==================== objective
Figure 1. Sequential cells coloured by netlist name (objective).
The bar under the picture is 20 um long. Other sequential cells in the stronger grey, the rest of the logic in the fainter grey.
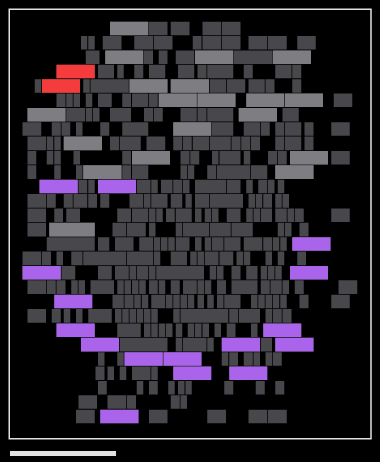

[src/rtl/objective.sv]
`default_nettype none
// ============================================================================
// Module   : objective
// Purpose  : Training-loop error stage. Joins the associate unit's forward
//            result stream with a target stream, applies a step activation
//            to the result and returns the saturated signed error
//            (target - activation) on a valid/ready stream.
// Revision : 1.0 - initial release
// ----------------------------------------------------------------------------
// Ports
//   clock      in   1     rising-edge clock
//   reset_n    in   1     synchronous active-low reset
//   res_valid  in   1     forward result valid
//   res_ready  out  1     result accepted on res_valid & res_ready
//   res_data   in   RESW  forward result (signed)
//   tgt_valid  in   1     target valid
//   tgt_ready  out  1     target accepted on tgt_valid & tgt_ready
//   tgt_data   in   RESW  target (signed)
//   err_valid  out  1     error valid
//   err_ready  in   1     error consumed on err_valid & err_ready
//   err_data   out  ERRW  saturated signed error
//   clear      in   1     zero the statistics counters   (OBJECTIVE_STATS_EN)
//   total      out  CNTW  delivered-error count          (OBJECTIVE_STATS_EN)
//   miss       out  CNTW  delivered non-zero error count (OBJECTIVE_STATS_EN)
// Configuration macro: OBJECTIVE_STATS_EN adds clear/total/miss and CNTW.
// ============================================================================
module objective #(
  parameter int                       RESW   = 16,
  parameter int                       ERRW   = 16,
  parameter logic        [RESW-1:0]   HIGH   = RESW'(16'h00ff),
  parameter logic        [RESW-1:0]   LOW    = '0,
  parameter logic signed [RESW-1:0]   THRESH = '0
`ifdef OBJECTIVE_STATS_EN
  ,
  parameter int                       CNTW   = 16
`endif
) (
  input  logic            clock,
  input  logic            reset_n,
  input  logic            res_valid,
  output logic            res_ready,
  input  logic [RESW-1:0] res_data,
  input  logic            tgt_valid,
  output logic            tgt_ready,
  input  logic [RESW-1:0] tgt_data,
  output logic            err_valid,
  input  logic            err_ready,
  output logic [ERRW-1:0] err_data
`ifdef OBJECTIVE_STATS_EN
  ,
  input  logic            clear,
  output logic [CNTW-1:0] total,
  output logic [CNTW-1:0] miss
`endif
);

  typedef enum logic [1:0] {
    ST_COLLECT = 2'd0,
    ST_COMPUTE = 2'd1,
    ST_SEND    = 2'd2
  } state_t;

  state_t          r_state;
  state_t          w_state_next;
  logic [RESW-1:0] r_res;
  logic [RESW-1:0] r_tgt;
  logic            r_res_held;
  logic            r_tgt_held;
  logic [ERRW-1:0] r_err_data;
  logic            w_res_take;
  logic            w_tgt_take;
  logic [RESW-1:0] w_act;
  logic [RESW:0]   w_diff;
  logic [ERRW-1:0] w_err_sat;

  // --------------------------------------------------------------------------
  // Next-state and handshake decode
  // --------------------------------------------------------------------------
  always_comb begin
    w_state_next = r_state;
    res_ready    = 1'b0;
    tgt_ready    = 1'b0;
    err_valid    = 1'b0;
    w_res_take   = 1'b0;
    w_tgt_take   = 1'b0;
    case (r_state)
      ST_COLLECT: begin
        res_ready  = !r_res_held;
        tgt_ready  = !r_tgt_held;
        w_res_take = res_valid && !r_res_held;
        w_tgt_take = tgt_valid && !r_tgt_held;
        // Move on as soon as both operands will be held after this edge.
        if ((r_res_held || w_res_take) && (r_tgt_held || w_tgt_take)) begin
          w_state_next = ST_COMPUTE;
        end
      end
      ST_COMPUTE: begin
        w_state_next = ST_SEND;
      end
      ST_SEND: begin
        err_valid = 1'b1;
        if (err_ready) begin
          w_state_next = ST_COLLECT;
        end
      end
      default: begin
        w_state_next = ST_COLLECT;
      end
    endcase
  end

  // --------------------------------------------------------------------------
  // Step activation and error at one guard bit above the operand width
  // --------------------------------------------------------------------------
  assign w_act  = ($signed(r_res) < THRESH) ? LOW : HIGH;
  assign w_diff = {r_tgt[RESW-1], r_tgt} - {w_act[RESW-1], w_act};

  generate
    if (ERRW > RESW) begin : g_sat_wide
      // Error port wide enough for every difference: plain sign extension.
      assign w_err_sat = ERRW'($signed(w_diff));
    end else begin : g_sat_narrow
      logic w_ovf;
      // Overflow when the bits above the error sign bit disagree with it.
      assign w_ovf     = !((&w_diff[RESW:ERRW-1]) || !(|w_diff[RESW:ERRW-1]));
      assign w_err_sat = w_ovf ? (w_diff[RESW] ? {1'b1, {(ERRW-1){1'b0}}}
                                               : {1'b0, {(ERRW-1){1'b1}}})
                               : w_diff[ERRW-1:0];
    end
  endgenerate

  // --------------------------------------------------------------------------
  // State, operand and error registers
  // --------------------------------------------------------------------------
  always_ff @(posedge clock) begin
    if (!reset_n) begin
      r_state    <= ST_COLLECT;
      r_res      <= '0;
      r_tgt      <= '0;
      r_res_held <= 1'b0;
      r_tgt_held <= 1'b0;
      r_err_data <= '0;
    end else begin
      r_state <= w_state_next;
      if (w_res_take) begin
        r_res      <= res_data;
        r_res_held <= 1'b1;
      end
      if (w_tgt_take) begin
        r_tgt      <= tgt_data;
        r_tgt_held <= 1'b1;
      end
      if (r_state == ST_COMPUTE) begin
        r_err_data <= w_err_sat;
        r_res_held <= 1'b0;
        r_tgt_held <= 1'b0;
      end
    end
  end

  assign err_data = r_err_data;

`ifdef OBJECTIVE_STATS_EN
  // --------------------------------------------------------------------------
  // Delivery statistics; saturating, clear wins over a same-cycle increment
  // --------------------------------------------------------------------------
  logic [CNTW-1:0] r_total;
  logic [CNTW-1:0] r_miss;
  logic            w_err_hs;

  assign w_err_hs = (r_state == ST_SEND) && err_ready;

  always_ff @(posedge clock) begin
    if (!reset_n || clear) begin
      r_total <= '0;
      r_miss  <= '0;
    end else if (w_err_hs) begin
      if (!(&r_total)) begin
        r_total <= r_total + CNTW'(1);
      end
      if ((r_err_data != '0) && !(&r_miss)) begin
        r_miss <= r_miss + CNTW'(1);
      end
    end
  end

  assign total = r_total;
  assign miss  = r_miss;
`endif

endmodule
`default_nettype wire
[config.mk]
export PLATFORM = sky130hd
export DESIGN_NAME = objective
export DESIGN_NICKNAME = d
export VERILOG_FILES = /design/src/rtl/objective.sv
export SDC_FILE = /design/constraint.sdc
export NUM_CORES = 1
export LEC_CHECK = 0
export ABC_AREA = 1
export CORE_ASPECT_RATIO = 1.2
export CORE_MARGIN = 2
export CORE_UTILIZATION = 44
export DETAILED_ROUTE_END_ITERATION = 10
export PLACE_DENSITY = 0.76
export SLEW_MARGIN = 20
export SYNTH_ARGS = -nofsm -noshare
export SYNTH_HDL_FRONTEND = slang
export SYNTH_SLANG_ARGS = --single-unit
export TNS_END_PERCENT = 1
[constraint.sdc]
create_clock -name clock -period 2 [get_ports clock]
set_clock_uncertainty 0.15 [all_clocks]
set_input_delay 0.4 -clock clock [delete_from_list [all_inputs] [get_ports clock]]
set_output_delay 0.4 -clock clock [all_outputs]
set_load 0.03 [all_outputs]
==================== dmem_access_ctrl
--- src/rtl/dmem_pkg.sv ---
// rtl/dmem_pkg.sv - shared types and constants for the data-memory access controller
//
// Purpose: FSM state and operation encodings, byte-lane geometry, and the
//          load/store + byte flag decode used when a request is accepted.
// Ports:   none (package).
package dmem_pkg;

  localparam int LANE_W  = 8;   // bits per byte lane
  localparam int N_LANES = 4;   // lanes per 32-bit word
  localparam int OFF_W   = 2;   // byte-offset bits inside a word

  typedef logic [OFF_W-1:0] lane_t;

  typedef enum logic [2:0] {
    IDLE,
    RD_REQ,
    RD_WAIT,
    WR_REQ,
    DONE
  } dmem_state_e;

  typedef enum logic [1:0] {
    OP_LW,
    OP_LBU,
    OP_SW,
    OP_SB
  } dmem_op_e;

  // Load wins if decode ever raises both flags.
  function automatic dmem_op_e decode_op(input logic is_load, input logic is_byte);
    if (is_load) return is_byte ? OP_LBU : OP_LW;
    return is_byte ? OP_SB : OP_SW;
  endfunction

endpackage

--- src/rtl/byte_lane_unit.sv ---
// rtl/byte_lane_unit.sv - combinational byte extract and byte merge on a 32-bit word
//
// Purpose: LBU extraction (zero-extended) and SB merge for read-modify-write.
// Ports:
//   word_i   in  word read from memory
//   lane_i   in  byte lane (little-endian, lane n = bits [8n+7:8n])
//   byte_i   in  byte to insert for SB
//   ext_o    out selected lane, zero-extended
//   merged_o out word_i with lane_i replaced by byte_i
module byte_lane_unit
  import dmem_pkg::*;
(
  input  logic [N_LANES*LANE_W-1:0] word_i,
  input  lane_t                     lane_i,
  input  logic [LANE_W-1:0]         byte_i,
  output logic [N_LANES*LANE_W-1:0] ext_o,
  output logic [N_LANES*LANE_W-1:0] merged_o
);

  always_comb begin
    ext_o                               = '0;
    ext_o[LANE_W-1:0]                   = word_i[lane_i*LANE_W +: LANE_W];
    merged_o                            = word_i;
    merged_o[lane_i*LANE_W +: LANE_W]   = byte_i;
  end

endmodule

--- src/rtl/dmem_access_ctrl.sv ---
// rtl/dmem_access_ctrl.sv - sequences LW/LBU/SW/SB onto a word-wide handshaked memory port
//
// Purpose: stalls the core while an access is in flight, turns SB into a
//          read-modify-write, returns load data, flags misalignment and timeout.
// Ports:
//   clk, reset                         clock, async active-high reset
//   req_i, is_load_i, is_store_i,
//   is_byte_i, addr_i, store_data_i    decoded memory op from the core
//   stall_o                            hold current instruction
//   load_valid_o, load_data_o          one-cycle load return, held data
//   err_o                              one-cycle misaligned/timeout pulse
//   mem_valid_o, mem_wen_o,
//   mem_addr_o, mem_wdata_o            registered memory request
//   mem_yumi_i                         memory accepts request
//   mem_rvalid_i, mem_rdata_i          read response
module dmem_access_ctrl
  import dmem_pkg::*;
#(
  parameter int ADDR_W  = 32,
  parameter int DATA_W  = 32,
  parameter int TIMEOUT = 255
) (
  input  logic              clk,
  input  logic              reset,
  input  logic              req_i,
  input  logic              is_load_i,
  input  logic              is_store_i,
  input  logic              is_byte_i,
  input  logic [ADDR_W-1:0] addr_i,
  input  logic [DATA_W-1:0] store_data_i,
  output logic              stall_o,
  output logic              load_valid_o,
  output logic [DATA_W-1:0] load_data_o,
  output logic              err_o,
  output logic              mem_valid_o,
  output logic              mem_wen_o,
  output logic [ADDR_W-1:0] mem_addr_o,
  output logic [DATA_W-1:0] mem_wdata_o,
  input  logic              mem_yumi_i,
  input  logic              mem_rvalid_i,
  input  logic [DATA_W-1:0] mem_rdata_i
);

  localparam int CNT_W = $clog2(TIMEOUT + 1);

  dmem_state_e       state_q, state_d;
  dmem_op_e          op_q, op_d;
  lane_t             lane_q, lane_d;
  logic [LANE_W-1:0] sbyte_q, sbyte_d;
  logic [CNT_W-1:0]  cnt_q, cnt_d;
  logic              mem_valid_q, mem_valid_d;
  logic              mem_wen_q, mem_wen_d;
  logic [ADDR_W-1:0] mem_addr_q, mem_addr_d;
  logic [DATA_W-1:0] mem_wdata_q, mem_wdata_d;
  logic [DATA_W-1:0] load_data_q, load_data_d;
  logic              load_valid_q, load_valid_d;
  logic              err_q, err_d;
  logic              stall;

  logic [DATA_W-1:0] ext_byte;
  logic [DATA_W-1:0] merged_word;

  byte_lane_unit u_lane (
    .word_i   (mem_rdata_i),
    .lane_i   (lane_q),
    .byte_i   (sbyte_q),
    .ext_o    (ext_byte),
    .merged_o (merged_word)
  );

  always_comb begin
    state_d      = state_q;
    op_d         = op_q;
    lane_d       = lane_q;
    sbyte_d      = sbyte_q;
    cnt_d        = cnt_q;
    mem_addr_d   = mem_addr_q;
    mem_wdata_d  = mem_wdata_q;
    load_data_d  = load_data_q;
    load_valid_d = 1'b0;
    err_d        = 1'b0;
    stall        = 1'b0;

    unique case (state_q)
      IDLE: begin
        // A request that is neither load nor store is dropped without stalling.
        if (req_i && (is_load_i || is_store_i)) begin
          stall      = 1'b1;
          op_d       = decode_op(is_load_i, is_byte_i);
          lane_d     = addr_i[OFF_W-1:0];
          sbyte_d    = store_data_i[LANE_W-1:0];
          mem_addr_d = {addr_i[ADDR_W-1:OFF_W], {OFF_W{1'b0}}};
          if (!is_byte_i && (addr_i[OFF_W-1:0] != '0)) begin
            err_d   = 1'b1;
            state_d = DONE;
          end else if (is_load_i || is_byte_i) begin
            // SB needs the current word first so the other lanes survive.
            state_d = RD_REQ;
          end else begin
            mem_wdata_d = store_data_i;
            state_d     = WR_REQ;
          end
        end
      end

      RD_REQ: begin
        stall = 1'b1;
        if (mem_yumi_i) begin
          cnt_d   = '0;
          state_d = RD_WAIT;
        end
      end

      RD_WAIT: begin
        stall = 1'b1;
        cnt_d = cnt_q + CNT_W'(1);
        // rvalid is checked before the timeout so a last-cycle response still lands.
        if (mem_rvalid_i) begin
          if (op_q == OP_SB) begin
            mem_wdata_d = merged_word;
            state_d     = WR_REQ;
          end else begin
            load_data_d  = (op_q == OP_LBU) ? ext_byte : mem_rdata_i;
            load_valid_d = 1'b1;
            state_d      = DONE;
          end
        end else if (cnt_q == CNT_W'(TIMEOUT)) begin
          err_d   = 1'b1;
          state_d = DONE;
        end
      end

      WR_REQ: begin
        stall = 1'b1;
        if (mem_yumi_i) state_d = DONE;
      end

      DONE: begin
        // req_i is ignored here; the core retires the instruction this cycle.
        state_d = IDLE;
      end

      default: state_d = IDLE;
    endcase

    // Request outputs are registered, so they follow the state being entered.
    mem_valid_d = (state_d == RD_REQ) || (state_d == WR_REQ);
    mem_wen_d   = (state_d == WR_REQ);
  end

  always_ff @(posedge clk or posedge reset) begin
    if (reset) begin
      state_q      <= IDLE;
      op_q         <= OP_LW;
      lane_q       <= '0;
      sbyte_q      <= '0;
      cnt_q        <= '0;
      mem_valid_q  <= 1'b0;
      mem_wen_q    <= 1'b0;
      mem_addr_q   <= '0;
      mem_wdata_q  <= '0;
      load_data_q  <= '0;
      load_valid_q <= 1'b0;
      err_q        <= 1'b0;
    end else begin
      state_q      <= state_d;
      op_q         <= op_d;
      lane_q       <= lane_d;
      sbyte_q      <= sbyte_d;
      cnt_q        <= cnt_d;
      mem_valid_q  <= mem_valid_d;
      mem_wen_q    <= mem_wen_d;
      mem_addr_q   <= mem_addr_d;
      mem_wdata_q  <= mem_wdata_d;
      load_data_q  <= load_data_d;
      load_valid_q <= load_valid_d;
      err_q        <= err_d;
    end
  end

  assign stall_o      = stall;
  assign load_valid_o = load_valid_q;
  assign load_data_o  = load_data_q;
  assign err_o        = err_q;
  assign mem_valid_o  = mem_valid_q;
  assign mem_wen_o    = mem_wen_q;
  assign mem_addr_o   = mem_addr_q;
  assign mem_wdata_o  = mem_wdata_q;

endmodule

--- config.mk ---
export PLATFORM = sky130hd
export DESIGN_NAME = dmem_access_ctrl
export DESIGN_NICKNAME = d
export VERILOG_FILES = /design/src/rtl/dmem_pkg.sv /design/src/rtl/byte_lane_unit.sv /design/src/rtl/dmem_access_ctrl.sv
export SDC_FILE = /design/constraint.sdc
export NUM_CORES = 1
export LEC_CHECK = 0
export ABC_AREA = 1
export CORE_MARGIN = 2
export CORE_UTILIZATION = 30
export DETAILED_ROUTE_END_ITERATION = 10
export SETUP_SLACK_MARGIN = 0.2
export SYNTH_ARGS = -nofsm -noshare
export SYNTH_HDL_FRONTEND = slang
export SYNTH_SLANG_ARGS = --single-unit
export TNS_END_PERCENT = 5
--- constraint.sdc ---
create_clock -name clk -period 9.72 [get_ports clk]
set_input_delay 0.972 -clock clk [delete_from_list [all_inputs] [get_ports clk]]
set_output_delay 0.972 -clock clk [all_outputs]
set_load 0.03 [all_outputs]
==================== rect_drop_sched_flat
--- config.mk ---
export PLATFORM = sky130hd
export DESIGN_NAME = rect_drop_sched_flat
export DESIGN_NICKNAME = d
export VERILOG_FILES = /design/src/rtl/rect_drop_sched_pkg.sv /design/src/rtl/rect_drop_sched_if.sv /design/src/rtl/rect_drop_sched_edge_det.sv /design/src/rtl/rect_drop_sched.sv /design/src/flat_wrapper.sv
export SDC_FILE = /design/constraint.sdc
export NUM_CORES = 1
export LEC_CHECK = 0
export CORE_MARGIN = 4
export CORE_UTILIZATION = 25
export DETAILED_ROUTE_END_ITERATION = 8
export PLACE_DENSITY = 0.55
export SYNTH_ARGS = -nofsm -noshare
export SYNTH_HDL_FRONTEND = slang
export SYNTH_HIERARCHICAL = 1
export SYNTH_SLANG_ARGS = --single-unit
--- constraint.sdc ---
create_clock -name pclk -period 10.9 [get_ports pclk]
set_input_delay 1.635 -clock pclk [delete_from_list [all_inputs] [get_ports pclk]]
set_output_delay 1.635 -clock pclk [all_outputs]
set_load 0.05 [all_outputs]
--- src/rtl/rect_drop_sched_pkg.sv ---
// rtl/rect_drop_sched_pkg.sv - display geometry, motion constants and state encoding for the drop scheduler
package rect_drop_sched_pkg;

   localparam int DISPLAY_WIDTH  = 800;
   localparam int DISPLAY_HEIGHT = 600;
   localparam int WIDTH_RECT     = 48;
   localparam int HEIGHT_RECT    = 64;
   localparam int GRAVITY        = 1;
   localparam int VMAX           = 24;
   localparam int HOLD_FRAMES    = 30;

   typedef enum logic [1:0] {
      FOLLOW = 2'd0,
      FALL   = 2'd1,
      LANDED = 2'd2
   } state_e;

   function automatic logic [11:0] clamp12(input logic [11:0] v, input logic [11:0] lim);
      return (v > lim) ? lim : v;
   endfunction

endpackage

--- src/rtl/rect_drop_sched_if.sv ---
// rtl/rect_drop_sched_if.sv - timing/mouse inputs and rectangle position outputs of the drop scheduler
interface rect_drop_sched_if;

   logic        vblnk;
   logic        mouse_left;
   logic [11:0] mouse_xpos;
   logic [11:0] mouse_ypos;
   logic [11:0] xpos;
   logic [11:0] ypos;
   logic        falling;
   logic        landed;

   modport master (
      output vblnk, mouse_left, mouse_xpos, mouse_ypos,
      input  xpos, ypos, falling, landed
   );

   modport slave (
      input  vblnk, mouse_left, mouse_xpos, mouse_ypos,
      output xpos, ypos, falling, landed
   );

endinterface

--- src/rtl/rect_drop_sched_edge_det.sv ---
// rtl/rect_drop_sched_edge_det.sv - registered rising-edge detector with selectable reset level
module rect_drop_sched_edge_det #(
   parameter logic RESET_VAL = 1'b0
) (
   input  logic clk_i,
   input  logic rst_i,
   input  logic d_i,
   output logic rise_o
);

   logic d_q;

   // Resetting to 1 suppresses an edge for a level already high at reset release.
   always_ff @(posedge clk_i) begin
      if (rst_i) begin
         d_q <= RESET_VAL;
      end else begin
         d_q <= d_i;
      end
   end

   assign rise_o = d_i & ~d_q;

endmodule

--- src/rtl/rect_drop_sched.sv ---
// rtl/rect_drop_sched.sv - frame-synchronous follow/fall/rest scheduler for the on-screen rectangle
module rect_drop_sched
   import rect_drop_sched_pkg::*;
#(
   parameter int P_DISPLAY_WIDTH  = DISPLAY_WIDTH,
   parameter int P_DISPLAY_HEIGHT = DISPLAY_HEIGHT,
   parameter int P_WIDTH_RECT     = WIDTH_RECT,
   parameter int P_HEIGHT_RECT    = HEIGHT_RECT,
   parameter int P_GRAVITY        = GRAVITY,
   parameter int P_VMAX           = VMAX,
   parameter int P_HOLD_FRAMES    = HOLD_FRAMES
) (
   input  logic             pclk,
   input  logic             rst,
   rect_drop_sched_if.slave bus
);

   localparam logic [11:0] XMAX  = 12'(P_DISPLAY_WIDTH - P_WIDTH_RECT - 1);
   localparam logic [11:0] FLOOR = 12'(P_DISPLAY_HEIGHT - P_HEIGHT_RECT - 1);
   localparam int          HW    = $clog2(P_HOLD_FRAMES + 1);

   logic tick;
   logic rise;

   rect_drop_sched_edge_det #(.RESET_VAL(1'b1)) u_vblnk_det (
      .clk_i  (pclk),
      .rst_i  (rst),
      .d_i    (bus.vblnk),
      .rise_o (tick)
   );

   rect_drop_sched_edge_det #(.RESET_VAL(1'b1)) u_left_det (
      .clk_i  (pclk),
      .rst_i  (rst),
      .d_i    (bus.mouse_left),
      .rise_o (rise)
   );

   state_e          state_q;
   logic [11:0]     xpos_q;
   logic [11:0]     ypos_q;
   logic [7:0]      vel_q;
   logic [HW-1:0]   hold_q;
   logic            press_pend_q;
   logic            falling_q;
   logic            landed_q;

   logic [8:0]      vel_inc_d;
   logic [7:0]      vel_n_d;
   logic [12:0]     sum_d;
   logic            press_d;

   // Integrator runs one bit wider so a near-floor step cannot wrap.
   always_comb begin
      vel_inc_d = {1'b0, vel_q} + 9'(P_GRAVITY);
      vel_n_d   = (vel_inc_d > 9'(P_VMAX)) ? 8'(P_VMAX) : vel_inc_d[7:0];
      sum_d     = {1'b0, ypos_q} + {5'd0, vel_n_d};
      press_d   = press_pend_q | rise;
   end

   always_ff @(posedge pclk) begin
      if (rst) begin
         state_q      <= FOLLOW;
         xpos_q       <= '0;
         ypos_q       <= '0;
         vel_q        <= '0;
         hold_q       <= '0;
         press_pend_q <= 1'b0;
         falling_q    <= 1'b0;
         landed_q     <= 1'b0;
      end else begin
         landed_q <= 1'b0;
         unique case (state_q)
            FOLLOW: begin
               if (tick) begin
                  xpos_q <= clamp12(bus.mouse_xpos, XMAX);
                  ypos_q <= clamp12(bus.mouse_ypos, FLOOR);
                  if (press_d) begin
                     vel_q        <= '0;
                     press_pend_q <= 1'b0;
                     falling_q    <= 1'b1;
                     state_q      <= FALL;
                  end
               end else if (rise) begin
                  press_pend_q <= 1'b1;
               end
            end
            FALL: begin
               press_pend_q <= 1'b0;
               if (tick) begin
                  vel_q <= vel_n_d;
                  if (sum_d >= {1'b0, FLOOR}) begin
                     ypos_q    <= FLOOR;
                     landed_q  <= 1'b1;
                     hold_q    <= '0;
                     falling_q <= 1'b0;
                     state_q   <= LANDED;
                  end else begin
                     ypos_q <= sum_d[11:0];
                  end
               end
            end
            LANDED: begin
               press_pend_q <= 1'b0;
               if (tick) begin
                  if (hold_q == HW'(P_HOLD_FRAMES - 1)) begin
                     state_q <= FOLLOW;
                  end else begin
                     hold_q <= hold_q + 1'b1;
                  end
               end
            end
            default: begin
               press_pend_q <= 1'b0;
               falling_q    <= 1'b0;
               state_q      <= FOLLOW;
            end
         endcase
      end
   end

   assign bus.xpos    = xpos_q;
   assign bus.ypos    = ypos_q;
   assign bus.falling = falling_q;
   assign bus.landed  = landed_q;

endmodule
--- src/flat_wrapper.sv ---
// flat-port wrapper written by rule: the top's interface ports become plain ports
module rect_drop_sched_flat import rect_drop_sched_pkg::*;
#(
   parameter int P_DISPLAY_WIDTH  = DISPLAY_WIDTH,
   parameter int P_DISPLAY_HEIGHT = DISPLAY_HEIGHT,
   parameter int P_WIDTH_RECT     = WIDTH_RECT,
   parameter int P_HEIGHT_RECT    = HEIGHT_RECT,
   parameter int P_GRAVITY        = GRAVITY,
   parameter int P_VMAX           = VMAX,
   parameter int P_HOLD_FRAMES    = HOLD_FRAMES
)
  (pclk, rst, bus_vblnk, bus_mouse_left, bus_mouse_xpos, bus_mouse_ypos, bus_xpos, bus_ypos, bus_falling, bus_landed);
  rect_drop_sched_if bus_i ();
  input  logic pclk;
  input  logic rst;
  input wire logic [$bits(bus_i.vblnk)-1:0] bus_vblnk;
  input wire logic [$bits(bus_i.mouse_left)-1:0] bus_mouse_left;
  input wire logic [$bits(bus_i.mouse_xpos)-1:0] bus_mouse_xpos;
  input wire logic [$bits(bus_i.mouse_ypos)-1:0] bus_mouse_ypos;
  output wire logic [$bits(bus_i.xpos)-1:0] bus_xpos;
  output wire logic [$bits(bus_i.ypos)-1:0] bus_ypos;
  output wire logic [$bits(bus_i.falling)-1:0] bus_falling;
  output wire logic [$bits(bus_i.landed)-1:0] bus_landed;
  assign bus_i.vblnk = bus_vblnk;
  assign bus_i.mouse_left = bus_mouse_left;
  assign bus_i.mouse_xpos = bus_mouse_xpos;
  assign bus_i.mouse_ypos = bus_mouse_ypos;
  assign bus_xpos = bus_i.xpos;
  assign bus_ypos = bus_i.ypos;
  assign bus_falling = bus_i.falling;
  assign bus_landed = bus_i.landed;
  rect_drop_sched #(.P_DISPLAY_WIDTH(P_DISPLAY_WIDTH), .P_DISPLAY_HEIGHT(P_DISPLAY_HEIGHT), .P_WIDTH_RECT(P_WIDTH_RECT), .P_HEIGHT_RECT(P_HEIGHT_RECT), .P_GRAVITY(P_GRAVITY), .P_VMAX(P_VMAX), .P_HOLD_FRAMES(P_HOLD_FRAMES)) u_core (.pclk(pclk), .rst(rst), .bus(bus_i));
endmodule
==================== i2s_wb_regfile_mc
===== src/rtl/i2s_wb_regfile_mc.sv =====
`default_nettype none
// ============================================================================
//  Module      : i2s_wb_regfile_mc
//  Description : Pipelined-Wishbone register file for the multichannel audio
//                path. Per-channel staging registers with atomic frame commit,
//                valid/ready handoff to the sample FIFO with bus stall
//                backpressure, sticky underrun, frame counter, maskable IRQ.
//  Revision    : 1.0 - initial release
// ============================================================================
module i2s_wb_regfile_mc #(
    parameter int NUM_CH        = 2,
    parameter int SAMPLE_W      = 24,
    parameter int FIFO_LEN_BITS = 4
) (
    input  logic                         clk,
    input  logic                         rst_n,
    // Wishbone slave (port names follow the bus master's point of view)
    input  logic [3:0]                   wb_sel_i,
    input  logic [31:0]                  wb_dat_o,
    input  logic [31:0]                  wb_adr_i,
    input  logic                         wb_stb_i,
    input  logic                         wb_cyc_i,
    input  logic                         wb_we_i,
    output logic [31:0]                  wb_dat_i,
    output logic                         wb_ack_o,
    output logic                         wb_stall_o,
    // Frame stream toward the sample FIFO
    output logic [NUM_CH*SAMPLE_W-1:0]   audio_data,
    output logic                         audio_valid,
    input  logic                         audio_ready,
    // FIFO status
    input  logic                         fifo_full,
    input  logic                         fifo_empty,
    input  logic                         fifo_low,
    input  logic [FIFO_LEN_BITS:0]       fifo_level,
    input  logic                         fifo_underrun,
    output logic [FIFO_LEN_BITS:0]       fifo_threshold,
    // Control outputs
    output logic                         software_rst,
    output logic                         dac_mode,
    output logic                         dac_enable,
    output logic                         i2s_enable,
    output logic                         irq
);

    // Word addresses (byte address >> 2)
    localparam logic [13:0] c_ADR_CTRL0     = 14'h0;
    localparam logic [13:0] c_ADR_STAT0     = 14'h1;
    localparam logic [13:0] c_ADR_FIFO_LOW  = 14'h2;
    localparam logic [13:0] c_ADR_FIFO_LVL  = 14'h3;
    localparam logic [13:0] c_ADR_IRQ_EN    = 14'h4;
    localparam logic [13:0] c_ADR_FRAME_CNT = 14'h5;
    localparam logic [13:0] c_ADR_CH_BASE   = 14'h8;
    localparam logic [13:0] c_ADR_CH_END    = 14'(8 + NUM_CH);

    // Registers
    logic [3:0]                        r_ctrl;
    logic [31:0]                       r_fifo_low;
    logic [1:0]                        r_irq_en;
    logic [31:0]                       r_frame_cnt;
    logic                              r_underrun;
    logic                              r_irq;
    logic                              r_ack;
    logic [31:0]                       r_rdata;
    logic                              r_valid;
    logic [NUM_CH*SAMPLE_W-1:0]        r_audio_data;
    logic [NUM_CH-1:0][SAMPLE_W-1:0]   r_stage;

    // Combinational
    logic [13:0]                       w_word;
    logic                              w_req;
    logic                              w_is_ch;
    logic                              w_commit_req;
    logic                              w_stall;
    logic                              w_acc;
    logic                              w_wr;
    logic                              w_rd;
    logic                              w_commit;
    logic                              w_audio_valid;
    logic                              w_frame_acc;
    logic                              w_cnt_clr;
    logic                              w_w1c;
    logic [31:0]                       w_bmask;
    logic [31:0]                       w_rdata;
    logic [NUM_CH-1:0][SAMPLE_W-1:0]   w_stage_nxt;
    logic                              w_unused;

    assign w_word   = wb_adr_i[15:2];
    assign w_unused = ^{wb_adr_i[31:16], wb_adr_i[1:0]};
    assign w_req    = wb_cyc_i & wb_stb_i;
    assign w_is_ch  = (w_word >= c_ADR_CH_BASE) && (w_word < c_ADR_CH_END);
    assign w_bmask  = {{8{wb_sel_i[3]}}, {8{wb_sel_i[2]}}, {8{wb_sel_i[1]}}, {8{wb_sel_i[0]}}};

    // A commit request is a sample write carrying the commit bit in an enabled top byte
    assign w_commit_req  = w_req & wb_we_i & w_is_ch & wb_sel_i[3] & wb_dat_o[31];

    // software_rst suppresses the outgoing frame immediately
    assign w_audio_valid = r_valid & ~r_ctrl[0];
    assign w_frame_acc   = w_audio_valid & audio_ready;

    // Only a commit that would overwrite a frame the FIFO has not taken is held off
    assign w_stall  = w_commit_req & w_audio_valid & ~audio_ready;
    assign w_acc    = w_req & ~w_stall;
    assign w_wr     = w_acc & wb_we_i;
    assign w_rd     = w_acc & ~wb_we_i;
    assign w_commit = w_acc & w_commit_req & ~r_ctrl[0];

    assign w_cnt_clr = w_wr && (w_word == c_ADR_FRAME_CNT);
    assign w_w1c     = w_wr && (w_word == c_ADR_STAT0) && wb_sel_i[0] && wb_dat_o[3];

    // Staging next-state: byte-merged write data, so a commit can launch the
    // frame including the bytes written in the same transfer
    for (genvar c = 0; c < NUM_CH; c++) begin : g_ch
        logic [SAMPLE_W-1:0] w_mask_s;
        logic [SAMPLE_W-1:0] w_new;
        assign w_mask_s = w_bmask[SAMPLE_W-1:0];
        assign w_new    = (r_stage[c] & ~w_mask_s) | (wb_dat_o[SAMPLE_W-1:0] & w_mask_s);
        assign w_stage_nxt[c] = (w_wr && (w_word == 14'(8 + c))) ? w_new : r_stage[c];
    end

    // Read multiplexer; unmapped and out-of-range channel slots read 0
    always_comb begin
        w_rdata = '0;
        case (w_word)
            c_ADR_CTRL0:     w_rdata[3:0] = r_ctrl;
            c_ADR_STAT0:     w_rdata[4:0] = {w_audio_valid, r_underrun, fifo_full, fifo_empty, fifo_low};
            c_ADR_FIFO_LOW:  w_rdata = r_fifo_low;
            c_ADR_FIFO_LVL:  w_rdata[FIFO_LEN_BITS:0] = fifo_level;
            c_ADR_IRQ_EN:    w_rdata[1:0] = r_irq_en;
            c_ADR_FRAME_CNT: w_rdata = r_frame_cnt;
            default: begin
                for (int c = 0; c < NUM_CH; c++) begin
                    if (w_word == 14'(8 + c)) begin
                        w_rdata[SAMPLE_W-1:0] = r_stage[c];
                    end
                end
            end
        endcase
    end

    // Bus response: one ack per accepted strobe, read data captured with it
    always_ff @(posedge clk or negedge rst_n) begin
        if (!rst_n) begin
            r_ack   <= 1'b0;
            r_rdata <= '0;
        end else begin
            r_ack <= w_acc;
            if (w_rd) begin
                r_rdata <= w_rdata;
            end
        end
    end

    // Configuration registers with byte enables
    always_ff @(posedge clk or negedge rst_n) begin
        if (!rst_n) begin
            r_ctrl     <= '0;
            r_fifo_low <= '0;
            r_irq_en   <= '0;
        end else if (w_wr) begin
            if (w_word == c_ADR_CTRL0 && wb_sel_i[0]) begin
                r_ctrl <= wb_dat_o[3:0];
            end
            if (w_word == c_ADR_IRQ_EN && wb_sel_i[0]) begin
                r_irq_en <= wb_dat_o[1:0];
            end
            if (w_word == c_ADR_FIFO_LOW) begin
                r_fifo_low <= (r_fifo_low & ~w_bmask) | (wb_dat_o & w_bmask);
            end
        end
    end

    // Staging registers follow the merged next-state every cycle
    always_ff @(posedge clk or negedge rst_n) begin
        if (!rst_n) begin
            r_stage <= '0;
        end else begin
            r_stage <= w_stage_nxt;
        end
    end

    // Frame register: load on commit (including same-cycle handoff), drop on acceptance
    always_ff @(posedge clk or negedge rst_n) begin
        if (!rst_n) begin
            r_valid      <= 1'b0;
            r_audio_data <= '0;
        end else if (r_ctrl[0]) begin
            r_valid <= 1'b0;
        end else if (w_commit) begin
            r_valid      <= 1'b1;
            r_audio_data <= w_stage_nxt;
        end else if (w_frame_acc) begin
            r_valid <= 1'b0;
        end
    end

    // Frame counter; a clear coinciding with an acceptance leaves 1
    always_ff @(posedge clk or negedge rst_n) begin
        if (!rst_n) begin
            r_frame_cnt <= '0;
        end else if (r_ctrl[0]) begin
            r_frame_cnt <= '0;
        end else if (w_cnt_clr) begin
            r_frame_cnt <= {31'b0, w_frame_acc};
        end else if (w_frame_acc) begin
            r_frame_cnt <= r_frame_cnt + 32'd1;
        end
    end

    // Sticky underrun; a new pulse wins over a coincident write-one-to-clear
    always_ff @(posedge clk or negedge rst_n) begin
        if (!rst_n) begin
            r_underrun <= 1'b0;
        end else if (r_ctrl[0]) begin
            r_underrun <= 1'b0;
        end else begin
            r_underrun <= fifo_underrun | (r_underrun & ~w_w1c);
        end
    end

    // Registered level interrupt
    always_ff @(posedge clk or negedge rst_n) begin
        if (!rst_n) begin
            r_irq <= 1'b0;
        end else begin
            r_irq <= (r_irq_en[0] & fifo_low) | (r_irq_en[1] & r_underrun);
        end
    end

    assign wb_dat_i       = r_rdata;
    assign wb_ack_o       = r_ack;
    assign wb_stall_o     = w_stall;
    assign audio_data     = r_audio_data;
    assign audio_valid    = w_audio_valid;
    assign fifo_threshold = r_fifo_low[FIFO_LEN_BITS:0];
    assign software_rst   = r_ctrl[0];
    assign dac_mode       = r_ctrl[1];
    assign dac_enable     = r_ctrl[2];
    assign i2s_enable     = r_ctrl[3];
    assign irq            = r_irq;

endmodule
`default_nettype wire


===== config.mk =====
export PLATFORM = sky130hd
export DESIGN_NAME = i2s_wb_regfile_mc
export DESIGN_NICKNAME = d
export VERILOG_FILES = /design/src/rtl/i2s_wb_regfile_mc.sv
export SDC_FILE = /design/constraint.sdc
export NUM_CORES = 1
export LEC_CHECK = 0
export ABC_AREA = 0
export CAP_MARGIN = 20
export CORE_MARGIN = 3
export CORE_UTILIZATION = 57
export CTS_BUF_LIST = sky130_fd_sc_hd__clkbuf_16
export DETAILED_ROUTE_END_ITERATION = 8
export GPL_ROUTABILITY_DRIVEN = 0
export PLACE_DENSITY_LB_ADDON = 0.2
export SLEW_MARGIN = 20
export SYNTH_ARGS = -nofsm -noshare
export SYNTH_HDL_FRONTEND = slang
export SYNTH_SLANG_ARGS = --single-unit
export TNS_END_PERCENT = 30

===== constraint.sdc =====
create_clock -name clk -period 4.7 [get_ports clk]
set_input_delay 0.94 -clock clk [delete_from_list [all_inputs] [get_ports clk]]
set_output_delay 0.94 -clock clk [all_outputs]
set_load 0.01 [all_outputs]

Figure 2. Placed cells, one colour a class (objective).
The bar under the picture is 20 um long. Fill, decap, tap and diode cells in grey.
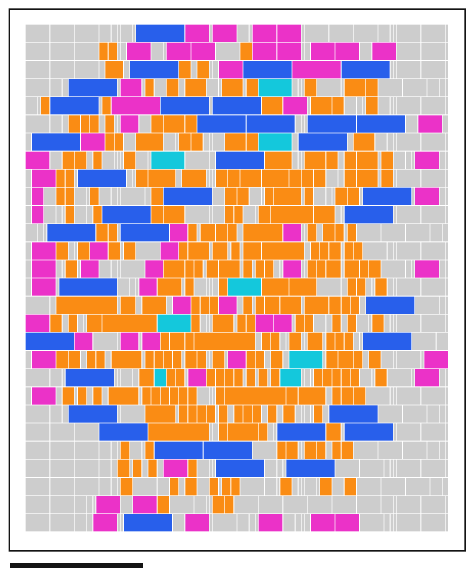
[orange] remaining logic cells | cells: 260 | share of their area: 51%
[magenta] remaining buffers and delay cells | cells: 60 | share of their area: 20%
[blue] registers | cells: 37 | share of their area: 26%
[cyan] clock drivers and dummy loads | cells: 8 | share of their area: 3.4%

Notes on Figure 1 above:
[purple] r_tgt | flops: 16
[red] r_state | flops: 2

==> impl_metrics.env, objective <==
# flow metrics
export IMPL_status="finished, violations left"
export IMPL_violations="negative setup slack"
export IMPL_path_buffers=3
export IMPL_cp_depth=13
export IMPL_largest_area_cell="dfxtp_1"
export IMPL_crit_path_max_incr_delay_ns=0.41
export IMPL_period_needed_ns=2.07
export IMPL_edf_count=0
export IMPL_drt_iter0_drc=97
export IMPL_pre_cts_slack_ns=-0.123
export IMPL_dpl_cell_count=417
export IMPL_setup_violations_final=14
export IMPL_clk_pin_slew_worst_paths_ns=0.08
export IMPL_finalNonFillerCells=425
export IMPL_seqCellArea_um2=744
export IMPL_layout_setup_ws_ns=-0.0749
export IMPL_power_density_nw_per_um2=839
export IMPL_max_slew_worst_pin_slew_ns=0.333
export IMPL_cts_sinks=37
export IMPL_top_area_share_pct=34.1
export IMPL_timing_rr_end="err_data[2]"
export IMPL_grt_usage_pct=20.0
export IMPL_drc_errors=0
export IMPL_cts_resized=3
export IMPL_maxCapViolations=0
export IMPL_path_class="flop to flop"
export IMPL_use_met3_pct=4.16
## objective: through the flow
stage	util (%)	area, um^2	TNS, ns	hold WS [ns]
global placement	57.8	2790	-0.777	0.320
CTS	59.7	2890	-0.730	0.347
detailed placement	57.8	2790	-1.44	0.330
global route	61.0	2950	-2.48	0.381
floorplan	-	2210	-1.24	0.304
finish	61.0	2950	-0.851	0.339
## objective: worst min-delay path by stage
stage                          start         end  slack (ns)  cells after the start
after CTS                   r_tgt[2]    r_tgt[2]        0.35                      2
after detailed placement    r_tgt[2]    r_tgt[2]        0.33                      2
final                       r_tgt[2]    r_tgt[2]        0.34                      2
after floorplan           r_res_held  r_res_held        0.30                      2
after global placement      r_tgt[2]    r_tgt[2]        0.32                      2
after global routing        r_tgt[2]    r_tgt[2]        0.38                      2
## objective: power by group
| group | total, mW | internal (mW) | switching [mW] |
|---|---|---|---|
| clock | 0.555 | 0.279 | 0.276 |
| combinational | 1.03 | 0.438 | 0.595 |
| sequential | 0.884 | 0.819 | 0.0645 |
| total | 2.47 | 1.54 | 0.936 |
## objective: state kept, by name, summed over array words and instances (netlist names)
register,cells
err_data,16
r_tgt_held,1
r_res,1
r_res_held,1
r_state,2
r_tgt,16
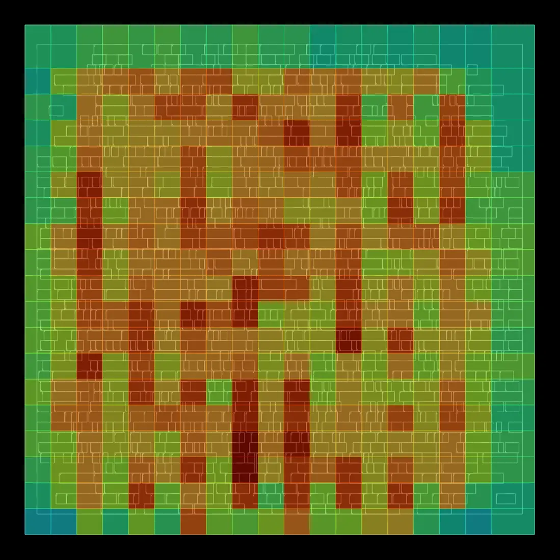
Figure 3: i2s_wb_regfile_mc, routing congestion map.
met2 usage: 48.4%
routed len/inst: 22.2 um
GR Layer Usage met1: 46.8%
GRT Util Overall: 31.3%
most used routing layer in global routing: met2

==> impl_metrics.env, i2s_wb_regfile_mc <==
# flow metrics
export IMPL_status="completed"
export IMPL_p_clk_share_pct=44.0
export IMPL_p_seq_share_pct=48.3
export IMPL_rows=46
export IMPL_seq_power_mw=1.79
export IMPL_use_met3_pct=4.75
export IMPL_pin_count=176
export IMPL_via_count=8572
export IMPL_htreeDepth=1
export IMPL_layout_setup_ws_ns=0.589
export IMPL_tool_warnings=46
export IMPL_place_detailed_hpwl_mm=19.1
export IMPL_ys_flops=202
export IMPL_r2r_cells=5
export IMPL_power_density_nw_per_um2=310
export IMPL_edf_count=0
export IMPL_maxCapViolations=0
export IMPL_switching_share_pct=23.5
export IMPL_fin_worst_skew_ns=0.00851
export IMPL_relSlewSlack_pct=35.2
export IMPL_grt_pass1_vias=8261
export IMPL_critPathSlowestCell="clkdlybuf4s50_1"
export IMPL_pre_cts_slack_ns=0.619
export IMPL_path_class="primary input to output port"
export IMPL_timing_rr_end="audio_data[20]"
export IMPL_grt_overflow_total=0
export IMPL_worstSetupEndpointType="output port"
export IMPL_cts_resized=0
export IMPL_grt_pass1_wl_mm=45.6
export IMPL_synthArstFlopShare_pct=100
export IMPL_powerClk_mw=1.63
export IMPL_cts_sinks=202
export IMPL_avgViaCountPerCell=6.62
export IMPL_cts_buffer_depth=3
export IMPL_antennaDiodeCount=0
export IMPL_fmax_mhz=243
export IMPL_r2r_start="r_ctrl[0]"
export IMPL_core_um2=16200
export IMPL_p_sw_mw=0.874
export IMPL_r2r_slack_ns=2.08
i2s_wb_regfile_mc: kinds of logic (layout without fill, tap and decap cells):
| kind of cell | count (synthesis) | in the layout | share of synthesized area (%) |
|---|---|---|---|
| AND-OR/OR-AND | 287 | 287 | 18.0 |
| XOR/XNOR | 11 | 11 | 1.00 |
| adder cells (fa/ha/maj) | 1 | 1 | 0.130 |
| buffers and inverters | 86 | 226 | 3.81 |
| flip-flops | 202 | 202 | 52.7 |
| multiplexers | 55 | 55 | 6.71 |
| AND/OR/NAND/NOR | 297 | 297 | 17.6 |
i2s_wb_regfile_mc: area by class of cell:
cell class / count / area, um^2
multi-input cells: 651 / 4180
repair buffers: 181 / 1760
inverters: 7 / 26.3
flip-flops and latches: 202 / 5050
clock buffers: 23 / 576
well taps: 216 / 270
fillers: 1137 / 4200
clock inverters: 15 / 104
i2s_wb_regfile_mc: metrics by stage:
stage,hold slack [ns],total power [mW],util [%],cells,area (um^2)
final,0.476,3.72,74.0,1295,12000
after detailed placement,0.469,2.11,69.8,1257,11300
after CTS,0.483,3.72,74.0,1295,12000
after floorplan,0.472,1.91,-,939,9590
after global routing,0.512,3.82,74.0,1295,12000
after global placement,0.460,2.11,69.8,1257,11300
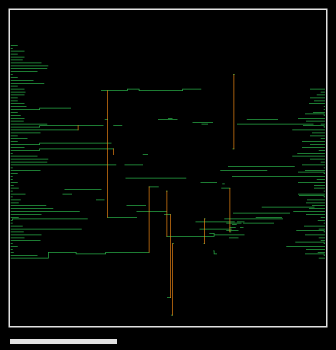
Figure 4: dmem_access_ctrl, routed metal, one colour a layer.
The bar under the picture is 50 um long. Only two layers are drawn.
[orange] M4 | wire length: 254 um
[green] M3 | wire length: 1810 um
via count: 6086
GRT Util Overall: 19.0%
routed len/inst: 15.4 um

==> impl_metrics.env, dmem_access_ctrl <==
# flow metrics
export IMPL_worstSkewPairLatency_ns=0.41
export IMPL_irDropWorstVdd_mv=0.166
export IMPL_pre_cts_slack_ns=6.22
export IMPL_wl_met3_mm=1.81
export IMPL_layout_setup_ws_ns=6.21
export IMPL_clock_area_share_pct=6.42
export IMPL_min_from="mem_addr_o[11]"
export IMPL_inv_count=38
export IMPL_worstPathArrival_ns=2.54
export IMPL_avgViaCountPerCell=4.63
export IMPL_cts_buffers=17
export IMPL_grt_start_max_net_pins=68
export IMPL_layout_top_cells="nand2_1, clkdlybuf4s50_1, nor2_1"
export IMPL_period_used_pct=36.1
export IMPL_synth_distinct_cells=30
export IMPL_seq_share_pct=34.0
export IMPL_core_um2=20200
export IMPL_nets=1144
export IMPL_status="completed"
export IMPL_top_layer_used="met5"
export IMPL_grt_pass1_vias=6140
export IMPL_endpoint="stall_o"
export IMPL_nClkBuffers=23
dmem_access_ctrl: where the power goes:
group | switching [mW] | internal (mW) | total, mW | leakage (nW)
combinational | 1.08 | 0.604 | 1.68 | 2.47
clock | 0.225 | 0.394 | 0.619 | 0.275
sequential | 0.178 | 0.741 | 0.918 | 1.53
total | 1.48 | 1.74 | 3.22 | 4.27
dmem_access_ctrl: metrics by stage:
stage | utilization, % | power (mW)
floorplan | - | 1.99
global placement | 41.2 | 2.60
detailed placement | 41.2 | 2.61
CTS | 44.0 | 3.25
global route | 44.0 | 3.47
finish | 44.0 | 3.22
dmem_access_ctrl: critical path, delay by kind of cell:
kind / cells / cell delay (ns)
AND-OR/OR-AND: 2 / 0.50
buffers and inverters: 2 / 1.07
dmem_access_ctrl: logic make-up (layout without fill, tap and decap cells):
logic type,count (synthesis),after routing,share of synthesized area (%)
AOI/OAI and AO/OA,38,38,3.27
and+or+nand+nor,604,604,40.3
DFF,121,121,49.1
xor gates and xnor gates,1,1,0.142
buffers and inverters,82,273,5.94
other,1,2,0.0608
adders and majority gates,6,6,1.22
Figure 5. Sequential cells coloured by netlist name (rect_drop_sched_flat).
The bar under the picture is 20 um long. Other sequential cells in the stronger grey, the rest of the logic in the fainter grey.
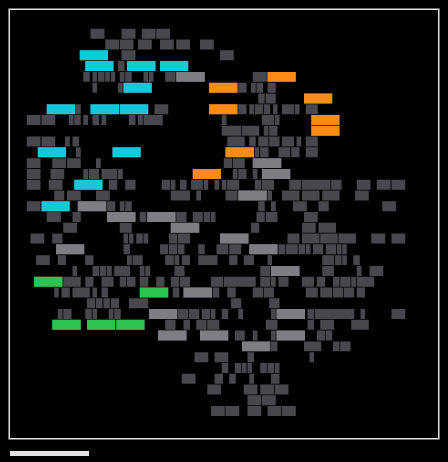
[orange] u_core/vel_q | flops: 8 | where: top middle
[cyan] u_core/bus.xpos | flops: 12 | where: top left
[green] u_core/hold_q | flops: 5 | where: bottom left
fin util: 33.2%
seq pwr: 0.170 mW
flip-flop and latch area: 881 um^2
Seq/total area: 27.2%

==> impl_metrics.env, rect_drop_sched_flat <==
# flow metrics
export IMPL_status="completed"
export IMPL_setup_tns_ns=0
export IMPL_initial_core_util_pct=25.6
export IMPL_yosysChipArea_um2=2500
export IMPL_top_layer_used="met4"
export IMPL_cp_top_family="AND-OR/OR-AND gates"
export IMPL_crit_chain="ha_1 > and3_1 > nand3_1 > mux2i_1 > nand3_1 > a21oi_1 > nor2b_1 > ha_1 > fa_1 > a211oi_2 > o31ai_2 > o311a_1 > nor3_1 > o32ai_1 > a21oi_1 > o21ai_0"
export IMPL_inv_count=5
export IMPL_fin_area_um2=3240
export IMPL_finalNonFillerCells=483
export IMPL_maxCapViolations=0
export IMPL_cp_max_fo=6
export IMPL_whs_path_depth=1
export IMPL_ys_top_cells_by_area="dfxtp_1, nor2_1, ha_1"
export IMPL_fin_worst_skew_ns=0.00304
export IMPL_power_frac_comb_pct=20.4
export IMPL_worstSetupEndpointType="flop"
export IMPL_power_density_nw_per_um2=104
export IMPL_synth_distinct_cells=58
export IMPL_dpl_cell_count=476
export IMPL_post_cts_buffers=0
export IMPL_crit_path_max_incr_delay_ns=0.67
export IMPL_relSlewSlack_pct=34.2
export IMPL_maxSlewViolCount=0
export IMPL_cts_resized=0
export IMPL_synthArstFlopShare_pct=0
export IMPL_wirelength_mm=6.59
export IMPL_dpl_instance_area_um2=3170
export IMPL_postSynthAreaPerCell_um2=8.42
export IMPL_path_buffers=0
export IMPL_p_sw_mw=0.0981
export IMPL_period_needed_ns=4.74
export IMPL_top_usage_layer="met2"
export IMPL_met1_usage_pct=16.5
export IMPL_wl_met1_mm=3.26
export IMPL_r2r_cells=16
-- rect_drop_sched_flat: power by group through the flow --
stage,combinational [mW],sequential (mW),clock [mW]
after floorplan,0.0272,0.188,0
after global placement,0.0678,0.174,0
after detailed placement,0.0683,0.174,0
after CTS,0.0686,0.170,0.103
after global routing,0.0735,0.171,0.109
final,0.0685,0.170,0.0974
-- rect_drop_sched_flat: kinds of logic after synthesis --
kind of cell,share of synthesized area [%]
and+or+nand+nor,27.1
AOI/OAI and AO/OA,23.9
DFF,35.2
buffers and inverters,2.55
adders and majority gates,6.81
xor gates and xnor gates,3.85
other,0.150
muxes,0.400
-- rect_drop_sched_flat: cells in the mapped netlist (2+ instances only) --
master and number:
nand3_1 7, a211oi_1 6, nor2_1 45, nand2_1 17, nor2b_1 5, o21ai_0 6
inv_1 5, a22o_1 4, xor2_1 3, a22oi_1 3, a21o_1 6, nor3b_1 5
a311oi_1 3, o22ai_1 2, o2bb2ai_1 4, a31oi_1 4, nand2b_1 6, and2_1 6
and3_1 3, or3_1 3, dfxtp_1 44, o211ai_1 5, nor4_1 4, or2_1 2
or4_1 3, a21oi_1 16, and4b_1 2, ha_1 12, clkbuf_1 9, nand4_1 4
xnor2_1 8, nor3_1 19

==================== mef_encaixotamento
Figure 6. Routing congestion map (mef_encaixotamento).
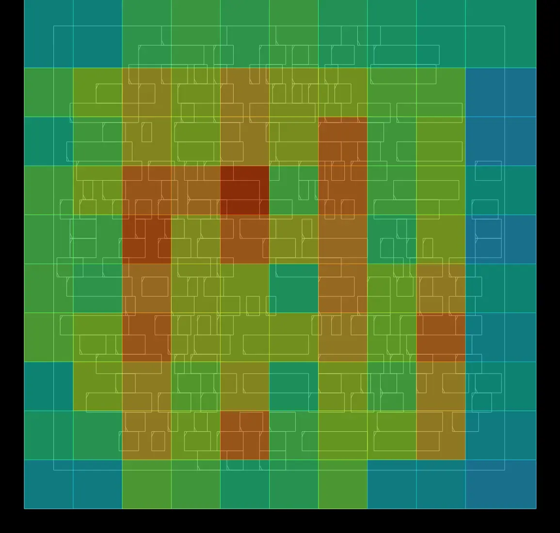

===== config.mk =====
export PLATFORM = sky130hd
export DESIGN_NAME = mef_encaixotamento
export DESIGN_NICKNAME = d
export VERILOG_FILES = /design/src/rtl/mef_encaixotamento.sv
export SDC_FILE = /design/constraint.sdc
export NUM_CORES = 1
export LEC_CHECK = 0
export ABC_CLOCK_PERIOD_IN_PS = 3740
export CAP_MARGIN = 10
export CELL_PAD_IN_SITES_DETAIL_PLACEMENT = 1
export CELL_PAD_IN_SITES_GLOBAL_PLACEMENT = 2
export CORE_MARGIN = 4
export CORE_UTILIZATION = 38
export CTS_BUF_LIST = sky130_fd_sc_hd__clkbuf_8
export CTS_CLUSTER_SIZE = 8
export DETAILED_ROUTE_END_ITERATION = 12
export PLACE_DENSITY = 0.83
export SKIP_LAST_GASP = 1
export SYNTH_ARGS = -nofsm -noshare
export SYNTH_HDL_FRONTEND = slang
export SYNTH_SLANG_ARGS = --single-unit

===== constraint.sdc =====
create_clock -name clk -period 3.74 [get_ports clk]
set_input_delay 0.748 -clock clk [delete_from_list [all_inputs] [get_ports clk]]
set_output_delay 0.748 -clock clk [all_outputs]
set_load 0.01 [all_outputs]

===== src/rtl/mef_encaixotamento.sv =====
// mef_encaixotamento: packs approved bottles into boxes, drives the sealer and counts shipped boxes per lot
module mef_encaixotamento #(
    parameter int GARRAFAS_POR_CAIXA = 12,
    parameter int CAIXAS_POR_LOTE    = 10,
    parameter int TIMEOUT_LACRE      = 8
) (
    input  logic       clk,
    input  logic       reset,
    input  logic       garrafa_aprovada,
    input  logic       caixa_presente,
    input  logic       fita_ok,
    input  logic       limpar_falha,
    output logic       motor_caixa,
    output logic       lacrar,
    output logic       esteira_parada,
    output logic       alarme,
    output logic       garrafa_perdida,
    output logic       lote_completo,
    output logic [3:0] cont_garrafas,
    output logic [7:0] cont_caixas
);
    typedef enum logic [2:0] {
        ESPERA_CAIXA = 3'd0,
        ENCHENDO     = 3'd1,
        LACRANDO     = 3'd2,
        EXPEDINDO    = 3'd3,
        FALHA        = 3'd4
    } estado_t;
    localparam logic [3:0] GPC_M1 = 4'(GARRAFAS_POR_CAIXA - 1);
    localparam logic [7:0] CPL_M1 = 8'(CAIXAS_POR_LOTE - 1);
    localparam logic [7:0] TMO_M1 = 8'(TIMEOUT_LACRE - 1);
    estado_t    estado_q, estado_d;
    logic [3:0] garrafas_d;
    logic [7:0] caixas_d, timer_q, timer_d;
    logic       perdida_d, lote_d;
    always_comb begin
        estado_d   = estado_q;
        garrafas_d = cont_garrafas;
        caixas_d   = cont_caixas;
        timer_d    = timer_q;
        perdida_d  = garrafa_aprovada;
        lote_d     = 1'b0;
        case (estado_q)
            ESPERA_CAIXA: estado_d = caixa_presente ? ENCHENDO : ESPERA_CAIXA;
            ENCHENDO: begin
                perdida_d = garrafa_aprovada & ~caixa_presente;
                if (!caixa_presente) begin
                    estado_d = FALHA;
                end else if (garrafa_aprovada) begin
                    garrafas_d = cont_garrafas + 4'd1;
                    if (cont_garrafas == GPC_M1) begin
                        estado_d = LACRANDO;
                        timer_d  = 8'd0;
                    end
                end
            end
            LACRANDO: begin
                timer_d = timer_q + 8'd1;
                // fita_ok takes priority over the timeout on the same cycle
                if (fita_ok) begin
                    estado_d = EXPEDINDO;
                    lote_d   = cont_caixas == CPL_M1;
                    caixas_d = (cont_caixas == CPL_M1) ? 8'd0 : cont_caixas + 8'd1;
                end else if (timer_q == TMO_M1) begin
                    estado_d = FALHA;
                end
            end
            EXPEDINDO: if (!caixa_presente) begin
                estado_d   = ESPERA_CAIXA;
                garrafas_d = 4'd0;
                timer_d    = 8'd0;
            end
            FALHA: if (limpar_falha) begin
                estado_d   = ESPERA_CAIXA;
                garrafas_d = 4'd0;
                timer_d    = 8'd0;
            end
            default: estado_d = ESPERA_CAIXA;
        endcase
    end
    always_ff @(posedge clk or negedge reset) begin
        if (!reset) begin
            estado_q        <= ESPERA_CAIXA;
            cont_garrafas   <= 4'd0;
            cont_caixas     <= 8'd0;
            timer_q         <= 8'd0;
            motor_caixa     <= 1'b1;
            esteira_parada  <= 1'b1;
            lacrar          <= 1'b0;
            alarme          <= 1'b0;
            garrafa_perdida <= 1'b0;
            lote_completo   <= 1'b0;
        end else begin
            estado_q        <= estado_d;
            cont_garrafas   <= garrafas_d;
            cont_caixas     <= caixas_d;
            timer_q         <= timer_d;
            motor_caixa     <= (estado_d == ESPERA_CAIXA) || (estado_d == EXPEDINDO);
            esteira_parada  <= estado_d != ENCHENDO;
            lacrar          <= estado_d == LACRANDO;
            alarme          <= estado_d == FALHA;
            garrafa_perdida <= perdida_d;
            lote_completo   <= lote_d;
        end
    end
endmodule


==================== if_fetch_stage
## src/rtl/fetch_pkg.sv

```systemverilog
// fetch_pkg: shared types and constants for the instruction-fetch stage.
package fetch_pkg;
    typedef enum logic [1:0] {REQ, BUF, DROP} state_t;
    localparam logic [31:0] NOP_INSTR = 32'h0000_0000;
    localparam logic [31:0] PC_STEP   = 32'd4;
    typedef struct packed {
        logic [31:0] instr;
        logic [31:0] pc;
        logic [31:0] pc4;
    } ifid_entry_t;
endpackage

```

## src/rtl/fetch_skid_buf.sv

```systemverilog
// fetch_skid_buf: one-entry holding register for a fetch that ID could not accept.
module fetch_skid_buf
    import fetch_pkg::*;
(
    input  logic        clk,
    input  logic        reset,
    input  logic        load,
    input  logic        clear,
    input  ifid_entry_t d,
    output ifid_entry_t q,
    output logic        valid
);
    always_ff @(posedge clk) begin
        if (reset || clear) begin
            valid <= 1'b0;
            q     <= '0;
        end else if (load) begin
            valid <= 1'b1;
            q     <= d;
        end
    end
endmodule

```

## src/rtl/if_fetch_stage.sv

```systemverilog
// if_fetch_stage: PC, imem req/ack fetch, skid buffering and redirects feeding IF/ID.
// Optional MISALIGN_TRAP_EN adds misalign_o, pulsed after a redirect to a non-word-aligned target.
module if_fetch_stage
    import fetch_pkg::*;
#(
    parameter int              XLEN     = 32,
    parameter logic [XLEN-1:0] RESET_PC = '0
) (
    input  logic            clk,
    input  logic            reset,
    output logic [XLEN-1:0] pc_o,
    input  logic [XLEN-1:0] pc_plus4_i,
    input  logic            redirect_i,
    input  logic [XLEN-1:0] redirect_pc_i,
    output logic            imem_req_o,
    output logic [XLEN-1:0] imem_addr_o,
    input  logic            imem_ack_i,
    input  logic [XLEN-1:0] imem_rdata_i,
    input  logic            id_stall_i,
    output logic            ifid_valid_o,
    output logic [XLEN-1:0] ifid_instr_o,
    output logic [XLEN-1:0] ifid_pc_o,
    output logic [XLEN-1:0] ifid_pc4_o
`ifdef MISALIGN_TRAP_EN
    ,
    output logic            misalign_o
`endif
);
    state_t          state, state_n;
    logic [XLEN-1:0] pc_n, addr_n, target;
    ifid_entry_t     ifid, ifid_n, fetched, skid_q;
    logic            ifid_valid_n, skid_load, skid_clear, skid_valid, acc, can_acc;

    assign acc     = imem_req_o & imem_ack_i;
    assign can_acc = ~ifid_valid_o | ~id_stall_i;
    assign target  = {redirect_pc_i[XLEN-1:2], 2'b00};
    assign fetched = '{instr: imem_rdata_i, pc: imem_addr_o, pc4: pc_plus4_i};

    fetch_skid_buf u_skid (
        .clk   (clk),
        .reset (reset),
        .load  (skid_load),
        .clear (skid_clear),
        .d     (fetched),
        .q     (skid_q),
        .valid (skid_valid)
    );

    always_comb begin
        state_n      = state;
        pc_n         = pc_o;
        addr_n       = imem_addr_o;
        skid_load    = 1'b0;
        skid_clear   = 1'b0;
        // ID takes the current entry this edge unless something refills it
        ifid_n       = can_acc ? '0 : ifid;
        ifid_valid_n = can_acc ? 1'b0 : ifid_valid_o;
        if (redirect_i) begin
            pc_n         = target;
            ifid_n       = '0;
            ifid_valid_n = 1'b0;
            skid_clear   = 1'b1;
            // an unacked request must finish at its old address before retargeting
            if (state == DROP || (state == REQ && imem_req_o)) begin
                state_n = acc ? REQ : DROP;
                addr_n  = acc ? target : imem_addr_o;
            end else begin
                state_n = REQ;
                addr_n  = target;
            end
        end else if (state == REQ) begin
            if (acc) begin
                pc_n = pc_plus4_i;
                if (can_acc) begin
                    ifid_n       = fetched;
                    ifid_valid_n = 1'b1;
                    addr_n       = pc_plus4_i;
                end else begin
                    skid_load = 1'b1;
                    state_n   = BUF;
                end
            end
        end else if (state == BUF) begin
            if (!id_stall_i) begin
                ifid_n       = skid_q;
                ifid_valid_n = skid_valid;
                addr_n       = pc_o;
                state_n      = REQ;
            end
        end else if (acc) begin
            addr_n  = pc_o;
            state_n = REQ;
        end
    end

    always_ff @(posedge clk) begin
        if (reset) begin
            state        <= REQ;
            pc_o         <= RESET_PC;
            imem_addr_o  <= RESET_PC;
            imem_req_o   <= 1'b0;
            ifid         <= '0;
            ifid_valid_o <= 1'b0;
        end else begin
            state        <= state_n;
            pc_o         <= pc_n;
            imem_addr_o  <= addr_n;
            imem_req_o   <= state_n != BUF;
            ifid         <= ifid_n;
            ifid_valid_o <= ifid_valid_n;
        end
    end

    assign ifid_instr_o = ifid.instr;
    assign ifid_pc_o    = ifid.pc;
    assign ifid_pc4_o   = ifid.pc4;

`ifdef MISALIGN_TRAP_EN
    always_ff @(posedge clk) begin
        misalign_o <= reset ? 1'b0 : redirect_i & |redirect_pc_i[1:0];
    end
`endif
endmodule

```

## config.mk

```make
export PLATFORM = sky130hd
export DESIGN_NAME = if_fetch_stage
export DESIGN_NICKNAME = d
export VERILOG_FILES = /design/src/rtl/fetch_pkg.sv /design/src/rtl/fetch_skid_buf.sv /design/src/rtl/if_fetch_stage.sv
export SDC_FILE = /design/constraint.sdc
export NUM_CORES = 1
export LEC_CHECK = 0
export CORE_AREA = 2 2 157 159
export CTS_BUF_LIST = sky130_fd_sc_hd__clkbuf_4 sky130_fd_sc_hd__clkbuf_8
export DETAILED_ROUTE_END_ITERATION = 8
export DIE_AREA = 0 0 159 161
export GPL_TIMING_DRIVEN = 0
export PLACE_DENSITY = 0.79
export SKIP_LAST_GASP = 1
export SYNTH_ARGS = -nofsm -noshare
export SYNTH_HDL_FRONTEND = slang
export SYNTH_SLANG_ARGS = --single-unit
```

## constraint.sdc

```tcl
create_clock -name clk -period 2.6 [get_ports clk]
set_clock_uncertainty 0.2 [all_clocks]
set_input_delay 0.52 -clock clk [delete_from_list [all_inputs] [get_ports clk]]
set_output_delay 0.52 -clock clk [all_outputs]
set_load 0.02 [all_outputs]
```

==================== operand_ram
File: config.mk
export PLATFORM = sky130hd
export DESIGN_NAME = operand_ram
export DESIGN_NICKNAME = d
export VERILOG_FILES = /design/src/rtl/operand_ram.sv
export SDC_FILE = /design/constraint.sdc
export NUM_CORES = 1
export LEC_CHECK = 0
export CAP_MARGIN = 20
export CORE_MARGIN = 8
export CORE_UTILIZATION = 50
export CTS_BUF_LIST = sky130_fd_sc_hd__clkbuf_16
export CTS_CLUSTER_DIAMETER = 150
export DETAILED_ROUTE_END_ITERATION = 10
export PLACE_DENSITY = 0.74
export SKIP_CTS_REPAIR_TIMING = 1
export SLEW_MARGIN = 20
export SYNTH_ARGS = -nofsm -noshare
export SYNTH_HDL_FRONTEND = slang
export SYNTH_SLANG_ARGS = --single-unit
File: constraint.sdc
create_clock -name i_clk -period 5.91 [get_ports i_clk]
set_clock_uncertainty 0.05 [all_clocks]
set_input_delay 1.182 -clock i_clk [delete_from_list [all_inputs] [get_ports i_clk]]
set_output_delay 1.182 -clock i_clk [all_outputs]
set_load 0.005 [all_outputs]
File: src/rtl/operand_ram.sv
// Banked operand store with a streaming load port, a random-access read/write port,
// and a clear sequencer that zeroes every word after reset or on request.
//
// state    | meaning
// ---------+------------------------------------------------------------
// ST_CLEAR | zeroing one word per cycle, all ports ignored, busy high
// ST_IDLE  | load, random-access write and read ports active
module operand_ram #(
   parameter  int WIDTH     = 32,
   parameter  int DEPTH     = 8,
   parameter  int BANKS     = 2,
   parameter  int READ_MODE = 0,
   localparam int AW        = (DEPTH > 1) ? $clog2(DEPTH) : 1,
   localparam int BW        = (BANKS > 1) ? $clog2(BANKS) : 1
) (
   input  logic             i_clk,
   input  logic             i_rst_n,
   input  logic             i_clr_req,
   output logic             o_busy,
   input  logic             i_ld_valid,
   output logic             o_ld_ready,
   input  logic [BW-1:0]    i_ld_bank,
   input  logic [WIDTH-1:0] i_ld_data,
   output logic             o_ld_done,
   input  logic             i_wr_en,
   input  logic             i_rd_en,
   input  logic [BW-1:0]    i_bank,
   input  logic [AW-1:0]    i_addr,
   input  logic [WIDTH-1:0] i_wr_data,
   output logic [WIDTH-1:0] o_rd_data,
   output logic             o_rd_valid
);

   localparam int N  = BANKS * DEPTH;
   localparam int NW = (N > 1) ? $clog2(N) : 1;

   localparam logic ST_CLEAR = 1'b0;
   localparam logic ST_IDLE  = 1'b1;

   logic             r_state;
   logic [NW-1:0]    r_clr_cnt;
   logic [AW-1:0]    r_ld_cnt;
   logic [BW-1:0]    r_ld_bank;
   logic             r_ld_done;
   logic [WIDTH-1:0] r_rd_data;
   logic             r_rd_valid;
   logic [WIDTH-1:0] r_mem [N];

   logic             w_idle;
   logic             w_ld_acc;
   logic [BW-1:0]    w_ld_bank;
   logic             w_ld_ok;
   logic             w_ra_ok;
   logic [NW-1:0]    w_ld_idx;
   logic [NW-1:0]    w_ra_idx;
   logic             w_we;
   logic [NW-1:0]    w_widx;
   logic [WIDTH-1:0] w_wdata;
   logic [WIDTH-1:0] w_rd_word;

   assign w_idle     = (r_state == ST_IDLE);
   assign o_busy     = !w_idle;
   assign o_ld_ready = w_idle && !i_wr_en && !i_clr_req;
   assign w_ld_acc   = i_ld_valid && o_ld_ready;
   assign o_ld_done  = r_ld_done;
   assign o_rd_data  = r_rd_data;
   assign o_rd_valid = r_rd_valid;

   // The bank for beat 0 comes straight from the port; later beats use the captured copy.
   assign w_ld_bank = (r_ld_cnt == '0) ? i_ld_bank : r_ld_bank;
   assign w_ld_ok   = ({1'b0, w_ld_bank} < (BW+1)'(BANKS));
   assign w_ra_ok   = ({1'b0, i_bank} < (BW+1)'(BANKS)) && ({1'b0, i_addr} < (AW+1)'(DEPTH));
   assign w_ld_idx  = NW'(w_ld_bank) * NW'(DEPTH) + NW'(r_ld_cnt);
   assign w_ra_idx  = NW'(i_bank) * NW'(DEPTH) + NW'(i_addr);

   // Single write port: clear, then random-access write, then load beat.
   always_comb begin
      w_we    = 1'b0;
      w_widx  = '0;
      w_wdata = '0;
      if (!w_idle) begin
         w_we   = 1'b1;
         w_widx = r_clr_cnt;
      end else if (i_wr_en) begin
         w_we    = w_ra_ok;
         w_widx  = w_ra_idx;
         w_wdata = i_wr_data;
      end else if (w_ld_acc) begin
         w_we    = w_ld_ok;
         w_widx  = w_ld_idx;
         w_wdata = i_ld_data;
      end
   end

   always_comb begin
      w_rd_word = '0;
      if (w_ra_ok) begin
         w_rd_word = r_mem[w_ra_idx];
         if (READ_MODE == 1 && w_we && (w_widx == w_ra_idx)) begin
            w_rd_word = w_wdata;
         end
      end
   end

   always_ff @(posedge i_clk) begin
      if (w_we) begin
         r_mem[w_widx] <= w_wdata;
      end
   end

   always_ff @(posedge i_clk or negedge i_rst_n) begin
      if (!i_rst_n) begin
         r_state    <= ST_CLEAR;
         r_clr_cnt  <= '0;
         r_ld_cnt   <= '0;
         r_ld_bank  <= '0;
         r_ld_done  <= 1'b0;
         r_rd_data  <= '0;
         r_rd_valid <= 1'b0;
      end else begin
         r_ld_done  <= 1'b0;
         r_rd_valid <= 1'b0;
         case (r_state)
            ST_CLEAR: begin
               if (r_clr_cnt == NW'(N - 1)) begin
                  r_state   <= ST_IDLE;
                  r_clr_cnt <= '0;
               end else begin
                  r_clr_cnt <= r_clr_cnt + 1'b1;
               end
            end
            default: begin
               if (i_clr_req) begin
                  r_state  <= ST_CLEAR;
                  r_ld_cnt <= '0;
               end else if (w_ld_acc) begin
                  if (r_ld_cnt == '0) begin
                     r_ld_bank <= i_ld_bank;
                  end
                  if (r_ld_cnt == AW'(DEPTH - 1)) begin
                     r_ld_cnt  <= '0;
                     r_ld_done <= 1'b1;
                  end else begin
                     r_ld_cnt <= r_ld_cnt + 1'b1;
                  end
               end
               if (i_rd_en) begin
                  r_rd_valid <= 1'b1;
                  r_rd_data  <= w_rd_word;
               end
            end
         endcase
      end
   end

endmodule

==> gallery <==
Routed metal, one colour a layer.
shot_01.png
The bar under the picture is 50 um long. Only two layers are drawn.
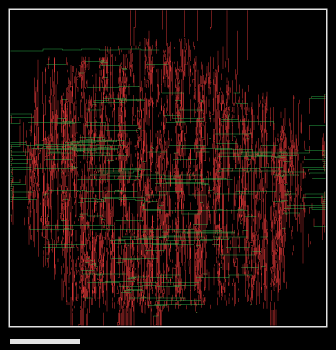
shot_02.png
The bar under the picture is 20 um long. Only two layers are drawn.
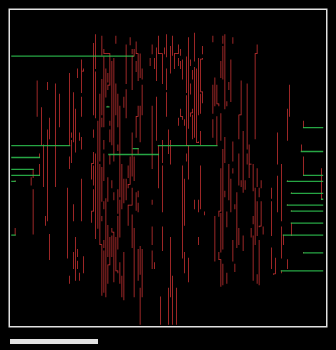
shot_03.png
The bar under the picture is 50 um long. Only two layers are drawn.
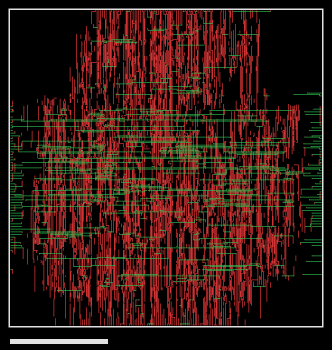
| from | picture |
|---|---|
| mef_encaixotamento | shot_02.png |
| operand_ram | shot_01.png |
| if_fetch_stage | shot_03.png |
Of these, most wire: shot_01.png

Figure 7. Placed cells, one colour a class (operand_ram).
The bar under the picture is 50 um long. Fill, decap, tap and diode cells in grey.
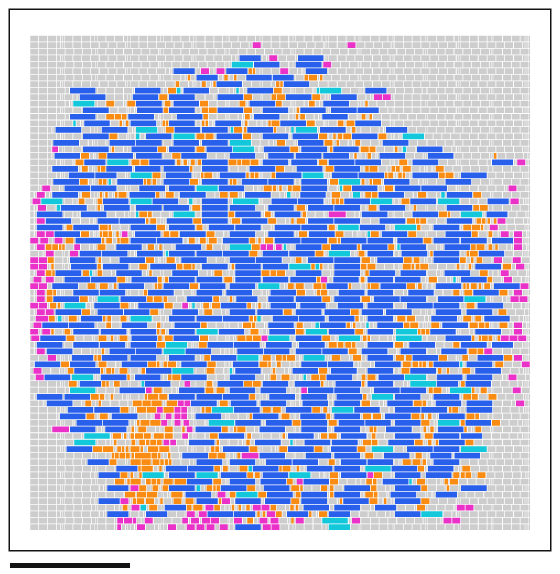
[magenta] remaining buffers and delay cells | cells: 145 | share of their area: 5.6%
[blue] registers | cells: 555 | share of their area: 66%
[cyan] clock drivers and dummy loads | cells: 101 | share of their area: 7.3%
[orange] remaining logic cells | cells: 716 | share of their area: 21%

==> impl_metrics.env, operand_ram <==
# flow metrics
export IMPL_cp_max_fo=41
export IMPL_whs_path_depth=2
export IMPL_totalPowerFinal_mw=11.2
export IMPL_top_power_group="registers"
export IMPL_ys_flops=555
export IMPL_synthAdderAreaFrac_pct=0.228
export IMPL_seq_power_mw=5.66
export IMPL_fp_dieW_um=225
export IMPL_finalCoreUtilization_pct=59.4
export IMPL_rows=76
export IMPL_synth_distinct_cells=42
export IMPL_wirelength_mm=51.7
export IMPL_crit_required_ns=4.68
export IMPL_detail_route_wl_per_cell_um=24.6
export IMPL_syn2layout_area_growth_pct=16.9
export IMPL_wl_met1_mm=21.4
export IMPL_yosysChipArea_um2=21900
export IMPL_drt_iter0_drc=1374
export IMPL_status="completed"
export IMPL_r2r_cells=5
export IMPL_place_detailed_hpwl_mm=28.9
export IMPL_timing_rr_end="r_mem[0][9]"
export IMPL_worstSkewPairLatency_ns=0.59
export IMPL_dieArea_um2=50800
export IMPL_core_um2=43200
[operand_ram: worst max-delay path, stage by stage]
cell             delay [ns]
buf_2                  0.76
nand2b_4               0.33
nor2_1                 0.07
clkdlybuf4s50_1        0.46
[operand_ram: area by class of cell]
cell class,instances,area (um^2)
Fill cell,3190,17500
Sequential cell,555,16500
Multi-Input combinational cell,712,5250
Timing Repair Buffer,145,1400
Clock buffer,55,1380
Tap cell,585,732
Clock inverter,46,434
Inverter,4,15.0
[operand_ram: state kept, by name, indices dropped and copies added, names as in the netlist]
signal / cells
r_ld_bank: 1
r_clr_cnt: 4
o_ld_done: 1
r_state: 1
o_rd_data: 32
o_rd_valid: 1
r_mem: 512
r_ld_cnt: 3
[operand_ram: cells in the final DEF (no fill, tap or decap), drive strengths merged, types with 2 or more instances in the layout]
cell and n:
bufinv 9, and2 4, nor2b 2, ha 4
clkbuf 55, dfrtp 43, o31ai 2, nand2 118
a22oi 106, a21bo 2, inv 9, edfxtp 512
buf 38, clkinv 31, mux2i 257, nor3 4
nand3 77, nor4 8, a22o 2, a21oi 35
mux2 2, nor2 45, nand2b 2, o21ai 6
nor3b 2, clkdlybuf4s50 107, nand4 22, nand4bb 3
Figure 8. Cell density map (mef_encaixotamento).
The die is cut into 7 by 7 equal tiles; black is low, pale yellow is high, 0 to 100% covered.
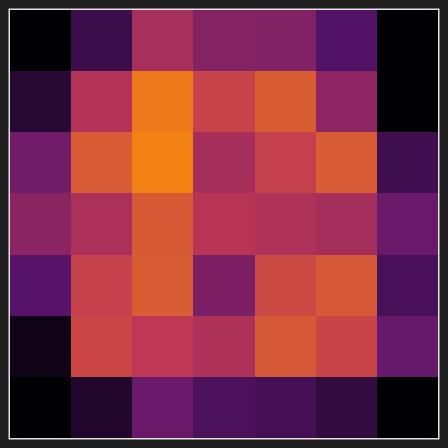
nearly empty tiles: 10%
fullest tile: 72%
mean over tiles: 36%

Figure 9. Placed cells, one colour a class (mef_encaixotamento).
The bar under the picture is 20 um long. Fill, decap, tap and diode cells in grey.
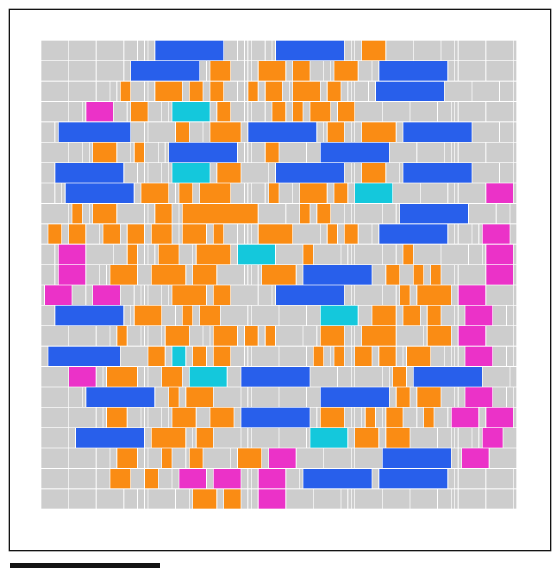
[cyan] clock drivers and dummy loads | cells: 8 | share of their area: 5.4%
[magenta] remaining buffers and delay cells | cells: 24 | share of their area: 13%
[blue] registers | cells: 29 | share of their area: 39%
[orange] remaining logic cells | cells: 114 | share of their area: 43%

About Figure 6:
most used routing layer in global routing: met2
fin util: 49.0%
met3 Usage GRT: 3.19%
GRT Util Overall: 15.5%

==> impl_metrics.env, mef_encaixotamento <==
# flow metrics
export IMPL_status="completed"
export IMPL_largest_area_cell="dfrtp_1"
export IMPL_startpoint="caixa_presente"
export IMPL_worstSetupEndpointType="flop"
export IMPL_cp_max_fo=7
export IMPL_top_layer_used="met4"
export IMPL_synth_distinct_cells=50
export IMPL_syn_inst=146
export IMPL_cts_buffers=5
export IMPL_p_leak_nw=0.814
export IMPL_detail_route_wl_per_cell_um=16.2
export IMPL_max_slew_worst_pin_slew_ns=0.627
export IMPL_htreeDepth=2
export IMPL_totalPowerFinal_mw=1.09
export IMPL_fmax_mhz=432
export IMPL_r2r_slack_ns=1.78
export IMPL_fp_dieW_um=72.1
export IMPL_setup_violations_final=0
export IMPL_dieArea_um2=5190
export IMPL_clk_pin_slew_worst_paths_ns=0.06
export IMPL_wl_met2_mm=1.70
export IMPL_antenna_found_initial=0
export IMPL_cts_buffer_depth=2
export IMPL_rsz0062_at_grt="false"
export IMPL_io_buffers=23
export IMPL_grt_start_max_net_pins=30
export IMPL_period_needed_ns=2.32
export IMPL_cts_resized=0
export IMPL_grtUsageMet2_pct=25.4
export IMPL_avgViaCountPerCell=5.50
export IMPL_maxCapViolations=0
export IMPL_wl_met3_um=159
export IMPL_layout_top_cells="dfrtp_1, clkdlybuf4s50_1, nand2_1"
export IMPL_antennaDiodeCount=0
export IMPL_netlist_area_um2=1560
export IMPL_min_from="cont_caixas[5]"
export IMPL_grt_pass1_vias=1288
export IMPL_ys_seq_share_pct=46.7
export IMPL_whs_endpoint="cont_caixas[5]"
export IMPL_fin_area_um2=1950
[mef_encaixotamento: cell families after synthesis]
group,count (synthesis),synth area share (%)
compound gates,30,15.6
fa+ha+maj,4,3.21
mux,6,3.85
simple gates,63,24.9
flops,29,46.7
buf+inv,7,1.85
xor+xnor,7,3.93
[mef_encaixotamento: cell type report]
| class | instances | area (um^2) | area share, % |
|---|---|---|---|
| multi-input cells | 110 | 802 | 41.2 |
| inverters | 4 | 15.0 | 0.771 |
| clock inverters | 1 | 5.00 | 0.257 |
| repair buffers | 24 | 238 | 12.2 |
| clock buffers | 7 | 96.3 | 4.95 |
| well taps | 50 | 62.6 | 3.21 |
| flip-flops and latches | 29 | 728 | 37.4 |
[mef_encaixotamento: flip-flops by register name, summed over array words and instances (netlist names)]
signal,flops
cont_caixas,8
timer_q,8
cont_garrafas,4
estado_q,3
alarme,1
esteira_parada,1
garrafa_perdida,1
lacrar,1
lote_completo,1
motor_caixa,1
[mef_encaixotamento: report_power, final]
group / leakage (nW) / total (mW) / switching [mW] / internal [mW]
clock network: 0.0542 / 0.281 / 0.115 / 0.166
registers: 0.382 / 0.478 / 0.0899 / 0.388
logic: 0.377 / 0.327 / 0.143 / 0.185
Figure 10. Routing congestion map (if_fetch_stage).
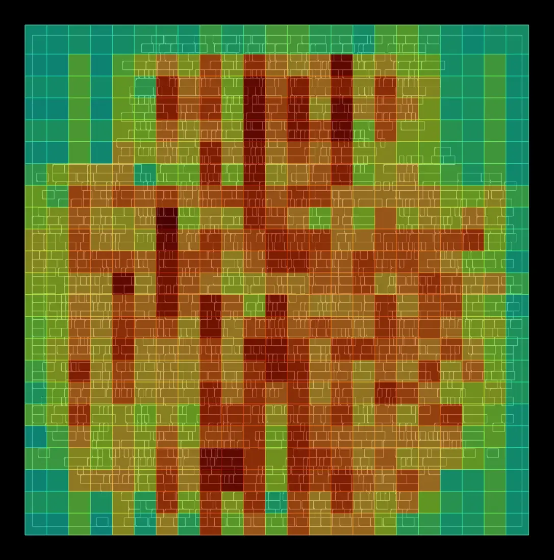
routed len/inst: 21.7 um
met2 usage: 48.6%
GR Layer Usage met1: 39.1%

Figure 11. Cell density map (if_fetch_stage).
The die is cut into 16 by 16 equal tiles; black is low, pale yellow is high, 0 to 100% covered.
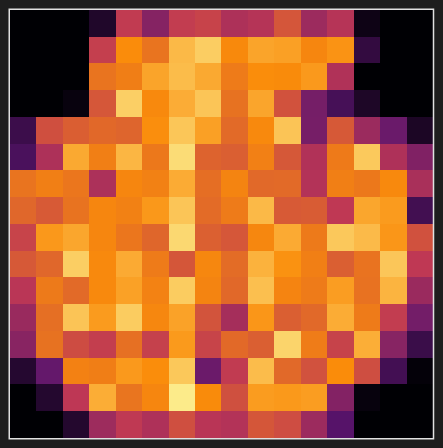
mean over tiles: 56%
fullest tile: 96%
nearly empty tiles: 11%
fin util: 60.9%
fp util: 44.4%

==> impl_metrics.env, if_fetch_stage <==
# flow metrics
export IMPL_worstSetupEndpointType="flop"
export IMPL_syn2layout_area_growth_pct=37.1
export IMPL_ys_flops=261
export IMPL_gp_congestion=0.929
export IMPL_edf_count=0
export IMPL_cts_resized=7
export IMPL_synth_distinct_cells=43
export IMPL_logic_area_um2=4900
export IMPL_comb_power_mw=1.16
export IMPL_rsz0062_at_grt="false"
export IMPL_root_buffer="clkbuf_8"
export IMPL_syn_nets=1330
export IMPL_maxSlewViolCount=0
export IMPL_maxCapViolations=0
export IMPL_top_cell="nand2_1"
export IMPL_largest_class="sequential cells"
export IMPL_nClkBuffers=70
export IMPL_antennaDiodeCount=1
export IMPL_place_detailed_hpwl_mm=29.9
export IMPL_post_cts_buffers=0
export IMPL_common_cells="nand2_1, dfxtp_1, a21oi_1"
export IMPL_max_slew_worst_pin_slew_ns=0.822
export IMPL_ys_cells=1229
export IMPL_buffer_area_share_pct=21.6
export IMPL_buffers=387
export IMPL_dieHeight_um=161
export IMPL_power_frac_comb_pct=12.6
export IMPL_netlist_area_um2=10600
export IMPL_drtPass1Iterations=7
export IMPL_flops=261
export IMPL_postSynthAreaPerCell_um2=8.66
export IMPL_drc_errors=0
export IMPL_grt_pass1_wl_mm=61.3
export IMPL_status="completed"
export IMPL_xor_share_pct=0
export IMPL_layout_top_cell="nand2_1"
export IMPL_rows=57
if_fetch_stage: stage by stage:
stage                     hold slack [ns]  setup TNS [ns]  power [mW]  std cells  setup slack [ns]
final                               0.149               0        9.18       1887            0.0446
after global routing                0.154               0        9.41       1887           0.00564
after CTS                           0.119               0        9.15       1886           0.00994
after detailed placement            0.243         -108.96        5.44       1812            -0.888
after global placement              0.237         -109.42        5.43       1812            -0.867
after floorplan                     0.232               0        4.82       1229             0.515
if_fetch_stage: worst max-delay path, cell delays in order (launching register included):
cell      delay [ns]
dfxtp_1         0.40
buf_4           0.19
nor4bb_1        0.26
buf_2           0.23
nand3_2         0.24
buf_2           0.29
clkbuf_1        0.33
nand2_1         0.16
a21oi_1         0.08
if_fetch_stage: per-layer routing:
layer / vias up / share of wire [%] / global-route usage, %
met3: 126 / 11 / 7.55
met2: 687 / 46 / 48.6
met4: 0 / 4.3 / 13.6
met1: 5425 / 39 / 39.1
li1: 5126 / - / -
met5: - / 0 / 0
if_fetch_stage: final timing paths:
path | depth (start not counted) | to | slack, ns
max | 8 | u_skid.q[4] | 0.04
min reg2reg | 2 | flop | 0.25
min | 2 | state[1] | 0.15
max reg2reg | 8 | u_skid.q[4] | 0.04

==================== sram_sync_be
`src/rtl/sram_pkg.sv`:
```
// Shared definitions for the byte-lane synchronous SRAM.
// Latency: none (constants and a constant function only).
// Backpressure: not applicable.
// Contents: read-latency limits and the lane-count helper.
package sram_pkg;

   localparam int unsigned RD_LAT_MIN = 1;
   localparam int unsigned RD_LAT_MAX = 4;

   // Number of independently writable lanes in one word.
   function automatic int unsigned nlanes(input int unsigned data_w,
                                          input int unsigned lane_w);
      return data_w / lane_w;
   endfunction

endpackage

```
`src/rtl/sram_rsp_fifo.sv`:
```
// Show-ahead response FIFO with empty bypass: a push into an empty FIFO is
// visible on the output in the same cycle.
// Latency: 0 cycles when empty (bypass), otherwise head-of-line.
// Backpressure: holds the output while out_rdy_i=0; the caller guarantees
//   no push when full.
// Ports:
//   clk_i, rst_i        clock, synchronous active-high reset
//   push_i, push_dat_i  write side
//   out_vld_o/out_rdy_i/out_dat_o  read side handshake
//   cnt_o               number of stored (non-bypassed) entries
module sram_rsp_fifo #(
   parameter  int unsigned W     = 33,
   parameter  int unsigned DEPTH = 3,
   localparam int unsigned PW    = (DEPTH > 1) ? $clog2(DEPTH) : 1,
   localparam int unsigned CW    = $clog2(DEPTH + 1)
) (
   input  logic          clk_i,
   input  logic          rst_i,
   input  logic          push_i,
   input  logic [W-1:0]  push_dat_i,
   output logic          out_vld_o,
   input  logic          out_rdy_i,
   output logic [W-1:0]  out_dat_o,
   output logic [CW-1:0] cnt_o
);

   logic [W-1:0]  mem_q [DEPTH];
   logic [PW-1:0] wr_ptr_q, wr_ptr_d;
   logic [PW-1:0] rd_ptr_q, rd_ptr_d;
   logic [CW-1:0] cnt_q, cnt_d;
   logic          empty, pop, store, deq;

   always_comb begin
      empty     = (cnt_q == '0);
      out_vld_o = !empty || push_i;
      out_dat_o = empty ? push_dat_i : mem_q[rd_ptr_q];
      pop       = out_vld_o && out_rdy_i;
      // A push that is consumed straight through the bypass is never stored.
      store     = push_i && !(empty && pop);
      deq       = pop && !empty;
      cnt_d     = cnt_q + CW'(store) - CW'(deq);
      wr_ptr_d  = wr_ptr_q;
      rd_ptr_d  = rd_ptr_q;
      // Pointers wrap explicitly because DEPTH need not be a power of two.
      if (store) wr_ptr_d = (wr_ptr_q == PW'(DEPTH - 1)) ? '0 : wr_ptr_q + PW'(1);
      if (deq)   rd_ptr_d = (rd_ptr_q == PW'(DEPTH - 1)) ? '0 : rd_ptr_q + PW'(1);
   end

   always_ff @(posedge clk_i) begin
      if (rst_i) begin
         cnt_q    <= '0;
         wr_ptr_q <= '0;
         rd_ptr_q <= '0;
      end else begin
         cnt_q    <= cnt_d;
         wr_ptr_q <= wr_ptr_d;
         rd_ptr_q <= rd_ptr_d;
      end
   end

   always_ff @(posedge clk_i) begin
      if (store) mem_q[wr_ptr_q] <= push_dat_i;
   end

   assign cnt_o = cnt_q;

endmodule

```
`src/rtl/sram_sync_be.sv`:
```
// Synchronous single-port SRAM with per-lane write enables and in-order reads.
// Latency: read response RD_LAT cycles after acceptance (earliest); writes
//   take effect at the accepting edge.
// Backpressure: req_ready is a registered credit check (outstanding reads <
//   RSP_DEPTH); reads and writes stall together so order is preserved.
// Ports:
//   CLK, RST                          clock, synchronous active-high reset
//   req_valid/req_ready, req_we, req_addr, req_be, req_wdata   request
//   rsp_valid/rsp_ready, rsp_rdata, rsp_err                    read response
module sram_sync_be
   import sram_pkg::*;
#(
   parameter int unsigned DATA_W    = 32,
   parameter int unsigned LANE_W    = 8,
   parameter int unsigned DEPTH     = 32,
   parameter int unsigned ADDR_W    = 5,
   parameter int unsigned RD_LAT    = 2,
   parameter int unsigned RSP_DEPTH = RD_LAT + 1
) (
   input  logic                      CLK,
   input  logic                      RST,
   input  logic                      req_valid,
   output logic                      req_ready,
   input  logic                      req_we,
   input  logic [ADDR_W-1:0]         req_addr,
   input  logic [DATA_W/LANE_W-1:0]  req_be,
   input  logic [DATA_W-1:0]         req_wdata,
   output logic                      rsp_valid,
   input  logic                      rsp_ready,
   output logic [DATA_W-1:0]         rsp_rdata,
   output logic                      rsp_err
);

   localparam int unsigned NL = nlanes(DATA_W, LANE_W);
   localparam int unsigned CW = $clog2(RSP_DEPTH + 1);
   localparam logic [ADDR_W:0] DEPTH_X = (ADDR_W + 1)'(DEPTH);

   typedef struct packed {
      logic              err;
      logic [DATA_W-1:0] rdata;
   } rsp_t;

   if (DATA_W % LANE_W != 0) begin : g_chk_lane
      $error("DATA_W must be a multiple of LANE_W");
   end
   if (RD_LAT < RD_LAT_MIN || RD_LAT > RD_LAT_MAX) begin : g_chk_lat
      $error("RD_LAT out of range 1..4");
   end
   if ((64'd1 << ADDR_W) < 64'(DEPTH)) begin : g_chk_addr
      $error("ADDR_W too narrow for DEPTH");
   end

   logic [DATA_W-1:0] mem_q [DEPTH];
   rsp_t              pipe_dat_q [RD_LAT];
   logic [RD_LAT-1:0] pipe_vld_q;
   rsp_t              pipe0_d;
   logic [CW-1:0]     crd_q, crd_d, fifo_cnt;
   logic              rdy_q;
   logic              acc, rd_acc, wr_en, in_range, pop;
   rsp_t              out_dat;

   always_comb begin
      in_range = ({1'b0, req_addr} < DEPTH_X);
      // Requests presented during reset are not taken.
      acc      = req_valid && rdy_q && !RST;
      rd_acc   = acc && !req_we;
      wr_en    = acc && req_we && in_range;
      pop      = rsp_valid && rsp_ready;
      pipe0_d  = '0;
      pipe0_d.err = !in_range;
      if (in_range) pipe0_d.rdata = mem_q[req_addr];
      crd_d    = crd_q + CW'(rd_acc) - CW'(pop);
   end

   // Storage is deliberately not reset.
   always_ff @(posedge CLK) begin
      if (wr_en) begin
         for (int i = 0; i < NL; i++) begin
            if (req_be[i]) mem_q[req_addr][i*LANE_W +: LANE_W] <= req_wdata[i*LANE_W +: LANE_W];
         end
      end
   end

   // Stage 0 samples the array at the accepting edge; RD_LAT-1 more follow.
   always_ff @(posedge CLK) begin
      if (RST) begin
         pipe_vld_q <= '0;
         for (int i = 0; i < RD_LAT; i++) pipe_dat_q[i] <= '0;
      end else begin
         pipe_vld_q[0] <= rd_acc;
         pipe_dat_q[0] <= pipe0_d;
         for (int i = 1; i < RD_LAT; i++) begin
            pipe_vld_q[i] <= pipe_vld_q[i-1];
            pipe_dat_q[i] <= pipe_dat_q[i-1];
         end
      end
   end

   // Credit counter: ready is computed from the next count so it stays a
   // pure register output with no path from rsp_ready.
   always_ff @(posedge CLK) begin
      if (RST) begin
         crd_q <= '0;
         rdy_q <= 1'b1;
      end else begin
         crd_q <= crd_d;
         rdy_q <= (crd_d < CW'(RSP_DEPTH));
      end
   end

   sram_rsp_fifo #(
      .W     ($bits(rsp_t)),
      .DEPTH (RSP_DEPTH)
   ) u_rsp_fifo (
      .clk_i      (CLK),
      .rst_i      (RST),
      .push_i     (pipe_vld_q[RD_LAT-1]),
      .push_dat_i (pipe_dat_q[RD_LAT-1]),
      .out_vld_o  (rsp_valid),
      .out_rdy_i  (rsp_ready),
      .out_dat_o  (out_dat),
      .cnt_o      (fifo_cnt)
   );

   // Every stored response holds a credit, so the buffer cannot overflow.
   a_fifo_within_credit: assert property (@(posedge CLK) disable iff (RST) fifo_cnt <= crd_q);

   assign req_ready = rdy_q;
   assign rsp_err   = out_dat.err;
   assign rsp_rdata = out_dat.rdata;

endmodule

```
`config.mk`:
```
export PLATFORM = sky130hd
export DESIGN_NAME = sram_sync_be
export DESIGN_NICKNAME = d
export VERILOG_FILES = /design/src/rtl/sram_pkg.sv /design/src/rtl/sram_rsp_fifo.sv /design/src/rtl/sram_sync_be.sv
export SDC_FILE = /design/constraint.sdc
export NUM_CORES = 1
export LEC_CHECK = 0
export CORE_ASPECT_RATIO = 1.5
export CORE_MARGIN = 1
export CORE_UTILIZATION = 40
export CTS_BUF_LIST = sky130_fd_sc_hd__clkbuf_8 sky130_fd_sc_hd__clkbuf_16
export CTS_CLUSTER_DIAMETER = 120
export DETAILED_ROUTE_END_ITERATION = 10
export GPL_ROUTABILITY_DRIVEN = 0
export SETUP_SLACK_MARGIN = 0.5
export SLEW_MARGIN = 20
export SYNTH_ARGS = -nofsm -noshare
export SYNTH_HDL_FRONTEND = slang
export SYNTH_HIERARCHICAL = 1
export SYNTH_SLANG_ARGS = --single-unit
```
`constraint.sdc`:
```
create_clock -name CLK -period 4 [get_ports CLK]
set_input_delay 0.8 -clock CLK [delete_from_list [all_inputs] [get_ports CLK]]
set_output_delay 0.8 -clock CLK [all_outputs]
set_load 0.01 [all_outputs]
```
==================== dec_2_4_buf
[src/rtl/dec_2_4_buf.sv]
// dec_2_4_buf
//   2-to-4 one-hot decoder feeding a 2-entry ready/valid FIFO, with one
//   saturating delivery counter per output line.
//
// Ports
//   clk        rising-edge clock for all state
//   rst_n      asynchronous active-low reset
//   i          binary code to decode (0..3 -> y[0]..y[3])
//   en         decode enable; 0 stores an all-zero word
//   in_valid   producer presents i/en
//   in_ready   FIFO not full
//   y          decoded word at FIFO head, 4'b0000 when empty
//   out_valid  FIFO not empty
//   out_ready  consumer takes y
//   level      FIFO occupancy 0..2
//   cnt_sel    selects which line counter drives cnt
//   cnt        delivery count of line cnt_sel
//   clr_cnt    synchronous clear of all four counters
module dec_2_4_buf #(
  parameter int CNT_W = 8
) (
  input  logic             clk,
  input  logic             rst_n,
  input  logic [1:0]       i,
  input  logic             en,
  input  logic             in_valid,
  output logic             in_ready,
  output logic [3:0]       y,
  output logic             out_valid,
  input  logic             out_ready,
  output logic [1:0]       level,
  input  logic [1:0]       cnt_sel,
  output logic [CNT_W-1:0] cnt,
  input  logic             clr_cnt
);

  localparam logic [CNT_W-1:0] CNT_MAX = '1;
  localparam logic [CNT_W-1:0] CNT_ONE = {{(CNT_W-1){1'b0}}, 1'b1};

  logic [3:0]       mem_q [2];
  logic [3:0]       mem_d [2];
  logic             wr_ptr_q, wr_ptr_d;
  logic             rd_ptr_q, rd_ptr_d;
  logic [1:0]       count_q, count_d;
  logic [CNT_W-1:0] cnt_q [4];
  logic [CNT_W-1:0] cnt_d [4];

  logic             push;
  logic             pop;
  logic [3:0]       push_word;

  // Handshake outputs come from registered occupancy only, so in_ready has
  // no combinational dependence on out_ready.
  always_comb begin
    in_ready  = (count_q != 2'd2);
    out_valid = (count_q != 2'd0);
    y         = out_valid ? mem_q[rd_ptr_q] : 4'b0000;
    level     = count_q;
    cnt       = cnt_q[cnt_sel];
    push      = in_valid && in_ready;
    pop       = out_valid && out_ready;
    push_word = en ? (4'b0001 << i) : 4'b0000;
  end

  always_comb begin
    mem_d    = mem_q;
    wr_ptr_d = wr_ptr_q;
    rd_ptr_d = rd_ptr_q;
    count_d  = count_q;
    if (push) begin
      mem_d[wr_ptr_q] = push_word;
      wr_ptr_d        = ~wr_ptr_q;
    end
    if (pop) begin
      rd_ptr_d = ~rd_ptr_q;
    end
    case ({push, pop})
      2'b10:   count_d = count_q + 2'd1;
      2'b01:   count_d = count_q - 2'd1;
      default: count_d = count_q;
    endcase
  end

  // Counters credit the word actually leaving (y at the pop edge); a clear
  // on the same edge wins over the increment.
  always_comb begin
    for (int k = 0; k < 4; k++) begin
      cnt_d[k] = cnt_q[k];
      if (clr_cnt) begin
        cnt_d[k] = '0;
      end else if (pop && y[k] && (cnt_q[k] != CNT_MAX)) begin
        cnt_d[k] = cnt_q[k] + CNT_ONE;
      end
    end
  end

  always_ff @(posedge clk or negedge rst_n) begin
    if (!rst_n) begin
      mem_q[0] <= 4'b0000;
      mem_q[1] <= 4'b0000;
      wr_ptr_q <= 1'b0;
      rd_ptr_q <= 1'b0;
      count_q  <= 2'd0;
      for (int k = 0; k < 4; k++) begin
        cnt_q[k] <= '0;
      end
    end else begin
      mem_q    <= mem_d;
      wr_ptr_q <= wr_ptr_d;
      rd_ptr_q <= rd_ptr_d;
      count_q  <= count_d;
      for (int k = 0; k < 4; k++) begin
        cnt_q[k] <= cnt_d[k];
      end
    end
  end

endmodule

[config.mk]
export PLATFORM = sky130hd
export DESIGN_NAME = dec_2_4_buf
export DESIGN_NICKNAME = d
export VERILOG_FILES = /design/src/rtl/dec_2_4_buf.sv
export SDC_FILE = /design/constraint.sdc
export NUM_CORES = 1
export LEC_CHECK = 0
export CAP_MARGIN = 20
export CORE_MARGIN = 2
export CORE_UTILIZATION = 60
export CTS_CLUSTER_DIAMETER = 60
export CTS_CLUSTER_SIZE = 25
export DETAILED_ROUTE_END_ITERATION = 10
export PLACE_DENSITY_LB_ADDON = 0.15
export SYNTH_ARGS = -nofsm -noshare
export SYNTH_HDL_FRONTEND = slang
export SYNTH_SLANG_ARGS = --single-unit
[constraint.sdc]
create_clock -name clk -period 3.3 [get_ports clk]
set_input_delay 0.825 -clock clk [delete_from_list [all_inputs] [get_ports clk]]
set_output_delay 0.825 -clock clk [all_outputs]
set_load 0.01 [all_outputs]
Figure 12. Routing congestion map (dec_2_4_buf).
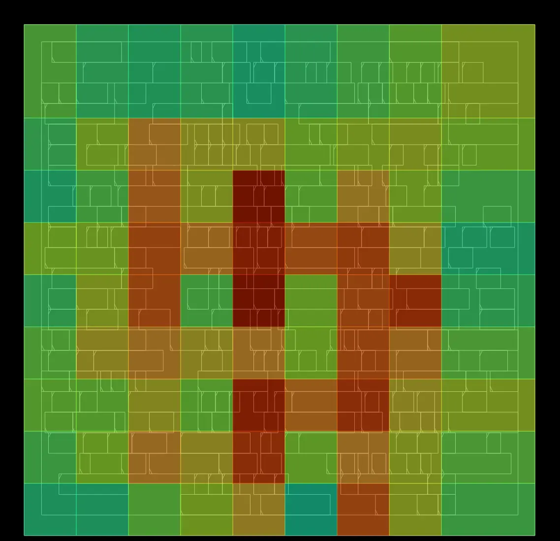
GR Layer Usage met1: 31.5%
met3 Usage GRT: 5.00%
most used routing layer in global routing: met2
routed len/inst: 16.5 um

==> impl_metrics.env, dec_2_4_buf <==
# flow metrics
export IMPL_status="completed"
export IMPL_ff_type="dfrtp_1"
export IMPL_grtUsageMet2_pct=40.2
export IMPL_rows=23
export IMPL_worstPathArrival_ns=2.32
export IMPL_layout_top_cells="dfrtp_1, a21oi_1, nand3_1, clkdlybuf4s50_1"
export IMPL_largest_class="combinational gates"
export IMPL_grt_usage_pct=24.5
export IMPL_cts_hold_buf=0
export IMPL_fill_cells=299
export IMPL_path_class="primary input to output port"
export IMPL_cts_tree="done"
export IMPL_relSlewSlack_pct=36.7
export IMPL_top_cell="dfrtp_1"
export IMPL_taps=50
export IMPL_min_from="mem_q[7]"
export IMPL_gp_congestion=0.782
export IMPL_grt_pass1_wl_mm=8.19
export IMPL_wl_met2_mm=2.45
export IMPL_mux_share_pct=14.7
export IMPL_ys_sh_aoi_pct=13.8
export IMPL_num_multi_input_gates=166
export IMPL_nets=266
export IMPL_wl_met3_um=277
export IMPL_avgViaCountPerCell=6.31
export IMPL_pin_count=26
export IMPL_endpoint="cnt[7]"
export IMPL_cts_buffers=5
export IMPL_p_seq_share_pct=46.9
export IMPL_syn2layout_area_growth_pct=14.6
export IMPL_flops=44
export IMPL_r2r_slack_ns=1.43
export IMPL_crit_path_max_incr_delay_ns=0.50
export IMPL_ant_nets=0
export IMPL_r2r_cells=5
export IMPL_intPower_mw=1.01
export IMPL_grt_start_max_net_pins=45
export IMPL_path_buffers=2
-- dec_2_4_buf: state kept, by name, summed over array words and instances, names as in the netlist --
register  cells
wr_ptr_q      1
level         2
rd_ptr_q      1
mem_q         8
cnt_q        32
-- dec_2_4_buf: power by group through the flow --
stage                     Combinational [mW]  Sequential [mW]  Clock [mW]
after global placement                 0.471            0.703           0
final                                  0.477            0.697       0.312
after floorplan                        0.320            0.692           0
after detailed placement               0.485            0.704           0
after CTS                              0.485            0.696       0.321
after global routing                   0.522            0.705       0.343
-- dec_2_4_buf: per-stage QoR --
stage	instance area, um^2	worst slack, ns	instances	utilization [%]	hold slack, ns
floorplan	2420	0.658	224	-	0.468
global route	2780	0.0967	301	70.5	0.526
global placement	2700	0.0345	294	68.5	0.481
detailed placement	2700	-0.00732	294	68.5	0.491
finish	2780	0.154	301	70.5	0.509
CTS	2770	0.00321	301	70.3	0.510
-- dec_2_4_buf: timing repair --
| action | 4_1_cts | 5_1_grt |
|---|---|---|
| pin swaps | 0 | 0 |
| gates resized | 5 | 2 |
| setup buffers | 0 | 0 |
| setup endpoints to repair | 5 | 2 |
Figure 13. Sequential cells coloured by netlist name (sram_sync_be).
The bar under the picture is 100 um long. Other sequential cells in the stronger grey, the rest of the logic in the fainter grey.
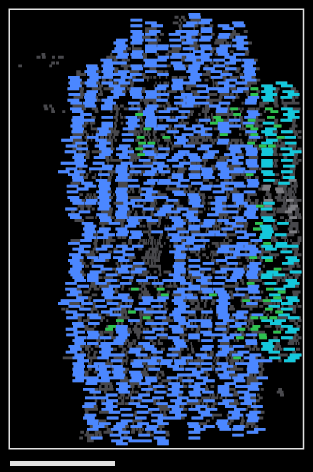
[green] pipe_dat_q | flops: 64
[blue] mem_q | flops: 1024
[cyan] u_rsp_fifo/mem_q | flops: 99
not coloured: 13

==> impl_metrics.env, sram_sync_be <==
# flow metrics
export IMPL_grt_usage_pct=19.9
export IMPL_dpl_cell_count=4213
export IMPL_wirelength_mm=116
export IMPL_irDropWorstVdd_mv=0.279
export IMPL_top_area_share_pct=73.7
export IMPL_drtPass1Iterations=8
export IMPL_ys_cells=2631
export IMPL_critPathSlowestCell="dfxtp_4"
export IMPL_dieArea_um2=116000
export IMPL_timing_rr_end="mem_q[17][6]"
export IMPL_top_cell="edfxtp_1"
export IMPL_start_kind="flop"
export IMPL_min_path_type="flop to flop"
export IMPL_maxCapViolations=0
export IMPL_cp_depth=5
export IMPL_ys_sh_aoi_pct=4.34
export IMPL_hold_viol=0
export IMPL_buffers=290
export IMPL_p_leak_nw=18.3
export IMPL_rows=151
export IMPL_whs_path_depth=1
export IMPL_relSlewSlack_pct=33.8
export IMPL_path_class="flop to output port"
export IMPL_setup_violations_final=0
export IMPL_seq_share_pct=66.8
export IMPL_cts_buffer_depth=3
export IMPL_cts_buffers=105
export IMPL_nClkBuffers=114
export IMPL_maxSlewViolCount=0
export IMPL_clk_pin_slew_worst_paths_ns=0.06
export IMPL_crit_path_max_incr_delay_ns=0.53
export IMPL_status="completed"
export IMPL_edf_count=1123
export IMPL_largest_area_cell="edfxtp_1"
export IMPL_common_cells="edfxtp_1, mux2i_1, o22ai_1"
export IMPL_wl_met1_mm=42.0
export IMPL_yosysChipArea_um2=45800
export IMPL_synthArstFlopShare_pct=0
export IMPL_synth_distinct_cells=42
export IMPL_worstSkewPairLatency_ns=0.72
export IMPL_postSynthAreaPerCell_um2=17.4
export IMPL_buffer_area_share_pct=4.78
export IMPL_r2r_slack_ns=1.47
-- sram_sync_be: timing repair --
action,4_1_cts,5_1_grt
resized,1,0
setup endpoints to repair,19,0
setup buffers,2,0
-- sram_sync_be: metrics by stage --
stage / setup slack [ns] / util [%] / instance area, um^2 / hold WS, ns
4_1_cts: 0.569 / 46.6 / 52800 / 0.436
6_report: 0.655 / 46.6 / 52800 / 0.439
5_1_grt: 0.501 / 46.6 / 52800 / 0.454
3_5_place_dp: 0.383 / 43.6 / 49300 / 0.441
3_3_place_gp: 0.441 / 43.6 / 49300 / 0.444
2_1_floorplan: 1.20 / - / 45800 / 0.414
-- sram_sync_be: registers in the layout, indices dropped and copies added, names as in the netlist, 2 cells and up, named ones only --
name / cells
mem_q: 1024
u_rsp_fifo/rd_ptr_q: 2
u_rsp_fifo/wr_ptr_q: 2
u_rsp_fifo/cnt_o: 2
pipe_vld_q: 2
u_rsp_fifo/mem_q: 99
crd_q: 2
pipe_dat_q: 64
-- sram_sync_be: where the power goes --
| group | switching [mW] | internal [mW] |
|---|---|---|
| Clock | 4.44 | 5.65 |
| Sequential | 0.0656 | 13.8 |
| Combinational | 0.758 | 0.487 |
| Total | 5.27 | 19.9 |

==================== z_word_packer
Figure 14. Cell density map (z_word_packer).
The die is cut into 10 by 10 equal tiles; black is low, pale yellow is high, 0 to 100% covered.
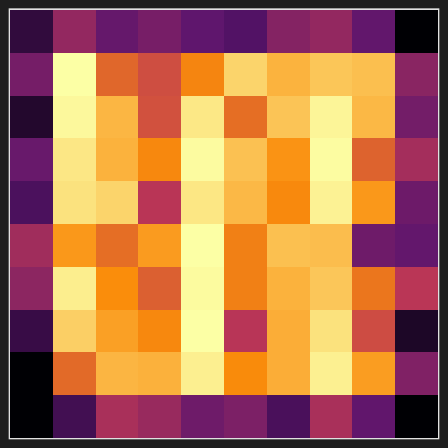

<file path="src/rtl/z_word_packer.sv">
// Packs accepted serial z bits LSB-first into W-bit words with length and ones-count side fields.
// Latency: a word appears on out_* one cycle after its last bit (or its flush) is accepted.
// Backpressure: the single output slot is drainable the same cycle; input stalls only on the word-completing bit.
module z_word_packer #(
  parameter int W  = 8,
  parameter int LW = $clog2(W+1)
) (
  input  logic          clk,
  input  logic          reset,
  input  logic          in_valid,
  output logic          in_ready,
  input  logic          z,
  input  logic          flush,
  output logic          out_valid,
  input  logic          out_ready,
  output logic [W-1:0]  out_data,
  output logic [LW-1:0] out_len,
  output logic [LW-1:0] out_ones,
  output logic          flush_err
);

  // IDLE means no bits are held (cnt==0); FILL means a partial word is held.
  typedef enum logic {
    S_IDLE = 1'b0,
    S_FILL = 1'b1
  } state_e;

  state_e         state_q, state_d;
  logic [W-1:0]   sr_q, sr_d;
  logic [LW-1:0]  cnt_q, cnt_d;
  logic [LW-1:0]  ones_q, ones_d;

  logic           out_valid_q;
  logic [W-1:0]   out_data_q;
  logic [LW-1:0]  out_len_q;
  logic [LW-1:0]  out_ones_q;
  logic           flush_err_q;

  logic           slot_free;
  logic           last_slot;
  logic           in_ready_c;
  logic           accept;
  logic           word_done;
  logic           pending;
  logic           flush_go;
  logic           flush_blk;
  logic           emit;

  // Word as it would look including this cycle's accepted bit (if any).
  logic [W-1:0]   word_data;
  logic [LW-1:0]  word_len;
  logic [LW-1:0]  word_ones;

  // Handshake and flush decode. A draining output slot counts as free this cycle.
  always_comb begin
    slot_free  = !out_valid_q || out_ready;
    last_slot  = (cnt_q == LW'(W - 1));
    in_ready_c = !(last_slot && !slot_free);
    accept     = in_valid && in_ready_c;
    word_done  = accept && last_slot;
    pending    = (state_q == S_FILL) || accept;
    // A flush coinciding with a completing bit is absorbed by the full word.
    flush_go   = flush && slot_free && pending && !word_done;
    flush_blk  = flush && !slot_free && pending;
    emit       = word_done || flush_go;
  end

  // Merge the accepted bit into the shift register at position cnt.
  always_comb begin
    word_data = sr_q;
    for (int i = 0; i < W; i++) begin
      if (accept && (cnt_q == LW'(i))) begin
        word_data[i] = z;
      end
    end
    word_len  = cnt_q + LW'(accept);
    word_ones = ones_q + LW'(accept && z);
  end

  // Next state of the fill side: everything clears when a word leaves.
  always_comb begin
    sr_d    = emit ? '0 : word_data;
    cnt_d   = emit ? '0 : word_len;
    ones_d  = emit ? '0 : word_ones;
    state_d = (cnt_d != '0) ? S_FILL : S_IDLE;
  end

  // Fill-side state: shift register, bit counter, running ones count, FSM.
  always_ff @(posedge clk) begin
    if (reset) begin
      state_q <= S_IDLE;
      sr_q    <= '0;
      cnt_q   <= '0;
      ones_q  <= '0;
    end else begin
      state_q <= state_d;
      sr_q    <= sr_d;
      cnt_q   <= cnt_d;
      ones_q  <= ones_d;
    end
  end

  // One-deep output register; held stable while stalled, cleared valid on drain.
  always_ff @(posedge clk) begin
    if (reset) begin
      out_valid_q <= 1'b0;
      out_data_q  <= '0;
      out_len_q   <= '0;
      out_ones_q  <= '0;
    end else if (emit) begin
      out_valid_q <= 1'b1;
      out_data_q  <= word_data;
      out_len_q   <= word_len;
      out_ones_q  <= word_ones;
    end else if (out_ready) begin
      out_valid_q <= 1'b0;
    end
  end

  // Sticky flag for a flush that could not be honoured because the slot was busy.
  always_ff @(posedge clk) begin
    if (reset) begin
      flush_err_q <= 1'b0;
    end else if (flush_blk) begin
      flush_err_q <= 1'b1;
    end
  end

  assign in_ready  = in_ready_c;
  assign out_valid = out_valid_q;
  assign out_data  = out_data_q;
  assign out_len   = out_len_q;
  assign out_ones  = out_ones_q;
  assign flush_err = flush_err_q;

endmodule

</file>
<file path="config.mk">
export PLATFORM = sky130hd
export DESIGN_NAME = z_word_packer
export DESIGN_NICKNAME = d
export VERILOG_FILES = /design/src/rtl/z_word_packer.sv
export SDC_FILE = /design/constraint.sdc
export NUM_CORES = 1
export LEC_CHECK = 0
export ABC_AREA = 1
export ABC_CLOCK_PERIOD_IN_PS = 5110
export CORE_UTILIZATION = 65
export DETAILED_ROUTE_END_ITERATION = 8
export DONT_BUFFER_PORTS = 1
export PLACE_DENSITY = 0.81
export SKIP_CTS_REPAIR_TIMING = 1
export SLEW_MARGIN = 15
export SYNTH_ARGS = -nofsm -noshare
export SYNTH_HDL_FRONTEND = slang
export SYNTH_SLANG_ARGS = --single-unit
</file>
<file path="constraint.sdc">
create_clock -name clk -period 5.11 [get_ports clk]
set_clock_uncertainty 0.2 [all_clocks]
set_input_delay 0.7665 -clock clk [delete_from_list [all_inputs] [get_ports clk]]
set_output_delay 0.7665 -clock clk [all_outputs]
set_load 0.005 [all_outputs]
</file>
==================== sensor_bus_arbiter
<file path="src/rtl/sensor_bus_pkg.sv">
`default_nettype none
// ============================================================================
// Module   : sensor_bus_pkg
// Purpose  : Shared types and idle pin levels for the sensor bus arbiter.
//            state_e - arbiter FSM states
//            owner_e - identity of the most recent bus owner
//            *_IDLE  - pin levels driven while nobody owns the bus
// Revision : 1.0 - initial release
// ============================================================================
package sensor_bus_pkg;

    typedef enum logic [1:0] {
        IDLE    = 2'd0,
        OWN_I2C = 2'd1,
        OWN_SPI = 2'd2,
        GUARD   = 2'd3
    } state_e;

    typedef enum logic {
        OWNER_I2C = 1'b0,
        OWNER_SPI = 1'b1
    } owner_e;

    localparam logic SCLK_IDLE = 1'b1;
    localparam logic CS_N_IDLE = 1'b1;
    localparam logic OE_IDLE   = 1'b0;

endpackage : sensor_bus_pkg
`default_nettype wire

</file>
<file path="src/rtl/sensor_bus_pin_mux.sv">
`default_nettype none
// ============================================================================
// Module   : sensor_bus_pin_mux
// Purpose  : Registered, glitch-free pin driver for the shared sensor bus.
//            Routes the current owner's signals to the pins one cycle later;
//            drives the idle levels in IDLE/GUARD and on reset.
// Ports    : clk, reset_n           - clock, synchronous active-low reset
//            state_i                - arbiter state for the coming cycle
//            i2c_scl_i, i2c_sda_oe_i             - I2C master pin requests
//            spi_sclk_i, spi_cs_n_i, spi_sdio_oe_i - SPI master pin requests
//            bus_sclk_o, bus_cs_n_o, bus_sda_oe_o  - registered pin outputs
// Revision : 1.0 - initial release
// ============================================================================
module sensor_bus_pin_mux
    import sensor_bus_pkg::*;
(
    input  logic   clk,
    input  logic   reset_n,
    input  state_e state_i,
    input  logic   i2c_scl_i,
    input  logic   i2c_sda_oe_i,
    input  logic   spi_sclk_i,
    input  logic   spi_cs_n_i,
    input  logic   spi_sdio_oe_i,
    output logic   bus_sclk_o,
    output logic   bus_cs_n_o,
    output logic   bus_sda_oe_o
);

    always_ff @(posedge clk) begin
        if (!reset_n) begin
            bus_sclk_o   <= SCLK_IDLE;
            bus_cs_n_o   <= CS_N_IDLE;
            bus_sda_oe_o <= OE_IDLE;
        end else begin
            case (state_i)
                OWN_I2C: begin
                    bus_sclk_o   <= i2c_scl_i;
                    bus_cs_n_o   <= CS_N_IDLE;
                    bus_sda_oe_o <= i2c_sda_oe_i;
                end
                OWN_SPI: begin
                    bus_sclk_o   <= spi_sclk_i;
                    bus_cs_n_o   <= spi_cs_n_i;
                    bus_sda_oe_o <= spi_sdio_oe_i;
                end
                default: begin
                    bus_sclk_o   <= SCLK_IDLE;
                    bus_cs_n_o   <= CS_N_IDLE;
                    bus_sda_oe_o <= OE_IDLE;
                end
            endcase
        end
    end

endmodule : sensor_bus_pin_mux
`default_nettype wire

</file>
<file path="src/rtl/sensor_bus_arbiter.sv">
`default_nettype none
// ============================================================================
// Module   : sensor_bus_arbiter
// Purpose  : Arbitrates the shared I2C_SCLK/I2C_SDAT pin pair between the
//            I2C bit-bang master (requester 0) and the gsensor SPI master
//            (requester 1). Round-robin on ties, idle guard interval on every
//            handover, registered pin outputs.
// Ports    : clk, reset_n                    - clock, sync active-low reset
//            i2c_req/i2c_gnt, spi_req/spi_gnt - request/grant handshakes
//            i2c_scl_in, i2c_sda_oe_in       - I2C master pin requests
//            spi_sclk_in, spi_cs_n_in, spi_sdio_oe_in - SPI master pins
//            bus_sclk, bus_cs_n, bus_sda_oe  - registered bus pins
//            sel_i2c, busy                   - routing select, non-idle flag
//            timeout_flag, timeout_clr       - sticky forced-revoke flag
// Options  : SENSOR_BUS_TIMEOUT_EN - enables the HOLD_MAX ownership limit.
//            Without it timeout_flag is 0 and timeout_clr is ignored.
// Revision : 1.0 - initial release
// ============================================================================
module sensor_bus_arbiter
    import sensor_bus_pkg::*;
#(
    parameter int GUARD_CYCLES = 8,
    parameter int HOLD_MAX     = 1000000
) (
    input  logic clk,
    input  logic reset_n,
    input  logic i2c_req,
    output logic i2c_gnt,
    input  logic i2c_scl_in,
    input  logic i2c_sda_oe_in,
    input  logic spi_req,
    output logic spi_gnt,
    input  logic spi_sclk_in,
    input  logic spi_cs_n_in,
    input  logic spi_sdio_oe_in,
    output logic bus_sclk,
    output logic bus_cs_n,
    output logic bus_sda_oe,
    output logic sel_i2c,
    output logic busy,
    output logic timeout_flag,
    input  logic timeout_clr
);

    localparam int GUARD_W = $clog2(GUARD_CYCLES + 1);
    localparam int HOLD_W  = $clog2(HOLD_MAX + 1);
    localparam logic [GUARD_W-1:0] c_GUARD_LOAD = GUARD_W'(GUARD_CYCLES - 1);

    state_e              state_q, state_d;
    owner_e              last_owner_q, last_owner_d;
    logic [GUARD_W-1:0]  guard_cnt_q, guard_cnt_d;
    logic                w_hold_expired;
    logic                w_revoke;

`ifdef SENSOR_BUS_TIMEOUT_EN
    localparam logic [HOLD_W-1:0] c_HOLD_LAST = HOLD_W'(HOLD_MAX - 1);
    logic [HOLD_W-1:0] hold_cnt_q;
    logic              timeout_flag_q;

    assign w_hold_expired = (hold_cnt_q == c_HOLD_LAST);

    always_ff @(posedge clk) begin
        if (!reset_n) begin
            hold_cnt_q     <= '0;
            timeout_flag_q <= 1'b0;
        end else begin
            // Zero outside ownership so every OWN_* entry starts from 0.
            if (state_q == OWN_I2C || state_q == OWN_SPI)
                hold_cnt_q <= hold_cnt_q + HOLD_W'(1);
            else
                hold_cnt_q <= '0;
            // Set has priority over clear.
            if (w_revoke)
                timeout_flag_q <= 1'b1;
            else if (timeout_clr)
                timeout_flag_q <= 1'b0;
        end
    end

    assign timeout_flag = timeout_flag_q;
`else
    logic w_unused_tmo;

    assign w_hold_expired = 1'b0;
    assign timeout_flag   = 1'b0;
    assign w_unused_tmo   = timeout_clr ^ w_revoke ^ (HOLD_W == 0);
`endif

    // Next-state decode. Every exit from ownership passes through GUARD;
    // a revoke is an exit while the owner still holds its request.
    always_comb begin
        state_d      = state_q;
        last_owner_d = last_owner_q;
        guard_cnt_d  = guard_cnt_q;
        w_revoke     = 1'b0;
        case (state_q)
            IDLE: begin
                if (i2c_req && spi_req)
                    state_d = (last_owner_q == OWNER_I2C) ? OWN_SPI : OWN_I2C;
                else if (i2c_req)
                    state_d = OWN_I2C;
                else if (spi_req)
                    state_d = OWN_SPI;
            end
            OWN_I2C: begin
                if (!i2c_req || w_hold_expired) begin
                    w_revoke     = i2c_req;
                    state_d      = GUARD;
                    last_owner_d = OWNER_I2C;
                    guard_cnt_d  = c_GUARD_LOAD;
                end
            end
            OWN_SPI: begin
                if (!spi_req || w_hold_expired) begin
                    w_revoke     = spi_req;
                    state_d      = GUARD;
                    last_owner_d = OWNER_SPI;
                    guard_cnt_d  = c_GUARD_LOAD;
                end
            end
            GUARD: begin
                if (guard_cnt_q == '0)
                    state_d = IDLE;
                else
                    guard_cnt_d = guard_cnt_q - GUARD_W'(1);
            end
            default: state_d = IDLE;
        endcase
    end

    // State plus registered outputs, all decoded from the next state so
    // grants and pin routing change on the same edge as the state.
    always_ff @(posedge clk) begin
        if (!reset_n) begin
            state_q      <= IDLE;
            last_owner_q <= OWNER_SPI;
            guard_cnt_q  <= '0;
            i2c_gnt      <= 1'b0;
            spi_gnt      <= 1'b0;
            sel_i2c      <= 1'b1;
            busy         <= 1'b0;
        end else begin
            state_q      <= state_d;
            last_owner_q <= last_owner_d;
            guard_cnt_q  <= guard_cnt_d;
            i2c_gnt      <= (state_d == OWN_I2C);
            spi_gnt      <= (state_d == OWN_SPI);
            sel_i2c      <= (state_d != OWN_SPI);
            busy         <= (state_d != IDLE);
        end
    end

    sensor_bus_pin_mux u_pin_mux (
        .clk           (clk),
        .reset_n       (reset_n),
        .state_i       (state_d),
        .i2c_scl_i     (i2c_scl_in),
        .i2c_sda_oe_i  (i2c_sda_oe_in),
        .spi_sclk_i    (spi_sclk_in),
        .spi_cs_n_i    (spi_cs_n_in),
        .spi_sdio_oe_i (spi_sdio_oe_in),
        .bus_sclk_o    (bus_sclk),
        .bus_cs_n_o    (bus_cs_n),
        .bus_sda_oe_o  (bus_sda_oe)
    );

endmodule : sensor_bus_arbiter
`default_nettype wire

</file>
<file path="config.mk">
export PLATFORM = sky130hd
export DESIGN_NAME = sensor_bus_arbiter
export DESIGN_NICKNAME = d
export VERILOG_FILES = /design/src/rtl/sensor_bus_pkg.sv /design/src/rtl/sensor_bus_pin_mux.sv /design/src/rtl/sensor_bus_arbiter.sv
export SDC_FILE = /design/constraint.sdc
export NUM_CORES = 1
export LEC_CHECK = 0
export ABC_CLOCK_PERIOD_IN_PS = 1800
export CAP_MARGIN = 20
export CORE_MARGIN = 2
export CORE_UTILIZATION = 30
export DETAILED_ROUTE_END_ITERATION = 7
export MAX_ROUTING_LAYER = met4
export PLACE_DENSITY = 0.56
export SYNTH_ARGS = -nofsm -noshare
export SYNTH_HDL_FRONTEND = slang
export SYNTH_SLANG_ARGS = --single-unit
</file>
<file path="constraint.sdc">
create_clock -name clk -period 1.8 [get_ports clk]
set_input_delay 0.36 -clock clk [delete_from_list [all_inputs] [get_ports clk]]
set_output_delay 0.36 -clock clk [all_outputs]
set_load 0.01 [all_outputs]
</file>

==> notes/layouts.md <==
Pictures saved along the way, in no particular order.

Placed cells, one colour a class.
Plate I
The bar under the picture is 20 um long. Fill, decap, tap and diode cells in grey.
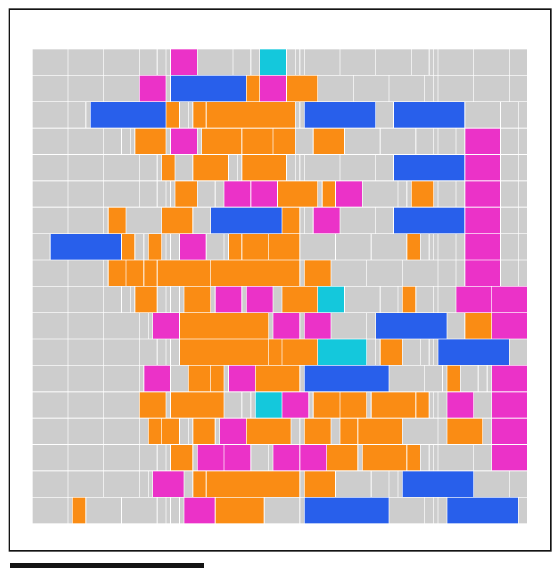
Plate II
The bar under the picture is 10 um long. Fill, decap, tap and diode cells in grey.
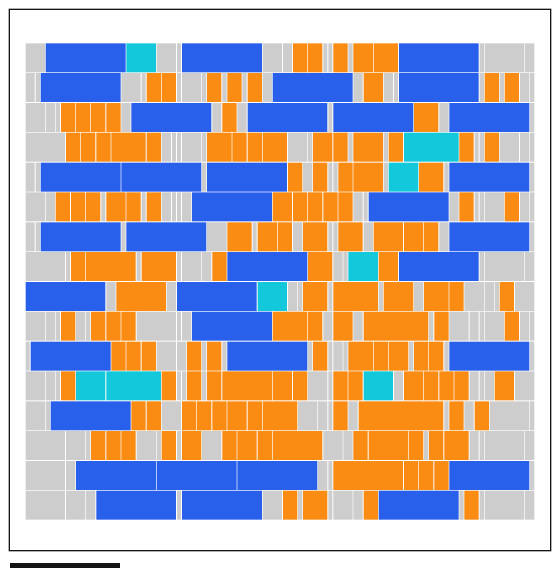
Of these, highest utilization: Plate II
Of these, largest die: Plate I
z_word_packer is Plate II.
sensor_bus_arbiter is Plate I.

Key to Plate II:
[orange] remaining logic cells | cells: 142 | share of their area: 48%
[cyan] clock drivers and dummy loads | cells: 8 | share of their area: 4.9%
[blue] registers | cells: 35 | share of their area: 47%

Figure 15. Routing congestion map (z_word_packer).
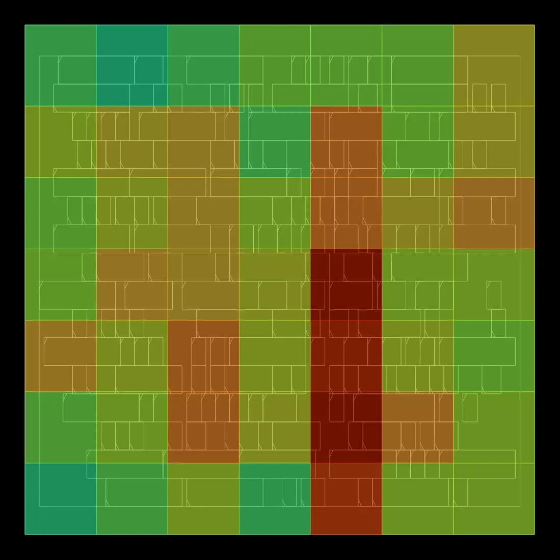
fin util: 75.3%
most used routing layer in global routing: met2
GR Layer Usage met1: 26.8%

## Picture notes: Figure 14
mean over tiles: 61%
fullest tile: 100%
densest ninth of the die: middle
core region area: 2020 um^2
fp util: 71.7%

==> impl_metrics.env, z_word_packer <==
# flow metrics
export IMPL_cp_max_fo=4
export IMPL_worstSetupEndpointType="flop"
export IMPL_relSlewSlack_pct=72.3
export IMPL_common_cells="nand2_1, dfxtp_1, inv_1"
export IMPL_tool_warnings=26
export IMPL_ff_type="dfxtp_1"
export IMPL_drc_errors=0
export IMPL_wl_met2_mm=1.35
export IMPL_netlist_area_um2=1450
export IMPL_xor_share_pct=2.42
export IMPL_layout_setup_ws_ns=2.88
export IMPL_finalNonFillerCells=212
export IMPL_grt_start_max_net_pins=23
export IMPL_endpoint="state_q"
export IMPL_dpl_instance_area_um2=1450
export IMPL_power_frac_comb_pct=6.9
export IMPL_crit_chain="inv_1 > nor2_1 > nand3_1 > nand2_1 > inv_1 > ha_1 > ha_1 > xor2_1 > nor3_1 > a21oi_1"
export IMPL_fin_area_um2=1520
export IMPL_yosysChipArea_um2=1450
export IMPL_antenna_found_initial=0
export IMPL_detail_route_wl_per_cell_um=12.7
export IMPL_path_class="flop to flop"
export IMPL_pre_cts_slack_ns=2.78
export IMPL_totalPowerFinal_mw=0.492
export IMPL_p_clk_share_pct=34.9
export IMPL_ant_nets=0
export IMPL_grt_pass1_wl_mm=4.53
export IMPL_hold_viol=0
export IMPL_clk_pin_slew_worst_paths_ns=0.11
export IMPL_rows=16
export IMPL_largest_area_cell="dfxtp_1"
export IMPL_wl_met3_um=151
export IMPL_drive_above_1_share_pct=9.19
export IMPL_dieHeight_um=49.2
export IMPL_status="completed"
export IMPL_p_sw_mw=0.121
export IMPL_cp_top_family="simple AND/OR/NAND/NOR gates"
export IMPL_r2r_cells=10
export IMPL_layout_top_cell="nand2_1"
export IMPL_grt_overflow_total=0
export IMPL_edf_count=0
export IMPL_ys_seq_share_pct=48.3
export IMPL_wl_met1_mm=1.15
export IMPL_intPower_mw=0.371
z_word_packer: sequential cells by signal (all words and copies together) (netlist names):
signal	count
flush_err	1
out_valid	1
sr_q	8
cnt_q	4
out_data	8
ones_q	4
out_len	4
state_q	1
out_ones	4
z_word_packer: layout make-up:
class                   instances  area, um^2
fillers                       168         499
clock inverters                 1        7.51
well taps                      27        33.8
multi-input cells             120         633
clock buffers                   7        65.1
flip-flops and latches         35         701
inverters                      22        82.6
z_word_packer: power groups by stage:
stage / clock network, mW / registers [mW] / logic [mW]
floorplan: 0 / 0.291 / 0.0309
global placement: 0 / 0.292 / 0.0323
detailed placement: 0 / 0.292 / 0.0338
CTS: 0.175 / 0.286 / 0.0342
global route: 0.186 / 0.287 / 0.0391
finish: 0.172 / 0.286 / 0.0342
z_word_packer: worst min-delay path by stage:
stage	from	cells after the start	to	slack [ns]
finish	flush_err	2	flush_err	0.27
global route	reset	1	flush_err	0.26
CTS	reset	1	flush_err	0.27
detailed placement	flush_err	2	flush_err	0.26
global placement	flush_err	2	flush_err	0.25
floorplan	flush_err	2	flush_err	0.24
Figure 16. Routed metal, one colour a layer (sensor_bus_arbiter).
The bar under the picture is 20 um long. Only two layers are drawn.
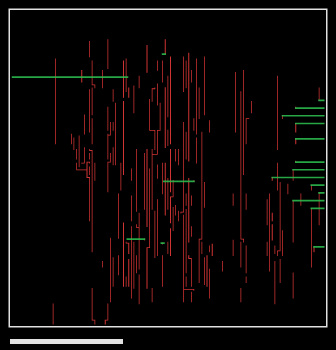
[red] M2 | wire length: 909 um
[green] M3 | wire length: 83.5 um

==> impl_metrics.env, sensor_bus_arbiter <==
# flow metrics
export IMPL_synthArstFlopShare_pct=0
export IMPL_timing_rr_end="u_pin_mux.bus_sclk_o"
export IMPL_nets=144
export IMPL_fp_dieW_um=55.7
export IMPL_period_needed_ns=1.78
export IMPL_detail_route_wl_per_cell_um=12.4
export IMPL_cts_sinks=14
export IMPL_cp_top_family="AND-OR/OR-AND gates"
export IMPL_drtPass1Iterations=4
export IMPL_rsz0062_at_grt="true"
export IMPL_grt_pass1_wl_mm=3.28
export IMPL_status="completed"
export IMPL_endpoint="u_pin_mux.bus_sclk_o"
export IMPL_top_area_share_pct=34.9
export IMPL_path_buffers=1
export IMPL_dpl_cell_count=148
export IMPL_comb_power_mw=1.41
export IMPL_seq_power_mw=0.523
export IMPL_root_buffer="clkbuf_4"
export IMPL_worstSkewPairLatency_ns=0.29
export IMPL_flops=14
export IMPL_critPathSlowestCell="dfxtp_2"
export IMPL_worstPathArrival_ns=1.96
export IMPL_r2r_cells=8
export IMPL_via_count=763
export IMPL_p_clk_share_pct=10.7
export IMPL_largest_class="combinational gates"
export IMPL_cp_depth=8
-- sensor_bus_arbiter: flip-flops by register name (all words and copies together) (netlist names) --
signal	count
guard_cnt_q	4
last_owner_q	1
i2c_gnt	1
u_pin_mux.bus_sclk_o	1
busy	1
sel_i2c	1
u_pin_mux.bus_sda_oe_o	1
state_q	2
spi_gnt	1
u_pin_mux.bus_cs_n_o	1
-- sensor_bus_arbiter: metal layers --
layer	GRT usage (%)	part of all wire, %
met1	15.8	45
met3	3.26	4.3
met4	8.01	3.2
met5	-	0
met2	22.3	47
-- sensor_bus_arbiter: cells by family after synthesis --
logic type,count (synthesis),synth area share [%]
buf+inv,11,6.71
fa+ha+maj,8,12.5
other cells,1,0.468
compound gates,26,26.4
simple gates,26,19.0
flops,14,34.9
-- sensor_bus_arbiter: per-stage QoR --
step	power [mW]	instance area (um^2)	util [%]	TNS, ns
3_5_place_dp	1.72	1120	44.7	-1.41
6_report	2.17	1270	51.0	0
4_1_cts	2.06	1210	48.3	-0.0178
5_1_grt	2.37	1270	51.0	-0.160
3_3_place_gp	1.70	1120	44.7	-1.32
2_1_floorplan	1.18	805	-	0


==> notes/layouts.md <==
Pictures saved along the way, in no particular order.

Placed cells, one colour a class.
picture 1
The bar under the picture is 50 um long. Fill, decap, tap and diode cells in grey.
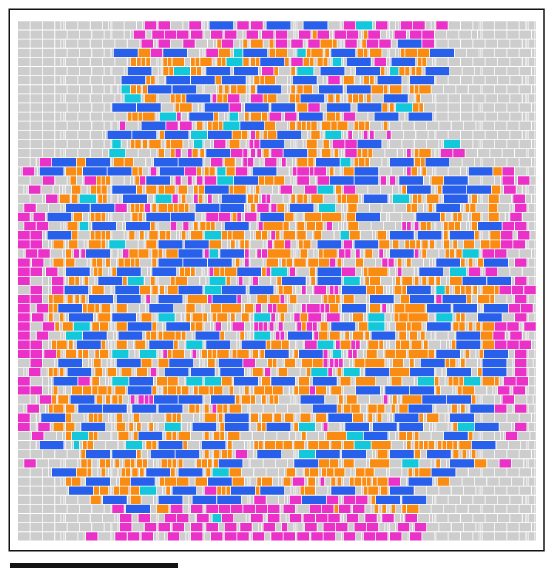
picture 2
The bar under the picture is 20 um long. Fill, decap, tap and diode cells in grey.
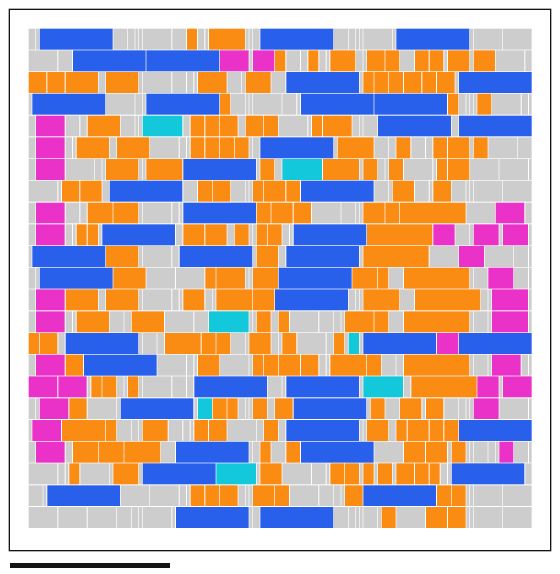
picture 3
The bar under the picture is 100 um long. Fill, decap, tap and diode cells in grey.
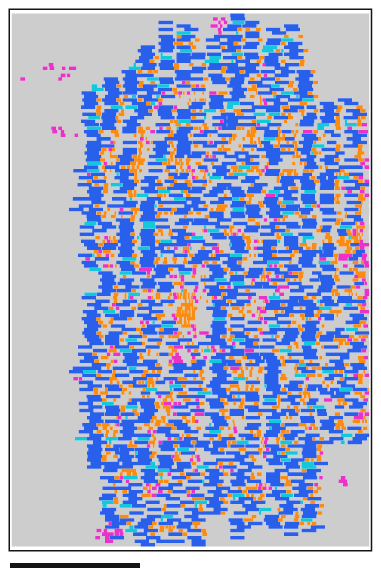
picture 4
The bar under the picture is 50 um long. Fill, decap, tap and diode cells in grey.
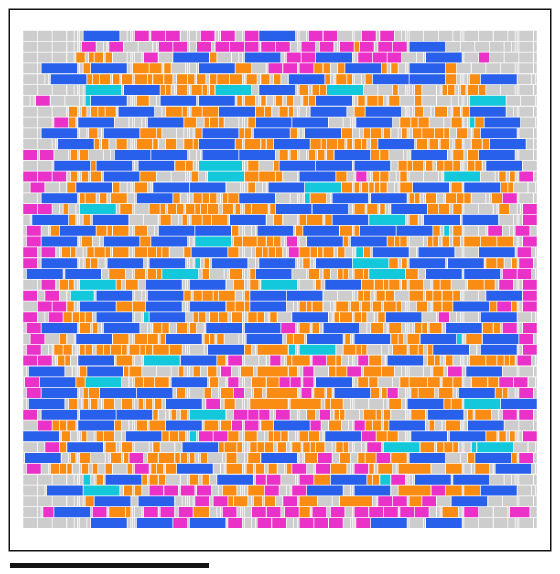
picture 5
The bar under the picture is 20 um long. Fill, decap, tap and diode cells in grey.
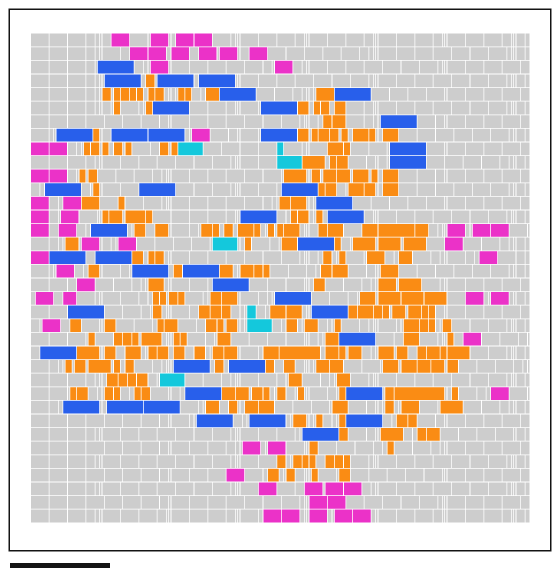
picture 6
The bar under the picture is 50 um long. Fill, decap, tap and diode cells in grey.
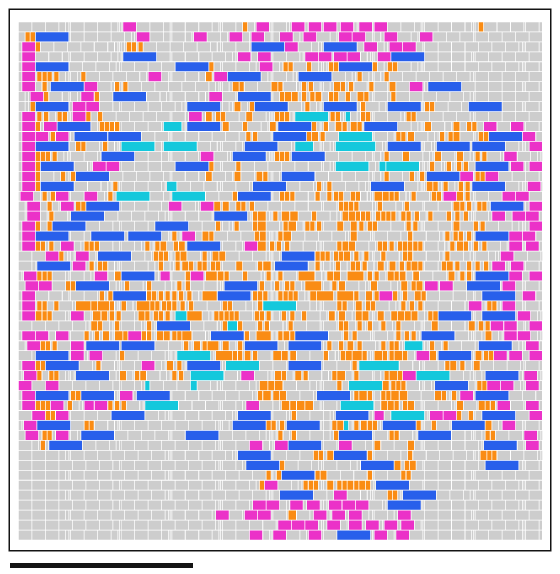
- most cells: picture 3
- lowest utilization: picture 5
if_fetch_stage -> picture 1
dec_2_4_buf -> picture 2
i2s_wb_regfile_mc -> picture 4
rect_drop_sched_flat -> picture 5
dmem_access_ctrl -> picture 6
sram_sync_be -> picture 3


==> notes/layouts.md <==
Pictures saved along the way, in no particular order.

Cell density map.
panel A
The die is cut into 14 by 14 equal tiles; black is low, pale yellow is high, 0 to 100% covered.
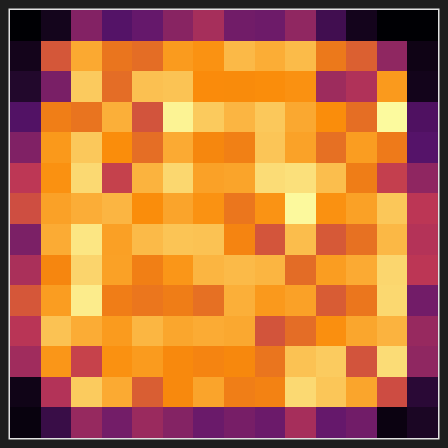
panel B
The die is cut into 11 by 11 equal tiles; black is low, pale yellow is high, 0 to 100% covered.
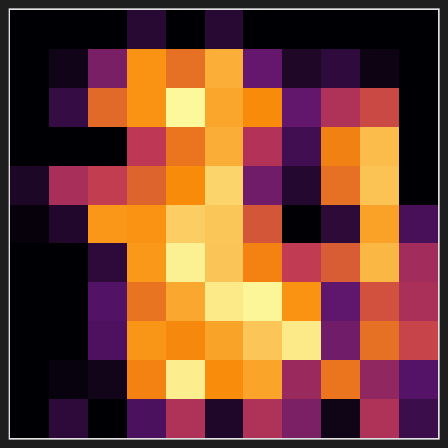
panel C
The die is cut into 7 by 7 equal tiles; black is low, pale yellow is high, 0 to 100% covered.
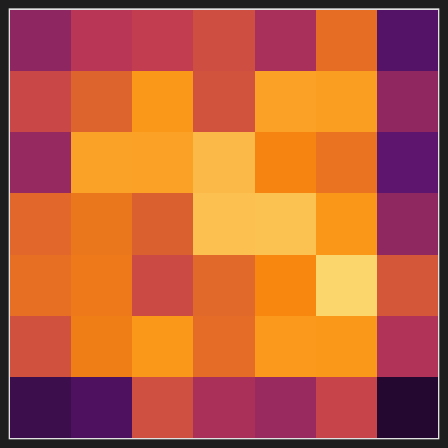
panel D
The die is cut into 7 by 8 equal tiles; black is low, pale yellow is high, 0 to 100% covered.
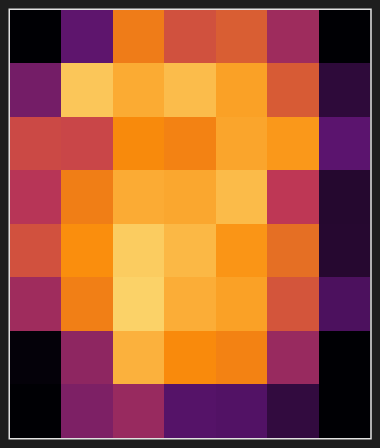
panel E
The die is cut into 15 by 15 equal tiles; black is low, pale yellow is high, 0 to 100% covered.
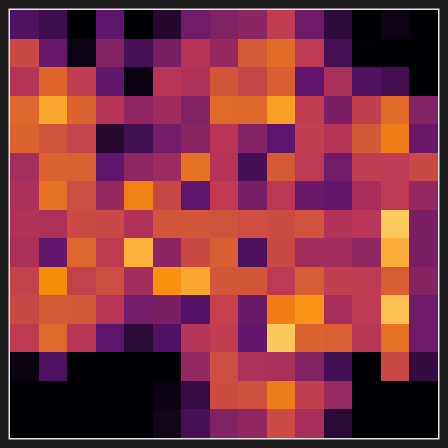
panel F
The die is cut into 11 by 11 equal tiles; black is low, pale yellow is high, 0 to 100% covered.
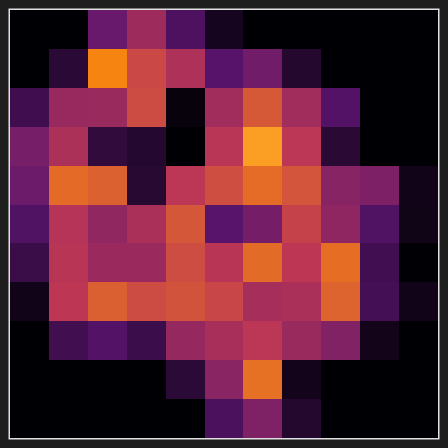
| from | picture |
|---|---|
| dec_2_4_buf | panel C |
| sensor_bus_arbiter | panel B |
| objective | panel D |
| dmem_access_ctrl | panel E |
| i2s_wb_regfile_mc | panel A |
| rect_drop_sched_flat | panel F |

Key to panel B:
tiles over 75% full: 24%
mean over tiles: 40%
fullest tile: 99%

Power figures rest on the tool's default switching activity, not on a simulated workload.
